# ---- fetch_ctrl ----
### Pin placement, fetch_ctrl

Scale bar: 20 um. Pins as bars across the die edge, other pins in grey.
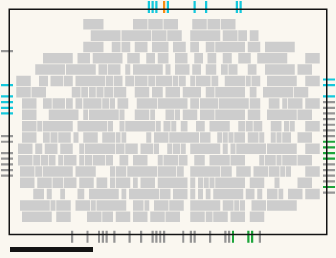

<file path="src/rtl/fetch_ctrl.sv">
// Instruction-fetch controller: owns the PC, a single-entry instruction register
// with valid/ready handoff to decode, branch redirect, halt/resume and a fetch counter.
module fetch_ctrl #(
    parameter logic [7:0] RESET_PC    = 8'h00,
    parameter logic [7:0] HALT_OPCODE = 8'hFF
) (
    input  logic        clk,
    input  logic        rst_n,
    output logic [7:0]  pc_addr,
    input  logic [7:0]  inst_in,
    output logic [7:0]  ir_out,
    output logic [7:0]  ir_pc,
    output logic        ir_valid,
    input  logic        ir_ready,
    input  logic        redirect,
    input  logic [7:0]  redirect_addr,
    input  logic        halt_req,
    input  logic        resume,
    output logic        halted,
    output logic [15:0] fetch_count
);

    typedef enum logic [0:0] {
        ST_RUN    = 1'b0,
        ST_HALTED = 1'b1
    } state_t;

    state_t state_r;
    logic   slot_free_s;

    // The IR may be overwritten or cleared when empty or being consumed this cycle.
    always_comb begin
        slot_free_s = (!ir_valid) || ir_ready;
    end

    // Fetch state machine: per-cycle priority is redirect, halt, resume, load.
    always_ff @(posedge clk) begin
        if (!rst_n) begin
            state_r     <= ST_RUN;
            pc_addr     <= RESET_PC;
            ir_out      <= 8'h00;
            ir_pc       <= 8'h00;
            ir_valid    <= 1'b0;
            halted      <= 1'b0;
            fetch_count <= 16'h0000;
        end else if (redirect) begin
            // Flush; a coincident transfer has already been taken by decode.
            state_r  <= ST_RUN;
            halted   <= 1'b0;
            pc_addr  <= redirect_addr;
            ir_valid <= 1'b0;
        end else begin
            case (state_r)
                ST_RUN: begin
                    if (halt_req) begin
                        state_r <= ST_HALTED;
                        halted  <= 1'b1;
                        if (slot_free_s) begin
                            ir_valid <= 1'b0;
                        end else begin
                            ir_valid <= ir_valid;
                        end
                    end else if (slot_free_s) begin
                        ir_out   <= inst_in;
                        ir_pc    <= pc_addr;
                        ir_valid <= 1'b1;
                        pc_addr  <= pc_addr + 8'h01;
                        if (fetch_count != 16'hFFFF) begin
                            fetch_count <= fetch_count + 16'h0001;
                        end else begin
                            fetch_count <= fetch_count;
                        end
                        // The halt opcode itself is still delivered and the PC steps past it.
                        if (inst_in == HALT_OPCODE) begin
                            state_r <= ST_HALTED;
                            halted  <= 1'b1;
                        end else begin
                            state_r <= ST_RUN;
                            halted  <= 1'b0;
                        end
                    end else begin
                        ir_valid <= ir_valid;
                    end
                end
                ST_HALTED: begin
                    if (resume && !halt_req) begin
                        state_r <= ST_RUN;
                        halted  <= 1'b0;
                    end else begin
                        state_r <= ST_HALTED;
                        halted  <= 1'b1;
                    end
                    if (slot_free_s) begin
                        ir_valid <= 1'b0;
                    end else begin
                        ir_valid <= ir_valid;
                    end
                end
                default: begin
                    state_r  <= ST_RUN;
                    halted   <= 1'b0;
                    ir_valid <= 1'b0;
                end
            endcase
        end
    end

endmodule

</file>
<file path="config.mk">
export PLATFORM = sky130hd
export DESIGN_NAME = fetch_ctrl
export DESIGN_NICKNAME = d
export VERILOG_FILES = /design/src/rtl/fetch_ctrl.sv
export SDC_FILE = /design/constraint.sdc
export NUM_CORES = 1
export LEC_CHECK = 0
export CORE_ASPECT_RATIO = 0.7
export CORE_UTILIZATION = 51
export CTS_BUF_LIST = sky130_fd_sc_hd__clkbuf_8
export DETAILED_ROUTE_END_ITERATION = 10
export GPL_TIMING_DRIVEN = 0
export PLACE_DENSITY = 0.95
export SLEW_MARGIN = 10
export SYNTH_ARGS = -nofsm -noshare
export SYNTH_HDL_FRONTEND = slang
export SYNTH_SLANG_ARGS = --single-unit
export TNS_END_PERCENT = 100
</file>
<file path="constraint.sdc">
create_clock -name clk -period 2.8 [get_ports clk]
set_input_delay 0.56 -clock clk [delete_from_list [all_inputs] [get_ports clk]]
set_output_delay 0.56 -clock clk [all_outputs]
set_load 0.02 [all_outputs]
</file>
# ---- aes_byte_stream_cipher_flat ----
==> config.mk <==
export PLATFORM = sky130hd
export DESIGN_NAME = aes_byte_stream_cipher_flat
export DESIGN_NICKNAME = d
export VERILOG_FILES = /design/src/rtl/aes_byte_stream_cipher_if.sv /design/src/rtl/aes_byte_stream_cipher.sv /design/src/flat_wrapper.sv
export SDC_FILE = /design/constraint.sdc
export NUM_CORES = 1
export LEC_CHECK = 0
export CAP_MARGIN = 20
export CELL_PAD_IN_SITES_DETAIL_PLACEMENT = 1
export CELL_PAD_IN_SITES_GLOBAL_PLACEMENT = 1
export CORE_MARGIN = 4
export CORE_UTILIZATION = 30
export DETAILED_ROUTE_END_ITERATION = 10
export PLACE_DENSITY = 0.67
export SYNTH_ARGS = -nofsm -noshare
export SYNTH_HDL_FRONTEND = slang
export SYNTH_SLANG_ARGS = --single-unit
export TNS_END_PERCENT = 30
==> constraint.sdc <==
create_clock -name clk -period 6.2 [get_ports clk]
set_input_delay 1.24 -clock clk [delete_from_list [all_inputs] [get_ports clk]]
set_output_delay 1.24 -clock clk [all_outputs]
set_load 0.03 [all_outputs]
==> src/rtl/aes_byte_stream_cipher_if.sv <==
//==============================================================================
// Module      : aes_byte_stream_cipher_if
// Description : Byte stream bus between a source/sink and the counter-mode cipher.
// Revision    : 1.0 - initial release
//==============================================================================
`default_nettype none

interface aes_byte_stream_cipher_if;
   logic       valid_in;
   logic       new_message;
   logic [7:0] key;
   logic [7:0] data_in;
   logic [7:0] data_out;
   logic       valid_out;
`ifdef AES_CIPHER_KEYSTREAM_EN
   logic [7:0] ks_out;

   modport master (
      output valid_in, new_message, key, data_in,
      input  data_out, valid_out, ks_out
   );

   modport slave (
      input  valid_in, new_message, key, data_in,
      output data_out, valid_out, ks_out
   );
`else
   modport master (
      output valid_in, new_message, key, data_in,
      input  data_out, valid_out
   );

   modport slave (
      input  valid_in, new_message, key, data_in,
      output data_out, valid_out
   );
`endif
endinterface

`default_nettype wire

==> src/rtl/aes_byte_stream_cipher.sv <==
//==============================================================================
// Module      : aes_byte_stream_cipher
// Description : Byte-serial CTR stream cipher, keystream = AES SBOX(key ^ ctr).
//               Define AES_CIPHER_KEYSTREAM_EN to add the registered ks_out port.
// Revision    : 1.0 - initial release
//==============================================================================
`default_nettype none

module aes_byte_stream_cipher (
   input  logic                      clk,
   input  logic                      reset_n,
   aes_byte_stream_cipher_if.slave   bus
);

   localparam logic [7:0] c_sbox [256] = '{
      8'h63, 8'h7c, 8'h77, 8'h7b, 8'hf2, 8'h6b, 8'h6f, 8'hc5, 8'h30, 8'h01, 8'h67, 8'h2b, 8'hfe, 8'hd7, 8'hab, 8'h76,
      8'hca, 8'h82, 8'hc9, 8'h7d, 8'hfa, 8'h59, 8'h47, 8'hf0, 8'had, 8'hd4, 8'ha2, 8'haf, 8'h9c, 8'ha4, 8'h72, 8'hc0,
      8'hb7, 8'hfd, 8'h93, 8'h26, 8'h36, 8'h3f, 8'hf7, 8'hcc, 8'h34, 8'ha5, 8'he5, 8'hf1, 8'h71, 8'hd8, 8'h31, 8'h15,
      8'h04, 8'hc7, 8'h23, 8'hc3, 8'h18, 8'h96, 8'h05, 8'h9a, 8'h07, 8'h12, 8'h80, 8'he2, 8'heb, 8'h27, 8'hb2, 8'h75,
      8'h09, 8'h83, 8'h2c, 8'h1a, 8'h1b, 8'h6e, 8'h5a, 8'ha0, 8'h52, 8'h3b, 8'hd6, 8'hb3, 8'h29, 8'he3, 8'h2f, 8'h84,
      8'h53, 8'hd1, 8'h00, 8'hed, 8'h20, 8'hfc, 8'hb1, 8'h5b, 8'h6a, 8'hcb, 8'hbe, 8'h39, 8'h4a, 8'h4c, 8'h58, 8'hcf,
      8'hd0, 8'hef, 8'haa, 8'hfb, 8'h43, 8'h4d, 8'h33, 8'h85, 8'h45, 8'hf9, 8'h02, 8'h7f, 8'h50, 8'h3c, 8'h9f, 8'ha8,
      8'h51, 8'ha3, 8'h40, 8'h8f, 8'h92, 8'h9d, 8'h38, 8'hf5, 8'hbc, 8'hb6, 8'hda, 8'h21, 8'h10, 8'hff, 8'hf3, 8'hd2,
      8'hcd, 8'h0c, 8'h13, 8'hec, 8'h5f, 8'h97, 8'h44, 8'h17, 8'hc4, 8'ha7, 8'h7e, 8'h3d, 8'h64, 8'h5d, 8'h19, 8'h73,
      8'h60, 8'h81, 8'h4f, 8'hdc, 8'h22, 8'h2a, 8'h90, 8'h88, 8'h46, 8'hee, 8'hb8, 8'h14, 8'hde, 8'h5e, 8'h0b, 8'hdb,
      8'he0, 8'h32, 8'h3a, 8'h0a, 8'h49, 8'h06, 8'h24, 8'h5c, 8'hc2, 8'hd3, 8'hac, 8'h62, 8'h91, 8'h95, 8'he4, 8'h79,
      8'he7, 8'hc8, 8'h37, 8'h6d, 8'h8d, 8'hd5, 8'h4e, 8'ha9, 8'h6c, 8'h56, 8'hf4, 8'hea, 8'h65, 8'h7a, 8'hae, 8'h08,
      8'hba, 8'h78, 8'h25, 8'h2e, 8'h1c, 8'ha6, 8'hb4, 8'hc6, 8'he8, 8'hdd, 8'h74, 8'h1f, 8'h4b, 8'hbd, 8'h8b, 8'h8a,
      8'h70, 8'h3e, 8'hb5, 8'h66, 8'h48, 8'h03, 8'hf6, 8'h0e, 8'h61, 8'h35, 8'h57, 8'hb9, 8'h86, 8'hc1, 8'h1d, 8'h9e,
      8'he1, 8'hf8, 8'h98, 8'h11, 8'h69, 8'hd9, 8'h8e, 8'h94, 8'h9b, 8'h1e, 8'h87, 8'he9, 8'hce, 8'h55, 8'h28, 8'hdf,
      8'h8c, 8'ha1, 8'h89, 8'h0d, 8'hbf, 8'he6, 8'h42, 8'h68, 8'h41, 8'h99, 8'h2d, 8'h0f, 8'hb0, 8'h54, 8'hbb, 8'h16
   };

   logic [7:0] r_key;
   logic [7:0] r_ctr;
   logic [7:0] r_data_out;
   logic       r_valid_out;

   logic [7:0] w_key_eff;
   logic [7:0] w_ctr_eff;
   logic [7:0] w_ks;

   // A byte arriving with new_message already belongs to the new message.
   assign w_key_eff = bus.new_message ? bus.key : r_key;
   assign w_ctr_eff = bus.new_message ? 8'h00   : r_ctr;
   assign w_ks      = c_sbox[w_key_eff ^ w_ctr_eff];

   always_ff @(posedge clk or posedge reset_n) begin
      if (reset_n) begin
         r_key       <= 8'h00;
         r_ctr       <= 8'h00;
         r_data_out  <= 8'h00;
         r_valid_out <= 1'b0;
      end else begin
         if (bus.new_message) begin
            r_key <= bus.key;
         end
         r_valid_out <= bus.valid_in;
         if (bus.valid_in) begin
            r_data_out <= bus.data_in ^ w_ks;
            r_ctr      <= w_ctr_eff + 8'h01;
         end else begin
            r_ctr      <= w_ctr_eff;
         end
      end
   end

   assign bus.data_out  = r_data_out;
   assign bus.valid_out = r_valid_out;

`ifdef AES_CIPHER_KEYSTREAM_EN
   logic [7:0] r_ks_out;

   always_ff @(posedge clk or posedge reset_n) begin
      if (reset_n) begin
         r_ks_out <= 8'h00;
      end else if (bus.valid_in) begin
         r_ks_out <= w_ks;
      end
   end

   assign bus.ks_out = r_ks_out;
`endif

endmodule

`default_nettype wire

==> src/flat_wrapper.sv <==
// flat-port wrapper written by rule: the top's interface ports become plain ports
module aes_byte_stream_cipher_flat 
  (clk, reset_n, bus_valid_in, bus_new_message, bus_key, bus_data_in, bus_data_out, bus_valid_out);
  aes_byte_stream_cipher_if bus_i ();
  input  logic clk;
  input  logic reset_n;
  input wire logic [$bits(bus_i.valid_in)-1:0] bus_valid_in;
  input wire logic [$bits(bus_i.new_message)-1:0] bus_new_message;
  input wire logic [$bits(bus_i.key)-1:0] bus_key;
  input wire logic [$bits(bus_i.data_in)-1:0] bus_data_in;
  output wire logic [$bits(bus_i.data_out)-1:0] bus_data_out;
  output wire logic [$bits(bus_i.valid_out)-1:0] bus_valid_out;
  assign bus_i.valid_in = bus_valid_in;
  assign bus_i.new_message = bus_new_message;
  assign bus_i.key = bus_key;
  assign bus_i.data_in = bus_data_in;
  assign bus_data_out = bus_i.data_out;
  assign bus_valid_out = bus_i.valid_out;
  aes_byte_stream_cipher u_core (.clk(clk), .reset_n(reset_n), .bus(bus_i));
endmodule
# ---- sorted_serializer ----
===== config.mk =====
export PLATFORM = sky130hd
export DESIGN_NAME = sorted_serializer
export DESIGN_NICKNAME = d
export VERILOG_FILES = /design/src/rtl/sorted_serializer.sv
export SDC_FILE = /design/constraint.sdc
export NUM_CORES = 1
export LEC_CHECK = 0
export ABC_CLOCK_PERIOD_IN_PS = 2450
export CAP_MARGIN = 15
export CORE_MARGIN = 2
export CORE_UTILIZATION = 35
export CTS_CLUSTER_SIZE = 14
export DETAILED_ROUTE_END_ITERATION = 16
export PLACE_DENSITY_LB_ADDON = 0.25
export SYNTH_ARGS = -nofsm -noshare
export SYNTH_HDL_FRONTEND = slang
export SYNTH_SLANG_ARGS = --single-unit

===== constraint.sdc =====
create_clock -name clk -period 2.45 [get_ports clk]
set_input_delay 0.245 -clock clk [delete_from_list [all_inputs] [get_ports clk]]
set_output_delay 0.245 -clock clk [all_outputs]
set_load 0.02 [all_outputs]

===== src/rtl/sorted_serializer.sv =====
// Purpose: captures a packed, nominally sorted frame of 2*n elements and emits it one element per handshake, ascending or descending.
// Latency: first element is valid one cycle after capture; a frame presented during the last handshake continues with no bubble.
// Backpressure: out_ready low freezes the element, index and held frame; in_ready is high only in IDLE or on the final handshake.
module sorted_serializer #(
  parameter int WIDTH = 3,
  parameter int n     = 4   // elements per half-list; must be a power of two >= 2
) (
  input  logic                     clk,
  input  logic                     rst,
  input  logic                     in_valid,
  output logic                     in_ready,
  input  logic [2*n*WIDTH-1:0]     inc,
  input  logic                     dir,
  output logic                     out_valid,
  input  logic                     out_ready,
  output logic [WIDTH-1:0]         out_data,
  output logic [$clog2(2*n)-1:0]   out_idx,
  output logic                     out_last,
  output logic                     busy,
  output logic                     sort_err
);

  localparam int NE   = 2 * n;
  localparam int IDXW = $clog2(NE);
  localparam logic [IDXW-1:0] LAST_IDX = IDXW'(NE - 1);

  typedef enum logic {
    IDLE   = 1'b0,
    STREAM = 1'b1
  } state_t;

  state_t state, state_nxt;

  // held frame and per-frame attributes
  logic [NE*WIDTH-1:0] frame_q;
  logic                dir_q;
  logic                sort_err_q;

  // emission position and registered output element
  logic [IDXW-1:0]     idx_q;
  logic [WIDTH-1:0]    data_q;

  // control strobes from the FSM
  logic                capture;
  logic                advance;
  logic                at_last;

  // element views of the incoming and held frames
  logic [WIDTH-1:0]    in_elem   [NE];
  logic [WIDTH-1:0]    held_elem [NE];
  logic                in_unsorted;
  logic [WIDTH-1:0]    first_elem;
  logic [IDXW-1:0]     nxt_idx;
  logic [IDXW-1:0]     nxt_sel;
  logic [WIDTH-1:0]    nxt_elem;

  assign at_last = (idx_q == LAST_IDX);

  // split the packed buses into element arrays; element k+1 of the spec is index k here
  always_comb begin
    for (int k = 0; k < NE; k++) begin
      in_elem[k]   = inc[k*WIDTH +: WIDTH];
      held_elem[k] = frame_q[k*WIDTH +: WIDTH];
    end
  end

  // order check on the incoming frame: any adjacent descent marks it unsorted
  always_comb begin
    in_unsorted = 1'b0;
    for (int k = 0; k < NE - 1; k++) begin
      if (in_elem[k+1] < in_elem[k]) begin
        in_unsorted = 1'b1;
      end
    end
  end

  // element shown right after capture and the element shown after each advance;
  // descending order reads the held frame from the top down
  always_comb begin
    first_elem = dir ? in_elem[NE-1] : in_elem[0];
    nxt_idx    = idx_q + IDXW'(1);
    nxt_sel    = dir_q ? (LAST_IDX - nxt_idx) : nxt_idx;
    nxt_elem   = held_elem[nxt_sel];
  end

  // FSM state register
  always_ff @(posedge clk or posedge rst) begin
    if (rst) begin
      state <= IDLE;
    end else begin
      state <= state_nxt;
    end
  end

  // FSM next-state and handshake decode; the final handshake doubles as an input slot
  always_comb begin
    state_nxt = state;
    in_ready  = 1'b0;
    out_valid = 1'b0;
    capture   = 1'b0;
    advance   = 1'b0;
    case (state)
      IDLE: begin
        in_ready = 1'b1;
        if (in_valid) begin
          capture   = 1'b1;
          state_nxt = STREAM;
        end
      end
      STREAM: begin
        out_valid = 1'b1;
        if (out_ready) begin
          if (at_last) begin
            in_ready = 1'b1;
            if (in_valid) begin
              capture = 1'b1;
            end else begin
              state_nxt = IDLE;
            end
          end else begin
            advance = 1'b1;
          end
        end
      end
      default: begin
        state_nxt = IDLE;
      end
    endcase
  end

  // frame, direction and order flag are loaded only on capture and held otherwise
  always_ff @(posedge clk or posedge rst) begin
    if (rst) begin
      frame_q    <= '0;
      dir_q      <= 1'b0;
      sort_err_q <= 1'b0;
    end else if (capture) begin
      frame_q    <= inc;
      dir_q      <= dir;
      sort_err_q <= in_unsorted;
    end
  end

  // position counter and output element register; nothing moves during a stall
  always_ff @(posedge clk or posedge rst) begin
    if (rst) begin
      idx_q  <= '0;
      data_q <= '0;
    end else if (capture) begin
      idx_q  <= '0;
      data_q <= first_elem;
    end else if (advance) begin
      idx_q  <= nxt_idx;
      data_q <= nxt_elem;
    end else if (state == STREAM && out_ready && at_last) begin
      idx_q  <= '0;
    end
  end

  assign out_data = data_q;
  assign out_idx  = idx_q;
  assign out_last = (state == STREAM) && at_last;
  assign busy     = (state == STREAM);
  assign sort_err = sort_err_q;

endmodule


# ---- branch_redirect_unit_flat ----
<file path="src/rtl/branch_redirect_unit_if.sv">
// Resolved-branch record handshake between the execute stage and the redirect unit.
interface branch_redirect_unit_if #(
  parameter int WIDTH = 31
);
  logic             resValid;
  logic             resReady;
  logic             resTaken;
  logic             resRedirect;
  logic [WIDTH:0]   resPC;
  logic [WIDTH:0]   resTarget;
  logic [WIDTH:0]   resPredTarget;

  modport master (
    output resValid, resTaken, resRedirect, resPC, resTarget, resPredTarget,
    input  resReady
  );

  modport slave (
    input  resValid, resTaken, resRedirect, resPC, resTarget, resPredTarget,
    output resReady
  );
endinterface

</file>
<file path="src/rtl/branch_redirect_unit.sv">
// Branch redirect unit: buffers resolved branches, classifies the head record,
// issues a one-cycle redirect pulse with flush, then freezes fetch while the
// pipeline drains.
module branch_redirect_unit #(
  parameter int WIDTH        = 31,
  parameter int DRAIN_CYCLES = 2
) (
  input  logic                  clk,
  input  logic                  globalReset,
  branch_redirect_unit_if.slave res,
  output logic                  mispredict,
  output logic                  misdirect,
  output logic                  seqRestore,
  output logic [WIDTH:0]        targetAddress,
  output logic [WIDTH:0]        oldPC,
  output logic                  flush,
  output logic                  freeze,
  output logic [15:0]           redirectCount
);

  typedef enum logic [1:0] {IDLE, REDIRECT, DRAIN} state_t;
  typedef enum logic [1:0] {K_CORRECT, K_RESTORE, K_MISPREDICT, K_MISDIRECT} kind_t;

  typedef struct packed {
    logic           taken;
    logic           redir;
    logic [WIDTH:0] pc;
    logic [WIDTH:0] target;
    logic [WIDTH:0] pred;
  } entry_t;

  state_t      r_state, w_state_next;
  kind_t       r_kind, w_kind;
  entry_t      r_mem [2];
  entry_t      w_head;
  logic        r_wptr, r_rptr;
  logic [1:0]  r_count;
  logic [3:0]  r_drain_cnt;
  logic [WIDTH:0] r_target, r_oldpc;
  logic [15:0] r_redirect_count;
  logic        w_classify, w_redirect_go, w_deq, w_enq, w_ready;

  // Head classification and handshake decode
  always_comb begin
    w_head = r_mem[r_rptr];
    w_kind = K_CORRECT;
    if (w_head.redir && !w_head.taken)
      w_kind = K_RESTORE;
    else if (!w_head.redir && w_head.taken)
      w_kind = K_MISPREDICT;
    else if (w_head.redir && w_head.taken && (w_head.target != w_head.pred))
      w_kind = K_MISDIRECT;
    w_ready       = (r_count != 2'd2) && (r_state == IDLE);
    w_enq         = res.resValid && w_ready;
    w_classify    = (r_state == IDLE) && (r_count != 2'd0);
    w_redirect_go = w_classify && (w_kind != K_CORRECT);
    w_deq         = w_classify && (w_kind == K_CORRECT);
  end

  // FIFO storage; a redirect clear suppresses the write of an incoming record
  always_ff @(posedge clk) begin
    if (w_enq && !w_redirect_go)
      r_mem[r_wptr] <= '{taken: res.resTaken, redir: res.resRedirect, pc: res.resPC,
                         target: res.resTarget, pred: res.resPredTarget};
  end

  // FIFO pointers and occupancy; the clear takes priority over enqueue/dequeue
  always_ff @(posedge clk or posedge globalReset) begin
    if (globalReset) begin
      r_wptr  <= 1'b0;
      r_rptr  <= 1'b0;
      r_count <= '0;
    end else if (w_redirect_go) begin
      r_wptr  <= 1'b0;
      r_rptr  <= 1'b0;
      r_count <= '0;
    end else begin
      if (w_enq) r_wptr <= ~r_wptr;
      if (w_deq) r_rptr <= ~r_rptr;
      r_count <= r_count + {1'b0, w_enq} - {1'b0, w_deq};
    end
  end

  // State register
  always_ff @(posedge clk or posedge globalReset) begin
    if (globalReset) r_state <= IDLE;
    else             r_state <= w_state_next;
  end

  // Next-state logic
  always_comb begin
    w_state_next = r_state;
    case (r_state)
      IDLE:     if (w_redirect_go) w_state_next = REDIRECT;
      REDIRECT: w_state_next = DRAIN;
      DRAIN:    if (r_drain_cnt <= 4'd1) w_state_next = IDLE;
      default:  w_state_next = IDLE;
    endcase
  end

  // Drain down-counter, loaded while leaving REDIRECT
  always_ff @(posedge clk or posedge globalReset) begin
    if (globalReset)
      r_drain_cnt <= '0;
    else if (r_state == REDIRECT)
      r_drain_cnt <= 4'(DRAIN_CYCLES);
    else if (r_state == DRAIN && r_drain_cnt != 4'd0)
      r_drain_cnt <= r_drain_cnt - 4'd1;
  end

  // Capture redirect kind and correction address on entry to REDIRECT
  always_ff @(posedge clk or posedge globalReset) begin
    if (globalReset) begin
      r_kind   <= K_CORRECT;
      r_target <= '0;
      r_oldpc  <= '0;
    end else if (w_redirect_go) begin
      r_kind <= w_kind;
      if (w_kind == K_RESTORE) r_oldpc  <= w_head.pc;
      else                     r_target <= w_head.target;
    end
  end

  // Saturating redirect counter
  always_ff @(posedge clk or posedge globalReset) begin
    if (globalReset)
      r_redirect_count <= '0;
    else if (w_redirect_go && r_redirect_count != 16'hFFFF)
      r_redirect_count <= r_redirect_count + 16'd1;
  end

  // Outputs decoded from state so reset removes pulses and freeze at once
  always_comb begin
    res.resReady  = w_ready;
    flush         = (r_state == REDIRECT);
    mispredict    = flush && (r_kind == K_MISPREDICT);
    misdirect     = flush && (r_kind == K_MISDIRECT);
    seqRestore    = flush && (r_kind == K_RESTORE);
    freeze        = (r_state == DRAIN);
    targetAddress = r_target;
    oldPC         = r_oldpc;
    redirectCount = r_redirect_count;
  end

endmodule

</file>
<file path="src/flat_wrapper.sv">
// flat-port wrapper written by rule: the top's interface ports become plain ports
module branch_redirect_unit_flat 
#(
  parameter int WIDTH        = 31,
  parameter int DRAIN_CYCLES = 2
)
  (clk, globalReset, mispredict, misdirect, seqRestore, targetAddress, oldPC, flush, freeze, redirectCount, res_resValid, res_resTaken, res_resRedirect, res_resPC, res_resTarget, res_resPredTarget, res_resReady);
  branch_redirect_unit_if #(.WIDTH(WIDTH)) res_i ();
  input  logic clk;
  input  logic globalReset;
  output logic mispredict;
  output logic misdirect;
  output logic seqRestore;
  output logic [WIDTH:0] targetAddress;
  output logic [WIDTH:0] oldPC;
  output logic flush;
  output logic freeze;
  output logic [15:0] redirectCount;
  input wire logic [$bits(res_i.resValid)-1:0] res_resValid;
  input wire logic [$bits(res_i.resTaken)-1:0] res_resTaken;
  input wire logic [$bits(res_i.resRedirect)-1:0] res_resRedirect;
  input wire logic [$bits(res_i.resPC)-1:0] res_resPC;
  input wire logic [$bits(res_i.resTarget)-1:0] res_resTarget;
  input wire logic [$bits(res_i.resPredTarget)-1:0] res_resPredTarget;
  output wire logic [$bits(res_i.resReady)-1:0] res_resReady;
  assign res_i.resValid = res_resValid;
  assign res_i.resTaken = res_resTaken;
  assign res_i.resRedirect = res_resRedirect;
  assign res_i.resPC = res_resPC;
  assign res_i.resTarget = res_resTarget;
  assign res_i.resPredTarget = res_resPredTarget;
  assign res_resReady = res_i.resReady;
  branch_redirect_unit #(.WIDTH(WIDTH), .DRAIN_CYCLES(DRAIN_CYCLES)) u_core (.clk(clk), .globalReset(globalReset), .res(res_i), .mispredict(mispredict), .misdirect(misdirect), .seqRestore(seqRestore), .targetAddress(targetAddress), .oldPC(oldPC), .flush(flush), .freeze(freeze), .redirectCount(redirectCount));
endmodule
</file>
<file path="config.mk">
export PLATFORM = sky130hd
export DESIGN_NAME = branch_redirect_unit_flat
export DESIGN_NICKNAME = d
export VERILOG_FILES = /design/src/rtl/branch_redirect_unit_if.sv /design/src/rtl/branch_redirect_unit.sv /design/src/flat_wrapper.sv
export SDC_FILE = /design/constraint.sdc
export NUM_CORES = 1
export LEC_CHECK = 0
export CORE_AREA = 4 4 145 147
export CTS_BUF_LIST = sky130_fd_sc_hd__clkbuf_8 sky130_fd_sc_hd__clkbuf_16
export DETAILED_ROUTE_END_ITERATION = 7
export DIE_AREA = 0 0 149 151
export GPL_TIMING_DRIVEN = 0
export PLACE_DENSITY = 0.86
export SLEW_MARGIN = 20
export SYNTH_ARGS = -nofsm -noshare
export SYNTH_HDL_FRONTEND = slang
export SYNTH_SLANG_ARGS = --single-unit
</file>
<file path="constraint.sdc">
create_clock -name clk -period 16.5 [get_ports clk]
set_clock_uncertainty 0.05 [all_clocks]
set_input_delay 1.65 -clock clk [delete_from_list [all_inputs] [get_ports clk]]
set_output_delay 1.65 -clock clk [all_outputs]
set_load 0.02 [all_outputs]
</file>

==> screenshots <==
Pin placement.
image #1
Scale bar: 20 um. Pins as bars across the die edge, other pins in grey.
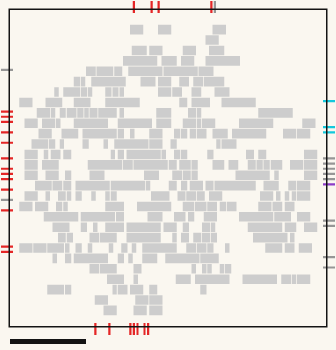
image #2
Scale bar: 50 um. Pins as bars across the die edge, other pins in grey.
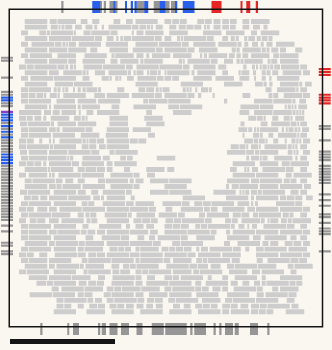
image #3
Scale bar: 50 um. Pins as bars across the die edge, other pins in grey.
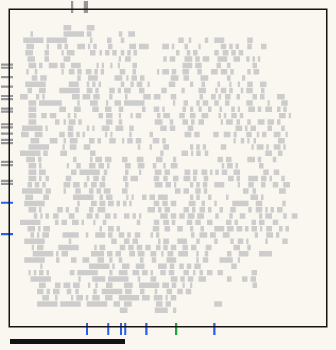
aes_byte_stream_cipher_flat: image #3
branch_redirect_unit_flat: image #2
sorted_serializer: image #1

Key to image #2:
port	colour	pins	direction	edge
oldPC	blue	32	output	20 north, 12 west
globalReset	purple	1	input	west
redirectCount	red	16	output	9 north, 7 east
all pins by edge	56 south, 54 west, 46 north, 31 east

### Clock wiring as the flow saved it, fetch_ctrl

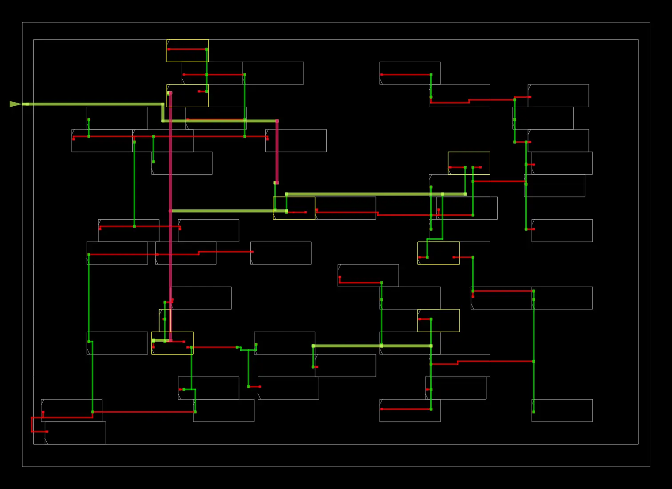
Seq cells: 43
Power Clock: 427 uW
# clock sinks: 43
Final Skew: 0.00493 ns

Notes on 'Pin placement' of fetch_ctrl above:
port	colour	pins	direction	edge
fetch_count	cyan	16	output	8 north, 5 west, 3 east
rst_n	orange	1	input	north
inst_in	green	8	input	5 east, 3 south
all pins by edge	22 south, 20 east, 13 west, 9 north

==> reports/metrics.yaml, fetch_ctrl <==
status: "finished clean"
insertedDiodeCount: 0
crit_path_end_kind: "flop"
ff_latch_area_sq_um: 861
ios: 64
fin_ws_ns: 0.428
logic_area_sq_mm: 0.00104
power_frac_clock_pct: 34.0
slew_headroom_pct: 66.0
setup_violations: 0
p_total_uw: 1260
synth_cell_type_count: 40
holdBufCountCts: 0
netlist_area_sq_mm: 0.00195
drc: 0
buf_share_pct: 24.2
setup-tns-final_ns: 0
setup.worst_path.start: "redirect"
worst_setup_path_start_kind: "primary input"
==> fetch_ctrl: placed cells by master (no fill, tap or decap), drive strengths merged <==
cell type | netlist | final
or4 | 2 | 2
clkdlybuf4s50 | 0 | 63
a31o | 1 | 1
o221ai | 1 | 1
and3 | 5 | 5
or2 | 1 | 1
dfxtp | 43 | 43
ha | 2 | 2
a21oi | 7 | 7
xnor2 | 8 | 8
mux2i | 2 | 2
o2111ai | 1 | 1
and4bb | 1 | 1
inv | 3 | 4
nor3b | 1 | 1
nor3 | 6 | 6
nand2 | 44 | 44
o21ai | 8 | 8
o211ai | 2 | 2
a21boi | 18 | 18
nor4 | 2 | 2
o21a | 1 | 1
clkbuf | 8 | 15
or3 | 2 | 2
o211a | 2 | 2
and2 | 13 | 13
nand4 | 7 | 7
nand2b | 2 | 2
buf | 1 | 1
nand3 | 10 | 10
xor2 | 10 | 10
nor2b | 1 | 1
and4 | 3 | 3
nor2 | 6 | 6
==> fetch_ctrl: state kept, by name (all words and copies together) (netlist names) <==
name	count
fetch_count	16
ir_out	8
state_r	1
ir_pc	8
halted	1
pc_addr	8
ir_valid	1
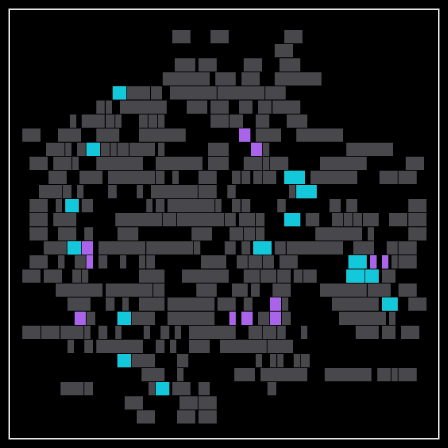
*Selected gate families, sorted_serializer*
family	colour	cells
non-inverting ao/oa cells	cyan	15
nor cells	purple	11

### Signal metal coverage by tile, sorted_serializer

The die is cut into 17 by 17 equal tiles; white is low, dark blue is high, scaled to the fullest tile. Values are wire area over tile area, all layers added.
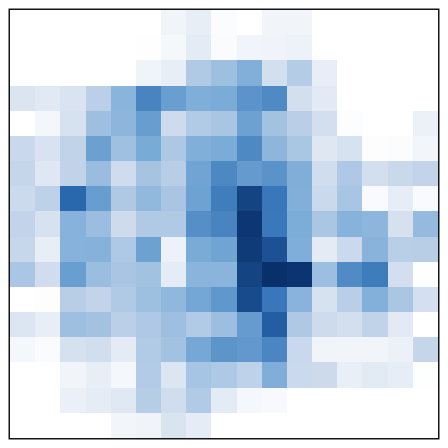
tiles over half the peak	14%
emptiest ninth of the die	north-east
densest ninth of the die	centre
mean over tiles	0.11
nearly empty tiles	25%
fullest tile	0.45

==> reports/metrics.yaml, sorted_serializer <==
status: "finished clean"
clock.fmax_ghz: 0.431
area_growth_syn_to_layout_pct: 25.8
vias: 1754
warnings: 26
dp_slack_ns: 0.179
p_total_uw: 2920
nets: 311
grt_pass1_vias: 1719
yosysTopAreaCell: "dfrtp_1"
netlist_area_sq_mm: 0.00217
period_used_pct: 94.7
fp_nets: 270
grt_usage_pct: 16.3
p_switching_uw: 1110
die_height_um: 82.7
path_delay_family: "adder cells"
die_w_um: 82.7
compound_area_share_pct: 21.0
slew_headroom_pct: 69.3
==> sorted_serializer: final cells by class <==
cell class,count,area [sq um]
fillers,586,3230
multi-input cells,160,1170
flip-flops and latches,33,826
repair buffers,44,428
well taps,75,93.8
clock buffers,6,82.6
inverters,22,82.6
clock inverters,2,37.5
==> sorted_serializer: flip-flops by register name, indices dropped and copies added (netlist names) <==
| register | cells |
|---|---|
| sort_err | 1 |
| dir_q | 1 |
| out_idx | 3 |
| busy | 1 |
| out_data | 3 |
| frame_q | 24 |
==> sorted_serializer: power groups by stage <==
stage / sequential (uW) / clock (uW) / combinational [uW]
CTS: 982 / 545 / 1410
global route: 1020 / 573 / 1560
floorplan: 994 / 0 / 1010
finish: 982 / 531 / 1410
detailed placement: 991 / 0 / 1400
global placement: 985 / 0 / 1380
==> sorted_serializer: worst register-to-register path, delay by kind of cell (launching register included) <==
kind            cells  cell delay (ns)
compound gates      3             0.62
fa+ha+maj           2             0.76
flops               1             0.41
mux                 1             0.41
==> sorted_serializer: layer usage <==
metal,GRT usage (%),part of all wire (%),vias up
met4,6.72,2.5,0
met2,25.1,44,53
met3,4.13,5.2,10
met5,0,0,-
met1,21.8,49,802
li1,-,-,889
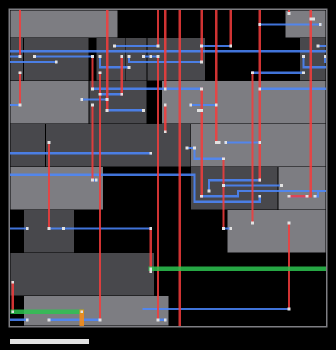
*Zoomed window, branch_redirect_unit_flat*
Scale bar: 5 um. Region (64, 96) to (84, 116) um. Cells in grey, sequential cells in the stronger grey; small squares are vias.
layer	colour
M2	red
M4	orange
M3	green
M1	blue
cells with their middle in the window	17
netlist names of flops here include	u_core.r_mem (4), u_core.oldPC (2)
sequential cells in the window	6
most frequent	edfxtp_1 (4)

==> reports/metrics.yaml, branch_redirect_unit_flat <==
clk_pin_slew_ns: 0.06
worst_setup_path_start_kind: "flop"
gr-usage-met1_pct: 25.6
antenna_found_initial: 0
status: "finished clean"
rows: 52
power_leader: "registers"
drive_above_1_share_pct: 17.6
mostFrequentLayoutCell: "edfxtp_1"
top_layer: "met4"
ys_sh_mux_pct: 9.83
crit_slowest_cell: "nor3_2"
setup_violations: 0
grt-busiest-layer: "met2"
fin_area_sq_mm: 0.0146
drt-initial-drc-count: 265
netlist_area_sq_mm: 0.0112
top_cell_area_share_pct: 52.8
fp_util_pct: 56.0
avgViaCountPerCell: 5.33
yosysCellCount: 679
comb_power_uw: 816
synth_top_cell_by_count: "edfxtp_1"
dieArea_sq_mm: 0.0225
avgRoutedWirePerCell_um: 19.8
p_comb_share_pct: 31.8
drc: 0
crit_type: "flop to flop"
branch_redirect_unit_flat: critical path: cells and delay by family, from the launching register on:
| kind | cells | cell delay, ns |
|---|---|---|
| simple gates | 5 | 2.05 |
| compound gates | 1 | 0.17 |
| flops | 1 | 0.42 |
| buf+inv | 4 | 0.87 |
| xor+xnor | 1 | 0.18 |
branch_redirect_unit_flat: area by class of cell:
| type | instances | share of cell area [%] |
|---|---|---|
| multi-input combinational | 359 | 19.2 |
| inverter | 11 | 0.317 |
| timing repair buffer | 206 | 14.3 |
| sequential | 288 | 56.1 |
| tap | 270 | 2.31 |
| buffer | 21 | 0.917 |
| clock buffer | 39 | 5.99 |
| clock inverter | 14 | 0.866 |
branch_redirect_unit_flat: through the flow:
stage / worst slack [ns] / std cells / util, %
after floorplan: 7.35 / 679 / -
after global placement: 3.18 / 1135 / 67.1
after detailed placement: 12.44 / 1155 / 68.3
after CTS: 12.47 / 1208 / 73.3
after global routing: 12.24 / 1208 / 73.3
final: 12.45 / 1208 / 73.3
### Selected gate families, aes_byte_stream_cipher_flat

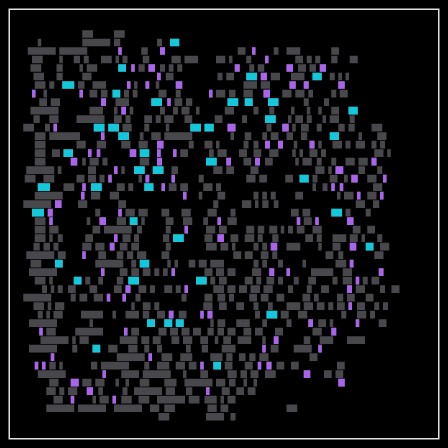
family	colour	cells
non-inverting ao/oa cells	cyan	43
nor cells	purple	112

### Signal metal coverage by tile, aes_byte_stream_cipher_flat

The die is cut into 27 by 27 equal tiles; white is low, dark blue is high, scaled to the fullest tile. Values are wire area over tile area, all layers added.
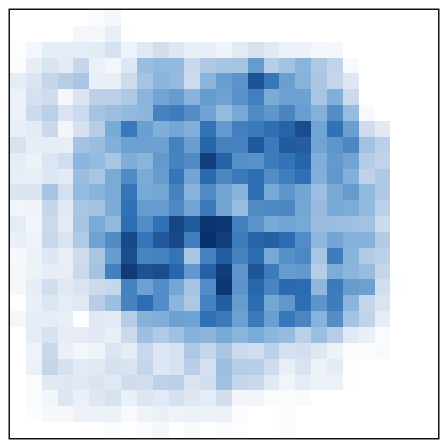
densest ninth of the die	centre
emptiest ninth of the die	south-east
fullest tile	1.0

==> reports/metrics.yaml, aes_byte_stream_cipher_flat <==
cts_tree: "done"
ys_sh_adder_pct: 3.77
clock_tree.root_cell: "clkbuf_16"
fin_skew_ns: 0.00364
final_antenna_net_count: 0
p_int_uw: 584
power-per-cell-area_mw_per_mm2: 239
synth-async-reset-ratio_pct: 100
clk_latency_ns: 0.27
nets: 762
min_from: "u_core.bus.data_out[6]$_DFFE_PP0P_"
status: "finished clean"
setup.worst_path.start: "bus_key[1]"
die_w_um: 137
fp_util_pct: 31.0
top_cell_area_share_pct: 12.6
pg_seq_uw: 201
synth_top_cell_by_count: "nor2_1"
dp_hpwl_um: 21800
insertedDiodeCount: 0
seq_power_share_pct: 14.7
critical_path.max_stage_delay_ns: 0.87
drt-initial-drc-count: 1123
worstPathCellList: "clkdlybuf4s50_1 -> mux2_2 -> inv_1 -> ha_1 -> a211oi_1 -> a2111oi_0 -> a211oi_1 -> o311ai_0 -> o2111a_1 -> a2111o_1"
avgRoutedWirePerCell_um: 32.1
critPathArrivalTime_ns: 5.72
-- aes_byte_stream_cipher_flat: cell type report --
type	instances	area, sq um	area share [%]
clock buffer	3	75.1	1.31
sequential	25	626	10.9
timing repair buffer	81	718	12.6
inverter	18	67.6	1.18
clock inverter	1	8.76	0.153
multi-input combinational	598	3950	69.1
tap	216	270	4.73
-- aes_byte_stream_cipher_flat: layer usage --
| layer | vias up | share of wire, % | GRT usage [%] |
|---|---|---|---|
| li1 | 2862 | - | - |
| met1 | 3289 | 39 | 43.4 |
| met2 | 574 | 41 | 46.4 |
| met3 | 149 | 13 | 9.78 |
| met4 | 4 | 6.6 | 16.8 |
| met5 | - | 0.12 | 0 |
-- aes_byte_stream_cipher_flat: stage by stage --
step	worst slack [ns]	cell area, sq um	hold WS, ns
floorplan	1.98	4980	0.501
finish	0.636	5710	0.501
CTS	1.03	5690	0.509
detailed placement	0.764	5600	0.489
global placement	0.757	5600	0.469
global route	0.667	5710	0.517
-- aes_byte_stream_cipher_flat: sequential cells by signal (all words and copies together) (netlist names) --
name,count
u_core.r_key,8
u_core.r_ctr,8
u_core.bus.valid_out,1
u_core.bus.data_out,8

# ---- blackjack_round_ctrl ----
### Selected gate families, blackjack_round_ctrl

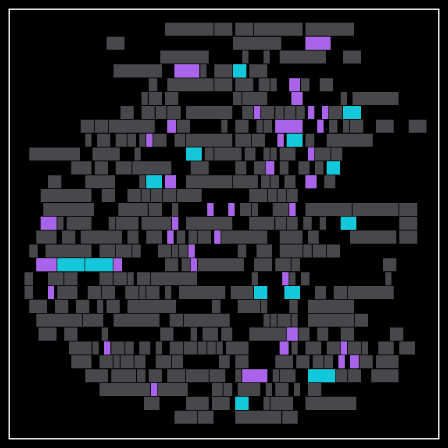

$ cat config.mk
export PLATFORM = sky130hd
export DESIGN_NAME = blackjack_round_ctrl
export DESIGN_NICKNAME = d
export VERILOG_FILES = /design/src/rtl/blackjack_round_ctrl_pkg.sv /design/src/rtl/blackjack_round_ctrl_button_edge_sync.sv /design/src/rtl/blackjack_round_ctrl.sv
export SDC_FILE = /design/constraint.sdc
export NUM_CORES = 1
export LEC_CHECK = 0
export CORE_MARGIN = 2
export CORE_UTILIZATION = 36
export DETAILED_ROUTE_END_ITERATION = 16
export PLACE_DENSITY = 0.61
export SYNTH_ARGS = -nofsm -noshare
export SYNTH_HDL_FRONTEND = slang
export SYNTH_HIERARCHICAL = 1
export SYNTH_SLANG_ARGS = --single-unit
$ cat constraint.sdc
create_clock -name Clock -period 2.7 [get_ports Clock]
set_clock_uncertainty 0.05 [all_clocks]
set_input_delay 0.27 -clock Clock [delete_from_list [all_inputs] [get_ports Clock]]
set_output_delay 0.27 -clock Clock [all_outputs]
set_load 0.02 [all_outputs]
$ cat src/rtl/blackjack_round_ctrl_pkg.sv
// Shared definitions for the blackjack round sequencer: state and result
// encodings plus the default game thresholds.
package blackjack_round_ctrl_pkg;

    typedef enum logic [3:0] {
        ST_IDLE    = 4'd0,
        ST_DEAL_P1 = 4'd1,
        ST_DEAL_D1 = 4'd2,
        ST_DEAL_P2 = 4'd3,
        ST_PLAYER  = 4'd4,
        ST_P_HIT   = 4'd5,
        ST_DEALER  = 4'd6,
        ST_D_HIT   = 4'd7,
        ST_RESOLVE = 4'd8,
        ST_DONE    = 4'd9
    } state_e;

    typedef enum logic [1:0] {
        RES_NONE   = 2'b00,
        RES_PLAYER = 2'b01,
        RES_DEALER = 2'b10,
        RES_PUSH   = 2'b11
    } result_e;

    localparam int TARGET_DEFAULT       = 21;
    localparam int DEALER_STAND_DEFAULT = 17;

endpackage

$ cat src/rtl/blackjack_round_ctrl_button_edge_sync.sv
// Two-flop synchroniser for an active-low pushbutton followed by a registered
// falling-edge detector; a held button yields a single one-cycle pulse.
module button_edge_sync (
    input  logic clk,
    input  logic rst,
    input  logic btn_n,
    output logic press
);

    logic sync1_q, sync1_d;
    logic sync2_q, sync2_d;
    logic prev_q,  prev_d;
    logic pulse_q, pulse_d;

    always_comb begin
        sync1_d = btn_n;
        sync2_d = sync1_q;
        prev_d  = sync2_q;
        // Released-to-pressed transition of the synchronised level
        pulse_d = prev_q & ~sync2_q;
    end

    always_ff @(posedge clk or posedge rst) begin
        if (rst) begin
            sync1_q <= 1'b1;
            sync2_q <= 1'b1;
            prev_q  <= 1'b1;
            pulse_q <= 1'b0;
        end else begin
            sync1_q <= sync1_d;
            sync2_q <= sync2_d;
            prev_q  <= prev_d;
            pulse_q <= pulse_d;
        end
    end

    assign press = pulse_q;

endmodule

$ cat src/rtl/blackjack_round_ctrl.sv
// Blackjack round sequencer: deals from a shared req/ack card source, runs the
// player's hit/stand and the dealer's automatic draw, then scores the round.
module blackjack_round_ctrl
    import blackjack_round_ctrl_pkg::*;
#(
    parameter int CARD_W       = 4,
    parameter int HAND_W       = 5,
    parameter int TARGET       = TARGET_DEFAULT,
    parameter int DEALER_STAND = DEALER_STAND_DEFAULT
) (
    input  logic              Clock,
    input  logic              reset,
    input  logic              enter_n,
    input  logic              pass_n,
    input  logic              card_ack,
    input  logic [CARD_W-1:0] card_val,
    output logic              card_req,
    output logic              card_to_dealer,
    output logic [HAND_W-1:0] phand,
    output logic [HAND_W-1:0] dhand,
    output logic [1:0]        result,
    output logic              busy,
    output logic [3:0]        state_out
);

    localparam logic [HAND_W-1:0] TGT       = HAND_W'(TARGET);
    localparam logic [HAND_W-1:0] STAND     = HAND_W'(DEALER_STAND);
    localparam logic [HAND_W-1:0] ACE_LIMIT = HAND_W'(TARGET - 10);

    // Rank 0 reads as an ace; anything above ten is a face card.
    function automatic logic [HAND_W-1:0] norm_card(input logic [CARD_W-1:0] v);
        if (v == '0) begin
            return HAND_W'(1);
        end else if (v > CARD_W'(10)) begin
            return HAND_W'(10);
        end
        return HAND_W'(v);
    endfunction

    function automatic logic [HAND_W-1:0] eff_total(input logic [HAND_W-1:0] hard,
                                                    input logic              ace);
        if (ace && (hard <= ACE_LIMIT)) begin
            return hard + HAND_W'(10);
        end
        return hard;
    endfunction

    // Returns {ace_flag, hard_sum} after adding one normalised card.
    function automatic logic [HAND_W:0] hand_add(input logic [HAND_W-1:0] hard,
                                                 input logic              ace,
                                                 input logic [HAND_W-1:0] card);
        return {ace | (card == HAND_W'(1)), hard + card};
    endfunction

    logic press_enter;
    logic press_pass;

    button_edge_sync u_enter_sync (
        .clk   (Clock),
        .rst   (reset),
        .btn_n (enter_n),
        .press (press_enter)
    );

    button_edge_sync u_pass_sync (
        .clk   (Clock),
        .rst   (reset),
        .btn_n (pass_n),
        .press (press_pass)
    );

    state_e              state_q,    state_d;
    logic [HAND_W-1:0]   p_hard_q,   p_hard_d;
    logic                p_ace_q,    p_ace_d;
    logic [HAND_W-1:0]   d_hard_q,   d_hard_d;
    logic                d_ace_q,    d_ace_d;
    result_e             result_q,   result_d;
    logic                card_req_q, card_req_d;

    logic [HAND_W-1:0]   card_n;
    logic [HAND_W:0]     p_sum;
    logic [HAND_W:0]     d_sum;
    logic [HAND_W-1:0]   p_eff;
    logic [HAND_W-1:0]   d_eff;
    logic [HAND_W-1:0]   p_new_eff;
    logic                take;

    always_comb begin
        card_n    = norm_card(card_val);
        p_sum     = hand_add(p_hard_q, p_ace_q, card_n);
        d_sum     = hand_add(d_hard_q, d_ace_q, card_n);
        p_eff     = eff_total(p_hard_q, p_ace_q);
        d_eff     = eff_total(d_hard_q, d_ace_q);
        p_new_eff = eff_total(p_sum[HAND_W-1:0], p_sum[HAND_W]);
        // An ack only counts while a request is outstanding.
        take      = card_req_q & card_ack;
    end

    always_comb begin
        state_d    = state_q;
        p_hard_d   = p_hard_q;
        p_ace_d    = p_ace_q;
        d_hard_d   = d_hard_q;
        d_ace_d    = d_ace_q;
        result_d   = result_q;
        card_req_d = card_req_q;

        case (state_q)
            ST_IDLE, ST_DONE: begin
                if (press_enter) begin
                    p_hard_d   = '0;
                    p_ace_d    = 1'b0;
                    d_hard_d   = '0;
                    d_ace_d    = 1'b0;
                    result_d   = RES_NONE;
                    card_req_d = 1'b1;
                    state_d    = ST_DEAL_P1;
                end
            end

            ST_DEAL_P1: begin
                if (!card_req_q) begin
                    card_req_d = 1'b1;
                end else if (take) begin
                    {p_ace_d, p_hard_d} = p_sum;
                    card_req_d = 1'b0;
                    state_d    = ST_DEAL_D1;
                end
            end

            // Back-to-back deals leave one idle cycle on card_req between cards.
            ST_DEAL_D1: begin
                if (!card_req_q) begin
                    card_req_d = 1'b1;
                end else if (take) begin
                    {d_ace_d, d_hard_d} = d_sum;
                    card_req_d = 1'b0;
                    state_d    = ST_DEAL_P2;
                end
            end

            ST_DEAL_P2: begin
                if (!card_req_q) begin
                    card_req_d = 1'b1;
                end else if (take) begin
                    {p_ace_d, p_hard_d} = p_sum;
                    card_req_d = 1'b0;
                    state_d    = (p_new_eff == TGT) ? ST_DEALER : ST_PLAYER;
                end
            end

            ST_PLAYER: begin
                if (press_enter) begin
                    card_req_d = 1'b1;
                    state_d    = ST_P_HIT;
                end else if (press_pass) begin
                    state_d = ST_DEALER;
                end
            end

            ST_P_HIT: begin
                if (!card_req_q) begin
                    card_req_d = 1'b1;
                end else if (take) begin
                    {p_ace_d, p_hard_d} = p_sum;
                    card_req_d = 1'b0;
                    if (p_new_eff > TGT) begin
                        state_d = ST_RESOLVE;
                    end else if (p_new_eff == TGT) begin
                        state_d = ST_DEALER;
                    end else begin
                        state_d = ST_PLAYER;
                    end
                end
            end

            ST_DEALER: begin
                if (d_eff < STAND) begin
                    card_req_d = 1'b1;
                    state_d    = ST_D_HIT;
                end else begin
                    state_d = ST_RESOLVE;
                end
            end

            ST_D_HIT: begin
                if (!card_req_q) begin
                    card_req_d = 1'b1;
                end else if (take) begin
                    {d_ace_d, d_hard_d} = d_sum;
                    card_req_d = 1'b0;
                    state_d    = ST_DEALER;
                end
            end

            ST_RESOLVE: begin
                if (p_eff > TGT) begin
                    result_d = RES_DEALER;
                end else if (d_eff > TGT) begin
                    result_d = RES_PLAYER;
                end else if (p_eff > d_eff) begin
                    result_d = RES_PLAYER;
                end else if (p_eff < d_eff) begin
                    result_d = RES_DEALER;
                end else begin
                    result_d = RES_PUSH;
                end
                state_d = ST_DONE;
            end

            default: begin
                card_req_d = 1'b0;
                state_d    = ST_IDLE;
            end
        endcase
    end

    always_ff @(posedge Clock or posedge reset) begin
        if (reset) begin
            state_q    <= ST_IDLE;
            p_hard_q   <= '0;
            p_ace_q    <= 1'b0;
            d_hard_q   <= '0;
            d_ace_q    <= 1'b0;
            result_q   <= RES_NONE;
            card_req_q <= 1'b0;
        end else begin
            state_q    <= state_d;
            p_hard_q   <= p_hard_d;
            p_ace_q    <= p_ace_d;
            d_hard_q   <= d_hard_d;
            d_ace_q    <= d_ace_d;
            result_q   <= result_d;
            card_req_q <= card_req_d;
        end
    end

    assign card_req       = card_req_q;
    assign card_to_dealer = (state_q == ST_DEAL_D1) || (state_q == ST_D_HIT);
    assign phand          = p_eff;
    assign dhand          = d_eff;
    assign result         = result_q;
    assign busy           = (state_q != ST_IDLE) && (state_q != ST_DONE);
    assign state_out      = state_q;

endmodule

# ---- sad_serial_ctrl ----
### config.mk
export PLATFORM = sky130hd
export DESIGN_NAME = sad_serial_ctrl
export DESIGN_NICKNAME = d
export VERILOG_FILES = /design/src/rtl/sad_serial_ctrl.sv
export SDC_FILE = /design/constraint.sdc
export NUM_CORES = 1
export LEC_CHECK = 0
export ABC_AREA = 0
export CAP_MARGIN = 15
export CORE_UTILIZATION = 36
export DETAILED_ROUTE_END_ITERATION = 10
export PLACE_DENSITY = 0.58
export SLEW_MARGIN = 10
export SYNTH_ARGS = -nofsm -noshare
export SYNTH_HDL_FRONTEND = slang
export SYNTH_SLANG_ARGS = --single-unit
### constraint.sdc
create_clock -name i_clk -period 3.85 [get_ports i_clk]
set_clock_uncertainty 0.05 [all_clocks]
set_input_delay 0.385 -clock i_clk [delete_from_list [all_inputs] [get_ports i_clk]]
set_output_delay 0.385 -clock i_clk [all_outputs]
set_load 0.005 [all_outputs]
### src/rtl/sad_serial_ctrl.sv
// sad_serial_ctrl: bit-serial block SAD controller sharing one full adder for subtract, swap and accumulate.
// Define SAD_ZERO_SKIP_EN to bypass accumulation of pairs whose difference is zero.
module full_adder (
  input  logic i_a,
  input  logic i_b,
  input  logic i_cin,
  output logic o_sum,
  output logic o_cout
);
  assign o_sum  = i_a ^ i_b ^ i_cin;
  assign o_cout = (i_a & i_b) | (i_cin & (i_a ^ i_b));
endmodule

module sad_serial_ctrl #(
  parameter int PIX_W = 8,
  parameter int BLK_N = 16,
  parameter int ACC_W = 12
) (
  input  logic             i_clk,
  input  logic             i_rst,
  input  logic             i_start,
  input  logic             i_pix_valid,
  input  logic [PIX_W-1:0] i_pix_a,
  input  logic [PIX_W-1:0] i_pix_b,
  output logic             o_pix_ready,
  output logic             o_busy,
  output logic [ACC_W-1:0] o_sad,
  output logic             o_sad_valid
);
  localparam int BW = $clog2(PIX_W + ACC_W + 1);
  localparam int CW = $clog2(BLK_N);
  typedef enum logic [2:0] {S_IDLE, S_LOAD, S_SUB, S_SWAP, S_ACC, S_DONE} state_t;
  state_t r_state, w_next, w_pair_end;
  logic [PIX_W-1:0] r_a, r_b, r_diff, w_diff_d;
  logic [ACC_W-1:0] r_acc, r_sad, w_acc_d;
  logic [CW-1:0] r_cnt;
  logic [BW-1:0] r_bit;
  logic r_carry, w_fa_a, w_fa_b, w_sum, w_cout, w_skip;
  logic w_last_pix, w_last_acc, w_last_pair;
  assign w_fa_a = (r_state == S_ACC) ? r_acc[0] : (r_state == S_SWAP) ? r_b[0] : r_a[0];
  assign w_fa_b = (r_state == S_ACC) ? r_diff[0] : (r_state == S_SWAP) ? ~r_a[0] : ~r_b[0];
  full_adder u_fa (.i_a(w_fa_a), .i_b(w_fa_b), .i_cin(r_carry), .o_sum(w_sum), .o_cout(w_cout));
  assign w_diff_d    = {w_sum, r_diff[PIX_W-1:1]};
  assign w_acc_d     = {w_sum, r_acc[ACC_W-1:1]};
  assign w_last_pix  = r_bit == BW'(PIX_W - 1);
  assign w_last_acc  = r_bit == BW'(ACC_W - 1);
  assign w_last_pair = r_cnt == CW'(BLK_N - 1);
  assign w_pair_end  = w_last_pair ? S_DONE : S_LOAD;
`ifdef SAD_ZERO_SKIP_EN
  assign w_skip = w_diff_d == '0;
`else
  assign w_skip = 1'b0;
`endif
  assign o_pix_ready = r_state == S_LOAD;
  assign o_busy      = r_state != S_IDLE;
  assign o_sad_valid = r_state == S_DONE;
  assign o_sad       = r_sad;
  always_comb begin
    w_next = r_state;
    case (r_state)
      S_IDLE: w_next = i_start ? S_LOAD : S_IDLE;
      S_LOAD: w_next = i_pix_valid ? S_SUB : S_LOAD;
      S_SUB:  if (w_last_pix) w_next = !w_cout ? S_SWAP : w_skip ? w_pair_end : S_ACC;
      S_SWAP: if (w_last_pix) w_next = S_ACC;
      S_ACC:  if (w_last_acc) w_next = w_pair_end;
      default: w_next = S_IDLE;
    endcase
  end
  always_ff @(posedge i_clk or posedge i_rst)
    if (i_rst) r_state <= S_IDLE;
    else r_state <= w_next;
  always_ff @(posedge i_clk or posedge i_rst) begin
    if (i_rst) begin
      r_a     <= '0;
      r_b     <= '0;
      r_diff  <= '0;
      r_acc   <= '0;
      r_sad   <= '0;
      r_cnt   <= '0;
      r_bit   <= '0;
      r_carry <= 1'b0;
    end else begin
      r_bit   <= (w_next != r_state) ? '0 : r_bit + 1'b1;
      r_carry <= w_cout;
      case (r_state)
        S_IDLE: if (i_start) begin
          r_acc <= '0;
          r_cnt <= '0;
        end
        S_LOAD: if (i_pix_valid) begin
          r_a     <= i_pix_a;
          r_b     <= i_pix_b;
          r_carry <= 1'b1;
        end
        S_SUB, S_SWAP: begin
          // operands rotate so SWAP sees them intact after SUB
          r_a    <= {r_a[0], r_a[PIX_W-1:1]};
          r_b    <= {r_b[0], r_b[PIX_W-1:1]};
          r_diff <= w_diff_d;
          if (w_last_pix) r_carry <= (r_state == S_SUB) && !w_cout;
        end
        S_ACC: begin
          r_acc  <= w_acc_d;
          r_diff <= {1'b0, r_diff[PIX_W-1:1]};
        end
        default: ;
      endcase
      if (w_next == S_LOAD && (r_state == S_ACC || r_state == S_SUB)) r_cnt <= r_cnt + 1'b1;
      if (w_next == S_DONE) r_sad <= (r_state == S_ACC) ? w_acc_d : r_acc;
    end
  end
endmodule

### Zoomed window, sad_serial_ctrl

Scale bar: 5 um. Region (36, 54) to (56, 74) um. Cells in grey, sequential cells in the stronger grey; small squares are vias.
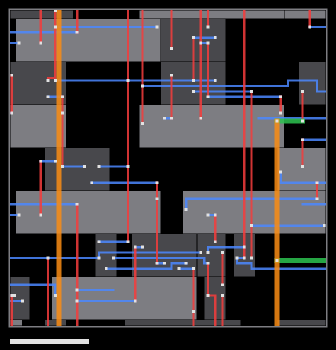
layer	colour
M1	blue
M2	red
M3	green
M4	orange
most frequent	mux2_2 (5), dfrtp_1 (5), nand2_1 (2)
sequential cells in the window	5
cells with their middle in the window	15
netlist names of flops here include	r_diff (5)

### Selected gate families, sad_serial_ctrl

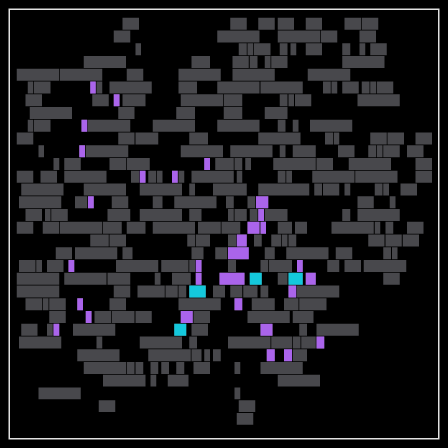
family	colour	cells
non-inverting ao/oa cells	cyan	4
nor cells	purple	30

==> reports/metrics.yaml, sad_serial_ctrl <==
cts.sinks: 61
drc: 0
buf_share_pct: 11.0
seq_share_pct: 43.4
r2r-start: "r_state[0]$_DFF_PP0_"
logic_area_sq_mm: 0.00122
grt_max_degree: 44
crit_path_end_kind: "flop"
fin_util_pct: 45.5
worstPathCellList: "nor2b_1 -> mux2_2 -> o21ai_0 -> a21oi_1 -> fa_1 -> nor2_1 -> a32oi_2 -> a32oi_2 -> buf_4 -> mux2i_1"
min_period_ns: 3.25
grt_pass1_vias: 1919
critical_path.max_stage_delay_ns: 0.56
status: "finished clean"
holdBufCountCts: 0
synth_cell_type_count: 43
crit_slowest_cell: "a32oi_2"
ys_seq_share_pct: 53.1
worst_pin_slew_ns: 1.09
-- sad_serial_ctrl: synth_stat cells (all sizes together) --
cell / instances
dfrtp: 61
mux2i: 37
o21ai: 26
nand2: 24
nor2: 17
inv: 16
mux2: 11
buf: 8
nand3: 8
a21oi: 6
clkbuf: 6
nor3: 5
nor3b: 5
nand2b: 3
a32oi: 2
and4bb: 2
ha: 2
nor2b: 2
xor2: 2
a211o: 1
a21bo: 1
a21boi: 1
a21o: 1
a2bb2oi: 1
a311oi: 1
and2: 1
and2b: 1
and3b: 1
fa: 1
nand3b: 1
nor4b: 1
o211ai: 1
o21a: 1
or2: 1
or2b: 1
or3: 1
xnor2: 1
-- sad_serial_ctrl: where the power goes --
part           internal (uW)  switching (uW)  total (uW)
clock                    346             237         583
combinational            446             417         863
sequential               914             171        1090
-- sad_serial_ctrl: per-layer routing --
layer | GRT usage [%] | share of wire [%] | up-vias
li1 | - | - | 963
met1 | 21.2 | 51 | 943
met5 | 0 | 0 | -
met4 | 6.75 | 1.9 | 0
met2 | 21.0 | 43 | 35
met3 | 3.02 | 4.2 | 9
### Zoomed window, blackjack_round_ctrl

Scale bar: 5 um. Region (32, 49) to (52, 69) um. Cells in grey, sequential cells in the stronger grey; small squares are vias.
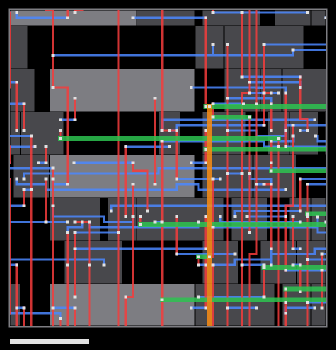
layer	colour
M2	red
M4	orange
M1	blue
M3	green
netlist names of flops here include	state_out (3)
cells with their middle in the window	30
sequential cells in the window	3

Notes on 'Selected gate families' of blackjack_round_ctrl above:
family	colour	cells
nor cells	purple	37
non-inverting ao/oa cells	cyan	13

==> reports/metrics.yaml, blackjack_round_ctrl <==
synth_top_flop_cell: "dfrtp_1"
hold_ws_ns: 0.198
use_met2_pct: 29.1
status: "complete, but fails checks"
place_area_sq_mm: 0.00304
period_used_pct: 103
fp_nets: 294
die_height_um: 84.0
fin_ws_ns: -0.0852
min_period_ns: 2.79
violations: "negative setup slack"
crit_fanout: 4
yosysTopAreaCell: "dfrtp_1"
setup_violations: 3
rows: 29
grt_pass1_vias: 2144
fin_area_sq_mm: 0.00326
clk_pin_slew_ns: 0.09
netlist_area_sq_mm: 0.00231
[blackjack_round_ctrl: final timing paths]
check                                              start                            to  cells after the start
min reg2reg                u_pass_sync/sync1_q$_DFF_PP1_  u_pass_sync/prev_d$_DFF_PP1_                      0
max                              p_hard_q[0]$_DFFE_PP0P_      state_out[2]$_DFFE_PP0P_                     11
min in group Clock         u_pass_sync/sync1_q$_DFF_PP1_  u_pass_sync/prev_d$_DFF_PP1_                      0
max in group asynchronous                          reset       p_hard_q[1]$_DFFE_PP0P_                      2
min                                                reset  u_enter_sync/press$_DFF_PP0_                      2
max reg2reg                      p_hard_q[0]$_DFFE_PP0P_      state_out[2]$_DFFE_PP0P_                     11
[blackjack_round_ctrl: layout make-up]
class	instances	share of cell area [%]
Clock buffer	3	1.27
Clock inverter	1	0.154
Inverter	21	2.42
Multi-Input combinational cell	207	51.6
Sequential cell	27	21.0
Tap cell	77	2.96
Timing Repair Buffer	80	20.6
[blackjack_round_ctrl: where the power goes]
part           switching, uW  total (uW)  internal, uW
registers                134         666           531
logic                   1610        3150          1540
clock network            124         227           103
[blackjack_round_ctrl: registers in the layout (all words and copies together), names as in the netlist, 2 cells and up]
signal	flops
result	2
d_hard_q	5
state_out	4
p_hard_q	5

# ---- arq_seqn_ctrl ----
### Zoomed window, arq_seqn_ctrl

Scale bar: 5 um. Region (57, 85) to (77, 105) um. Cells in grey, sequential cells in the stronger grey; small squares are vias.
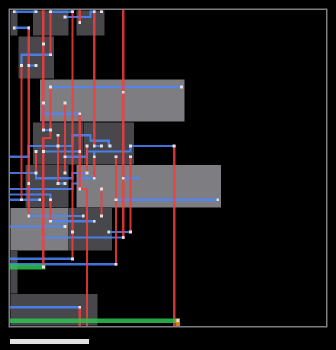

**config.mk**
```make
export PLATFORM = sky130hd
export DESIGN_NAME = arq_seqn_ctrl
export DESIGN_NICKNAME = d
export VERILOG_FILES = /design/src/rtl/arq_seqn_ctrl.sv
export SDC_FILE = /design/constraint.sdc
export NUM_CORES = 1
export LEC_CHECK = 0
export CAP_MARGIN = 10
export CORE_AREA = 2 2 132 134
export CTS_CLUSTER_SIZE = 30
export DETAILED_ROUTE_END_ITERATION = 10
export DIE_AREA = 0 0 134 136
export GPL_ROUTABILITY_DRIVEN = 0
export PLACE_DENSITY = 0.49
export SLEW_MARGIN = 20
export SYNTH_ARGS = -nofsm -noshare
export SYNTH_HDL_FRONTEND = slang
export SYNTH_SLANG_ARGS = --single-unit
```
**constraint.sdc**
```tcl
create_clock -name clk_6M -period 3.1 [get_ports clk_6M]
set_input_delay 0.775 -clock clk_6M [delete_from_list [all_inputs] [get_ports clk_6M]]
set_output_delay 0.775 -clock clk_6M [all_outputs]
set_load 0.01 [all_outputs]
```
**src/rtl/arq_seqn_ctrl.sv**
```systemverilog
// Per-LT_ADDR ARQ/SEQN bookkeeping for the connection-state header path.
// A single global FSM follows each transmit -> response header -> CRC exchange.
module arq_seqn_ctrl #(
  parameter int               WIN_W     = 11,
  parameter logic [WIN_W-1:0] RX_WIN_US = 11'd1250
) (
  input  logic       clk_6M,
  input  logic       rst,
  input  logic       p_1us,
  input  logic       conns,
  input  logic       tx_done_p,
  input  logic [2:0] tx_lt_addr,
  input  logic [3:0] tx_pktype,
  input  logic       rx_hdr_done_p,
  input  logic       dec_hecgood,
  input  logic [2:0] dec_lt_addr,
  input  logic [3:0] dec_pk_type,
  input  logic       dec_seqn,
  input  logic       dec_arqn_bit,
  input  logic       rx_crc_done_p,
  input  logic       rx_crcgood,
  input  logic       flush_p,
  input  logic [2:0] flush_lt,
  output logic [7:0] txaclSEQN,
  output logic [7:0] txARQN,
  output logic [7:0] pending,
  output logic [7:0] retx_req,
  output logic       rx_accept_p,
  output logic       rx_dup_p,
  output logic       resp_timeout_p
);

  typedef enum logic [1:0] {IDLE, RX_WAIT, HDR_EVAL, CRC_WAIT} state_t;

  state_t           state_q, state_d;
  logic [7:0]       seqn_q, seqn_d;
  logic [7:0]       arqn_q, arqn_d;
  logic [7:0]       pend_q, pend_d;
  logic [7:0]       retx_q, retx_d;
  logic [7:0]       last_q, last_d;
  logic [WIN_W-1:0] win_q, win_d;
  logic [2:0]       cap_lt_q, cap_lt_d;
  logic [3:0]       cap_type_q, cap_type_d;
  logic             cap_seqn_q, cap_seqn_d;
  logic             cap_hec_q, cap_hec_d;
  logic             accept_q, accept_d;
  logic             dup_q, dup_d;
  logic             tmo_q, tmo_d;
  logic             expire;

  // NULL, POLL, FHS-free SCO-class types (5..7) carry no CRC'd payload.
  function automatic logic needs_crc(input logic [3:0] t);
    return !(t inside {4'd0, 4'd1, 4'd5, 4'd6, 4'd7});
  endfunction

  assign expire = (state_q == RX_WAIT) && p_1us && (win_q == RX_WIN_US - 1'b1);

  always_comb begin
    state_d    = state_q;
    seqn_d     = seqn_q;
    arqn_d     = arqn_q;
    pend_d     = pend_q;
    retx_d     = retx_q;
    last_d     = last_q;
    win_d      = win_q;
    cap_lt_d   = cap_lt_q;
    cap_type_d = cap_type_q;
    cap_seqn_d = cap_seqn_q;
    cap_hec_d  = cap_hec_q;
    accept_d   = 1'b0;
    dup_d      = 1'b0;
    tmo_d      = 1'b0;

    case (state_q)
      IDLE: begin
        if (tx_done_p) state_d = RX_WAIT;
      end
      RX_WAIT: begin
        if (rx_hdr_done_p) begin
          state_d    = HDR_EVAL;
          cap_lt_d   = dec_lt_addr;
          cap_type_d = dec_pk_type;
          cap_seqn_d = dec_seqn;
          cap_hec_d  = dec_hecgood;
          if (!dec_hecgood) begin
            retx_d = pend_q;
          end else if (pend_q[dec_lt_addr]) begin
            if (dec_arqn_bit) begin
              pend_d[dec_lt_addr] = 1'b0;
              retx_d[dec_lt_addr] = 1'b0;
              seqn_d[dec_lt_addr] = ~seqn_q[dec_lt_addr];
            end else begin
              retx_d[dec_lt_addr] = 1'b1;
            end
          end
        end else if (tx_done_p) begin
          state_d = RX_WAIT;
        end else if (expire) begin
          tmo_d   = 1'b1;
          retx_d  = pend_q;
          state_d = IDLE;
        end else if (p_1us && (win_q != {WIN_W{1'b1}})) begin
          win_d = win_q + 1'b1;
        end
      end
      HDR_EVAL: begin
        if (tx_done_p)
          state_d = RX_WAIT;
        else if (cap_hec_q && needs_crc(cap_type_q))
          state_d = CRC_WAIT;
        else
          state_d = IDLE;
      end
      CRC_WAIT: begin
        if (rx_crc_done_p) begin
          state_d = tx_done_p ? RX_WAIT : IDLE;
          if (rx_crcgood) begin
            arqn_d[cap_lt_q] = 1'b1;
            if (cap_seqn_q != last_q[cap_lt_q]) begin
              accept_d         = 1'b1;
              last_d[cap_lt_q] = cap_seqn_q;
            end else begin
              dup_d = 1'b1;
            end
          end else begin
            arqn_d[cap_lt_q] = 1'b0;
          end
        end else if (tx_done_p) begin
          state_d = IDLE;
        end
      end
      default: state_d = IDLE;
    endcase

    if (tx_done_p) begin
      win_d = '0;
      if (needs_crc(tx_pktype)) begin
        pend_d[tx_lt_addr] = 1'b1;
        retx_d[tx_lt_addr] = 1'b0;
      end
    end

    // Flush is applied last so it overrides any same-cycle update to its LT_ADDR.
    if (flush_p) begin
      pend_d[flush_lt] = 1'b0;
      retx_d[flush_lt] = 1'b0;
      seqn_d[flush_lt] = ~seqn_q[flush_lt];
    end

    if (!conns) begin
      state_d    = IDLE;
      seqn_d     = 8'hFF;
      arqn_d     = 8'h00;
      pend_d     = 8'h00;
      retx_d     = 8'h00;
      last_d     = 8'h00;
      win_d      = '0;
      cap_lt_d   = 3'd0;
      cap_type_d = 4'd0;
      cap_seqn_d = 1'b0;
      cap_hec_d  = 1'b0;
      accept_d   = 1'b0;
      dup_d      = 1'b0;
      tmo_d      = 1'b0;
    end
  end

  always_ff @(posedge clk_6M or posedge rst) begin
    if (rst) begin
      state_q    <= IDLE;
      seqn_q     <= 8'hFF;
      arqn_q     <= 8'h00;
      pend_q     <= 8'h00;
      retx_q     <= 8'h00;
      last_q     <= 8'h00;
      win_q      <= '0;
      cap_lt_q   <= 3'd0;
      cap_type_q <= 4'd0;
      cap_seqn_q <= 1'b0;
      cap_hec_q  <= 1'b0;
      accept_q   <= 1'b0;
      dup_q      <= 1'b0;
      tmo_q      <= 1'b0;
    end else begin
      state_q    <= state_d;
      seqn_q     <= seqn_d;
      arqn_q     <= arqn_d;
      pend_q     <= pend_d;
      retx_q     <= retx_d;
      last_q     <= last_d;
      win_q      <= win_d;
      cap_lt_q   <= cap_lt_d;
      cap_type_q <= cap_type_d;
      cap_seqn_q <= cap_seqn_d;
      cap_hec_q  <= cap_hec_d;
      accept_q   <= accept_d;
      dup_q      <= dup_d;
      tmo_q      <= tmo_d;
    end
  end

  assign txaclSEQN      = seqn_q;
  assign txARQN         = arqn_q;
  assign pending        = pend_q;
  assign retx_req       = retx_q;
  assign rx_accept_p    = accept_q;
  assign rx_dup_p       = dup_q;
  assign resp_timeout_p = tmo_q;

endmodule
```
# ---- input_conditioner ----
$ cat src/rtl/input_conditioner.sv
`default_nettype none
// ============================================================================
//  Module      : input_conditioner
//  Description : Player-input front end for the ping-pong board. Every raw
//                BTN/SW line is synchronised (2 flops) and debounced by an
//                independent per-channel counter. Registered outputs give
//                clean levels and one-cycle press/rise/release strobes. Two
//                hold trackers count game ticks while the paddle switches
//                (SW[0] right, SW[15] left) stay on.
//  Ports       : clk, resetn (async, active-low)
//                BTN[4:0], SW[15:0]  raw asynchronous inputs
//                tick                one-cycle game-step strobe
//                btn_level/press/release, sw_level/rise  debounced outputs
//                paddle_hold_r/l     paddle switch held >= HOLD_TICKS ticks
//  Revision    : 1.0 - initial release
// ============================================================================
module input_conditioner #(
    parameter int DEB_CYCLES = 1000000,
    parameter int HOLD_TICKS = 21
) (
    input  logic        clk,
    input  logic        resetn,
    input  logic [4:0]  BTN,
    input  logic [15:0] SW,
    input  logic        tick,
    output logic [4:0]  btn_level,
    output logic [4:0]  btn_press,
    output logic [4:0]  btn_release,
    output logic [15:0] sw_level,
    output logic [15:0] sw_rise,
    output logic        paddle_hold_r,
    output logic        paddle_hold_l
);

    localparam int c_N_BTN = 5;
    localparam int c_N_CH  = 21;
    localparam int c_CH_R  = c_N_BTN + 0;    // channel index of SW[0]
    localparam int c_CH_L  = c_N_BTN + 15;   // channel index of SW[15]
    localparam int c_DCW   = $clog2(DEB_CYCLES + 1);
    localparam int c_HCW   = $clog2(HOLD_TICKS + 1);

    localparam logic [c_DCW-1:0] c_DC_LAST  = c_DCW'(DEB_CYCLES - 1);
    localparam logic [c_HCW-1:0] c_HOLD_MAX = c_HCW'(HOLD_TICKS);

    // Channels 0..4 are the buttons, 5..20 the switches.
    logic [c_N_CH-1:0]  w_raw;
    logic [c_N_CH-1:0]  w_level;
    logic [c_N_CH-1:0]  w_rise;
    logic [c_N_BTN-1:0] w_fall;
    logic [1:0]         w_pad_next;   // next-cycle debounced level of SW[0]/SW[15]
    logic [1:0]         w_hold;

    assign w_raw = {SW, BTN};

    genvar gi;
    generate
        for (gi = 0; gi < c_N_CH; gi++) begin : g_ch
            logic [1:0]       r_sync;
            logic [c_DCW-1:0] r_dc;
            logic             r_level;
            logic             r_rise;
            logic             w_diff;
            logic             w_flip;

            assign w_diff = r_sync[1] ^ r_level;
            // The level flips on the same edge the strobe registers, so the
            // strobe is high exactly in the first cycle the new level shows.
            assign w_flip = w_diff && (r_dc == c_DC_LAST);

            always_ff @(posedge clk or negedge resetn) begin
                if (!resetn) begin
                    r_sync  <= 2'b00;
                    r_dc    <= '0;
                    r_level <= 1'b0;
                    r_rise  <= 1'b0;
                end else begin
                    r_sync <= {r_sync[0], w_raw[gi]};
                    if (!w_diff || w_flip) begin
                        r_dc <= '0;
                    end else begin
                        r_dc <= r_dc + 1'b1;
                    end
                    if (w_flip) begin
                        r_level <= ~r_level;
                    end
                    r_rise <= w_flip & ~r_level;
                end
            end

            assign w_level[gi] = r_level;
            assign w_rise[gi]  = r_rise;

            if (gi < c_N_BTN) begin : g_rel
                logic r_fall;
                always_ff @(posedge clk or negedge resetn) begin
                    if (!resetn) begin
                        r_fall <= 1'b0;
                    end else begin
                        r_fall <= w_flip & r_level;
                    end
                end
                assign w_fall[gi] = r_fall;
            end

            // Hold trackers look at the level being loaded this edge, so a
            // tick coincident with the debounced rise is counted and a fall
            // clears the counter in the same cycle.
            if (gi == c_CH_R) begin : g_pad_r
                assign w_pad_next[0] = r_level ^ w_flip;
            end else if (gi == c_CH_L) begin : g_pad_l
                assign w_pad_next[1] = r_level ^ w_flip;
            end
        end

        for (gi = 0; gi < 2; gi++) begin : g_hold
            logic [c_HCW-1:0] r_hc;
            logic             r_hold;

            always_ff @(posedge clk or negedge resetn) begin
                if (!resetn) begin
                    r_hc   <= '0;
                    r_hold <= 1'b0;
                end else begin
                    if (!w_pad_next[gi]) begin
                        r_hc <= '0;
                    end else if (tick && (r_hc != c_HOLD_MAX)) begin
                        r_hc <= r_hc + 1'b1;
                    end
                    r_hold <= (r_hc == c_HOLD_MAX);
                end
            end

            assign w_hold[gi] = r_hold;
        end
    endgenerate

    assign btn_level     = w_level[c_N_BTN-1:0];
    assign sw_level      = w_level[c_N_CH-1:c_N_BTN];
    assign btn_press     = w_rise[c_N_BTN-1:0];
    assign sw_rise       = w_rise[c_N_CH-1:c_N_BTN];
    assign btn_release   = w_fall;
    assign paddle_hold_r = w_hold[0];
    assign paddle_hold_l = w_hold[1];

endmodule
`default_nettype wire

$ cat config.mk
export PLATFORM = sky130hd
export DESIGN_NAME = input_conditioner
export DESIGN_NICKNAME = d
export VERILOG_FILES = /design/src/rtl/input_conditioner.sv
export SDC_FILE = /design/constraint.sdc
export NUM_CORES = 1
export LEC_CHECK = 0
export CAP_MARGIN = 20
export CORE_MARGIN = 1
export CORE_UTILIZATION = 55
export CTS_CLUSTER_DIAMETER = 60
export DETAILED_ROUTE_END_ITERATION = 8
export PLACE_DENSITY = 0.7
export SYNTH_ARGS = -nofsm -noshare
export SYNTH_HDL_FRONTEND = slang
export SYNTH_SLANG_ARGS = --single-unit
$ cat constraint.sdc
create_clock -name clk -period 4 [get_ports clk]
set_clock_uncertainty 0.2 [all_clocks]
set_input_delay 1 -clock clk [delete_from_list [all_inputs] [get_ports clk]]
set_output_delay 1 -clock clk [all_outputs]
set_load 0.02 [all_outputs]
# ---- mem_stage ----
### src/rtl/mem_stage.sv
// Memory-access stage: req/ack data-memory transactions, byte lanes, load extension, MEM/WB registers.
// Optional misaligned-access trap enabled by defining MEM_ALIGN_CHECK_EN.
module mem_stage #(
    parameter int ADDR_W = 32,
    parameter int DATA_W = 32
) (
    input  logic              clk,
    input  logic              resetn,
    input  logic              in_valid,
    input  logic              MemRead,
    input  logic              MemWrite,
    input  logic              RegWrite,
    input  logic              MemtoReg,
    input  logic [1:0]        mem_size,
    input  logic              mem_unsigned,
    input  logic [DATA_W-1:0] ALUResult,
    input  logic [DATA_W-1:0] store_data,
    input  logic [4:0]        regdst,
    output logic              mem_stall,
    output logic              data_req,
    output logic              data_wr,
    output logic [ADDR_W-1:0] data_addr,
    output logic [3:0]        data_be,
    output logic [DATA_W-1:0] data_wdata,
    input  logic [DATA_W-1:0] data_rdata,
    input  logic              data_ack,
    output logic              mem_RegWrite,
    output logic              mem_MemtoReg,
    output logic [DATA_W-1:0] mem_memdata,
    output logic [DATA_W-1:0] mem_ALUResult,
    output logic [4:0]        mem_regdst,
    output logic              mem_addr_err
);

    typedef enum logic {IDLE, ACCESS} state_t;

    state_t state_q, state_d;

    logic [DATA_W-1:0] alu_q, alu_d, sd_q, sd_d;
    logic [1:0]        size_q, size_d;
    logic              uns_q, uns_d, wr_q, wr_d, rw_q, rw_d, m2r_q, m2r_d;
    logic [4:0]        dst_q, dst_d;

    logic              wb_rw_q, wb_rw_d, wb_m2r_q, wb_m2r_d, err_q, err_d;
    logic [DATA_W-1:0] wb_md_q, wb_md_d, wb_alu_q, wb_alu_d;
    logic [4:0]        wb_dst_q, wb_dst_d;

    logic              is_mem, align_err, go_mem;
    logic [DATA_W-1:0] byte_sh, half_sh, load_ext;

    assign is_mem = in_valid & (MemRead | MemWrite);

`ifdef MEM_ALIGN_CHECK_EN
    always_comb begin
        align_err = 1'b0;
        if (is_mem) begin
            if (mem_size == 2'b01)
                align_err = ALUResult[0];
            else if (mem_size[1])
                align_err = (ALUResult[1:0] != 2'b00);
        end
    end
`else
    assign align_err = 1'b0;
`endif

    assign go_mem = is_mem & ~align_err;

    // State register
    always_ff @(posedge clk or negedge resetn) begin
        if (!resetn) state_q <= IDLE;
        else         state_q <= state_d;
    end

    // Next-state logic
    always_comb begin
        state_d = state_q;
        case (state_q)
            IDLE:    if (go_mem)   state_d = ACCESS;
            ACCESS:  if (data_ack) state_d = IDLE;
            default: state_d = IDLE;
        endcase
    end

    // FSM outputs; stall is gated by resetn so it reads 0 while reset is held
    always_comb begin
        data_req  = 1'b0;
        mem_stall = 1'b0;
        case (state_q)
            IDLE:    mem_stall = resetn & go_mem;
            ACCESS: begin
                data_req  = 1'b1;
                mem_stall = ~data_ack;
            end
            default: ;
        endcase
    end

    assign data_wr    = wr_q;
    assign data_addr  = {alu_q[ADDR_W-1:2], 2'b00};

    always_comb begin
        case (size_q)
            2'b00:   data_be = 4'b0001 << alu_q[1:0];
            2'b01:   data_be = alu_q[1] ? 4'b1100 : 4'b0011;
            default: data_be = 4'b1111;
        endcase
        case (size_q)
            2'b00:   data_wdata = {4{sd_q[7:0]}};
            2'b01:   data_wdata = {2{sd_q[15:0]}};
            default: data_wdata = sd_q;
        endcase
    end

    always_comb begin
        byte_sh = data_rdata >> {alu_q[1:0], 3'b000};
        half_sh = data_rdata >> {alu_q[1], 4'b0000};
        case (size_q)
            2'b00:   load_ext = uns_q ? {24'h0, byte_sh[7:0]}
                                      : {{24{byte_sh[7]}}, byte_sh[7:0]};
            2'b01:   load_ext = uns_q ? {16'h0, half_sh[15:0]}
                                      : {{16{half_sh[15]}}, half_sh[15:0]};
            default: load_ext = data_rdata;
        endcase
    end

    // Latched transaction holds its value; MEM/WB defaults to a bubble every cycle
    always_comb begin
        alu_d    = alu_q;
        sd_d     = sd_q;
        size_d   = size_q;
        uns_d    = uns_q;
        wr_d     = wr_q;
        rw_d     = rw_q;
        m2r_d    = m2r_q;
        dst_d    = dst_q;
        wb_rw_d  = 1'b0;
        wb_m2r_d = 1'b0;
        wb_md_d  = '0;
        wb_alu_d = '0;
        wb_dst_d = '0;
        err_d    = 1'b0;
        if (state_q == IDLE) begin
            if (go_mem) begin
                alu_d  = ALUResult;
                sd_d   = store_data;
                size_d = mem_size;
                uns_d  = mem_unsigned;
                wr_d   = MemWrite;
                rw_d   = RegWrite;
                m2r_d  = MemtoReg;
                dst_d  = regdst;
            end else if (in_valid) begin
                wb_rw_d  = RegWrite & ~align_err;
                wb_m2r_d = MemtoReg;
                wb_alu_d = ALUResult;
                wb_dst_d = regdst;
                err_d    = align_err;
            end
        end else if (data_ack) begin
            wb_rw_d  = rw_q;
            wb_m2r_d = m2r_q;
            wb_md_d  = wr_q ? '0 : load_ext;
            wb_alu_d = alu_q;
            wb_dst_d = dst_q;
        end
    end

    always_ff @(posedge clk or negedge resetn) begin
        if (!resetn) begin
            alu_q    <= '0;
            sd_q     <= '0;
            size_q   <= '0;
            uns_q    <= 1'b0;
            wr_q     <= 1'b0;
            rw_q     <= 1'b0;
            m2r_q    <= 1'b0;
            dst_q    <= '0;
            wb_rw_q  <= 1'b0;
            wb_m2r_q <= 1'b0;
            wb_md_q  <= '0;
            wb_alu_q <= '0;
            wb_dst_q <= '0;
            err_q    <= 1'b0;
        end else begin
            alu_q    <= alu_d;
            sd_q     <= sd_d;
            size_q   <= size_d;
            uns_q    <= uns_d;
            wr_q     <= wr_d;
            rw_q     <= rw_d;
            m2r_q    <= m2r_d;
            dst_q    <= dst_d;
            wb_rw_q  <= wb_rw_d;
            wb_m2r_q <= wb_m2r_d;
            wb_md_q  <= wb_md_d;
            wb_alu_q <= wb_alu_d;
            wb_dst_q <= wb_dst_d;
            err_q    <= err_d;
        end
    end

    assign mem_RegWrite  = wb_rw_q;
    assign mem_MemtoReg  = wb_m2r_q;
    assign mem_memdata   = wb_md_q;
    assign mem_ALUResult = wb_alu_q;
    assign mem_regdst    = wb_dst_q;
    assign mem_addr_err  = err_q;

endmodule

### config.mk
export PLATFORM = sky130hd
export DESIGN_NAME = mem_stage
export DESIGN_NICKNAME = d
export VERILOG_FILES = /design/src/rtl/mem_stage.sv
export SDC_FILE = /design/constraint.sdc
export NUM_CORES = 1
export LEC_CHECK = 0
export CORE_ASPECT_RATIO = 0.8
export CORE_MARGIN = 5
export CORE_UTILIZATION = 44
export CTS_CLUSTER_DIAMETER = 100
export DETAILED_ROUTE_END_ITERATION = 12
export PLACE_DENSITY = 0.81
export RECOVER_POWER = 100
export SYNTH_ARGS = -nofsm -noshare
export SYNTH_HDL_FRONTEND = slang
export SYNTH_SLANG_ARGS = --single-unit
### constraint.sdc
create_clock -name clk -period 2 [get_ports clk]
set_input_delay 0.4 -clock clk [delete_from_list [all_inputs] [get_ports clk]]
set_output_delay 0.4 -clock clk [all_outputs]
set_load 0.05 [all_outputs]
### Signal metal coverage by tile, arq_seqn_ctrl

The die is cut into 27 by 27 equal tiles; white is low, dark blue is high, scaled to the fullest tile. Values are wire area over tile area, all layers added.
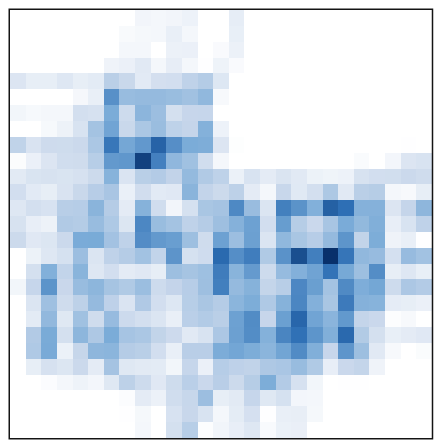
nearly empty tiles	33%
emptiest ninth of the die	north-east
mean over tiles	0.11
fullest tile	0.55

About 'Zoomed window' of arq_seqn_ctrl:
layer	colour
M4	orange
M3	green
M2	red
M1	blue
sequential cells in the window	2
netlist names of flops here include	last_q (2)
most frequent	or2_2 (2), o31ai_1 (2), dfrtp_1 (2)
cells with their middle in the window	10

==> reports/metrics.yaml, arq_seqn_ctrl <==
fp_nets: 471
ys_seq_share_pct: 39.7
comb_area_share_pct: 43.4
ys_sh_mux_pct: 7.25
yosys_warnings: 0
crit_slowest_cell: "clkdlybuf4s50_1"
critPathArrivalTime_ns: 2.72
drt-initial-drc-count: 212
p_comb_share_pct: 12.1
grt_pass1_wl_um: 20200
top_cell_area_share_pct: 34.6
buf_share_pct: 13.6
numCtsBuffers: 9
ios: 64
cts_setup_buffers: 0
drive_above_1_share_pct: 12.9
top_logic_kind: "simple AND/OR/NAND/NOR gates"
fin_skew_ns: 0.00581
synth-async-reset-ratio_pct: 100
worst_pin_slew_ns: 0.650
avgViaCountPerCell: 5.10
status: "finished clean"
clock_tree.root_cell: "clkbuf_16"
dp.cells: 713
hold_viol_final: 0
crit_fanout: 14
-- arq_seqn_ctrl: state kept, by name (all words and copies together), names as in the netlist --
name	count
rx_dup_p	1
cap_hec_q	1
cap_type_q	4
rx_accept_p	1
state_q	2
txaclSEQN	8
txARQN	8
cap_seqn_q	1
retx_req	8
cap_lt_q	3
last_q	8
resp_timeout_p	1
pending	8
win_q	11
-- arq_seqn_ctrl: metal layers --
metal | routed length, um | GRT usage [%]
met1 | 5640 | 18.2
met2 | 6040 | 23.6
met3 | 645 | 3.91
met4 | 177 | 4.31
met5 | 0 | 0
-- arq_seqn_ctrl: path summary, 6_finish.rpt --
kind                                          end  slack (ns)                  start
max                         retx_req[3]$_DFF_PP0_        0.58         dec_lt_addr[1]
min                         cap_hec_q$_DFFE_PP0P_        0.52  cap_hec_q$_DFFE_PP0P_
max reg2reg                 retx_req[2]$_DFF_PP0_        0.95   win_q[1]$_DFFE_PP0P_
min reg2reg                 cap_hec_q$_DFFE_PP0P_        0.52  cap_hec_q$_DFFE_PP0P_
max in group asynchronous  txaclSEQN[1]$_DFF_PP1_        1.58                    rst
min in group asynchronous   last_q[3]$_DFFE_PP0P_        0.82                    rst
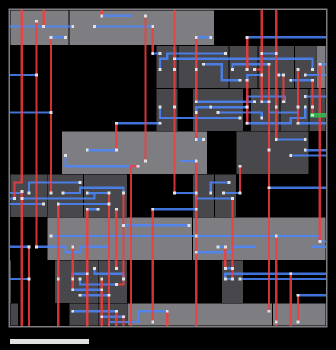
*Zoomed window, input_conditioner*
Scale bar: 5 um. Region (97, 140) to (117, 160) um. Cells in grey, sequential cells in the stronger grey; small squares are vias.
layer	colour
M2	red
M3	green
M1	blue
cells with their middle in the window	26
most frequent	nor2_1 (5), dfrtp_1 (5), nand3_1 (4)
netlist names of flops here include	g_ch.r_dc (5)
sequential cells in the window	5

### Signal metal coverage by tile, input_conditioner

The die is cut into 21 by 21 equal tiles; white is low, dark blue is high, scaled to the fullest tile. Values are wire area over tile area, all layers added.
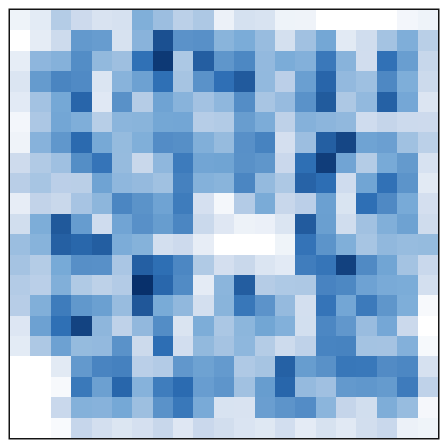
nearly empty tiles	3.9%
tiles over half the peak	37%
fullest tile	0.37
mean over tiles	0.16

==> reports/metrics.yaml, input_conditioner <==
mostFrequentLayoutCell: "dfrtp_1"
comb_power_uw: 328
rsz0062_at_grt: "no"
fin_util_pct: 62.8
crit_type: "flop to primary output"
hp-class: "flop to flop"
dieArea_sq_mm: 0.0461
seq_share_pct: 46.7
status: "finished clean"
yosys_warnings: 0
n_all_inverters: 91
vias: 18000
min_period_ns: 2.95
largest_register_ffs: 420
pg_seq_uw: 5420
setup_violations: 0
worst-path-buf-inv: 1
use_met3_pct: 3.22
drive_above_1_share_pct: 6.66
seq_cells: 521
logic_area_sq_mm: 0.0109
grt-ovfl-total: 0
-- input_conditioner: cells by family (layout without fill, tap and decap cells) --
logic type	Yosys count	after routing	synth area share (%)
flip-flops	521	521	52.4
AND/OR/NAND/NOR	1137	1137	24.5
AND-OR/OR-AND	292	292	7.19
buffers and inverters	205	281	3.96
adder cells (fa/ha/maj)	25	25	1.26
XOR/XNOR	279	279	9.82
multiplexers	18	18	0.845
-- input_conditioner: Yosys cell counts, types with 6 or more instances --
cell type	count	area share, %
and3_1	52	1.3
nand4_1	74	1.9
buf_4	49	1.5
nand4b_1	10	0.35
nand3_1	171	3.4
or2_2	6	0.15
nor2_1	314	4.7
nand2_1	117	1.8
nand2b_1	14	0.35
nor4_1	51	1.3
ha_1	25	1.3
inv_1	91	1.4
or4b_1	11	0.44
a31o_2	7	0.25
xnor2_1	166	5.8
o21ai_0	65	1.3
or3_1	79	2.0
and2_1	17	0.43
buf_2	19	0.38
or4_1	104	3.1
xor2_1	113	4.0
and4_1	9	0.32
nor4b_1	11	0.39
clkbuf_1	45	0.68
a21oi_1	135	2.7
nor3b_1	17	0.51
nor2b_1	6	0.15
dfrtp_1	521	52
mux2_2	15	0.68
nor3_1	54	1.1
o31ai_1	63	1.9
### Clock wiring as the flow saved it, mem_stage

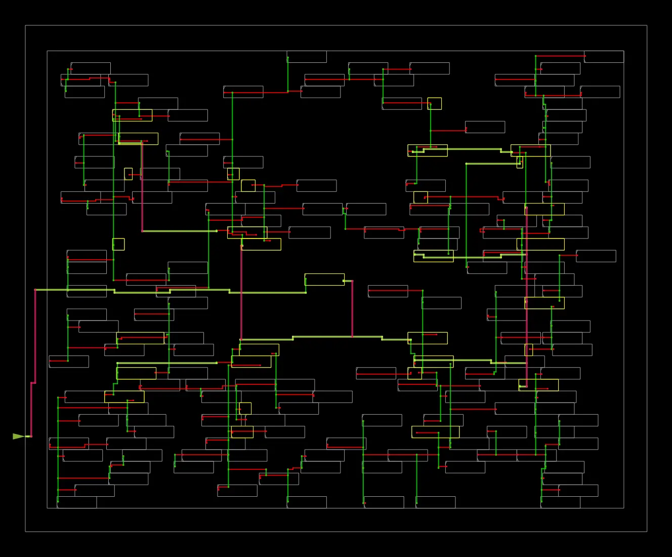
# clock sinks: 147
Clk Latency, worst-skew pair: 0.42 ns

==> reports/metrics.yaml, mem_stage <==
edf_count: 0
ys_sh_adder_pct: 0
grt_pass1_wl_um: 27600
post_cts_resized: 48
p_switching_uw: 4760
fin_ws_ns: -0.0348
use_met2_pct: 33.4
area_growth_syn_to_layout_pct: 56.9
grt-busiest-layer: "met2"
fin_area_sq_mm: 0.00996
ff_latch_area_sq_mm: 0.00368
dr.pass1.iters: 6
clock_tree.root_cell: "clkbuf_16"
power_leader: "combinational cells"
numCtsBuffers: 17
p_total_uw: 12500
status: "complete, but fails checks"
seq_power_share_pct: 30.5
violations: "negative setup slack"
worst_pin_slew_ns: 1.32
setup_violations: 7
mem_stage: layout make-up:
type | instances | area share (%)
Timing Repair Buffer | 285 | 31.1
Sequential cell | 147 | 37.0
Multi-Input combinational cell | 273 | 23.5
Clock inverter | 12 | 1.58
Clock buffer | 19 | 4.45
Inverter | 3 | 0.151
Tap cell | 184 | 2.31
mem_stage: sequential cells by signal, summed over array words and instances, names as in the netlist:
| name | flops |
|---|---|
| alu_q | 32 |
| mem_ALUResult | 32 |
| mem_memdata | 32 |
| sd_q | 32 |
| dst_q | 5 |
| mem_regdst | 5 |
| size_q | 2 |
| data_wr | 1 |
| m2r_q | 1 |
| mem_MemtoReg | 1 |
| mem_RegWrite | 1 |
| rw_q | 1 |
| state_q | 1 |
| uns_q | 1 |
mem_stage: worst max-delay path, cell delays in order (launching register included):
cell and delay (ns):
dfrtp_2 0.45, nor2_4 0.14, buf_6 0.15, mux2_4 0.33
buf_12 0.15
mem_stage: stage by stage:
step | setup WS [ns] | utilization, %
5_1_grt | -0.101 | 70.1
3_3_place_gp | -0.105 | 65.0
6_report | -0.0348 | 70.1
2_1_floorplan | -0.376 | -
3_5_place_dp | -0.129 | 65.0
4_1_cts | -0.0843 | 69.2

# ---- pc_stack ----
### Zoomed window, pc_stack

Scale bar: 5 um. Region (44, 80) to (64, 100) um. Cells in grey, sequential cells in the stronger grey; small squares are vias.
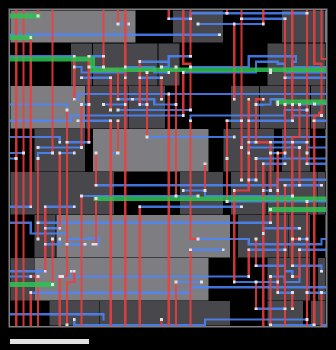

<file path="config.mk">
export PLATFORM = sky130hd
export DESIGN_NAME = pc_stack
export DESIGN_NICKNAME = d
export VERILOG_FILES = /design/src/rtl/pc_stack.sv
export SDC_FILE = /design/constraint.sdc
export NUM_CORES = 1
export LEC_CHECK = 0
export ABC_CLOCK_PERIOD_IN_PS = 4480
export CAP_MARGIN = 25
export CORE_ASPECT_RATIO = 1.2
export CORE_MARGIN = 2
export CORE_UTILIZATION = 52
export CTS_CLUSTER_DIAMETER = 120
export CTS_CLUSTER_SIZE = 24
export DETAILED_ROUTE_END_ITERATION = 16
export DONT_BUFFER_PORTS = 1
export PLACE_DENSITY = 0.67
export SYNTH_ARGS = -nofsm -noshare
export SYNTH_HDL_FRONTEND = slang
export SYNTH_SLANG_ARGS = --single-unit
</file>
<file path="constraint.sdc">
create_clock -name clk -period 4.48 [get_ports clk]
set_clock_uncertainty 0.1 [all_clocks]
set_input_delay 0.672 -clock clk [delete_from_list [all_inputs] [get_ports clk]]
set_output_delay 0.672 -clock clk [all_outputs]
set_load 0.1 [all_outputs]
</file>
<file path="src/rtl/pc_stack.sv">
// Program counter with a LIFO return-address stack for call/ret.
// Define PC_STACK_ERR_EN to build the sticky stack-fault flag on err.
module pc_stack #(
  parameter int WIDTH = 16,
  parameter int DEPTH = 8
) (
  input  logic                       clk,
  input  logic                       reset,
  input  logic                       tick,
  input  logic                       countdown,
  input  logic                       load,
  input  logic                       call,
  input  logic                       ret,
  input  logic [WIDTH-1:0]           in,
  output logic [WIDTH-1:0]           out,
  output logic [$clog2(DEPTH):0]     depth,
  output logic                       full,
  output logic                       empty,
  output logic                       err
);

  localparam int AW = $clog2(DEPTH);
  localparam int DW = AW + 1;

  logic [WIDTH-1:0] pc_reg, pc_next;
  logic [DW-1:0]    depth_reg, depth_next;
  logic [WIDTH-1:0] stack_mem [DEPTH];
  logic [AW-1:0]    top_idx;
  logic [AW-1:0]    push_idx;
  logic [WIDTH-1:0] ret_addr;
  logic             push;
  logic             is_full;
  logic             is_empty;

  assign is_full  = (depth_reg == DW'(DEPTH));
  assign is_empty = (depth_reg == '0);
  assign top_idx  = AW'(depth_reg - DW'(1));
  assign push_idx = depth_reg[AW-1:0];
  // Return address wraps naturally, so a call from all-ones pushes zero.
  assign ret_addr = pc_reg + WIDTH'(1);

  // One action per cycle: load > call > ret > tick.
  always_comb begin
    pc_next    = pc_reg;
    depth_next = depth_reg;
    push       = 1'b0;
    if (load) begin
      pc_next = in;
    end else if (call) begin
      if (!is_full) begin
        push       = 1'b1;
        pc_next    = in;
        depth_next = depth_reg + DW'(1);
      end
    end else if (ret) begin
      if (!is_empty) begin
        pc_next    = stack_mem[top_idx];
        depth_next = depth_reg - DW'(1);
      end
    end else if (tick) begin
      pc_next = countdown ? (pc_reg - WIDTH'(1)) : (pc_reg + WIDTH'(1));
    end
  end

  always_ff @(posedge clk) begin
    if (reset) begin
      pc_reg    <= '0;
      depth_reg <= '0;
    end else begin
      pc_reg    <= pc_next;
      depth_reg <= depth_next;
    end
  end

  // Storage is never cleared; entries above depth are unobservable.
  always_ff @(posedge clk) begin
    if (push && !reset) begin
      stack_mem[push_idx] <= ret_addr;
    end
  end

`ifdef PC_STACK_ERR_EN
  logic err_reg;
  logic fault;

  assign fault = !load && ((call && is_full) || (!call && ret && is_empty));

  always_ff @(posedge clk) begin
    if (reset) begin
      err_reg <= 1'b0;
    end else if (fault) begin
      err_reg <= 1'b1;
    end
  end

  assign err = err_reg;
`else
  assign err = 1'b0;
`endif

  assign out   = pc_reg;
  assign depth = depth_reg;
  assign full  = is_full;
  assign empty = is_empty;

endmodule

</file>
# ---- button_duty_stepper_flat ----
### src/rtl/button_duty_stepper_if.sv
// Button-to-duty-cycle bundle: raw buttons in, debounced levels and duty level out.
interface button_duty_stepper_if;
  logic       switch1;
  logic       switch2;
  logic       outSwitch1;
  logic       outSwitch2;
  logic [3:0] counter;
  logic [7:0] dutyCycle;
  logic       stepPulse;

  modport master (
    output switch1, switch2,
    input  outSwitch1, outSwitch2, counter, dutyCycle, stepPulse
  );

  modport slave (
    input  switch1, switch2,
    output outSwitch1, outSwitch2, counter, dutyCycle, stepPulse
  );
endinterface

### src/rtl/button_duty_stepper.sv
// Synchronises and debounces up/down buttons and steps a saturating duty level,
// presented both as a 4-bit digit and as an 8-bit percentage.
module button_duty_stepper #(
  parameter int DEBOUNCE_CYCLES = 1000,
  parameter int STEP_PCT        = 10,
  parameter int MAX_LEVEL       = 10,
  parameter int RESET_LEVEL     = 5
) (
  input logic                   clk,
  input logic                   rst,
  button_duty_stepper_if.slave  bus
);

  localparam int              CW        = (DEBOUNCE_CYCLES > 1) ? $clog2(DEBOUNCE_CYCLES) : 1;
  localparam logic [CW-1:0]   CNT_LAST  = CW'(DEBOUNCE_CYCLES - 1);
  localparam logic [3:0]      MAX_L     = 4'(MAX_LEVEL);
  localparam logic [3:0]      RESET_L   = 4'(RESET_LEVEL);
  localparam logic [7:0]      STEP      = 8'(STEP_PCT);
  localparam logic [7:0]      RESET_PCT = 8'(RESET_LEVEL * STEP_PCT);

  // Index 0 is the up button, index 1 the down button.
  logic [1:0]    meta;
  logic [1:0]    sync;
  logic [1:0]    fill;
  logic [1:0]    stable;
  logic [1:0]    armed;
  logic [1:0]    press;
  logic [CW-1:0] cnt [2];

  logic [3:0]    level;
  logic [3:0]    level_next;
  logic [7:0]    duty;
  logic          step;

  // fill marks when the synchroniser again carries real samples after reset;
  // armed then requires a released button before any press may count, so a
  // button held through reset never steps.
  always_ff @(posedge clk) begin
    if (!rst) begin
      meta   <= '0;
      sync   <= '0;
      fill   <= '0;
      stable <= '0;
      armed  <= '0;
      press  <= '0;
      cnt[0] <= '0;
      cnt[1] <= '0;
    end else begin
      // NOTE: state registers use non-blocking assignments so every flop samples pre-edge values.
      meta <= {bus.switch2, bus.switch1};
      sync <= meta;
      fill <= {fill[0], 1'b1};
      for (int i = 0; i < 2; i++) begin
        press[i] <= 1'b0;
        if (fill[1] && !sync[i]) armed[i] <= 1'b1;
        if (sync[i] == stable[i]) begin
          cnt[i] <= '0;
        end else if (cnt[i] == CNT_LAST) begin
          stable[i] <= sync[i];
          cnt[i]    <= '0;
          press[i]  <= sync[i] & armed[i];
        end else begin
          cnt[i] <= cnt[i] + 1'b1;
        end
      end
    end
  end

  always_comb begin
    // NOTE: default first so no path through this block leaves level_next unassigned (no latch).
    level_next = level;
    if (press == 2'b01 && level != MAX_L)
      level_next = level + 4'd1;
    else if (press == 2'b10 && level != 4'd0)
      level_next = level - 4'd1;
  end

  always_ff @(posedge clk) begin
    if (!rst) begin
      level <= RESET_L;
      duty  <= RESET_PCT;
      step  <= 1'b0;
    end else begin
      level <= level_next;
      duty  <= 8'(level_next) * STEP;
      step  <= (level_next != level);
    end
  end

  assign bus.outSwitch1 = stable[0];
  assign bus.outSwitch2 = stable[1];
  assign bus.counter    = level;
  assign bus.dutyCycle  = duty;
  assign bus.stepPulse  = step;

endmodule

### src/flat_wrapper.sv
// flat-port wrapper written by rule: the top's interface ports become plain ports
module button_duty_stepper_flat 
#(
  parameter int DEBOUNCE_CYCLES = 1000,
  parameter int STEP_PCT        = 10,
  parameter int MAX_LEVEL       = 10,
  parameter int RESET_LEVEL     = 5
)
  (clk, rst, bus_switch1, bus_switch2, bus_outSwitch1, bus_outSwitch2, bus_counter, bus_dutyCycle, bus_stepPulse);
  button_duty_stepper_if bus_i ();
  input logic clk;
  input logic rst;
  input wire logic [$bits(bus_i.switch1)-1:0] bus_switch1;
  input wire logic [$bits(bus_i.switch2)-1:0] bus_switch2;
  output wire logic [$bits(bus_i.outSwitch1)-1:0] bus_outSwitch1;
  output wire logic [$bits(bus_i.outSwitch2)-1:0] bus_outSwitch2;
  output wire logic [$bits(bus_i.counter)-1:0] bus_counter;
  output wire logic [$bits(bus_i.dutyCycle)-1:0] bus_dutyCycle;
  output wire logic [$bits(bus_i.stepPulse)-1:0] bus_stepPulse;
  assign bus_i.switch1 = bus_switch1;
  assign bus_i.switch2 = bus_switch2;
  assign bus_outSwitch1 = bus_i.outSwitch1;
  assign bus_outSwitch2 = bus_i.outSwitch2;
  assign bus_counter = bus_i.counter;
  assign bus_dutyCycle = bus_i.dutyCycle;
  assign bus_stepPulse = bus_i.stepPulse;
  button_duty_stepper #(.DEBOUNCE_CYCLES(DEBOUNCE_CYCLES), .STEP_PCT(STEP_PCT), .MAX_LEVEL(MAX_LEVEL), .RESET_LEVEL(RESET_LEVEL)) u_core (.clk(clk), .rst(rst), .bus(bus_i));
endmodule
### config.mk
export PLATFORM = sky130hd
export DESIGN_NAME = button_duty_stepper_flat
export DESIGN_NICKNAME = d
export VERILOG_FILES = /design/src/rtl/button_duty_stepper_if.sv /design/src/rtl/button_duty_stepper.sv /design/src/flat_wrapper.sv
export SDC_FILE = /design/constraint.sdc
export NUM_CORES = 1
export LEC_CHECK = 0
export CAP_MARGIN = 20
export CORE_AREA = 2 2 52 78
export CTS_CLUSTER_SIZE = 20
export DETAILED_ROUTE_END_ITERATION = 16
export DIE_AREA = 0 0 54 80
export PLACE_DENSITY = 0.85
export SLEW_MARGIN = 20
export SYNTH_ARGS = -nofsm -noshare
export SYNTH_HDL_FRONTEND = slang
export SYNTH_SLANG_ARGS = --single-unit
### constraint.sdc
create_clock -name clk -period 7.5 [get_ports clk]
set_input_delay 1.5 -clock clk [delete_from_list [all_inputs] [get_ports clk]]
set_output_delay 1.5 -clock clk [all_outputs]
set_load 0.01 [all_outputs]
### Pin placement, button_duty_stepper_flat

Scale bar: 20 um. Pins as bars across the die edge, other pins in grey.
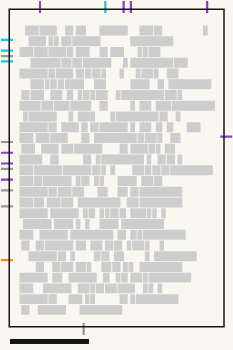
port	colour	pins	direction	edge
bus_dutyCycle	purple	8	output	4 north, 3 west, 1 east
bus_switch1	orange	1	input	west
bus_counter	cyan	4	output	3 west, 1 north

### Zoomed window, button_duty_stepper_flat

Scale bar: 5 um. Region (17, 46) to (37, 66) um. Cells in grey, sequential cells in the stronger grey; small squares are vias.
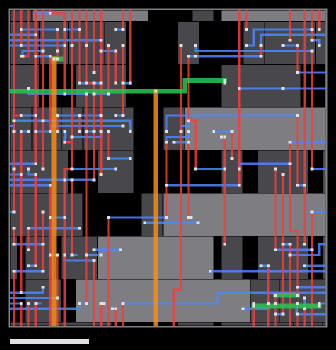
layer	colour
M2	red
M3	green
M4	orange
M1	blue
sequential cells in the window	4
netlist names of flops here include	u_core.cnt (3), u_core.bus.dutyCycle (1)
cells with their middle in the window	31
most frequent	nor2_1 (5), xor2_1 (3), edfxtp_1 (3)

==> reports/metrics.yaml, button_duty_stepper_flat <==
crit_type: "flop to flop"
layout.cells.non_filler: 282
rows: 27
fin_util_pct: 68.1
synth_top_flop_cell: "dfxtp_1"
drt-total-wl_um: 3770
ys_top_cells_by_count: "22 x dfxtp_1, 21 x nor2_1, 20 x edfxtp_1, 12 x nand2_1"
hp-class: "flop to flop"
hold_viol_final: 0
min_period_ns: 3.13
insertedDiodeCount: 0
dr.pass1.iters: 4
clk_path_buf_depth: 2
fp_util_pct: 58.3
grt_usage_pct: 20.0
drt-initial-drc-count: 43
worst_pin_slew_ns: 0.820
grt_max_degree: 29
ios: 19
status: "finished clean"
crit_path_end_kind: "flop"
post_cts_resized: 0
fin_skew_ns: 0.00573
worst_setup_path_start_kind: "flop"
hold_end: "u_core.sync[0]$_SDFF_PN0_"
numCtsBuffers: 5
yosys_warnings: 0
drc: 0
setup.worst_path.start: "u_core.bus.dutyCycle[1]$_SDFF_PN1_"
clk_latency_ns: 0.30
## button_duty_stepper_flat: final cells by class
| type | count | area share, % |
|---|---|---|
| multi-input combinational | 169 | 44.9 |
| sequential | 42 | 41.9 |
| clock inverter | 3 | 0.957 |
| tap | 43 | 2.17 |
| timing repair buffer | 17 | 6.85 |
| inverter | 3 | 0.453 |
| clock buffer | 5 | 2.77 |
## button_duty_stepper_flat: report_power, final
| part | switching (uW) | internal, uW | leakage, uW |
|---|---|---|---|
| Sequential | 6.45 | 247 | 0.000386 |
| Combinational | 8.50 | 7.25 | 0.000593 |
| Clock | 83.5 | 67.5 | 0.0000491 |
| Total | 98.4 | 321 | 0.00103 |
## button_duty_stepper_flat: layer usage
layer | part of all wire, % | GRT usage (%)
met1 | 42 | 24.1
met2 | 52 | 32.4
met3 | 2.4 | 3.93
met4 | 3.1 | 10.5
met5 | 0 | 0
## button_duty_stepper_flat: critical path, stage by stage, from the launching register on
cell and delay [ns]:
dfxtp_1 0.42, inv_1 0.12, ha_1 0.23, nor3b_1 0.37, nor2_1 0.16, a21oi_1 0.22
o31a_1 0.18, ha_1 0.23, ha_1 0.23, fa_1 0.43, nor2b_1 0.16, o2111ai_1 0.18
nand2_1 0.08
### Selected gate families, pc_stack

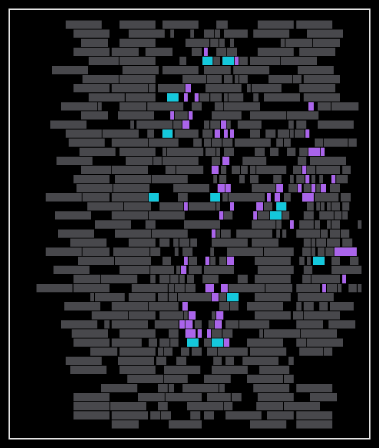
family	colour	cells
non-inverting ao/oa cells	cyan	12
nor cells	purple	57

### Clock wiring as the flow saved it, pc_stack

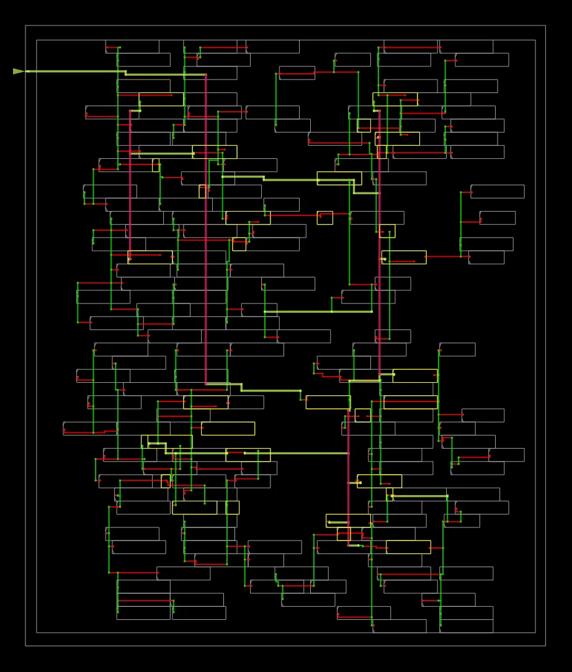
Seq cells: 148
# clock sinks: 148
Clk Latency, worst-skew pair: 0.42 ns

Notes on 'Zoomed window' of pc_stack above:
layer	colour
M1	blue
M3	green
M2	red
most frequent	edfxtp_1 (3)
netlist names of flops here include	stack_mem (3), out (1)
cells with their middle in the window	30
sequential cells in the window	4

==> reports/metrics.yaml, pc_stack <==
leakagePower_uw: 0.00255
use_met3_pct: 5.85
power_leader: "registers"
core_sq_mm: 0.0126
drt-met1-wl_um: 6390
netlist_area_sq_mm: 0.00668
status: "finished clean"
comb_power_uw: 708
fin_util_pct: 60.9
port_buffers: 0
ys_area_sq_mm: 0.00668
reg2reg_depth: 8
p_int_uw: 2610
setup.worst_path.start: "depth[1]$_SDFFE_PP0P_"
crit_path_end_kind: "flop"
avgSynthCellArea_sq_um: 14.9
synth_top_flop_cell: "edfxtp_1"
p_total_uw: 3640
rsz0062_at_grt: "no"
grt_usage_pct: 24.9
comb_area_share_pct: 29.5
yosysCellCount: 449
die_height_um: 128
synth_cell_type_count: 61
dp_hpwl_um: 10200
gp_congestion: 0.924
==> pc_stack: cell families (layout without fill, tap and decap cells) <==
kind of cell             after synthesis  count (layout)  share of synthesized area, %
AND/OR/NAND/NOR                      116             116                          9.14
multiplexers                          38              38                          11.8
flip-flops                           148             148                          63.6
adder cells (fa/ha/maj)                4               4                         0.750
AND-OR/OR-AND                         72              72                          8.19
XOR/XNOR                              28              28                          3.67
other                                  1               1                        0.0562
buffers and inverters                 42              77                          2.85
==> pc_stack: critical path, stage by stage (launching register included) <==
cell,delay [ns]
dfxtp_1,0.30
buf_4,0.34
inv_1,0.11
ha_1,0.88
buf_12,0.27
mux4_2,0.32
a22o_1,0.24
o21ai_0,0.14
a211oi_1,0.09
==> pc_stack: layout by cell type, fill, tap and decap left out, types with 6 or more instances in the layout <==
master,count
nand3_1,7
a22oi_1,6
a221oi_1,9
clkbuf_16,18
dfxtp_1,19
inv_1,8
a21oi_1,12
nand2_1,24
xor2_1,13
o221ai_1,9
nand2b_1,6
xnor2_1,15
nor3_1,11
o22ai_1,6
buf_4,29
nor2_1,28
nor4_1,8
edfxtp_1,128
mux4_2,31

==> screenshots <==
Signal metal coverage by tile.
shot_01.png
The die is cut into 21 by 26 equal tiles; white is low, dark blue is high, scaled to the fullest tile. Values are wire area over tile area, all layers added.
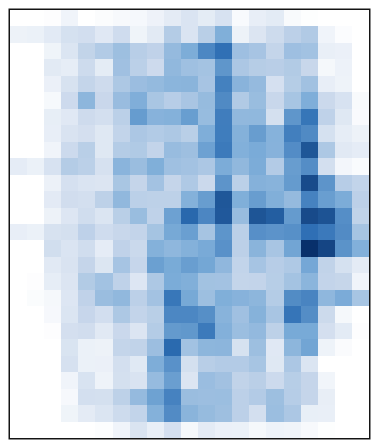
shot_02.png
The die is cut into 11 by 16 equal tiles; white is low, dark blue is high, scaled to the fullest tile. Values are wire area over tile area, all layers added.
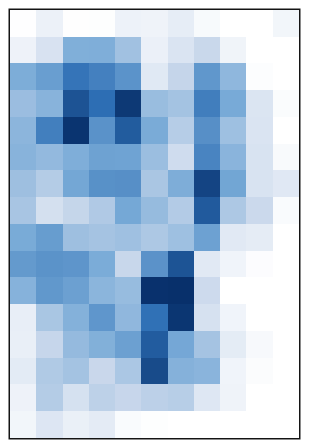
For button_duty_stepper_flat, see shot_02.png.
For pc_stack, see shot_01.png.

Key to shot_02.png:
mean over tiles	0.14
nearly empty tiles	17%
emptiest ninth of the die	south-east
densest ninth of the die	centre
tiles over half the peak	24%


# ---- ham_secded_fix ----
### Selected gate families, ham_secded_fix

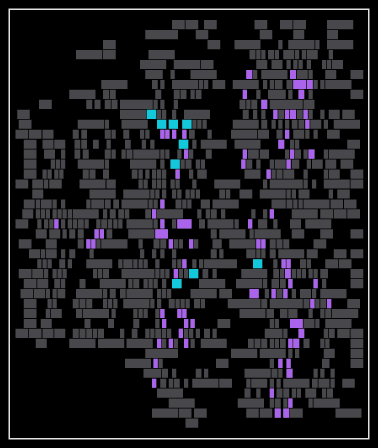

`config.mk`:
```
export PLATFORM = sky130hd
export DESIGN_NAME = ham_secded_fix
export DESIGN_NICKNAME = d
export VERILOG_FILES = /design/src/rtl/ham_secded_fix.sv
export SDC_FILE = /design/constraint.sdc
export NUM_CORES = 1
export LEC_CHECK = 0
export ABC_AREA = 1
export CAP_MARGIN = 5
export CORE_ASPECT_RATIO = 1.2
export CORE_MARGIN = 1
export CORE_UTILIZATION = 39
export DETAILED_ROUTE_END_ITERATION = 6
export PLACE_DENSITY = 0.69
export SLEW_MARGIN = 5
export SYNTH_ARGS = -nofsm -noshare
export SYNTH_HDL_FRONTEND = slang
export SYNTH_SLANG_ARGS = --single-unit
```
`constraint.sdc`:
```
create_clock -name clock -period 2.2 [get_ports clock]
set_clock_uncertainty 0.15 [all_clocks]
set_input_delay 0.22 -clock clock [delete_from_list [all_inputs] [get_ports clock]]
set_output_delay 0.22 -clock clock [all_outputs]
set_load 0.005 [all_outputs]
```
`src/rtl/ham_secded_fix.sv`:
```
// Two-stage SECDED corrector for extended Hamming codewords with a valid/ready
// handshake and saturating counters of corrected and uncorrectable words.
module ham_secded_fix #(
  parameter int PAR_W = 4,
  parameter int CNT_W = 16
) (
  input  logic                    clock,
  input  logic                    reset_n,
  input  logic                    correct_en,
  input  logic                    in_valid,
  output logic                    in_ready,
  input  logic [(2**PAR_W)-1:0]   in_code,
  output logic                    out_valid,
  input  logic                    out_ready,
  output logic [(2**PAR_W)-1:0]   out_code,
  output logic [PAR_W-1:0]        out_syndrome,
  output logic                    out_corrected,
  output logic                    out_double,
  input  logic                    clear_counts,
  output logic [CNT_W-1:0]        corr_count,
  output logic [CNT_W-1:0]        double_count
);

  localparam int CODE_W = (2**PAR_W) - 1;

  // XOR of the positions of every set bit above the overall-parity bit
  function automatic logic [PAR_W-1:0] calc_syndrome(input logic [CODE_W:0] c);
    logic [PAR_W-1:0] s;
    s = '0;
    for (int i = 1; i <= CODE_W; i++) begin
      if (c[i]) s = s ^ PAR_W'(i);
    end
    return s;
  endfunction

  // A syndrome of zero with odd parity points at bit 0, so one flip covers both cases
  function automatic logic [CODE_W:0] fix_word(input logic [CODE_W:0] c,
                                               input logic [PAR_W-1:0] s,
                                               input logic             p,
                                               input logic             en);
    logic [CODE_W:0] w;
    w = c;
    if (en && p) w[s] = ~w[s];
    return w;
  endfunction

  logic              s1_vld_q, s1_vld_d;
  logic [CODE_W:0]   s1_code_q, s1_code_d;
  logic [PAR_W-1:0]  s1_syn_q, s1_syn_d;
  logic              s1_par_q, s1_par_d;
  logic              s1_cen_q, s1_cen_d;

  logic              s2_vld_q, s2_vld_d;
  logic [CODE_W:0]   s2_code_q, s2_code_d;
  logic [PAR_W-1:0]  s2_syn_q, s2_syn_d;
  logic              s2_corr_q, s2_corr_d;
  logic              s2_dbl_q, s2_dbl_d;

  logic [CNT_W-1:0]  corr_cnt_q, corr_cnt_d;
  logic [CNT_W-1:0]  dbl_cnt_q, dbl_cnt_d;

  logic              s2_adv;
  logic              xfer;

  assign s2_adv   = !s2_vld_q || out_ready;
  assign in_ready = !s1_vld_q || s2_adv;
  assign xfer     = s2_vld_q && out_ready;

  // Stage 1: capture the word with its syndrome and overall parity
  always_comb begin
    s1_vld_d  = s1_vld_q;
    s1_code_d = s1_code_q;
    s1_syn_d  = s1_syn_q;
    s1_par_d  = s1_par_q;
    s1_cen_d  = s1_cen_q;
    if (in_ready) begin
      s1_vld_d = in_valid;
      if (in_valid) begin
        s1_code_d = in_code;
        s1_syn_d  = calc_syndrome(in_code);
        s1_par_d  = ^in_code;
        s1_cen_d  = correct_en;
      end
    end
  end

  // Stage 2: classify and apply the correction
  always_comb begin
    s2_vld_d  = s2_vld_q;
    s2_code_d = s2_code_q;
    s2_syn_d  = s2_syn_q;
    s2_corr_d = s2_corr_q;
    s2_dbl_d  = s2_dbl_q;
    if (s2_adv) begin
      s2_vld_d = s1_vld_q;
      if (s1_vld_q) begin
        s2_code_d = fix_word(s1_code_q, s1_syn_q, s1_par_q, s1_cen_q);
        s2_syn_d  = s1_syn_q;
        s2_corr_d = s1_par_q;
        s2_dbl_d  = !s1_par_q && (s1_syn_q != '0);
      end
    end
  end

  // Counters advance only when the consumer takes a flagged word; clear has priority
  always_comb begin
    corr_cnt_d = corr_cnt_q;
    dbl_cnt_d  = dbl_cnt_q;
    if (clear_counts) begin
      corr_cnt_d = '0;
      dbl_cnt_d  = '0;
    end else if (xfer) begin
      if (s2_corr_q && (corr_cnt_q != '1)) corr_cnt_d = corr_cnt_q + 1'b1;
      if (s2_dbl_q && (dbl_cnt_q != '1))   dbl_cnt_d  = dbl_cnt_q + 1'b1;
    end
  end

  always_ff @(posedge clock) begin
    if (!reset_n) begin
      s1_vld_q   <= 1'b0;
      s1_code_q  <= '0;
      s1_syn_q   <= '0;
      s1_par_q   <= 1'b0;
      s1_cen_q   <= 1'b0;
      s2_vld_q   <= 1'b0;
      s2_code_q  <= '0;
      s2_syn_q   <= '0;
      s2_corr_q  <= 1'b0;
      s2_dbl_q   <= 1'b0;
      corr_cnt_q <= '0;
      dbl_cnt_q  <= '0;
    end else begin
      s1_vld_q   <= s1_vld_d;
      s1_code_q  <= s1_code_d;
      s1_syn_q   <= s1_syn_d;
      s1_par_q   <= s1_par_d;
      s1_cen_q   <= s1_cen_d;
      s2_vld_q   <= s2_vld_d;
      s2_code_q  <= s2_code_d;
      s2_syn_q   <= s2_syn_d;
      s2_corr_q  <= s2_corr_d;
      s2_dbl_q   <= s2_dbl_d;
      corr_cnt_q <= corr_cnt_d;
      dbl_cnt_q  <= dbl_cnt_d;
    end
  end

  assign out_valid     = s2_vld_q;
  assign out_code      = s2_code_q;
  assign out_syndrome  = s2_syn_q;
  assign out_corrected = s2_corr_q;
  assign out_double    = s2_dbl_q;
  assign corr_count    = corr_cnt_q;
  assign double_count  = dbl_cnt_q;

endmodule

```
# ---- reflet_prefetch_queue ----
## config.mk

```make
export PLATFORM = sky130hd
export DESIGN_NAME = reflet_prefetch_queue
export DESIGN_NICKNAME = d
export VERILOG_FILES = /design/src/rtl/reflet_prefetch_queue.sv
export SDC_FILE = /design/constraint.sdc
export NUM_CORES = 1
export LEC_CHECK = 0
export CAP_MARGIN = 10
export CORE_MARGIN = 2
export CORE_UTILIZATION = 54
export DETAILED_ROUTE_END_ITERATION = 7
export PLACE_DENSITY = 0.8
export SYNTH_ARGS = -nofsm -noshare
export SYNTH_HDL_FRONTEND = slang
export SYNTH_SLANG_ARGS = --single-unit
```

## constraint.sdc

```tcl
create_clock -name clk -period 2.5 [get_ports clk]
set_clock_uncertainty 0.2 [all_clocks]
set_input_delay 0.25 -clock clk [delete_from_list [all_inputs] [get_ports clk]]
set_output_delay 0.25 -clock clk [all_outputs]
set_load 0.02 [all_outputs]
```

## src/rtl/reflet_prefetch_queue.sv

```systemverilog
// reflet_prefetch_queue: byte-instruction prefetcher between the 16-bit dual-byte
// program ROM and the reflet decoder. Keeps a small byte FIFO topped up with ROM
// reads and hands out one opcode per handshake, tagged with its PC. A flush drops
// queued and in-flight bytes and restarts fetch at the new address.
//
// Optional feature macro: REFLET_PREFETCH_BYPASS_EN
//   When defined, a ROM response arriving into an empty queue is presented to the
//   consumer combinationally in the response cycle (first-instruction latency t+1).
//   When undefined, rom_data never reaches instr/instr_valid combinationally.
module reflet_prefetch_queue #(
  parameter int unsigned ADDR_WIDTH = 7,
  parameter int unsigned DEPTH      = 4
) (
  input  logic                  clk,
  input  logic                  reset,
  output logic [ADDR_WIDTH-1:0] rom_addr,
  output logic                  rom_enable,
  input  logic [15:0]           rom_data,
  input  logic                  flush,
  input  logic [ADDR_WIDTH-1:0] flush_addr,
  output logic [7:0]            instr,
  output logic [ADDR_WIDTH-1:0] instr_pc,
  output logic                  instr_valid,
  input  logic                  instr_ready
);

  localparam int unsigned PTR_W = (DEPTH > 1) ? $clog2(DEPTH) : 1;
  localparam int unsigned CNT_W = $clog2(DEPTH + 1);
  localparam int unsigned SUM_W = CNT_W + 2;

  // Byte storage and queue bookkeeping
  logic [7:0]            mem_q [DEPTH];
  logic [PTR_W-1:0]      rd_ptr_q, rd_ptr_d;
  logic [PTR_W-1:0]      wr_ptr_q, wr_ptr_d;
  logic [PTR_W-1:0]      wr_ptr_nxt_c;
  logic [CNT_W-1:0]      count_q, count_d;
  logic                  pending_q, pending_d;
  logic [ADDR_WIDTH-1:0] fetch_addr_q, fetch_addr_d;
  logic [ADDR_WIDTH-1:0] head_pc_q, head_pc_d;
  logic [7:0]            last_instr_q;

  // Per-cycle control
  logic                  fifo_empty_c;
  logic                  bypass_c;
  logic                  transfer_c;
  logic                  pop_c;
  logic                  push_lo_c;
  logic                  push_hi_c;
  logic                  issue_c;
  logic [SUM_W-1:0]      demand_c;

  // Consumer-facing view of the queue head (and of the bypassed ROM byte if enabled)
  always_comb begin
    fifo_empty_c = (count_q == '0);
`ifdef REFLET_PREFETCH_BYPASS_EN
    bypass_c     = fifo_empty_c && pending_q && !flush;
    instr_valid  = !fifo_empty_c || bypass_c;
    if (!fifo_empty_c)
      instr = mem_q[rd_ptr_q];
    else if (bypass_c)
      instr = rom_data[7:0];
    else
      instr = last_instr_q;
`else
    bypass_c     = 1'b0;
    instr_valid  = !fifo_empty_c;
    instr        = fifo_empty_c ? last_instr_q : mem_q[rd_ptr_q];
`endif
    instr_pc     = head_pc_q;
    rom_addr     = fetch_addr_q;
    rom_enable   = pending_q;
  end

  // Handshake, push/pop and issue decisions for this cycle
  always_comb begin
    transfer_c   = instr_valid && instr_ready && !flush;
    pop_c        = transfer_c && !fifo_empty_c;
    // A bypassed low byte that is consumed right away is not stored
    push_hi_c    = pending_q && !flush;
    push_lo_c    = push_hi_c && !(bypass_c && instr_ready);
    demand_c     = SUM_W'(count_q) + SUM_W'({pending_q, 1'b0}) + SUM_W'(2);
    issue_c      = !flush && (demand_c <= SUM_W'(DEPTH));
    wr_ptr_nxt_c = wr_ptr_q + PTR_W'(1);
  end

  // Next-state computation; flush overrides everything
  always_comb begin
    rd_ptr_d     = rd_ptr_q;
    wr_ptr_d     = wr_ptr_q;
    count_d      = count_q;
    pending_d    = pending_q;
    fetch_addr_d = fetch_addr_q;
    head_pc_d    = head_pc_q;
    if (flush) begin
      rd_ptr_d     = '0;
      wr_ptr_d     = '0;
      count_d      = '0;
      pending_d    = 1'b0;
      fetch_addr_d = flush_addr;
      head_pc_d    = flush_addr;
    end else begin
      pending_d = issue_c;
      if (issue_c)
        fetch_addr_d = fetch_addr_q + ADDR_WIDTH'(2);
      if (transfer_c)
        head_pc_d = head_pc_q + ADDR_WIDTH'(1);
      if (pop_c)
        rd_ptr_d = rd_ptr_q + PTR_W'(1);
      wr_ptr_d = wr_ptr_q + PTR_W'(push_lo_c) + PTR_W'(push_hi_c);
      count_d  = count_q + CNT_W'(push_lo_c) + CNT_W'(push_hi_c) - CNT_W'(pop_c);
    end
  end

  // Control state register
  always_ff @(posedge clk or posedge reset) begin
    if (reset) begin
      rd_ptr_q     <= '0;
      wr_ptr_q     <= '0;
      count_q      <= '0;
      pending_q    <= 1'b0;
      fetch_addr_q <= '0;
      head_pc_q    <= '0;
    end else begin
      rd_ptr_q     <= rd_ptr_d;
      wr_ptr_q     <= wr_ptr_d;
      count_q      <= count_d;
      pending_q    <= pending_d;
      fetch_addr_q <= fetch_addr_d;
      head_pc_q    <= head_pc_d;
    end
  end

  // Byte storage: low byte first, then high byte, or high byte alone after a bypass
  always_ff @(posedge clk or posedge reset) begin
    if (reset) begin
      for (int i = 0; i < int'(DEPTH); i++)
        mem_q[i] <= '0;
    end else if (push_lo_c) begin
      mem_q[wr_ptr_q]     <= rom_data[7:0];
      mem_q[wr_ptr_nxt_c] <= rom_data[15:8];
    end else if (push_hi_c) begin
      mem_q[wr_ptr_q]     <= rom_data[15:8];
    end
  end

  // Remember the last displayed opcode so instr holds steady while the queue is empty
  always_ff @(posedge clk or posedge reset) begin
    if (reset)
      last_instr_q <= '0;
    else
      last_instr_q <= instr;
  end

endmodule

```

# ---- uart_tx_fifo ----
### src/rtl/n5_uart_pkg.sv
// Shared UART TX definitions: FSM state encoding and frame constants.
// The PARITY state exists only when UART_TX_PARITY_EN is defined.
package n5_uart_pkg;

    localparam int   DATA_BITS  = 8;
    localparam logic IDLE_LEVEL = 1'b1;

`ifdef UART_TX_PARITY_EN
    typedef enum logic [2:0] {
        IDLE   = 3'd0,
        START  = 3'd1,
        DATA   = 3'd2,
        PARITY = 3'd3,
        STOP   = 3'd4
    } state_e;
`else
    typedef enum logic [2:0] {
        IDLE  = 3'd0,
        START = 3'd1,
        DATA  = 3'd2,
        STOP  = 3'd4
    } state_e;
`endif

endpackage

### src/rtl/uart_tx_fifo_mem.sv
// Byte FIFO feeding the UART transmitter. Pointers carry one extra wrap bit,
// so full/empty/level come straight from the registered pointers.
module uart_tx_fifo_mem #(
    parameter int DEPTH = 16
) (
    input  logic                   clk,
    input  logic                   rst_n,
    input  logic                   push,
    input  logic [7:0]             wdata,
    input  logic                   pop,
    output logic [7:0]             rdata,
    output logic                   full,
    output logic                   empty,
    output logic [$clog2(DEPTH):0] level,
    output logic                   overflow
);

    localparam int AW = $clog2(DEPTH);
    localparam logic [AW:0] FULL_LVL = (AW+1)'(DEPTH);

    logic [7:0]  mem_q [DEPTH];
    logic [AW:0] wptr_q, wptr_d;
    logic [AW:0] rptr_q, rptr_d;
    logic        overflow_q, overflow_d;
    logic        do_push, do_pop;

    assign level    = wptr_q - rptr_q;
    assign full     = (level == FULL_LVL);
    assign empty    = (level == '0);
    assign rdata    = mem_q[rptr_q[AW-1:0]];
    assign overflow = overflow_q;

    // A push into a full FIFO still lands if the head leaves on the same edge.
    assign do_pop     = pop & ~empty;
    assign do_push    = push & (~full | do_pop);
    assign wptr_d     = do_push ? wptr_q + 1'b1 : wptr_q;
    assign rptr_d     = do_pop  ? rptr_q + 1'b1 : rptr_q;
    assign overflow_d = push & ~do_push;

    always_ff @(posedge clk) begin
        if (do_push) mem_q[wptr_q[AW-1:0]] <= wdata;
    end

    always_ff @(posedge clk or negedge rst_n) begin
        if (!rst_n) begin
            wptr_q     <= '0;
            rptr_q     <= '0;
            overflow_q <= 1'b0;
        end else begin
            wptr_q     <= wptr_d;
            rptr_q     <= rptr_d;
            overflow_q <= overflow_d;
        end
    end

endmodule

### src/rtl/uart_tx_fifo.sv
// UART transmitter with byte FIFO: 8N1 framing, or 8E1 when UART_TX_PARITY_EN
// is defined. Bit time is prescaler+1 HCLK cycles, latched at each frame start.
module uart_tx_fifo
    import n5_uart_pkg::*;
#(
    parameter int DEPTH      = 16,
    parameter int PRESCALE_W = 16
) (
    input  logic                   HCLK,
    input  logic                   HRESETn,
    input  logic                   en,
    input  logic [PRESCALE_W-1:0]  prescaler,
    input  logic                   wr,
    input  logic [7:0]             wdata,
    output logic                   full,
    output logic                   empty,
    output logic [$clog2(DEPTH):0] level,
    output logic                   overflow,
    output logic                   busy,
    output logic                   tx
);

    state_e                state_q, state_d;
    logic [7:0]            shreg_q, shreg_d;
    logic [PRESCALE_W-1:0] presc_q, presc_d;
    logic [PRESCALE_W-1:0] cnt_q, cnt_d;
    logic [2:0]            bitidx_q, bitidx_d;
    logic                  tx_q, tx_d;
`ifdef UART_TX_PARITY_EN
    logic                  par_q, par_d;
`endif

    logic       pop, bit_end, load;
    logic [7:0] rdata;

    uart_tx_fifo_mem #(.DEPTH(DEPTH)) u_fifo (
        .clk      (HCLK),
        .rst_n    (HRESETn),
        .push     (wr),
        .wdata    (wdata),
        .pop      (pop),
        .rdata    (rdata),
        .full     (full),
        .empty    (empty),
        .level    (level),
        .overflow (overflow)
    );

    assign bit_end = (cnt_q == presc_q);
    // A frame starts from IDLE or directly out of the last STOP cycle.
    assign load    = en & ~empty &
                     ((state_q == IDLE) | ((state_q == STOP) & bit_end));
    assign pop     = load;
    assign busy    = (state_q != IDLE);
    assign tx      = tx_q;

    always_comb begin
        state_d  = state_q;
        shreg_d  = shreg_q;
        presc_d  = presc_q;
        cnt_d    = (state_q == IDLE) ? '0 : cnt_q + 1'b1;
        bitidx_d = bitidx_q;
        tx_d     = tx_q;
`ifdef UART_TX_PARITY_EN
        par_d    = par_q;
`endif
        if (bit_end) begin
            case (state_q)
                START: begin
                    cnt_d    = '0;
                    state_d  = DATA;
                    bitidx_d = '0;
                    tx_d     = shreg_q[0];
                    shreg_d  = shreg_q >> 1;
                end
                DATA: begin
                    cnt_d = '0;
                    if (bitidx_q == 3'(DATA_BITS-1)) begin
`ifdef UART_TX_PARITY_EN
                        state_d = PARITY;
                        tx_d    = par_q;
`else
                        state_d = STOP;
                        tx_d    = IDLE_LEVEL;
`endif
                    end else begin
                        bitidx_d = bitidx_q + 1'b1;
                        tx_d     = shreg_q[0];
                        shreg_d  = shreg_q >> 1;
                    end
                end
`ifdef UART_TX_PARITY_EN
                PARITY: begin
                    cnt_d   = '0;
                    state_d = STOP;
                    tx_d    = IDLE_LEVEL;
                end
`endif
                STOP: begin
                    cnt_d   = '0;
                    state_d = IDLE;
                    tx_d    = IDLE_LEVEL;
                end
                default: ;
            endcase
        end
        if (load) begin
            state_d = START;
            shreg_d = rdata;
            presc_d = prescaler;
            cnt_d   = '0;
            tx_d    = ~IDLE_LEVEL;
`ifdef UART_TX_PARITY_EN
            par_d   = ^rdata;
`endif
        end
    end

    always_ff @(posedge HCLK or negedge HRESETn) begin
        if (!HRESETn) begin
            state_q  <= IDLE;
            shreg_q  <= '0;
            presc_q  <= '0;
            cnt_q    <= '0;
            bitidx_q <= '0;
            tx_q     <= IDLE_LEVEL;
`ifdef UART_TX_PARITY_EN
            par_q    <= 1'b0;
`endif
        end else begin
            state_q  <= state_d;
            shreg_q  <= shreg_d;
            presc_q  <= presc_d;
            cnt_q    <= cnt_d;
            bitidx_q <= bitidx_d;
            tx_q     <= tx_d;
`ifdef UART_TX_PARITY_EN
            par_q    <= par_d;
`endif
        end
    end

endmodule

### config.mk
export PLATFORM = sky130hd
export DESIGN_NAME = uart_tx_fifo
export DESIGN_NICKNAME = d
export VERILOG_FILES = /design/src/rtl/n5_uart_pkg.sv /design/src/rtl/uart_tx_fifo_mem.sv /design/src/rtl/uart_tx_fifo.sv
export SDC_FILE = /design/constraint.sdc
export NUM_CORES = 1
export LEC_CHECK = 0
export ABC_AREA = 1
export CORE_MARGIN = 2
export CORE_UTILIZATION = 45
export DETAILED_ROUTE_END_ITERATION = 8
export PLACE_DENSITY_LB_ADDON = 0.2
export SETUP_SLACK_MARGIN = 0.3
export SYNTH_ARGS = -nofsm -noshare
export SYNTH_HDL_FRONTEND = slang
export SYNTH_HIERARCHICAL = 1
export SYNTH_SLANG_ARGS = --single-unit
### constraint.sdc
create_clock -name HCLK -period 4 [get_ports HCLK]
set_input_delay 0.8 -clock HCLK [delete_from_list [all_inputs] [get_ports HCLK]]
set_output_delay 0.8 -clock HCLK [all_outputs]
set_load 0.05 [all_outputs]
# ---- cond_writeback_stage ----
--- src/rtl/arm_pkg.sv ---
// Shared ARM execute/writeback definitions: condition codes, flag bit positions, ALU opcodes.
// Pure declarations, no logic or latency.
// No flow control of its own.
package arm_pkg;

    localparam logic [3:0] COND_EQ = 4'b0000;
    localparam logic [3:0] COND_NE = 4'b0001;
    localparam logic [3:0] COND_CS = 4'b0010;
    localparam logic [3:0] COND_CC = 4'b0011;
    localparam logic [3:0] COND_MI = 4'b0100;
    localparam logic [3:0] COND_PL = 4'b0101;
    localparam logic [3:0] COND_VS = 4'b0110;
    localparam logic [3:0] COND_VC = 4'b0111;
    localparam logic [3:0] COND_HI = 4'b1000;
    localparam logic [3:0] COND_LS = 4'b1001;
    localparam logic [3:0] COND_GE = 4'b1010;
    localparam logic [3:0] COND_LT = 4'b1011;
    localparam logic [3:0] COND_GT = 4'b1100;
    localparam logic [3:0] COND_LE = 4'b1101;
    localparam logic [3:0] COND_AL = 4'b1110;
    localparam logic [3:0] COND_NV = 4'b1111;

    // Flags are packed {V,N,C,Z}.
    localparam int FLAG_Z = 0;
    localparam int FLAG_C = 1;
    localparam int FLAG_N = 2;
    localparam int FLAG_V = 3;

    localparam logic [4:0] ALU_AND = 5'h00;
    localparam logic [4:0] ALU_EOR = 5'h01;
    localparam logic [4:0] ALU_SUB = 5'h02;
    localparam logic [4:0] ALU_RSB = 5'h03;
    localparam logic [4:0] ALU_ADD = 5'h04;
    localparam logic [4:0] ALU_ADC = 5'h05;
    localparam logic [4:0] ALU_SBC = 5'h06;
    localparam logic [4:0] ALU_RSC = 5'h07;
    localparam logic [4:0] ALU_TST = 5'h08;
    localparam logic [4:0] ALU_TEQ = 5'h09;
    localparam logic [4:0] ALU_CMP = 5'h0a;
    localparam logic [4:0] ALU_CMN = 5'h0b;
    localparam logic [4:0] ALU_ORR = 5'h0c;
    localparam logic [4:0] ALU_MOV = 5'h0d;
    localparam logic [4:0] ALU_BIC = 5'h0e;
    localparam logic [4:0] ALU_MVN = 5'h0f;
    localparam logic [4:0] ALU_MUL = 5'h10;
    localparam logic [4:0] ALU_MLA = 5'h11;

    // Header half of the writeback register; the data word travels beside it.
    typedef struct packed {
        logic       we;
        logic [3:0] waddr;
    } wb_hdr_t;

endpackage

--- src/rtl/cond_eval.sv ---
// ARM condition-field evaluator against a {V,N,C,Z} flag set.
// Combinational, zero latency.
// No flow control; consumer qualifies pass with its own handshake.
module cond_eval
    import arm_pkg::*;
(
    input  logic [3:0] cond,
    input  logic [3:0] flags,
    output logic       pass
);

    logic z, c, n, v;

    always_comb begin
        z = flags[FLAG_Z];
        c = flags[FLAG_C];
        n = flags[FLAG_N];
        v = flags[FLAG_V];
        pass = 1'b0;
        unique case (cond)
            COND_EQ: pass = z;
            COND_NE: pass = ~z;
            COND_CS: pass = c;
            COND_CC: pass = ~c;
            COND_MI: pass = n;
            COND_PL: pass = ~n;
            COND_VS: pass = v;
            COND_VC: pass = ~v;
            COND_HI: pass = c & ~z;
            COND_LS: pass = ~c | z;
            COND_GE: pass = (n == v);
            COND_LT: pass = (n != v);
            COND_GT: pass = ~z & (n == v);
            COND_LE: pass = z | (n != v);
            COND_AL: pass = 1'b1;
            COND_NV: pass = 1'b0;
            default: pass = 1'b0;
        endcase
    end

endmodule

--- src/rtl/cond_writeback_stage.sv ---
// Execute-to-writeback: condition check, CPSR commit, registered RF write, debug counters.
// Latency: CPSR and rf_we visible one cycle after accept.
// Backpressure: stall freezes all state and masks rf_we; in_ready = ~stall.
module cond_writeback_stage
    import arm_pkg::*;
#(
    parameter int DATA_W = 32,
    parameter int CNT_W  = 32
) (
    input  logic              clk,
    input  logic              reset,
    input  logic              in_valid,
    output logic              in_ready,
    input  logic [3:0]        cond,
    input  logic              s_bit,
    input  logic [3:0]        rd,
    input  logic [DATA_W-1:0] alu_result,
    input  logic [3:0]        alu_flags,
    input  logic              alu_wb,
    input  logic              stall,
    output logic              rf_we,
    output logic [3:0]        rf_waddr,
    output logic [DATA_W-1:0] rf_wdata,
    output logic [3:0]        cpsr_flags,
    output logic [CNT_W-1:0]  retired_cnt,
    output logic [CNT_W-1:0]  fail_cnt
);

    logic              pass;
    logic              accept;
    logic [3:0]        cpsr_q;
    wb_hdr_t           hdr_q;
    logic [DATA_W-1:0] data_q;
    logic [CNT_W-1:0]  retired_q;
    logic [CNT_W-1:0]  fail_q;

    cond_eval u_cond_eval (
        .cond  (cond),
        .flags (cpsr_q),
        .pass  (pass)
    );

    assign in_ready = ~stall;
    assign accept   = in_valid & ~stall;

    always_ff @(posedge clk or posedge reset) begin
        if (reset) begin
            cpsr_q    <= '0;
            hdr_q     <= '0;
            data_q    <= '0;
            retired_q <= '0;
            fail_q    <= '0;
        end else if (!stall) begin
            if (accept) begin
                if (pass && s_bit) begin
                    cpsr_q <= alu_flags;
                end
                hdr_q.we    <= pass & alu_wb;
                hdr_q.waddr <= rd;
                data_q      <= alu_result;
                retired_q   <= retired_q + CNT_W'(1);
                if (!pass) begin
                    fail_q <= fail_q + CNT_W'(1);
                end
            end else begin
                // Address and data are left as-is so the bus stays quiet between writes.
                hdr_q.we <= 1'b0;
            end
        end
    end

    assign rf_we       = hdr_q.we & ~stall;
    assign rf_waddr    = hdr_q.waddr;
    assign rf_wdata    = data_q;
    assign cpsr_flags  = cpsr_q;
    assign retired_cnt = retired_q;
    assign fail_cnt    = fail_q;

endmodule
--- config.mk ---
export PLATFORM = sky130hd
export DESIGN_NAME = cond_writeback_stage
export DESIGN_NICKNAME = d
export VERILOG_FILES = /design/src/rtl/arm_pkg.sv /design/src/rtl/cond_eval.sv /design/src/rtl/cond_writeback_stage.sv
export SDC_FILE = /design/constraint.sdc
export NUM_CORES = 1
export LEC_CHECK = 0
export CORE_UTILIZATION = 42
export CTS_CLUSTER_SIZE = 40
export DETAILED_ROUTE_END_ITERATION = 10
export PLACE_DENSITY = 0.83
export SYNTH_ARGS = -nofsm -noshare
export SYNTH_HDL_FRONTEND = slang
export SYNTH_SLANG_ARGS = --single-unit
--- constraint.sdc ---
create_clock -name clk -period 4 [get_ports clk]
set_input_delay 1.2 -clock clk [delete_from_list [all_inputs] [get_ports clk]]
set_output_delay 1.2 -clock clk [all_outputs]
set_load 0.005 [all_outputs]
### Selected gate families, cond_writeback_stage

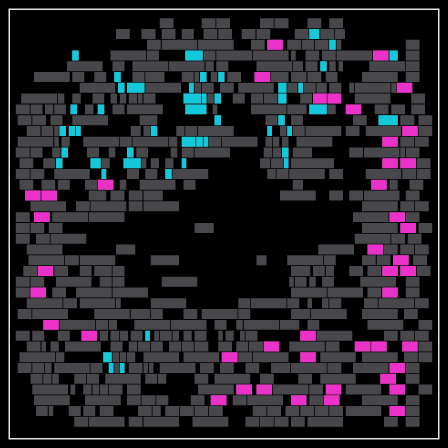
family	colour	cells
mux cells	magenta	44
nor cells	cyan	48

==> reports/metrics.yaml, cond_writeback_stage <==
status: "finished clean"
grt_pass1_vias: 3579
final_antenna_net_count: 0
drt-initial-drc-count: 134
seq_cells: 105
clock_area_share_pct: 3.12
critPathCapture: "rf_we"
fin_util_pct: 60.8
p_int_uw: 1920
worst_pin_slew_ns: 0.731
worst_setup_path_start_kind: "primary input"
fin_ws_ns: 0.430
avgSynthCellArea_sq_um: 12.3
post_cts_resized: 0
ys_sh_mux_pct: 10.4
avgViaCountPerCell: 5.17
crit_type: "primary input to primary output"
clk_pin_slew_ns: 0.09
fin_area_sq_mm: 0.00662
critPathArrivalTime_ns: 2.37
vdd_drop_max_uv: 264
cts_tree: "done"
pg_seq_uw: 1330
-- cond_writeback_stage: critical path: stages --
cell and delay, ns:
clkdlybuf4s50_1 0.51, nor2b_1 0.15, clkdlybuf4s50_1 0.51
-- cond_writeback_stage: synth_stat cells, types with 2 or more instances --
cell type  count  area share (%)
and2_1         3            0.40
and3_1         4            0.53
and4_1        12             2.2
buf_1          4            0.32
buf_2          4            0.42
buf_4          5            0.79
clkbuf_1       3            0.24
dfrtp_1      105              56
ha_1           2            0.53
inv_1          5            0.40
mux2_2        41             9.8
mux2i_1        2            0.42
nand2_1       19             1.5
nand3_1       22             2.3
nand4_1       21             2.8
nor2_1        13             1.0
nor2b_1        3            0.40
nor3_1        21             2.2
nor3b_1        2            0.32
nor4_2         4             1.1
xnor2_1       27             5.0
xor2_1        37             6.9
-- cond_writeback_stage: sequential cells by signal, summed over array words and instances, names as in the netlist --
| register | flops |
|---|---|
| cpsr_flags | 4 |
| fail_cnt | 32 |
| hdr_q | 1 |
| retired_cnt | 32 |
| rf_waddr | 4 |
| rf_wdata | 32 |
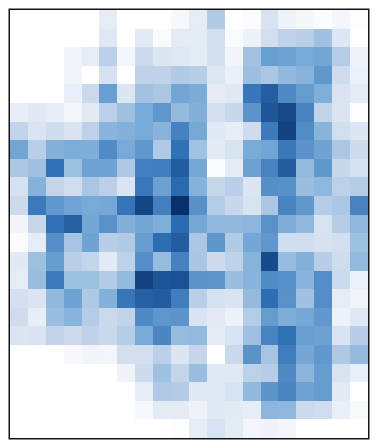
*Signal metal coverage by tile, ham_secded_fix*
The die is cut into 20 by 23 equal tiles; white is low, dark blue is high, scaled to the fullest tile. Values are wire area over tile area, all layers added.
mean over tiles	0.15
fullest tile	0.46
emptiest ninth of the die	south-west
densest ninth of the die	centre
tiles over half the peak	25%

### Pin placement, ham_secded_fix

Scale bar: 20 um. Pins as bars across the die edge, other pins in grey.
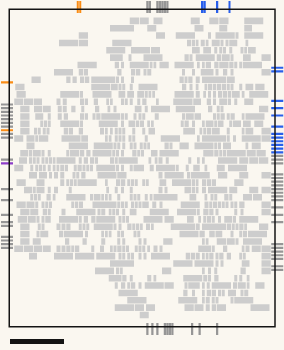
port	colour	pins	direction	edge
out_syndrome	orange	4	output	2 west, 2 north
double_count	blue	16	output	12 east, 4 north
in_valid	purple	1	input	west
all pins by edge	33 east, 22 west, 13 north, 10 south

## Picture notes: 'Selected gate families' of ham_secded_fix
family	colour	cells
nor cells	purple	77
non-inverting ao/oa cells	cyan	9

==> reports/metrics.yaml, ham_secded_fix <==
ff2ff_setup_slack_ns: 0.26
top_logic_kind: "simple AND/OR/NAND/NOR gates"
clock_area_share_pct: 5.26
vdd_drop_max_uv: 322
place_area_sq_mm: 0.00518
drc: 17
ios: 78
drt-met1-wl_um: 4740
core_sq_mm: 0.0106
fillers: 1036
hp-class: "flop to flop"
worst_path_most_repeated_cell: "nor2_1"
top_cell_area_share_pct: 36.4
nets: 753
drive_above_1_share_pct: 5.87
status: "complete, but fails checks"
ys_seq_share_pct: 36.4
violations: "design-rule violations"
die_w_um: 97.7
ham_secded_fix: metrics by stage:
step                hold WS, ns  worst slack [ns]  power, uW
global route              0.331             0.106       3610
CTS                       0.313             0.255       3490
global placement          0.306             0.273       2040
detailed placement        0.304             0.267       2050
floorplan                 0.208             0.525       1880
finish                    0.313             0.256       3440
ham_secded_fix: state kept, by name, indices dropped and copies added, names as in the netlist:
name	cells
s1_cen_q	1
double_count	16
out_corrected	1
out_syndrome	4
corr_count	16
out_double	1
out_valid	1
s1_code_q	16
out_code	16
s1_vld_q	1
s1_par_q	1
s1_syn_q	4
ham_secded_fix: where the power goes:
part           total, uW  internal (uW)  switching [uW]
Sequential          1500           1470            36.7
Combinational        512            207             305
Clock               1430            882             545
ham_secded_fix: cell usage in the layout (no fill, tap or decap), types with 4 or more instances in the layout:
master,count
clkbuf_8,4
a21oi_2,9
o21ai_0,30
clkbuf_16,9
nand2_1,217
nor2_1,58
clkdlybuf4s50_1,77
nand3_1,25
nand4_1,5
inv_2,6
dfxtp_1,78
inv_1,63
xnor2_1,19
buf_4,8
o21a_1,9
nor3_1,14
xor2_1,22
a21oi_1,63
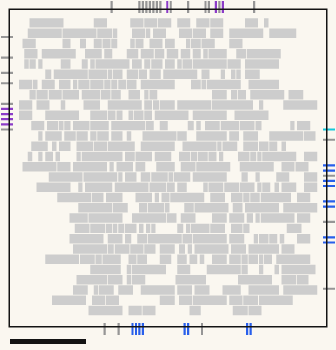
*Pin placement, reflet_prefetch_queue*
Scale bar: 20 um. Pins as bars across the die edge, other pins in grey.
port	colour	pins	direction	edge
instr_pc	purple	7	output	4 west, 3 north
instr_valid	cyan	1	output	east
rom_data	blue	16	input	8 east, 8 south

==> reports/metrics.yaml, reflet_prefetch_queue <==
cts.sinks: 62
seq_cells: 62
vdd_drop_max_uv: 703
leakagePower_uw: 0.00180
top_logic_kind: "multiplexers"
nets: 411
avgSynthCellArea_sq_um: 11.1
slew_headroom_pct: 57.4
reg2reg_depth: 7
avgRoutedWirePerCell_um: 17.7
setup-tns-final_ns: 0
vias: 2682
netlist_area_sq_mm: 0.00343
compound_area_share_pct: 10.1
postSynthCellCount: 308
status: "finished clean"
grt_pass1_wl_um: 13500
htreeDepth: 3
hold_ws_ns: 0.0770
grt_pass1_vias: 2694
crit_required_ns: 2.05
top_cell_area_share_pct: 45.3
edf_count: 0
ys_area_sq_mm: 0.00343
reflet_prefetch_queue: worst max-delay path, stage by stage (launching register included):
cell,delay (ns)
dfrtp_1,0.40
buf_12,0.16
mux4_2,0.49
mux2_2,0.28
dlygate4sd2_1,0.32
reflet_prefetch_queue: cells in the final DEF, fill, tap and decap left out, drive strengths merged, types with 8 or more instances in the layout:
cell type	n
dfrtp	62
clkdlybuf4s50	42
mux2	40
nor2	27
nand2	21
o21ai	15
ha	15
buf	15
inv	13
a31oi	12
clkbuf	12
nand3b	11
a21oi	10
and3b	9
mux4	8
reflet_prefetch_queue: where the power goes:
group          total [uW]  switching, uW  internal (uW)
sequential           1720            311           1410
combinational        2550           1270           1280
clock                 977            391            586
total                5250           1970           3270
reflet_prefetch_queue: flip-flops by register name, summed over array words and instances (netlist names):
signal / cells
count_q: 3
wr_ptr_q: 2
rom_addr: 7
last_instr_q: 8
rom_enable: 1
rd_ptr_q: 2
mem_q: 32
instr_pc: 7
reflet_prefetch_queue: timing repair:
item                       CTS  global route
resized                      8             5
hold buffers                 0             0
setup endpoints to repair    8             7
buffers inserted             0             1
### Signal metal coverage by tile, uart_tx_fifo

The die is cut into 28 by 28 equal tiles; white is low, dark blue is high, scaled to the fullest tile. Values are wire area over tile area, all layers added.
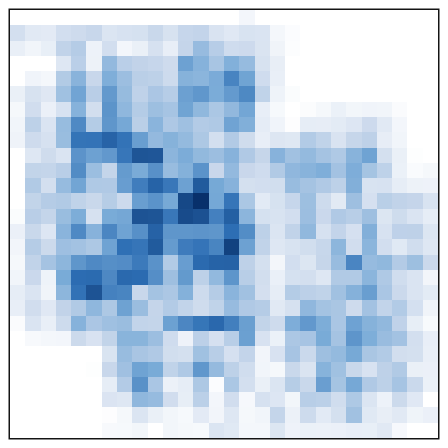
mean over tiles	0.17
densest ninth of the die	centre
fullest tile	0.63
tiles over half the peak	15%
emptiest ninth of the die	north-east
nearly empty tiles	18%

==> reports/metrics.yaml, uart_tx_fifo <==
ys_seq_share_pct: 61.5
rows: 50
comb_area_share_pct: 30.0
cts_tree: "done"
dp_hpwl_um: 13800
met3_length_um: 1330
ff2ff_setup_slack_ns: 0.55
ys_sh_adder_pct: 1.97
fin_area_sq_mm: 0.0100
critPathCapture: "empty"
grt_usage_pct: 21.4
yosysTopAreaCell: "edfxtp_1"
synth_top_cell_by_count: "nand2_1"
min_period_ns: 3.49
top_layer: "met4"
top_cell_area_share_pct: 44.6
yosys_warnings: 6
status: "finished clean"
crit_required_ns: 3.20
core_sq_mm: 0.0188
grt_pass1_wl_um: 32500
ys_sh_mux_pct: 0.116
power_frac_clock_pct: 33.1
use_met2_pct: 34.6
edf_count: 128
rsz0062_at_grt: "no"
crit_path_end_kind: "primary output"
fp_util_pct: 45.9
layout.cells.non_filler: 1162
leakagePower_uw: 0.00398
uart_tx_fifo: worst min path at each step:
stage	from	slack [ns]	depth (start not counted)	endpoint
global placement	shreg_q[7]$_DFFE_PN0P_	0.46	2	shreg_q[7]$_DFFE_PN0P_
floorplan	shreg_q[7]$_DFFE_PN0P_	0.44	2	shreg_q[7]$_DFFE_PN0P_
finish	shreg_q[7]$_DFFE_PN0P_	0.48	2	shreg_q[7]$_DFFE_PN0P_
global route	bitidx_q[0]$_DFFE_PN0P_	0.49	1	bitidx_q[0]$_DFFE_PN0P_
detailed placement	shreg_q[7]$_DFFE_PN0P_	0.46	2	shreg_q[7]$_DFFE_PN0P_
CTS	tx$_DFFE_PN1P_	0.48	2	tx$_DFFE_PN1P_
uart_tx_fifo: timing repair:
action                                  in CTS  in global routing
gates cloned                                 0                  1
pin swaps                                    0                  4
gates resized                                9                 11
endpoints found under the setup margin      72                134
buffers inserted                             0                  3
uart_tx_fifo: critical path: stages, from the launching register on:
cell        delay [ns]
dfrtp_1           0.45
inv_2             0.09
ha_1              0.20
inv_1             0.09
fa_2              0.48
or2_1             0.26
nor2_2            0.23
nand3_4           0.16
clkinvlp_4        0.16
buf_12            0.15

# ---- ram_sp_clr ----
### Signal metal coverage by tile, ram_sp_clr

The die is cut into 36 by 32 equal tiles; white is low, dark blue is high, scaled to the fullest tile. Values are wire area over tile area, all layers added.
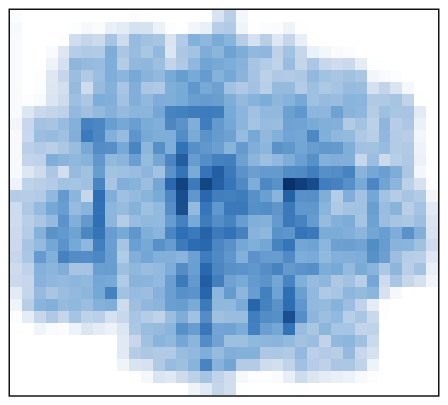

### config.mk
export PLATFORM = sky130hd
export DESIGN_NAME = ram_sp_clr
export DESIGN_NICKNAME = d
export VERILOG_FILES = /design/src/rtl/ram_pkg.sv /design/src/rtl/ram_core.sv /design/src/rtl/ram_sp_clr.sv
export SDC_FILE = /design/constraint.sdc
export NUM_CORES = 2
export LEC_CHECK = 0
export CORE_ASPECT_RATIO = 0.9
export CORE_UTILIZATION = 35
export CTS_CLUSTER_DIAMETER = 30
export DETAILED_ROUTE_END_ITERATION = 10
export PLACE_DENSITY_LB_ADDON = 0.15
export SETUP_SLACK_MARGIN = 0.4
export SYNTH_ARGS = -nofsm -noshare
export SYNTH_HDL_FRONTEND = slang
export SYNTH_HIERARCHICAL = 1
export SYNTH_SLANG_ARGS = --single-unit
### constraint.sdc
create_clock -name clk -period 15.62 [get_ports clk]
set_clock_uncertainty 0.15 [all_clocks]
set_input_delay 3.124 -clock clk [delete_from_list [all_inputs] [get_ports clk]]
set_output_delay 3.124 -clock clk [all_outputs]
set_load 0.005 [all_outputs]
### src/rtl/ram_pkg.sv
// Shared definitions for the single-port RAM family: FSM encodings and the
// address-width derivation used by every RAM variant.
package ram_pkg;

    typedef enum logic [0:0] {
        ST_IDLE  = 1'b0,
        ST_CLEAR = 1'b1
    } ram_state_e;

    // Address width for a word count; a floor of one bit keeps ports legal.
    function automatic int addr_w(input int depth);
        return (depth > 1) ? $clog2(depth) : 1;
    endfunction

endpackage

### src/rtl/ram_core.sv
// Bare inferred block-RAM array: one masked write port and a registered read
// port on the same address, deliberately without reset so the array maps to BRAM.
module ram_core import ram_pkg::*; #(
    parameter  int WIDTH  = 16,
    parameter  int DEPTH  = 256,
    localparam int ADDR_W = addr_w(DEPTH)
) (
    input  logic              clk,
    input  logic              we,
    input  logic              re,
    input  logic [ADDR_W-1:0] addr,
    input  logic [WIDTH-1:0]  din,
    input  logic [WIDTH-1:0]  wmask,
    output logic [WIDTH-1:0]  q
);

    logic [WIDTH-1:0] mem_r [DEPTH];

    // Masked write and registered read; q holds its value when no read occurs.
    always_ff @(posedge clk) begin
        if (we) begin
            mem_r[addr] <= (mem_r[addr] & ~wmask) | (din & wmask);
        end
        if (re) begin
            q <= mem_r[addr];
        end
    end

endmodule

### src/rtl/ram_sp_clr.sv
// Parametrised single-port RAM with per-bit write mask, req/ready handshake,
// read-valid strobe and an optional clear engine enabled by RAM_CLEAR_EN.
module ram_sp_clr import ram_pkg::*; #(
    parameter  int WIDTH  = 16,
    parameter  int DEPTH  = 256,
    localparam int ADDR_W = addr_w(DEPTH)
) (
    input  logic              clk,
    input  logic              rst_n,
    input  logic              req,
    input  logic              we,
    input  logic [ADDR_W-1:0] addr,
    input  logic [WIDTH-1:0]  din,
    input  logic [WIDTH-1:0]  wmask,
    input  logic              clr,
    output logic              ready,
    output logic              busy,
    output logic [WIDTH-1:0]  dout,
    output logic              dout_valid
);

    logic              ready_s;
    logic              busy_s;
    logic              clear_wr_s;
    logic [ADDR_W-1:0] clr_ptr_s;
    logic              acc_s;
    logic              core_we_s;
    logic              core_re_s;
    logic [ADDR_W-1:0] core_addr_s;
    logic [WIDTH-1:0]  core_din_s;
    logic [WIDTH-1:0]  core_mask_s;
    logic [WIDTH-1:0]  core_q_s;
    logic              dout_valid_r;
    logic              dout_zero_r;

`ifdef RAM_CLEAR_EN
    ram_state_e        state_r;
    logic [ADDR_W-1:0] clr_ptr_r;

    // Clear FSM: reset lands in CLEAR so the array is zeroed after every reset.
    always_ff @(posedge clk or negedge rst_n) begin
        if (!rst_n) begin
            state_r   <= ST_CLEAR;
            clr_ptr_r <= {ADDR_W{1'b0}};
        end else begin
            case (state_r)
                ST_IDLE: begin
                    if (clr) begin
                        state_r <= ST_CLEAR;
                    end
                    clr_ptr_r <= {ADDR_W{1'b0}};
                end
                ST_CLEAR: begin
                    clr_ptr_r <= clr_ptr_r + {{(ADDR_W-1){1'b0}}, 1'b1};
                    if (clr_ptr_r == ADDR_W'(DEPTH - 1)) begin
                        state_r <= ST_IDLE;
                    end
                end
                default: begin
                    state_r   <= ST_CLEAR;
                    clr_ptr_r <= {ADDR_W{1'b0}};
                end
            endcase
        end
    end

    assign busy_s     = (state_r == ST_CLEAR);
    assign ready_s    = (state_r == ST_IDLE) & ~clr;
    // Gated by rst_n so edges seen while reset is held never touch the array.
    assign clear_wr_s = busy_s & rst_n;
    assign clr_ptr_s  = clr_ptr_r;
`else
    logic ready_r;
    logic unused_clr_s;

    // Without the clear engine the port opens on the first edge after reset.
    always_ff @(posedge clk or negedge rst_n) begin
        if (!rst_n) begin
            ready_r <= 1'b0;
        end else begin
            ready_r <= 1'b1;
        end
    end

    assign busy_s       = 1'b0;
    assign ready_s      = ready_r;
    assign clear_wr_s   = 1'b0;
    assign clr_ptr_s    = {ADDR_W{1'b0}};
    assign unused_clr_s = clr;
`endif

    assign acc_s = req & ready_s;

    // Array port mux: the clear engine owns the port while it runs.
    always_comb begin
        core_we_s   = 1'b0;
        core_re_s   = 1'b0;
        core_addr_s = addr;
        core_din_s  = din;
        core_mask_s = wmask;
        if (clear_wr_s) begin
            core_we_s   = 1'b1;
            core_addr_s = clr_ptr_s;
            core_din_s  = {WIDTH{1'b0}};
            core_mask_s = {WIDTH{1'b1}};
        end else begin
            core_we_s = acc_s & we;
            core_re_s = acc_s & ~we;
        end
    end

    ram_core #(
        .WIDTH (WIDTH),
        .DEPTH (DEPTH)
    ) u_core (
        .clk   (clk),
        .we    (core_we_s),
        .re    (core_re_s),
        .addr  (core_addr_s),
        .din   (core_din_s),
        .wmask (core_mask_s),
        .q     (core_q_s)
    );

    // Read strobe, plus a flag that presents zero until the first read after
    // reset, since the core's read register itself has no reset.
    always_ff @(posedge clk or negedge rst_n) begin
        if (!rst_n) begin
            dout_valid_r <= 1'b0;
            dout_zero_r  <= 1'b1;
        end else begin
            dout_valid_r <= acc_s & ~we;
            if (acc_s & ~we) begin
                dout_zero_r <= 1'b0;
            end else begin
                dout_zero_r <= dout_zero_r;
            end
        end
    end

    assign ready      = ready_s;
    assign busy       = busy_s;
    assign dout       = dout_zero_r ? {WIDTH{1'b0}} : core_q_s;
    assign dout_valid = dout_valid_r;

endmodule

# ---- instr_issue_ctrl ----
### src/rtl/issue_ctrl_pkg.sv
// Shared constants and FSM encoding for the instruction issue controller.
// The ISSUE_RETIRE_CNT_EN option is handled in instr_issue_ctrl.sv.
package issue_ctrl_pkg;

    localparam logic [31:0] NOP_WORD = 32'h00000013;  // addi zero, zero, 0

    typedef enum logic [1:0] {
        HALT  = 2'd0,
        RUN   = 2'd1,
        DRAIN = 2'd2
    } issue_state_t;

endpackage

### src/rtl/issue_fifo.sv
// Circular instruction buffer with head/tail pointers and registered occupancy.
// The pointers wrap naturally because DEPTH is a power of two.
module issue_fifo #(
    parameter  int DEPTH = 4,
    localparam int AW    = $clog2(DEPTH),
    localparam int CW    = AW + 1
) (
    input  logic          clock,
    input  logic          reset,
    input  logic          clear,
    input  logic          push,
    input  logic [31:0]   push_data,
    input  logic          pop,
    output logic [31:0]   head_data,
    output logic [CW-1:0] count
);

    logic [31:0]   mem [DEPTH];
    logic [AW-1:0] head;
    logic [AW-1:0] tail;
    logic          do_push;
    logic          do_pop;

    // Guard against overflow/underflow even if the caller misbehaves.
    assign do_push   = push && (count != CW'(DEPTH)) && !clear;
    assign do_pop    = pop && (count != '0) && !clear;
    assign head_data = mem[head];

    always_ff @(posedge clock or negedge reset) begin
        if (!reset) begin
            head  <= '0;
            tail  <= '0;
            count <= '0;
        end else if (clear) begin
            head  <= '0;
            tail  <= '0;
            count <= '0;
        end else begin
            if (do_push) tail <= tail + AW'(1);
            if (do_pop)  head <= head + AW'(1);
            case ({do_push, do_pop})
                2'b10:   count <= count + CW'(1);
                2'b01:   count <= count - CW'(1);
                default: count <= count;
            endcase
        end
    end

    always_ff @(posedge clock) begin
        if (do_push) mem[tail] <= push_data;
    end

endmodule

### src/rtl/instr_issue_ctrl.sv
// Issue controller feeding a single-cycle core: buffers pushed words and issues one per
// cycle under start/stop/flush, NOP otherwise. `define ISSUE_RETIRE_CNT_EN adds retired_cnt.
module instr_issue_ctrl
    import issue_ctrl_pkg::*;
#(
    parameter int          DEPTH     = 4,
    parameter logic [31:0] NOP_INSTR = NOP_WORD,
    localparam int         CW        = $clog2(DEPTH) + 1
) (
    input  logic          clock,
    input  logic          reset,
    input  logic          in_valid,
    input  logic [31:0]   in_instr,
    output logic          in_ready,
    input  logic          start,
    input  logic          stop,
    input  logic          flush,
    output logic [31:0]   instruction,
    output logic          issued,
    output logic [CW-1:0] count,
    output logic          empty,
    output logic          full,
    output logic          done,
`ifdef ISSUE_RETIRE_CNT_EN
    output logic [31:0]   retired_cnt,
`endif
    output issue_state_t  fsm_state
);

    issue_state_t state;
    issue_state_t state_next;
    logic         do_issue;
    logic         push;
    logic         done_next;
    logic [31:0]  head_data;

    // Handshake: a word transfers on a rising edge where in_valid && in_ready.
    // in_ready depends only on registered occupancy and flush, never on in_valid.
    assign push      = in_valid && in_ready;
    assign empty     = (count == '0);
    assign full      = (count == CW'(DEPTH));
    assign fsm_state = state;

    issue_fifo #(.DEPTH(DEPTH)) u_fifo (
        .clock     (clock),
        .reset     (reset),
        .clear     (flush),
        .push      (push),
        .push_data (in_instr),
        .pop       (do_issue),
        .head_data (head_data),
        .count     (count)
    );

    always_ff @(posedge clock or negedge reset) begin
        if (!reset) state <= HALT;
        else        state <= state_next;
    end

    always_comb begin
        state_next = state;
        if (flush) begin
            state_next = HALT;
        end else begin
            case (state)
                HALT:    if (start) state_next = RUN;
                RUN:     if (stop)  state_next = DRAIN;
                DRAIN: begin
                    if (start)             state_next = RUN;
                    else if (count == '0)  state_next = HALT;
                end
                default: state_next = HALT;
            endcase
        end
    end

    always_comb begin
        in_ready  = !full && !flush;
        do_issue  = (state != HALT) && (count != '0) && !flush;
        done_next = (state == DRAIN) && !flush && !start && (count == '0);
    end

    always_ff @(posedge clock or negedge reset) begin
        if (!reset) begin
            instruction <= NOP_INSTR;
            issued      <= 1'b0;
            done        <= 1'b0;
        end else begin
            instruction <= do_issue ? head_data : NOP_INSTR;
            issued      <= do_issue;
            done        <= done_next;
        end
    end

`ifdef ISSUE_RETIRE_CNT_EN
    // Survives flush on purpose; only reset clears it.
    always_ff @(posedge clock or negedge reset) begin
        if (!reset)        retired_cnt <= '0;
        else if (do_issue) retired_cnt <= retired_cnt + 32'd1;
    end
`endif

endmodule

### config.mk
export PLATFORM = sky130hd
export DESIGN_NAME = instr_issue_ctrl
export DESIGN_NICKNAME = d
export VERILOG_FILES = /design/src/rtl/issue_ctrl_pkg.sv /design/src/rtl/issue_fifo.sv /design/src/rtl/instr_issue_ctrl.sv
export SDC_FILE = /design/constraint.sdc
export NUM_CORES = 1
export LEC_CHECK = 0
export CAP_MARGIN = 20
export CORE_MARGIN = 10
export CORE_UTILIZATION = 55
export CTS_CLUSTER_DIAMETER = 60
export CTS_CLUSTER_SIZE = 30
export DETAILED_ROUTE_END_ITERATION = 10
export GPL_TIMING_DRIVEN = 0
export PLACE_DENSITY = 0.81
export SLEW_MARGIN = 10
export SYNTH_ARGS = -nofsm -noshare
export SYNTH_HDL_FRONTEND = slang
export SYNTH_SLANG_ARGS = --single-unit
export TNS_END_PERCENT = 100
### constraint.sdc
create_clock -name clock -period 3.68 [get_ports clock]
set_clock_uncertainty 0.2 [all_clocks]
set_input_delay 0.736 -clock clock [delete_from_list [all_inputs] [get_ports clock]]
set_output_delay 0.736 -clock clock [all_outputs]
set_load 0.05 [all_outputs]
# ---- alu_exec_stage ----
==> src/rtl/alu_exec_stage.sv <==
// alu_exec_stage: execute/writeback stage driving the register file write port.
// Define ALU_MUL_EN to add the iterative multiply (op 8); otherwise op 8 is illegal.
module alu_exec_stage #(
  parameter int WIDTH      = 16,
  parameter int MUL_CYCLES = 16
) (
  input  logic             clk,
  input  logic             rst_n,
  input  logic             in_valid,
  output logic             in_ready,
  input  logic [3:0]       op,
  input  logic [2:0]       dst,
  input  logic [WIDTH-1:0] src_a,
  input  logic [WIDTH-1:0] src_b,
  output logic             write,
  output logic [2:0]       wr_Addr,
  output logic [WIDTH-1:0] wr_Data,
  output logic             zero_flag,
  output logic             carry_flag,
  output logic             illegal_op
);
  logic             accept, legal, is_mul, alu_cy, wb_en, wb_cy;
  logic             write_d, write_q, zf_d, zf_q, cf_d, cf_q, ill_d, ill_q;
  logic [WIDTH-1:0] alu_res, wb_data, data_d, data_q;
  logic [2:0]       wb_addr, addr_d, addr_q;
  logic [3:0]       sh;

  if (MUL_CYCLES != WIDTH) begin : g_cfg_chk
    $error("alu_exec_stage: MUL_CYCLES must equal WIDTH");
  end

  assign sh     = src_b[3:0];
  assign accept = in_valid & in_ready;

  // Shifts run through a WIDTH+1 vector so the extra bit holds the last bit shifted out.
  always_comb begin
    alu_res = '0;
    alu_cy  = 1'b0;
    legal   = 1'b1;
    is_mul  = 1'b0;
    case (op)
      4'd0: {alu_cy, alu_res} = {1'b0, src_a} + {1'b0, src_b};
      4'd1: begin
        alu_res = src_a - src_b;
        alu_cy  = src_a < src_b;
      end
      4'd2: alu_res = src_a & src_b;
      4'd3: alu_res = src_a | src_b;
      4'd4: alu_res = src_a ^ src_b;
      4'd5: alu_res = ~src_a;
      4'd6: {alu_cy, alu_res} = {1'b0, src_a} << sh;
      4'd7: {alu_res, alu_cy} = {src_a, 1'b0} >> sh;
`ifdef ALU_MUL_EN
      4'd8: is_mul = 1'b1;
`endif
      4'd9: alu_res = src_b;
      default: legal = 1'b0;
    endcase
  end

`ifdef ALU_MUL_EN
  localparam int CW = $clog2(MUL_CYCLES);
  typedef enum logic [1:0] {IDLE, MUL, MWB} state_t;
  state_t             state_q, state_d;
  logic [WIDTH-1:0]   a_q, a_d, b_q, b_d;
  logic [2:0]         mdst_q, mdst_d;
  logic [2*WIDTH-1:0] acc_q, acc_d;
  logic [CW-1:0]      cnt_q, cnt_d;
  logic               mul_done;

  assign in_ready = state_q != MUL;

  always_comb begin
    state_d  = state_q;
    a_d      = a_q;
    b_d      = b_q;
    mdst_d   = mdst_q;
    acc_d    = acc_q;
    cnt_d    = cnt_q;
    mul_done = 1'b0;
    if (state_q == MUL) begin
      acc_d    = acc_q + (b_q[cnt_q] ? {{WIDTH{1'b0}}, a_q} << cnt_q : '0);
      cnt_d    = cnt_q + 1'b1;
      mul_done = cnt_q == CW'(MUL_CYCLES - 1);
      state_d  = mul_done ? MWB : MUL;
    end else if (accept & is_mul) begin
      state_d = MUL;
      a_d     = src_a;
      b_d     = src_b;
      mdst_d  = dst;
      acc_d   = '0;
      cnt_d   = '0;
    end else begin
      state_d = IDLE;
    end
  end

  always_ff @(posedge clk or negedge rst_n) begin
    if (!rst_n) begin
      state_q <= IDLE;
      a_q     <= '0;
      b_q     <= '0;
      mdst_q  <= '0;
      acc_q   <= '0;
      cnt_q   <= '0;
    end else begin
      state_q <= state_d;
      a_q     <= a_d;
      b_q     <= b_d;
      mdst_q  <= mdst_d;
      acc_q   <= acc_d;
      cnt_q   <= cnt_d;
    end
  end
`else
  assign in_ready = 1'b1;
`endif

  // The final multiply iteration takes over the write port; no op can be accepted then.
  always_comb begin
    wb_en   = accept & legal & ~is_mul;
    wb_addr = dst;
    wb_data = alu_res;
    wb_cy   = alu_cy;
`ifdef ALU_MUL_EN
    if (mul_done) begin
      wb_en   = 1'b1;
      wb_addr = mdst_q;
      wb_data = acc_d[WIDTH-1:0];
      wb_cy   = |acc_d[2*WIDTH-1:WIDTH];
    end
`endif
  end

  assign write_d = wb_en & ~wb_addr[2];
  assign ill_d   = accept & ~legal;
  assign addr_d  = write_d ? wb_addr : addr_q;
  assign data_d  = write_d ? wb_data : data_q;
  assign zf_d    = write_d ? ~|wb_data : zf_q;
  assign cf_d    = write_d ? wb_cy : cf_q;

  always_ff @(posedge clk or negedge rst_n) begin
    if (!rst_n) begin
      write_q <= 1'b0;
      addr_q  <= '0;
      data_q  <= '0;
      zf_q    <= 1'b0;
      cf_q    <= 1'b0;
      ill_q   <= 1'b0;
    end else begin
      write_q <= write_d;
      addr_q  <= addr_d;
      data_q  <= data_d;
      zf_q    <= zf_d;
      cf_q    <= cf_d;
      ill_q   <= ill_d;
    end
  end

  assign write      = write_q;
  assign wr_Addr    = addr_q;
  assign wr_Data    = data_q;
  assign zero_flag  = zf_q;
  assign carry_flag = cf_q;
  assign illegal_op = ill_q;
endmodule

==> config.mk <==
export PLATFORM = sky130hd
export DESIGN_NAME = alu_exec_stage
export DESIGN_NICKNAME = d
export VERILOG_FILES = /design/src/rtl/alu_exec_stage.sv
export SDC_FILE = /design/constraint.sdc
export NUM_CORES = 1
export LEC_CHECK = 0
export CORE_MARGIN = 3
export CORE_UTILIZATION = 25
export DETAILED_ROUTE_END_ITERATION = 8
export PLACE_DENSITY = 0.46
export SLEW_MARGIN = 0
export SYNTH_ARGS = -nofsm -noshare
export SYNTH_HDL_FRONTEND = slang
export SYNTH_SLANG_ARGS = --single-unit
==> constraint.sdc <==
create_clock -name clk -period 1 [get_ports clk]
set_clock_uncertainty 0.1 [all_clocks]
set_input_delay 0.1 -clock clk [delete_from_list [all_inputs] [get_ports clk]]
set_output_delay 0.1 -clock clk [all_outputs]
set_load 0.01 [all_outputs]

==> notes/layouts.md <==
Pictures saved along the way, in no particular order.

Pin placement.
panel A
Scale bar: 200 um. Pins as bars across the die edge, other pins in grey.
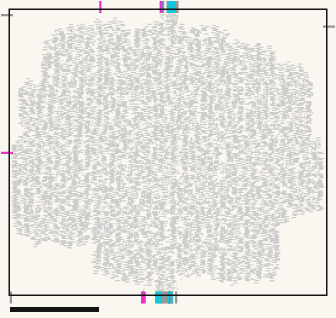
panel B
Scale bar: 50 um. Pins as bars across the die edge, other pins in grey.
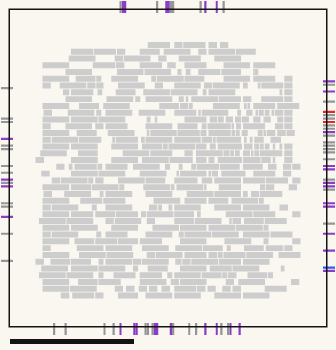
panel C
Scale bar: 50 um. Pins as bars across the die edge, other pins in grey.
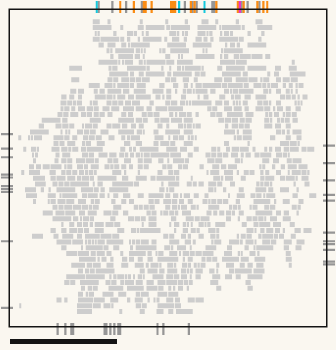
- panel C = alu_exec_stage
- panel B = instr_issue_ctrl
- panel A = ram_sp_clr
Of these, smallest die: panel B
Of these, largest die: panel A

### Clock wiring as the flow saved it, ram_sp_clr

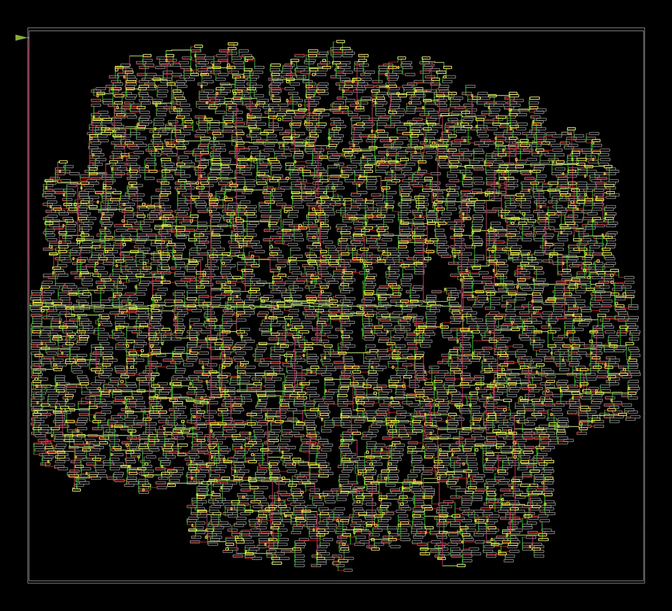
Clk Latency, worst-skew pair: 1.12 ns
TritonCTS buffer count: 813

### Zoomed window, ram_sp_clr

Scale bar: 5 um. Region (345, 438) to (365, 458) um. Cells in grey, sequential cells in the stronger grey; small squares are vias.
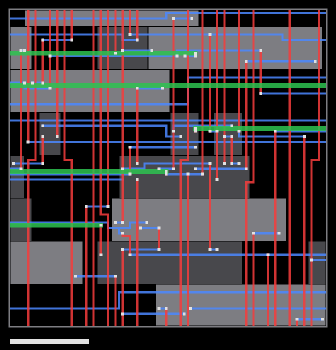
layer	colour
M3	green
M2	red
M1	blue
sequential cells in the window	4
cells with their middle in the window	10
most frequent	edfxtp_1 (4), o21ai_0 (2)
netlist names of flops here include	u_core/mem_r (4)

About 'Signal metal coverage by tile' of ram_sp_clr:
mean over tiles	0.16
nearly empty tiles	19%
fullest tile	0.48
tiles over half the peak	26%
densest ninth of the die	centre

==> reports/metrics.yaml, ram_sp_clr <==
ys.flops: 4115
dp_hpwl_um: 271000
crit_slowest_cell: "a41oi_1"
mostFrequentLayoutCells: "4112 x edfxtp_1, 841 x mux4_2, 818 x clkbuf_16"
grt_usage_pct: 20.3
yosysTopAreaCell: "edfxtp_1"
status: "finished clean"
worst_setup_path_start_kind: "primary input"
hold_viol_final: 0
ys_seq_share_pct: 78.0
seq_share_pct: 62.9
power_frac_clock_pct: 55.7
min_period_ns: 9.40
cts.sinks: 4115
ys_sh_mux_pct: 14.9
die_height_um: 640
crit_type: "primary input to flop"
[ram_sp_clr: per-layer routing]
layer / track usage [%] / vias up / routed length (um)
met1: 28.5 / 44000 / 204000
met5: 0 / - / 13
li1: - / 33300 / -
met4: 6.73 / 2 / 14300
met2: 32.2 / 2848 / 222000
met3: 3.32 / 678 / 28600
[ram_sp_clr: power by group through the flow]
stage / registers [uW] / logic (uW) / clock network [uW]
detailed placement: 12600 / 1420 / 0
floorplan: 12800 / 716 / 0
global placement: 12600 / 1390 / 0
CTS: 12400 / 1430 / 17700
finish: 12400 / 1400 / 17400
global route: 12400 / 1470 / 18200
[ram_sp_clr: worst register-to-register path, delay by kind of cell (launching register included)]
family | cells | cell delay, ns
buf+inv | 3 | 2.02
compound gates | 4 | 2.10
simple gates | 1 | 0.24
mux | 1 | 0.06
flops | 1 | 0.32
[ram_sp_clr: state kept, by name, summed over array words and instances, names as in the netlist]
signal and flops:
dout_zero_r 1, u_core/mem_r 4096, u_core/q 16, ready 1, dout_valid 1
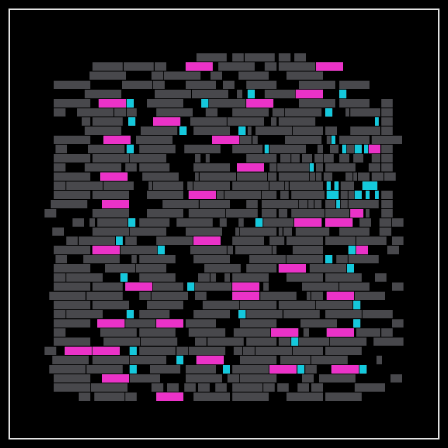
*Selected gate families, instr_issue_ctrl*
family	colour	cells
nor cells	cyan	44
mux cells	magenta	35

### Clock wiring as the flow saved it, instr_issue_ctrl

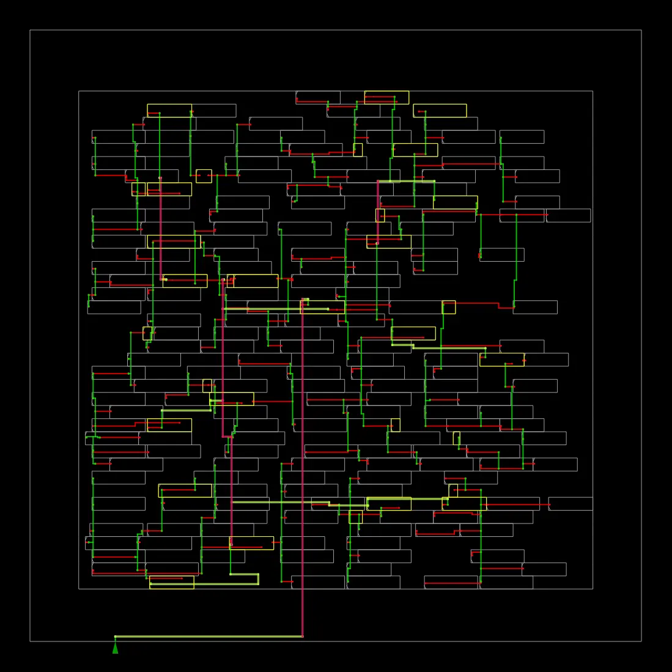
Clk Latency, worst-skew pair: 0.42 ns
# clock sinks: 171
clkbuf count: 19
Seq cells: 171

==> reports/metrics.yaml, instr_issue_ctrl <==
fin_ws_ns: 0.211
ys_sh_adder_pct: 1.11
dieArea_sq_mm: 0.0161
grt_pass1_vias: 3390
netlist_area_sq_mm: 0.00629
post_cts_resized: 0
status: "finished clean"
crit_path_end_kind: "primary output"
core_sq_mm: 0.0110
critPathCapture: "in_ready"
synth-async-reset-ratio_pct: 25.1
fp_nets: 346
signal_buffers: 97
worst_setup_path_start_kind: "primary input"
dp_hpwl_um: 7590
crit_required_ns: 2.74
gp_congestion: 0.737
ys.flops: 171
seq_power_share_pct: 49.7
fin_area_sq_mm: 0.00797
nets: 449
simple_gate_area_share_pct: 6.05
comb_area_share_pct: 16.2
crit_slowest_cell: "clkdlybuf4s50_1"
drive_above_1_share_pct: 21.2
critPathArrivalTime_ns: 2.53
p_total_uw: 4390
## instr_issue_ctrl: sequential cells by signal (all words and copies together), names as in the netlist
signal        cells
done              1
fsm_state         2
instruction      32
issued            1
u_fifo.count      3
u_fifo.head       2
u_fifo.mem      128
u_fifo.tail       2
## instr_issue_ctrl: critical path, delay by kind of cell
| family | cells | cell delay (ns) |
|---|---|---|
| buffers and inverters | 3 | 1.71 |
| AND/OR/NAND/NOR | 1 | 0.09 |
## instr_issue_ctrl: cells in the final DEF, fill, tap and decap left out, types with 6 or more instances in the layout
cell type        netlist  routed
nor2_1                11      11
clkinv_2               0       6
dfrtp_1               40      40
nor2b_1               30      30
buf_2                  8       9
clkdlybuf4s50_1        0      78
clkbuf_1               5       7
mux4_2                32      32
edfxtp_1             128     128
clkbuf_16              0      17
## instr_issue_ctrl: synthesized netlist by cell type, types with 4 or more instances
cell | number | area, sq um
edfxtp_1 | 128 | 3840
dfrtp_1 | 40 | 1000
mux4_2 | 32 | 721
nor2b_1 | 30 | 188
nor2_1 | 11 | 41.3
buf_2 | 8 | 40.0
clkbuf_1 | 5 | 18.8
and2_1 | 4 | 25.0
ha_1 | 4 | 50.1
inv_1 | 4 | 15.0
### Zoomed window, alu_exec_stage

Scale bar: 5 um. Region (64, 94) to (84, 114) um. Cells in grey, sequential cells in the stronger grey; small squares are vias.
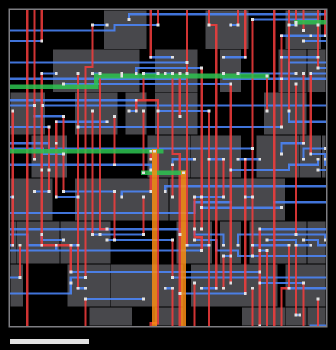
layer	colour
M2	red
M3	green
M1	blue
M4	orange
cells with their middle in the window	28
most frequent	buf_4 (8), nor2_1 (3)
sequential cells in the window	0

==> reports/metrics.yaml, alu_exec_stage <==
use_met3_pct: 3.29
rr_endpoint: "wr_Data[14]$_DFFE_PN0P_"
synth_top_cell_by_count: "nor2_1"
clk_latency_ns: 0.25
dp_slack_ns: -3.20
fin_ws_ns: -2.18
setup-tns-final_ns: -24.27
power_frac_clock_pct: 11.7
avgSynthCellArea_sq_um: 7.43
warnings: 62
dr.pass1.iters: 5
hold_viol_final: 0
vdd_drop_max_uv: 631
htreeDepth: 1
synth_top_flop_cell: "dfrtp_1"
cts_tree: "done"
use_met2_pct: 39.3
route.met2.wl_um: 12300
pg_seq_uw: 1180
ff_latch_area_sq_um: 576
yosysCellCount: 682
violations: "negative setup slack"
ys.flops: 23
setup_violations: 23
status: "complete, but fails checks"
seq_power_share_pct: 16.0
edf_count: 0
crit_slowest_cell: "or4_4"
synth_cell_type_count: 78
core_sq_mm: 0.0197
alu_exec_stage: kinds of logic (layout without fill, tap and decap cells):
| family | count (synthesis) | after routing | share of synthesized area, % |
|---|---|---|---|
| xor+xnor | 5 | 5 | 0.865 |
| mux | 54 | 54 | 13.4 |
| flops | 23 | 23 | 11.4 |
| fa+ha+maj | 51 | 51 | 12.9 |
| other cells | 1 | 1 | 0.0740 |
| compound gates | 221 | 221 | 30.2 |
| simple gates | 228 | 228 | 21.3 |
| buf+inv | 99 | 453 | 9.93 |
alu_exec_stage: worst max-delay path, delay by kind of cell:
family | cells | cell delay, ns
AND/OR/NAND/NOR | 7 | 1.60
adder cells (fa/ha/maj) | 1 | 0.26
buffers and inverters | 4 | 0.41
AND-OR/OR-AND | 3 | 0.85
alu_exec_stage: area by class of cell:
type                       instances  share of cell area [%]
sequential                        23                    5.99
tap                              265                    3.45
multi-input combinational        560                    52.7
inverter                          50                    2.27
clock buffer                       4                   0.820
timing repair buffer             399                    34.8
alu_exec_stage: through the flow:
step	cells	total power, uW
after floorplan	682	3100
after global placement	1237	5340
after detailed placement	1237	5380
after CTS	1289	7030
after global routing	1301	7860
final	1301	7410

# ---- sevenseg_scan_driver ----
### Zoomed window, sevenseg_scan_driver

Scale bar: 5 um. Region (38, 57) to (58, 77) um. Cells in grey, sequential cells in the stronger grey; small squares are vias.
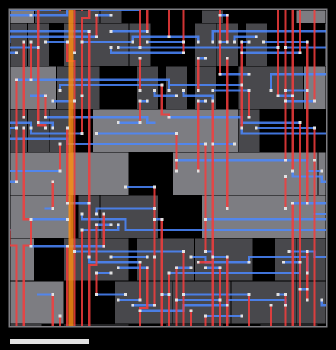

`config.mk`:
```
export PLATFORM = sky130hd
export DESIGN_NAME = sevenseg_scan_driver
export DESIGN_NICKNAME = d
export VERILOG_FILES = /design/src/rtl/sevenseg_pkg.sv /design/src/rtl/sevenseg_hex_decode.sv /design/src/rtl/sevenseg_scan_driver.sv
export SDC_FILE = /design/constraint.sdc
export NUM_CORES = 1
export LEC_CHECK = 0
export ABC_CLOCK_PERIOD_IN_PS = 4140
export CAP_MARGIN = 15
export CORE_MARGIN = 4
export CORE_UTILIZATION = 57
export CTS_CLUSTER_SIZE = 30
export DETAILED_ROUTE_END_ITERATION = 8
export PLACE_DENSITY = 0.79
export SLEW_MARGIN = 15
export SYNTH_ARGS = -nofsm -noshare
export SYNTH_HDL_FRONTEND = slang
export SYNTH_SLANG_ARGS = --single-unit
```
`constraint.sdc`:
```
create_clock -name clk -period 4.14 [get_ports clk]
set_input_delay 0.414 -clock clk [delete_from_list [all_inputs] [get_ports clk]]
set_output_delay 0.414 -clock clk [all_outputs]
set_load 0.01 [all_outputs]
```
`src/rtl/sevenseg_pkg.sv`:
```
// Shared 7-segment display types, constants and the hex-to-segment table.
// Segment vectors are {g,f,e,d,c,b,a}, active-low.
package sevenseg_pkg;

  typedef enum logic {
    BLANK = 1'b0,
    SHOW  = 1'b1
  } scan_state_t;

  localparam logic [6:0] SEG_OFF = 7'h7F;
  localparam logic [7:0] AN_OFF  = 8'hFF;

  function automatic logic [6:0] hex_to_seg(input logic [3:0] nib);
    logic [6:0] s;
    case (nib)
      4'h0: s = 7'h40;
      4'h1: s = 7'h79;
      4'h2: s = 7'h24;
      4'h3: s = 7'h30;
      4'h4: s = 7'h19;
      4'h5: s = 7'h12;
      4'h6: s = 7'h02;
      4'h7: s = 7'h78;
      4'h8: s = 7'h00;
      4'h9: s = 7'h10;
      4'hA: s = 7'h08;
      4'hB: s = 7'h03;
      4'hC: s = 7'h46;
      4'hD: s = 7'h21;
      4'hE: s = 7'h06;
      4'hF: s = 7'h0E;
      default: s = SEG_OFF;
    endcase
    return s;
  endfunction

endpackage

```
`src/rtl/sevenseg_hex_decode.sv`:
```
// Combinational hex nibble to active-low segment pattern; zero latency.
module sevenseg_hex_decode
  import sevenseg_pkg::*;
(
  input  logic [3:0] nibble,
  output logic [6:0] seg
);

  assign seg = hex_to_seg(nibble);

endmodule

```
`src/rtl/sevenseg_scan_driver.sv`:
```
// Time-multiplexed common-anode display scanner with frame-aligned double buffering and blink.
// Registered outputs track the scan state with no extra lag; an never has more than one bit low.
module sevenseg_scan_driver
  import sevenseg_pkg::*;
#(
  parameter int N_DIGITS     = 4,
  parameter int SHOW_CYCLES  = 100000,
  parameter int BLANK_CYCLES = 1000,
  parameter int BLINK_FRAMES = 125
) (
  input  logic                  clk,
  input  logic                  rst_n,
  input  logic [4*N_DIGITS-1:0] value,
  input  logic [N_DIGITS-1:0]   dp_in,
  input  logic [N_DIGITS-1:0]   digit_en,
  input  logic [N_DIGITS-1:0]   blink_en,
  input  logic                  load,
  output logic [6:0]            seg,
  output logic                  dp,
  output logic [N_DIGITS-1:0]   an,
  output logic                  frame_done
);

  localparam int TMAX = (SHOW_CYCLES > BLANK_CYCLES) ? SHOW_CYCLES : BLANK_CYCLES;
  localparam int TW   = (TMAX > 1) ? $clog2(TMAX) : 1;
  localparam int IW   = $clog2(N_DIGITS);
  localparam int FW   = (BLINK_FRAMES > 1) ? $clog2(BLINK_FRAMES) : 1;

  localparam logic [TW-1:0] SHOW_LAST  = TW'(SHOW_CYCLES - 1);
  localparam logic [TW-1:0] BLANK_LAST = TW'(BLANK_CYCLES - 1);
  localparam logic [IW-1:0] IDX_LAST   = IW'(N_DIGITS - 1);
  localparam logic [FW-1:0] FRAME_LAST = FW'(BLINK_FRAMES - 1);

  scan_state_t   state, state_nxt;
  logic [TW-1:0] timer, timer_nxt;
  logic [IW-1:0] idx, idx_nxt;
  logic          frame_end;

  logic [4*N_DIGITS-1:0] stg_value, act_value;
  logic [N_DIGITS-1:0]   stg_dp, act_dp;
  logic [N_DIGITS-1:0]   stg_en, act_en;
  logic [N_DIGITS-1:0]   stg_blink, act_blink;

  logic [FW-1:0] frame_cnt;
  logic          blink_off;

  logic [3:0]          nibble;
  logic [6:0]          seg_dec;
  logic                lit;
  logic [6:0]          seg_nxt;
  logic                dp_nxt;
  logic [N_DIGITS-1:0] an_nxt;

  always_ff @(posedge clk or negedge rst_n) begin
    if (!rst_n) begin
      state <= BLANK;
      timer <= '0;
      idx   <= '0;
    end else begin
      state <= state_nxt;
      timer <= timer_nxt;
      idx   <= idx_nxt;
    end
  end

  always_comb begin
    state_nxt = state;
    timer_nxt = timer + 1'b1;
    idx_nxt   = idx;
    frame_end = 1'b0;
    case (state)
      BLANK: begin
        if (timer == BLANK_LAST) begin
          state_nxt = SHOW;
          timer_nxt = '0;
        end
      end
      SHOW: begin
        if (timer == SHOW_LAST) begin
          state_nxt = BLANK;
          timer_nxt = '0;
          idx_nxt   = (idx == IDX_LAST) ? '0 : idx + 1'b1;
          frame_end = (idx == IDX_LAST);
        end
      end
      default: begin
        state_nxt = BLANK;
        timer_nxt = '0;
        idx_nxt   = '0;
      end
    endcase
  end

  // Active copy only moves at a frame boundary; a coincident load lands in staging for the next frame.
  always_ff @(posedge clk or negedge rst_n) begin
    if (!rst_n) begin
      stg_value <= '0;
      stg_dp    <= '0;
      stg_en    <= '0;
      stg_blink <= '0;
      act_value <= '0;
      act_dp    <= '0;
      act_en    <= '0;
      act_blink <= '0;
    end else begin
      if (load) begin
        stg_value <= value;
        stg_dp    <= dp_in;
        stg_en    <= digit_en;
        stg_blink <= blink_en;
      end
      if (frame_end) begin
        act_value <= stg_value;
        act_dp    <= stg_dp;
        act_en    <= stg_en;
        act_blink <= stg_blink;
      end
    end
  end

  always_ff @(posedge clk or negedge rst_n) begin
    if (!rst_n) begin
      frame_cnt <= '0;
      blink_off <= 1'b0;
    end else if (frame_end) begin
      if (frame_cnt == FRAME_LAST) begin
        frame_cnt <= '0;
        blink_off <= ~blink_off;
      end else begin
        frame_cnt <= frame_cnt + 1'b1;
      end
    end
  end

  // Output terms are built from the next scan position so the registers line up with the state.
  assign nibble = act_value[{idx_nxt, 2'b00} +: 4];
  assign lit    = act_en[idx_nxt] && !(act_blink[idx_nxt] && blink_off);

  sevenseg_hex_decode u_hex_decode (
    .nibble (nibble),
    .seg    (seg_dec)
  );

  always_comb begin
    seg_nxt = SEG_OFF;
    dp_nxt  = 1'b1;
    an_nxt  = AN_OFF[N_DIGITS-1:0];
    if (state_nxt == SHOW && lit) begin
      an_nxt[idx_nxt] = 1'b0;
      seg_nxt         = seg_dec;
      dp_nxt          = ~act_dp[idx_nxt];
    end
  end

  always_ff @(posedge clk or negedge rst_n) begin
    if (!rst_n) begin
      seg        <= SEG_OFF;
      dp         <= 1'b1;
      an         <= AN_OFF[N_DIGITS-1:0];
      frame_done <= 1'b0;
    end else begin
      seg        <= seg_nxt;
      dp         <= dp_nxt;
      an         <= an_nxt;
      frame_done <= frame_end;
    end
  end

endmodule
```
# ---- mux2x4_arbiter ----
[config.mk]
export PLATFORM = sky130hd
export DESIGN_NAME = mux2x4_arbiter
export DESIGN_NICKNAME = d
export VERILOG_FILES = /design/src/rtl/mux_ctrl_pkg.sv /design/src/rtl/Mux2x4.sv /design/src/rtl/mux2x4_arbiter.sv
export SDC_FILE = /design/constraint.sdc
export NUM_CORES = 1
export LEC_CHECK = 0
export CAP_MARGIN = 20
export CORE_UTILIZATION = 43
export CTS_CLUSTER_DIAMETER = 40
export CTS_CLUSTER_SIZE = 28
export DETAILED_ROUTE_END_ITERATION = 7
export PLACE_DENSITY_LB_ADDON = 0.3
export SETUP_SLACK_MARGIN = 0.05
export SYNTH_ARGS = -nofsm -noshare
export SYNTH_HDL_FRONTEND = slang
export SYNTH_SLANG_ARGS = --single-unit
[constraint.sdc]
create_clock -name CLK -period 1.85 [get_ports CLK]
set_clock_uncertainty 0.05 [all_clocks]
set_input_delay 0.37 -clock CLK [delete_from_list [all_inputs] [get_ports CLK]]
set_output_delay 0.37 -clock CLK [all_outputs]
set_load 0.02 [all_outputs]
[src/rtl/mux_ctrl_pkg.sv]
// Shared select/priority definitions for the two-requester mux arbiter.
package mux_ctrl_pkg;

   localparam logic GRANT_I0 = 1'b0;
   localparam logic GRANT_I1 = 1'b1;

   // PRI0: requester 0 wins a tie (last grant went to requester 1).
   typedef enum logic {PRI0 = 1'b0, PRI1 = 1'b1} pri_t;

   localparam pri_t PRI_RST = PRI0;
   localparam logic SEL_RST = GRANT_I0;

endpackage

[src/rtl/Mux2x4.sv]
// 2:1 mux on 4-bit words; purely combinational, no backpressure.
module Mux2x4 (
   input  logic [3:0] I0,
   input  logic [3:0] I1,
   input  logic       S,
   output logic [3:0] O
);

   assign O = S ? I1 : I0;

endmodule

[src/rtl/mux2x4_arbiter.sv]
// Round-robin arbiter feeding a shared Mux2x4 into a one-entry output register; 1-cycle latency.
// Readies drop while the output register is full and not drained; drain and refill share one edge.
module mux2x4_arbiter
   import mux_ctrl_pkg::*;
#(
   parameter int WIDTH = 4,
   parameter int CNT_W = 8
) (
   input  logic             CLK,
   input  logic             ASYNCRESET,
   input  logic             I0_valid,
   input  logic [WIDTH-1:0] I0_data,
   output logic             I0_ready,
   input  logic             I1_valid,
   input  logic [WIDTH-1:0] I1_data,
   output logic             I1_ready,
   output logic             O_valid,
   output logic [WIDTH-1:0] O_data,
   input  logic             O_ready,
   output logic             S,
   output logic [CNT_W-1:0] CNT0,
   output logic [CNT_W-1:0] CNT1
);

   generate
      if (WIDTH != 4) begin : g_width_err
         $error("mux2x4_arbiter: WIDTH must be 4 to match Mux2x4");
      end
   endgenerate

   pri_t             state_q, state_d;
   logic             s_q;
   logic             sel;
   logic             load;
   logic             accept;
   logic [3:0]       mux_o;
   logic             o_valid_q;
   logic [WIDTH-1:0] o_data_q;
   logic [CNT_W-1:0] cnt0_q, cnt1_q;

   assign load = !o_valid_q || O_ready;

   always_comb begin
      sel      = s_q;
      state_d  = state_q;
      I0_ready = 1'b0;
      I1_ready = 1'b0;
      if (I0_valid && I1_valid)
         sel = (state_q == PRI1) ? GRANT_I1 : GRANT_I0;
      else if (I0_valid)
         sel = GRANT_I0;
      else if (I1_valid)
         sel = GRANT_I1;
      if (!ASYNCRESET) begin
         I0_ready = load && I0_valid && (sel == GRANT_I0);
         I1_ready = load && I1_valid && (sel == GRANT_I1);
      end
      accept = I0_ready || I1_ready;
      // Favour whichever requester was not just granted.
      if (accept)
         state_d = (sel == GRANT_I1) ? PRI0 : PRI1;
   end

   Mux2x4 u_mux (
      .I0 (I0_data),
      .I1 (I1_data),
      .S  (sel),
      .O  (mux_o)
   );

   always_ff @(posedge CLK or posedge ASYNCRESET) begin
      if (ASYNCRESET) begin
         state_q   <= PRI_RST;
         s_q       <= SEL_RST;
         o_valid_q <= 1'b0;
         o_data_q  <= '0;
         cnt0_q    <= '0;
         cnt1_q    <= '0;
      end else begin
         state_q <= state_d;
         s_q     <= sel;
         if (accept) begin
            o_valid_q <= 1'b1;
            o_data_q  <= mux_o;
            if (I0_ready) cnt0_q <= cnt0_q + CNT_W'(1);
            if (I1_ready) cnt1_q <= cnt1_q + CNT_W'(1);
         end else if (O_ready) begin
            o_valid_q <= 1'b0;
         end
      end
   end

   assign S       = sel;
   assign O_valid = o_valid_q;
   assign O_data  = o_data_q;
   assign CNT0    = cnt0_q;
   assign CNT1    = cnt1_q;

endmodule

# ---- branch_resolve_unit_flat ----
==> config.mk <==
export PLATFORM = sky130hd
export DESIGN_NAME = branch_resolve_unit_flat
export DESIGN_NICKNAME = d
export VERILOG_FILES = /design/src/rtl/branch_resolve_unit_if.sv /design/src/rtl/branch_resolve_unit.sv /design/src/flat_wrapper.sv
export SDC_FILE = /design/constraint.sdc
export NUM_CORES = 1
export LEC_CHECK = 0
export CORE_ASPECT_RATIO = 0.6
export CORE_MARGIN = 3
export CORE_UTILIZATION = 50
export CTS_CLUSTER_SIZE = 20
export DETAILED_ROUTE_END_ITERATION = 10
export GPL_ROUTABILITY_DRIVEN = 0
export PLACE_DENSITY_LB_ADDON = 0.25
export SLEW_MARGIN = 20
export SYNTH_ARGS = -nofsm -noshare
export SYNTH_HDL_FRONTEND = slang
export SYNTH_SLANG_ARGS = --single-unit
==> constraint.sdc <==
create_clock -name i_clk -period 25.1 [get_ports i_clk]
set_input_delay 6.275 -clock i_clk [delete_from_list [all_inputs] [get_ports i_clk]]
set_output_delay 6.275 -clock i_clk [all_outputs]
set_load 0.01 [all_outputs]
==> src/rtl/branch_resolve_unit_if.sv <==
// Port bundle of the branch resolve unit: fetch-time prediction, E-stage
// outcome, redirect/flush, predictor training and performance counters.
interface branch_resolve_unit_if #(
    parameter int GBIT  = 10,
    parameter int CNT_W = 32
);
    logic              i_stall;
    logic              i_valid_F;
    logic [1:0]        i_br_type_F;
    logic              i_pred_taken_F;
    logic [31:0]       i_pred_target_F;
    logic [31:0]       i_pc_4_F;
    logic [GBIT-1:0]   i_pht_idx_F;
    logic              i_taken_E;
    logic [31:0]       i_target_E;
    logic              o_redirect;
    logic [31:0]       o_redirect_pc;
    logic              o_flush_FD;
    logic              o_upd_en;
    logic              o_upd_taken;
    logic [GBIT-1:0]   o_upd_idx;
    logic [CNT_W-1:0]  o_br_cnt;
    logic [CNT_W-1:0]  o_miss_cnt;

    modport master (
        output i_stall, i_valid_F, i_br_type_F, i_pred_taken_F,
        output i_pred_target_F, i_pc_4_F, i_pht_idx_F,
        output i_taken_E, i_target_E,
        input  o_redirect, o_redirect_pc, o_flush_FD,
        input  o_upd_en, o_upd_taken, o_upd_idx,
        input  o_br_cnt, o_miss_cnt
    );

    modport slave (
        input  i_stall, i_valid_F, i_br_type_F, i_pred_taken_F,
        input  i_pred_target_F, i_pc_4_F, i_pht_idx_F,
        input  i_taken_E, i_target_E,
        output o_redirect, o_redirect_pc, o_flush_FD,
        output o_upd_en, o_upd_taken, o_upd_idx,
        output o_br_cnt, o_miss_cnt
    );
endinterface

==> src/rtl/branch_resolve_unit.sv <==
// Execute-stage branch resolution: tracks gshare predictions F->D->E,
// redirects on mispredict, trains the PHT and counts branches/misses.
module branch_resolve_unit #(
    parameter int GBIT  = 10,
    parameter int CNT_W = 32
) (
    input  logic                 i_clk,
    input  logic                 i_rst,
    branch_resolve_unit_if.slave bus
);
    typedef struct packed {
        logic            valid;
        logic [1:0]      br_type;
        logic            pred_taken;
        logic [31:0]     pred_target;
        logic [31:0]     pc_4;
        logic [GBIT-1:0] pht_idx;
    } slot_t;

    localparam logic [1:0]       BR_NONE = 2'b00;
    localparam logic [1:0]       BR_COND = 2'b01;
    localparam logic [CNT_W-1:0] CNT_MAX = '1;
    localparam logic [CNT_W-1:0] CNT_ONE = {{(CNT_W-1){1'b0}}, 1'b1};

    slot_t            f_slot;
    slot_t            d_q, d_d;
    slot_t            e_q, e_d;
    logic             upd_en_q, upd_en_d;
    logic             upd_taken_q, upd_taken_d;
    logic [GBIT-1:0]  upd_idx_q, upd_idx_d;
    logic [CNT_W-1:0] br_cnt_q, br_cnt_d;
    logic [CNT_W-1:0] miss_cnt_q, miss_cnt_d;

    logic             resolve;
    logic             is_cond;
    logic             mispredict;
    logic [31:0]      fix_pc;

    always_comb begin
        f_slot             = '0;
        f_slot.valid       = bus.i_valid_F;
        f_slot.br_type     = bus.i_br_type_F;
        f_slot.pred_taken  = bus.i_pred_taken_F;
        f_slot.pred_target = bus.i_pred_target_F;
        f_slot.pc_4        = bus.i_pc_4_F;
        f_slot.pht_idx     = bus.i_pht_idx_F;
    end

    // Direction is checked first; a taken branch must also hit the target.
    always_comb begin
        resolve    = e_q.valid && (e_q.br_type != BR_NONE) && !bus.i_stall;
        is_cond    = (e_q.br_type == BR_COND);
        mispredict = 1'b0;
        fix_pc     = bus.i_target_E;
        if (resolve) begin
            if (is_cond && !e_q.pred_taken) begin
                mispredict = bus.i_taken_E;
            end else if (is_cond && !bus.i_taken_E) begin
                mispredict = 1'b1;
                fix_pc     = e_q.pc_4;
            end else begin
                mispredict = (e_q.pred_target != bus.i_target_E);
            end
        end
    end

    assign bus.o_redirect    = mispredict;
    assign bus.o_flush_FD    = mispredict;
    assign bus.o_redirect_pc = mispredict ? fix_pc : 32'h0;

    always_comb begin
        d_d = d_q;
        e_d = e_q;
        if (!bus.i_stall) begin
            d_d = f_slot;
            e_d = d_q;
            // Younger slots are wrong-path once E redirects.
            if (mispredict) begin
                d_d.valid = 1'b0;
                e_d.valid = 1'b0;
            end
        end
    end

    always_comb begin
        upd_en_d    = resolve && is_cond;
        upd_taken_d = upd_taken_q;
        upd_idx_d   = upd_idx_q;
        br_cnt_d    = br_cnt_q;
        miss_cnt_d  = miss_cnt_q;
        if (resolve && is_cond) begin
            upd_taken_d = bus.i_taken_E;
            upd_idx_d   = e_q.pht_idx;
            if (br_cnt_q != CNT_MAX) begin
                br_cnt_d = br_cnt_q + CNT_ONE;
            end
        end
        if (mispredict && (miss_cnt_q != CNT_MAX)) begin
            miss_cnt_d = miss_cnt_q + CNT_ONE;
        end
    end

    always_ff @(posedge i_clk or posedge i_rst) begin
        if (i_rst) begin
            d_q         <= '0;
            e_q         <= '0;
            upd_en_q    <= 1'b0;
            upd_taken_q <= 1'b0;
            upd_idx_q   <= '0;
            br_cnt_q    <= '0;
            miss_cnt_q  <= '0;
        end else begin
            d_q         <= d_d;
            e_q         <= e_d;
            upd_en_q    <= upd_en_d;
            upd_taken_q <= upd_taken_d;
            upd_idx_q   <= upd_idx_d;
            br_cnt_q    <= br_cnt_d;
            miss_cnt_q  <= miss_cnt_d;
        end
    end

    assign bus.o_upd_en     = upd_en_q;
    assign bus.o_upd_taken  = upd_taken_q;
    assign bus.o_upd_idx    = upd_idx_q;
    assign bus.o_br_cnt     = br_cnt_q;
    assign bus.o_miss_cnt   = miss_cnt_q;
endmodule

==> src/flat_wrapper.sv <==
// flat-port wrapper written by rule: the top's interface ports become plain ports
module branch_resolve_unit_flat 
#(
    parameter int GBIT  = 10,
    parameter int CNT_W = 32
)
  (i_clk, i_rst, bus_i_stall, bus_i_valid_F, bus_i_br_type_F, bus_i_pred_taken_F, bus_i_pred_target_F, bus_i_pc_4_F, bus_i_pht_idx_F, bus_i_taken_E, bus_i_target_E, bus_o_redirect, bus_o_redirect_pc, bus_o_flush_FD, bus_o_upd_en, bus_o_upd_taken, bus_o_upd_idx, bus_o_br_cnt, bus_o_miss_cnt);
  branch_resolve_unit_if #(.GBIT(GBIT), .CNT_W(CNT_W)) bus_i ();
  input  logic i_clk;
  input  logic i_rst;
  input wire logic [$bits(bus_i.i_stall)-1:0] bus_i_stall;
  input wire logic [$bits(bus_i.i_valid_F)-1:0] bus_i_valid_F;
  input wire logic [$bits(bus_i.i_br_type_F)-1:0] bus_i_br_type_F;
  input wire logic [$bits(bus_i.i_pred_taken_F)-1:0] bus_i_pred_taken_F;
  input wire logic [$bits(bus_i.i_pred_target_F)-1:0] bus_i_pred_target_F;
  input wire logic [$bits(bus_i.i_pc_4_F)-1:0] bus_i_pc_4_F;
  input wire logic [$bits(bus_i.i_pht_idx_F)-1:0] bus_i_pht_idx_F;
  input wire logic [$bits(bus_i.i_taken_E)-1:0] bus_i_taken_E;
  input wire logic [$bits(bus_i.i_target_E)-1:0] bus_i_target_E;
  output wire logic [$bits(bus_i.o_redirect)-1:0] bus_o_redirect;
  output wire logic [$bits(bus_i.o_redirect_pc)-1:0] bus_o_redirect_pc;
  output wire logic [$bits(bus_i.o_flush_FD)-1:0] bus_o_flush_FD;
  output wire logic [$bits(bus_i.o_upd_en)-1:0] bus_o_upd_en;
  output wire logic [$bits(bus_i.o_upd_taken)-1:0] bus_o_upd_taken;
  output wire logic [$bits(bus_i.o_upd_idx)-1:0] bus_o_upd_idx;
  output wire logic [$bits(bus_i.o_br_cnt)-1:0] bus_o_br_cnt;
  output wire logic [$bits(bus_i.o_miss_cnt)-1:0] bus_o_miss_cnt;
  assign bus_i.i_stall = bus_i_stall;
  assign bus_i.i_valid_F = bus_i_valid_F;
  assign bus_i.i_br_type_F = bus_i_br_type_F;
  assign bus_i.i_pred_taken_F = bus_i_pred_taken_F;
  assign bus_i.i_pred_target_F = bus_i_pred_target_F;
  assign bus_i.i_pc_4_F = bus_i_pc_4_F;
  assign bus_i.i_pht_idx_F = bus_i_pht_idx_F;
  assign bus_i.i_taken_E = bus_i_taken_E;
  assign bus_i.i_target_E = bus_i_target_E;
  assign bus_o_redirect = bus_i.o_redirect;
  assign bus_o_redirect_pc = bus_i.o_redirect_pc;
  assign bus_o_flush_FD = bus_i.o_flush_FD;
  assign bus_o_upd_en = bus_i.o_upd_en;
  assign bus_o_upd_taken = bus_i.o_upd_taken;
  assign bus_o_upd_idx = bus_i.o_upd_idx;
  assign bus_o_br_cnt = bus_i.o_br_cnt;
  assign bus_o_miss_cnt = bus_i.o_miss_cnt;
  branch_resolve_unit #(.GBIT(GBIT), .CNT_W(CNT_W)) u_core (.i_clk(i_clk), .i_rst(i_rst), .bus(bus_i));
endmodule
# ---- psum_shift_acc ----
`src/rtl/psum_shift_acc_pkg.sv`:
```
// Shared widths, state encoding and tag bundle for the bit-serial
// partial-sum shift accumulator.
package psum_shift_acc_pkg;

    localparam int BITS_SIP_DOT_ADDER = 8;
    localparam int MAX_PREC   = 8;
    localparam int PREC_W     = $clog2(MAX_PREC);
    localparam int SHIFT_W    = PREC_W + 1;
    localparam int PSUM_W_DEF = BITS_SIP_DOT_ADDER;
    localparam int ACC_W_DEF  = PSUM_W_DEF + 2 * (MAX_PREC - 1) + 2;
    localparam int OUT_W_DEF  = 16;
    localparam int PE_LAT_DEF = 1;

    typedef enum logic [1:0] {
        ST_IDLE  = 2'd0,
        ST_ISSUE = 2'd1,
        ST_DRAIN = 2'd2,
        ST_DONE  = 2'd3
    } state_t;

    typedef struct packed {
        logic               valid;
        logic [SHIFT_W-1:0] shift;
        logic               last;
    } tag_t;

endpackage

```
`src/rtl/psum_shift_acc_tag_pipe.sv`:
```
// psum_tag_pipe: DEPTH-stage register chain of {valid, shift, last}
// tags that tracks each issued plane pair until its psum arrives.
module psum_tag_pipe
    import psum_shift_acc_pkg::*;
#(
    parameter int DEPTH = PE_LAT_DEF
) (
    input  logic CLK,
    input  logic RST,
    input  tag_t i_tag,
    output tag_t o_tag
);

    tag_t r_stage [DEPTH];

    always_ff @(posedge CLK) begin
        if (RST) begin
            for (int i = 0; i < DEPTH; i++) begin
                r_stage[i] <= '0;
            end
        end else begin
            r_stage[0] <= i_tag;
            for (int i = 1; i < DEPTH; i++) begin
                r_stage[i] <= r_stage[i-1];
            end
        end
    end

    assign o_tag = r_stage[DEPTH-1];

endmodule

```
`src/rtl/psum_shift_acc.sv`:
```
// Bit-plane sequencer and shift accumulator behind a 1-bit PE.
// Define PSUM_ACC_SAT_EN to saturate o_result instead of truncating.
module psum_shift_acc
    import psum_shift_acc_pkg::*;
#(
    parameter int PSUM_W = PSUM_W_DEF,
    parameter int ACC_W  = ACC_W_DEF,
    parameter int OUT_W  = OUT_W_DEF,
    parameter int PE_LAT = PE_LAT_DEF
) (
    input  logic              CLK,
    input  logic              RST,
    input  logic              i_start,
    input  logic [2:0]        i_act_prec,
    input  logic [2:0]        i_w_prec,
    input  logic              i_signed_act,
    input  logic              i_signed_w,
    output logic              o_issue_valid,
    output logic [2:0]        o_act_bit,
    output logic [2:0]        o_w_bit,
    output logic              o_SignI,
    output logic              o_SignW,
    input  logic              i_psum_valid,
    input  logic [PSUM_W-1:0] i_psum,
    output logic              o_busy,
    output logic              o_valid,
    output logic [OUT_W-1:0]  o_result,
    output logic              o_err
);

    state_t r_state, w_next;
    logic [PREC_W-1:0] r_ap, r_wp, r_act, r_w;
    logic r_sa, r_sw, r_err;
    logic signed [ACC_W-1:0] r_acc, w_acc_next, w_term, w_ext;
    logic [OUT_W-1:0] r_result, w_res;
    logic w_issue, w_act_end, w_last_issue;
    logic w_consume, w_final;
    tag_t w_tag_in, w_tag_out;

    assign w_issue      = (r_state == ST_ISSUE);
    assign w_act_end    = (r_act == r_ap);
    assign w_last_issue = w_issue && w_act_end && (r_w == r_wp);
    assign w_consume    = w_tag_out.valid;
    assign w_final      = w_consume && w_tag_out.last;

    always_comb begin
        w_tag_in       = '0;
        w_tag_in.valid = w_issue;
        w_tag_in.shift = SHIFT_W'(r_act) + SHIFT_W'(r_w);
        w_tag_in.last  = w_last_issue;
    end

    psum_tag_pipe #(
        .DEPTH (PE_LAT)
    ) u_tag_pipe (
        .CLK   (CLK),
        .RST   (RST),
        .i_tag (w_tag_in),
        .o_tag (w_tag_out)
    );

    // A missing psum contributes nothing; o_err records the loss.
    assign w_ext = {{(ACC_W-PSUM_W){i_psum[PSUM_W-1]}}, i_psum};

    always_comb begin
        w_term = '0;
        if (w_consume && i_psum_valid) begin
            w_term = w_ext <<< w_tag_out.shift;
        end
        w_acc_next = r_acc + w_term;
    end

`ifdef PSUM_ACC_SAT_EN
    always_comb begin
        w_res = w_acc_next[OUT_W-1:0];
        if (w_acc_next[ACC_W-1:OUT_W-1] !=
            {(ACC_W-OUT_W+1){w_acc_next[ACC_W-1]}}) begin
            w_res = w_acc_next[ACC_W-1] ?
                    {1'b1, {(OUT_W-1){1'b0}}} :
                    {1'b0, {(OUT_W-1){1'b1}}};
        end
    end
`else
    assign w_res = w_acc_next[OUT_W-1:0];
`endif

    always_comb begin
        w_next = r_state;
        unique case (r_state)
            ST_IDLE:  if (i_start) w_next = ST_ISSUE;
            ST_ISSUE: if (w_last_issue) w_next = ST_DRAIN;
            ST_DRAIN: if (w_final) w_next = ST_DONE;
            ST_DONE:  w_next = ST_IDLE;
            default:  w_next = ST_IDLE;
        endcase
    end

    always_ff @(posedge CLK) begin
        if (RST) begin
            r_state  <= ST_IDLE;
            r_ap     <= '0;
            r_wp     <= '0;
            r_act    <= '0;
            r_w      <= '0;
            r_sa     <= 1'b0;
            r_sw     <= 1'b0;
            r_err    <= 1'b0;
            r_acc    <= '0;
            r_result <= '0;
        end else begin
            r_state <= w_next;
            if (r_state == ST_IDLE && i_start) begin
                r_ap  <= i_act_prec;
                r_wp  <= i_w_prec;
                r_sa  <= i_signed_act;
                r_sw  <= i_signed_w;
                r_act <= '0;
                r_w   <= '0;
                r_acc <= '0;
                r_err <= 1'b0;
            end
            if (w_issue) begin
                if (w_act_end) begin
                    r_act <= '0;
                    r_w   <= w_last_issue ? '0 : r_w + 1'b1;
                end else begin
                    r_act <= r_act + 1'b1;
                end
            end
            if (w_consume) begin
                r_acc <= w_acc_next;
                if (!i_psum_valid) r_err <= 1'b1;
            end
            if (w_final) r_result <= w_res;
        end
    end

    assign o_issue_valid = w_issue;
    assign o_act_bit     = w_issue ? r_act : '0;
    assign o_w_bit       = w_issue ? r_w : '0;
    assign o_SignI       = w_issue && r_sa && w_act_end;
    assign o_SignW       = w_issue && r_sw && (r_w == r_wp);
    assign o_busy        = (r_state != ST_IDLE);
    assign o_valid       = (r_state == ST_DONE);
    assign o_result      = r_result;
    assign o_err         = r_err;

endmodule

```
`config.mk`:
```
export PLATFORM = sky130hd
export DESIGN_NAME = psum_shift_acc
export DESIGN_NICKNAME = d
export VERILOG_FILES = /design/src/rtl/psum_shift_acc_pkg.sv /design/src/rtl/psum_shift_acc_tag_pipe.sv /design/src/rtl/psum_shift_acc.sv
export SDC_FILE = /design/constraint.sdc
export NUM_CORES = 1
export LEC_CHECK = 0
export CORE_MARGIN = 2
export CORE_UTILIZATION = 60
export DETAILED_ROUTE_END_ITERATION = 8
export PLACE_DENSITY_LB_ADDON = 0.08
export RECOVER_POWER = 100
export SLEW_MARGIN = 10
export SYNTH_ARGS = -nofsm -noshare
export SYNTH_HDL_FRONTEND = slang
export SYNTH_SLANG_ARGS = --single-unit
```
`constraint.sdc`:
```
create_clock -name CLK -period 7.7 [get_ports CLK]
set_clock_uncertainty 0.1 [all_clocks]
set_input_delay 1.155 -clock CLK [delete_from_list [all_inputs] [get_ports CLK]]
set_output_delay 1.155 -clock CLK [all_outputs]
set_load 0.05 [all_outputs]
```

==> notes/layouts.md <==
Pictures saved along the way, in no particular order.

Zoomed window.
(a)
Scale bar: 5 um. Region (31, 47) to (51, 67) um. Cells in grey, sequential cells in the stronger grey; small squares are vias.
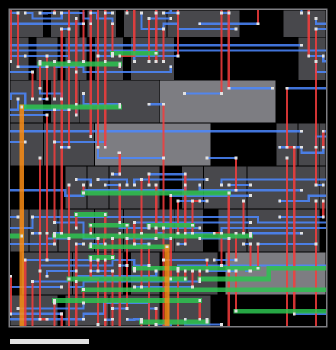
(b)
Scale bar: 5 um. Region (15, 26) to (35, 46) um. Cells in grey, sequential cells in the stronger grey; small squares are vias.
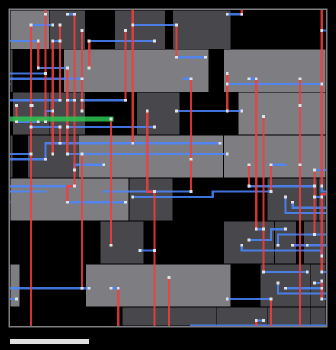
(c)
Scale bar: 5 um. Region (85, 71) to (105, 91) um. Cells in grey, sequential cells in the stronger grey; small squares are vias.
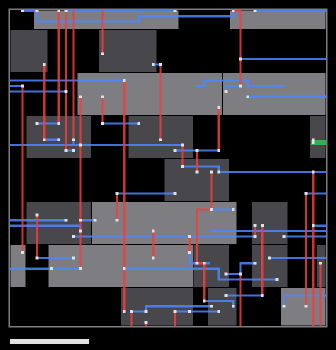
mux2x4_arbiter is (b).
branch_resolve_unit_flat is (c).
psum_shift_acc is (a).
- largest die: (c)
- smallest die: (b)

Key to (a):
layer	colour
M2	red
M3	green
M4	orange
M1	blue
netlist names of flops here include	r_acc (2), o_result (1)
sequential cells in the window	3
most frequent	nor2_1 (5), ha_1 (4)
cells with their middle in the window	41

### Clock wiring as the flow saved it, branch_resolve_unit_flat

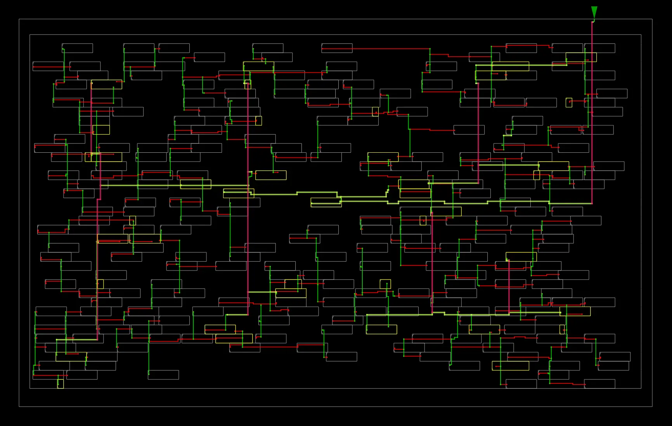
TritonCTS buffer count: 22
Clk Latency, worst-skew pair: 0.50 ns
# clock sinks: 232
Power Clock: 345 uW

==> reports/metrics.yaml, branch_resolve_unit_flat <==
netlist_area_sq_mm: 0.0101
yosysTopAreaCell: "dfrtp_1"
yosysCellCount: 801
port_buffers: 223
dr.pass1.iters: 5
critical_path.max_stage_delay_ns: 0.61
ys_sh_mux_pct: 18.6
status: "finished clean"
setup-tns-final_ns: 0
cts_setup_buffers: 0
min_from: "u_core.bus.o_miss_cnt[22]$_DFFE_PP0P_"
crit_cells: 9
reg_top3: "u_core.d_q (78), u_core.e_q (78)"
fin_util_pct: 68.6
simple_gate_area_share_pct: 11.6
crit_fanout: 34
holdBufCountCts: 0
die_height_um: 116
crit_slowest_cell: "or2_2"
vias: 6852
synth_top_cell_by_count: "dfrtp_1"
-- branch_resolve_unit_flat: metal layers --
metal,up-vias,share of wire [%],routed length (um)
met3,33,6.4,1530
met2,180,42,10100
met5,-,0,0
met1,3393,50,11900
li1,3246,-,-
met4,0,2.0,489
-- branch_resolve_unit_flat: through the flow --
step           worst slack (ns)  instances  area, sq um  power, uW  hold WS, ns
6_report                   9.11       1298        13300        952        0.487
5_1_grt                    9.02       1298        13300        995        0.510
4_1_cts                    9.19       1298        13300        962        0.489
3_5_place_dp               9.21       1258        12600        614        0.480
3_3_place_gp               9.21       1258        12600        608        0.468
2_1_floorplan             10.93        801        10100        532        0.447
-- branch_resolve_unit_flat: report_power, final --
group	internal [uW]	switching (uW)
registers	420	34.1
logic	91.5	61.5
clock network	204	141
-- branch_resolve_unit_flat: layout make-up --
cell class	count	area, sq um
Clock buffer	26	607
Clock inverter	14	149
Fill cell	1487	6090
Inverter	4	22.5
Multi-Input combinational cell	527	4130
Sequential cell	232	5810
Tap cell	266	333
Timing Repair Buffer	229	2280
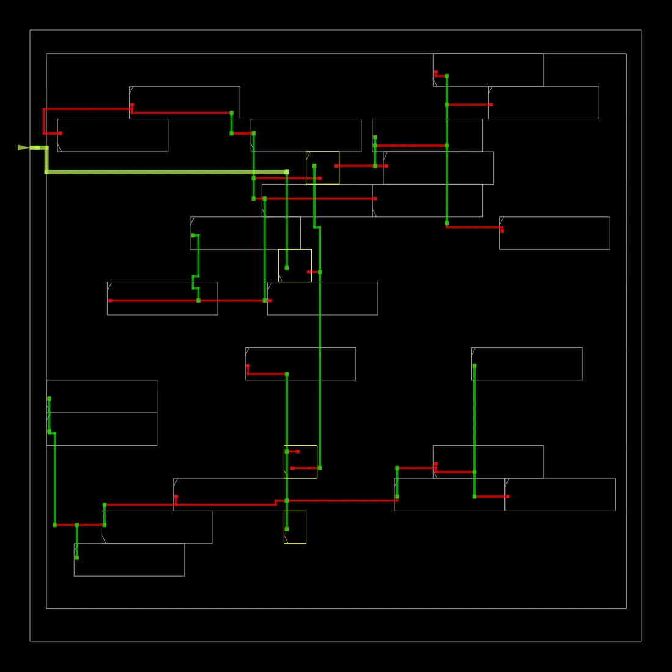
*Clock wiring as the flow saved it, mux2x4_arbiter*
Power Clock: 229 uW
Clk Latency, worst-skew pair: 0.31 ns
Seq cells: 23
clkbuf count: 3
# clock sinks: 23

==> reports/metrics.yaml, mux2x4_arbiter <==
nets: 148
yosysTopAreaCell: "dfrtp_1"
logic_area_sq_um: 445
ys_top_cells_by_count: "23 x dfrtp_1, 12 x xnor2_1, 7 x nand4_1, 4 x o221a_2, 4 x or2b_1"
fp_util_pct: 46.1
p_comb_share_pct: 40.8
hp-class: "flop to flop"
top_cell_area_share_pct: 55.9
core_sq_mm: 0.00223
logic_gate_count: 54
clock_area_share_pct: 1.78
ys.flops: 23
pg_seq_uw: 805
antenna_found_initial: 0
clk_path_buf_depth: 2
grt-ovfl-total: 0
worstPathCellList: "clkdlybuf4s50_1 -> nor2_4 -> nand3b_2 -> inv_2 -> buf_4"
status: "finished clean"
die_height_um: 50.9
crit_required_ns: 1.43
==> mux2x4_arbiter: worst paths after layout <==
check                                    start                    end  cells past startpoint
max reg2reg                state_q$_DFFE_PP0P_  O_data[2]$_DFFE_PP0P_                      6
min reg2reg                CNT1[7]$_DFFE_PP0P_    CNT1[7]$_DFFE_PP0P_                      1
min                        CNT1[7]$_DFFE_PP0P_    CNT1[7]$_DFFE_PP0P_                      1
max                                 ASYNCRESET               I1_ready                      5
min in group asynchronous           ASYNCRESET    CNT1[5]$_DFFE_PP0P_                      3
max in group asynchronous           ASYNCRESET  O_data[1]$_DFFE_PP0P_                      4
==> mux2x4_arbiter: repair_timing <==
item	4_1_cts	5_1_grt
setup endpoints to repair	9	7
pin swaps	0	2
setup buffers	0	3
hold endpoints to repair	0	0
gates resized	23	8
hold buffers	0	0
gates cloned	0	0
==> mux2x4_arbiter: kinds of logic after synthesis <==
group | Yosys count | synth area share, %
adders and majority gates | 2 | 2.43
xor gates and xnor gates | 14 | 11.9
DFF | 23 | 55.9
AOI/OAI and AO/OA | 7 | 6.80
buffers and inverters | 3 | 1.82
muxes | 2 | 2.19
and+or+nand+nor | 29 | 19.0
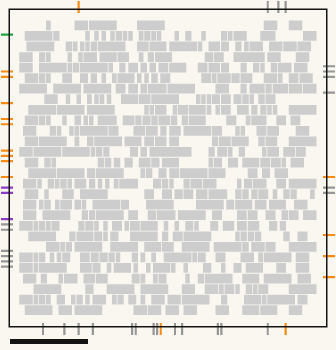
*Pin placement, psum_shift_acc*
Scale bar: 20 um. Pins as bars across the die edge, other pins in grey.
port	colour	pins	direction	edge
CLK	green	1	input	west
o_result	orange	16	output	9 west, 4 east, 2 south, 1 north
i_w_prec	purple	3	input	west

### Clock wiring as the flow saved it, psum_shift_acc

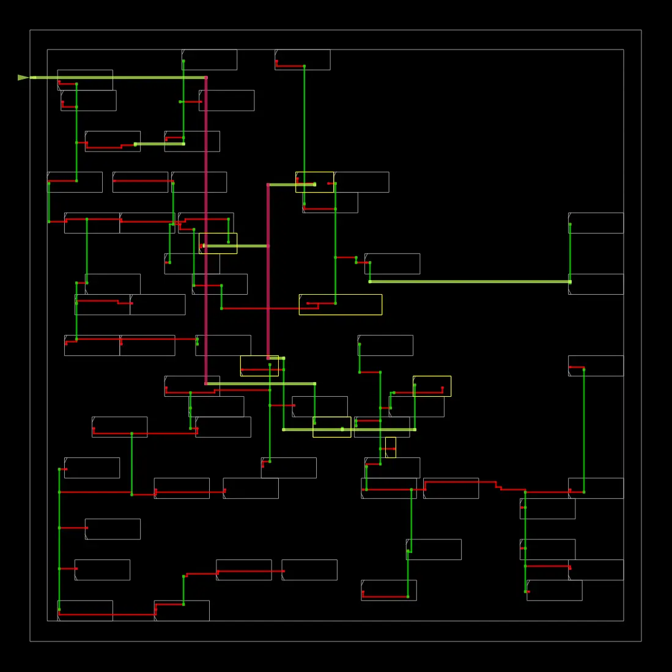
Seq cells: 55
Clk Latency, worst-skew pair: 0.31 ns
# clock sinks: 55
Power Clock: 193 uW

==> reports/metrics.yaml, psum_shift_acc <==
topCellsByArea: "dfxtp_1 31%, ha_1 8.7%, nand2_1 6.3%, a21oi_1 6.1%, nor2_1 5.3%"
htreeDepth: 2
worst_pin_slew_ns: 2.82
violations: "max-capacitance violations, max-slew violations"
drt-met1-wl_um: 4230
route.met2.wl_um: 3750
grt_max_degree: 75
warnings: 30
critPathCapture: "r_acc[9]$_SDFFE_PP0P_"
fp_nets: 508
cap_violations: 1
fin_area_sq_mm: 0.00415
maxSlewViolCount: 75
cts_tree: "done"
drive_above_1_share_pct: 3.91
yosysTopAreaCell: "dfxtp_1"
avgViaCountPerCell: 5.97
status: "complete, but fails checks"
synth_cell_type_count: 53
yosys_warnings: 0
-- psum_shift_acc: cell usage in the layout (no fill, tap or decap), types with 8 or more instances in the layout --
| cell | count |
|---|---|
| and2_1 | 9 |
| nand3_1 | 16 |
| mux2i_1 | 13 |
| a21oi_1 | 44 |
| nor3b_1 | 9 |
| a21o_1 | 8 |
| inv_1 | 8 |
| nand3b_1 | 13 |
| a211oi_1 | 8 |
| nand2_1 | 60 |
| nor2_1 | 51 |
| dlygate4sd3_1 | 29 |
| dfxtp_1 | 55 |
| ha_1 | 25 |
| clkdlybuf4s50_1 | 17 |
| o21ai_0 | 15 |
| nor3_1 | 9 |
-- psum_shift_acc: cells by family (layout without fill, tap and decap cells) --
logic type               Yosys count  after routing  share of synthesized area (%)
flip-flops                        55             55                           30.6
AND/OR/NAND/NOR                  195            195                           26.6
XOR/XNOR                          14             14                           3.40
buffers and inverters             38             63                           4.17
adder cells (fa/ha/maj)           27             27                           9.80
multiplexers                      18             18                           5.49
AND-OR/OR-AND                    114            114                           20.0
### Signal metal coverage by tile, sevenseg_scan_driver

The die is cut into 19 by 19 equal tiles; white is low, dark blue is high, scaled to the fullest tile. Values are wire area over tile area, all layers added.
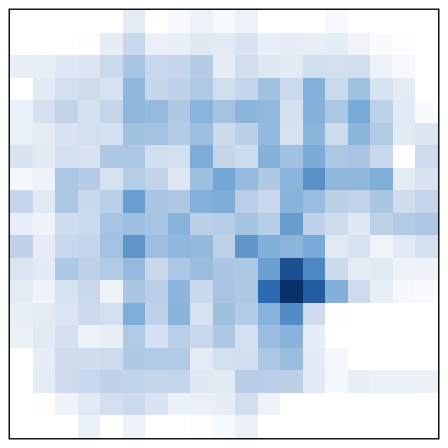
tiles over half the peak	3.9%
mean over tiles	0.14
densest ninth of the die	centre
emptiest ninth of the die	south-east
fullest tile	0.66
nearly empty tiles	18%

About 'Zoomed window' of sevenseg_scan_driver:
layer	colour
M2	red
M4	orange
M1	blue
sequential cells in the window	4
most frequent	nand2_1 (14), mux2i_1 (5)
netlist names of flops here include	act_value (4)
cells with their middle in the window	31

==> reports/metrics.yaml, sevenseg_scan_driver <==
status: "finished clean"
crit_slowest_cell: "dfrtp_1"
grt-busiest-layer: "met2"
leakagePower_uw: 0.00234
worstPathCellList: "or3b_1 -> or3_4 -> or2_1 -> mux2i_4 -> inv_2 -> mux2i_1 -> mux2i_1 -> inv_1 -> ha_1 -> inv_1 -> nor2_1 -> a21oi_1 -> o221ai_1"
clk_path_buf_depth: 2
grt_max_degree: 65
mostFrequentLayoutCell: "nand2_1"
clock_tree.root_cell: "clkbuf_8"
antenna_found_initial: 0
comb_power_uw: 80.6
power_frac_clock_pct: 38.6
yosys_warnings: 0
grt_pass1_wl_um: 14300
fillers: 531
cts_tree: "done"
grt_pass1_vias: 3125
insertedDiodeCount: 0
avgViaCountPerCell: 5.36
period_used_pct: 89.8
[sevenseg_scan_driver: cell type report]
type,count,share of cell area (%)
flip-flops and latches,97,47.2
multi-input cells,294,36.2
repair buffers,49,9.04
clock buffers,11,2.54
well taps,99,2.39
clock inverters,5,1.67
inverters,13,0.943
[sevenseg_scan_driver: stage by stage]
step	util, %	worst slack, ns	total power, uW
CTS	69.9	0.438	1760
detailed placement	67.0	0.489	1090
floorplan	-	0.792	1040
finish	69.8	0.422	1740
global route	69.8	0.176	1810
global placement	67.0	0.625	1090
[sevenseg_scan_driver: cells by family after synthesis]
family,share of synthesized area (%)
muxes,13.5
AOI/OAI and AO/OA,3.61
adders and majority gates,2.82
buffers and inverters,2.85
DFF,55.0
xor gates and xnor gates,4.54
and+or+nand+nor,17.7
[sevenseg_scan_driver: sequential cells by signal, summed over array words and instances, names as in the netlist]
| register | cells |
|---|---|
| stg_en | 4 |
| state | 1 |
| an | 4 |
| timer | 17 |
| act_en | 4 |
| act_dp | 4 |
| act_blink | 4 |
| stg_dp | 4 |
| blink_off | 1 |
| idx | 2 |
| stg_value | 16 |
| dp | 1 |
| frame_cnt | 7 |
| stg_blink | 4 |
| frame_done | 1 |
| seg | 7 |
| act_value | 16 |


## Gallery

Zoomed window.
picture 1
Scale bar: 5 um. Region (53, 79) to (73, 99) um. Cells in grey, sequential cells in the stronger grey; small squares are vias.
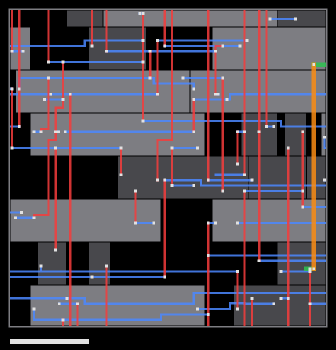
picture 2
Scale bar: 5 um. Region (62, 72) to (82, 92) um. Cells in grey, sequential cells in the stronger grey; small squares are vias.
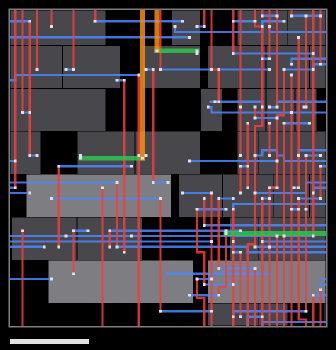
picture 3
Scale bar: 5 um. Region (28, 28) to (48, 48) um. Cells in grey, sequential cells in the stronger grey; small squares are vias.
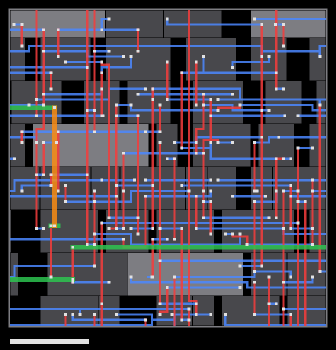
picture 4
Scale bar: 5 um. Region (44, 66) to (64, 86) um. Cells in grey, sequential cells in the stronger grey; small squares are vias.
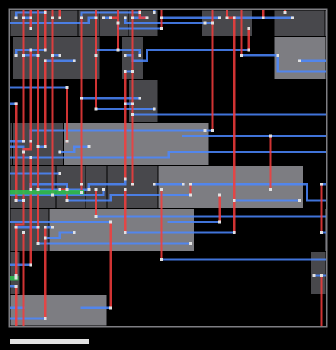
picture 5
Scale bar: 5 um. Region (31, 48) to (51, 68) um. Cells in grey, sequential cells in the stronger grey; small squares are vias.
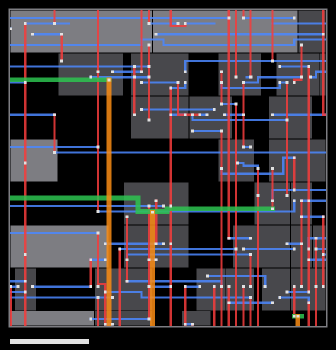
picture 6
Scale bar: 5 um. Region (32, 49) to (52, 69) um. Cells in grey, sequential cells in the stronger grey; small squares are vias.
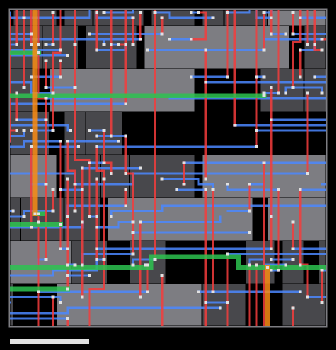
| picture | from |
|---|---|
| picture 4 | cond_writeback_stage |
| picture 5 | sorted_serializer |
| picture 2 | mem_stage |
| picture 6 | reflet_prefetch_queue |
| picture 3 | fetch_ctrl |
| picture 1 | instr_issue_ctrl |
- smallest die: picture 3

Key to picture 4:
layer	colour
M3	green
M1	blue
M2	red
most frequent	xor2_1 (4), dfrtp_1 (4), nor3_1 (3)
cells with their middle in the window	19
sequential cells in the window	4
netlist names of flops here include	fail_cnt (4)


==> notes/layouts.md <==
Pictures saved along the way, in no particular order.

Pin placement.
Plate I
Scale bar: 20 um. Pins as bars across the die edge, other pins in grey.
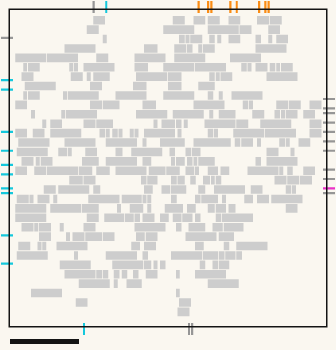
Plate II
Scale bar: 50 um. Pins as bars across the die edge, other pins in grey.
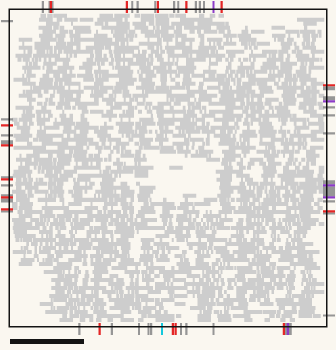
Plate III
Scale bar: 50 um. Pins as bars across the die edge, other pins in grey.
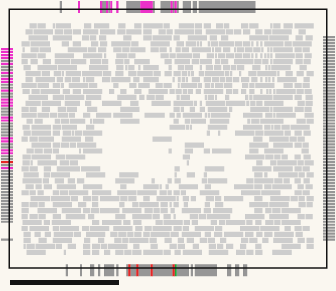
Plate IV
Scale bar: 20 um. Pins as bars across the die edge, other pins in grey.
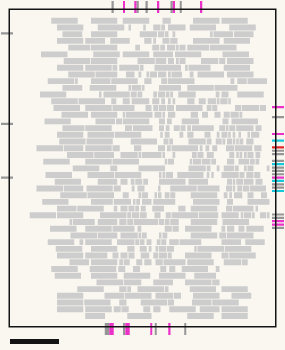
Plate V
Scale bar: 50 um. Pins as bars across the die edge, other pins in grey.
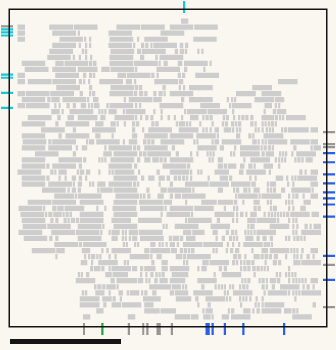
Plate VI
Scale bar: 20 um. Pins as bars across the die edge, other pins in grey.
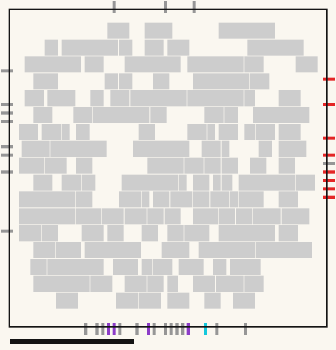
- Plate I = sad_serial_ctrl
- Plate VI = mux2x4_arbiter
- Plate IV = pc_stack
- Plate III = mem_stage
- Plate V = uart_tx_fifo
- Plate II = input_conditioner

Power and IR drop assume default switching activity.
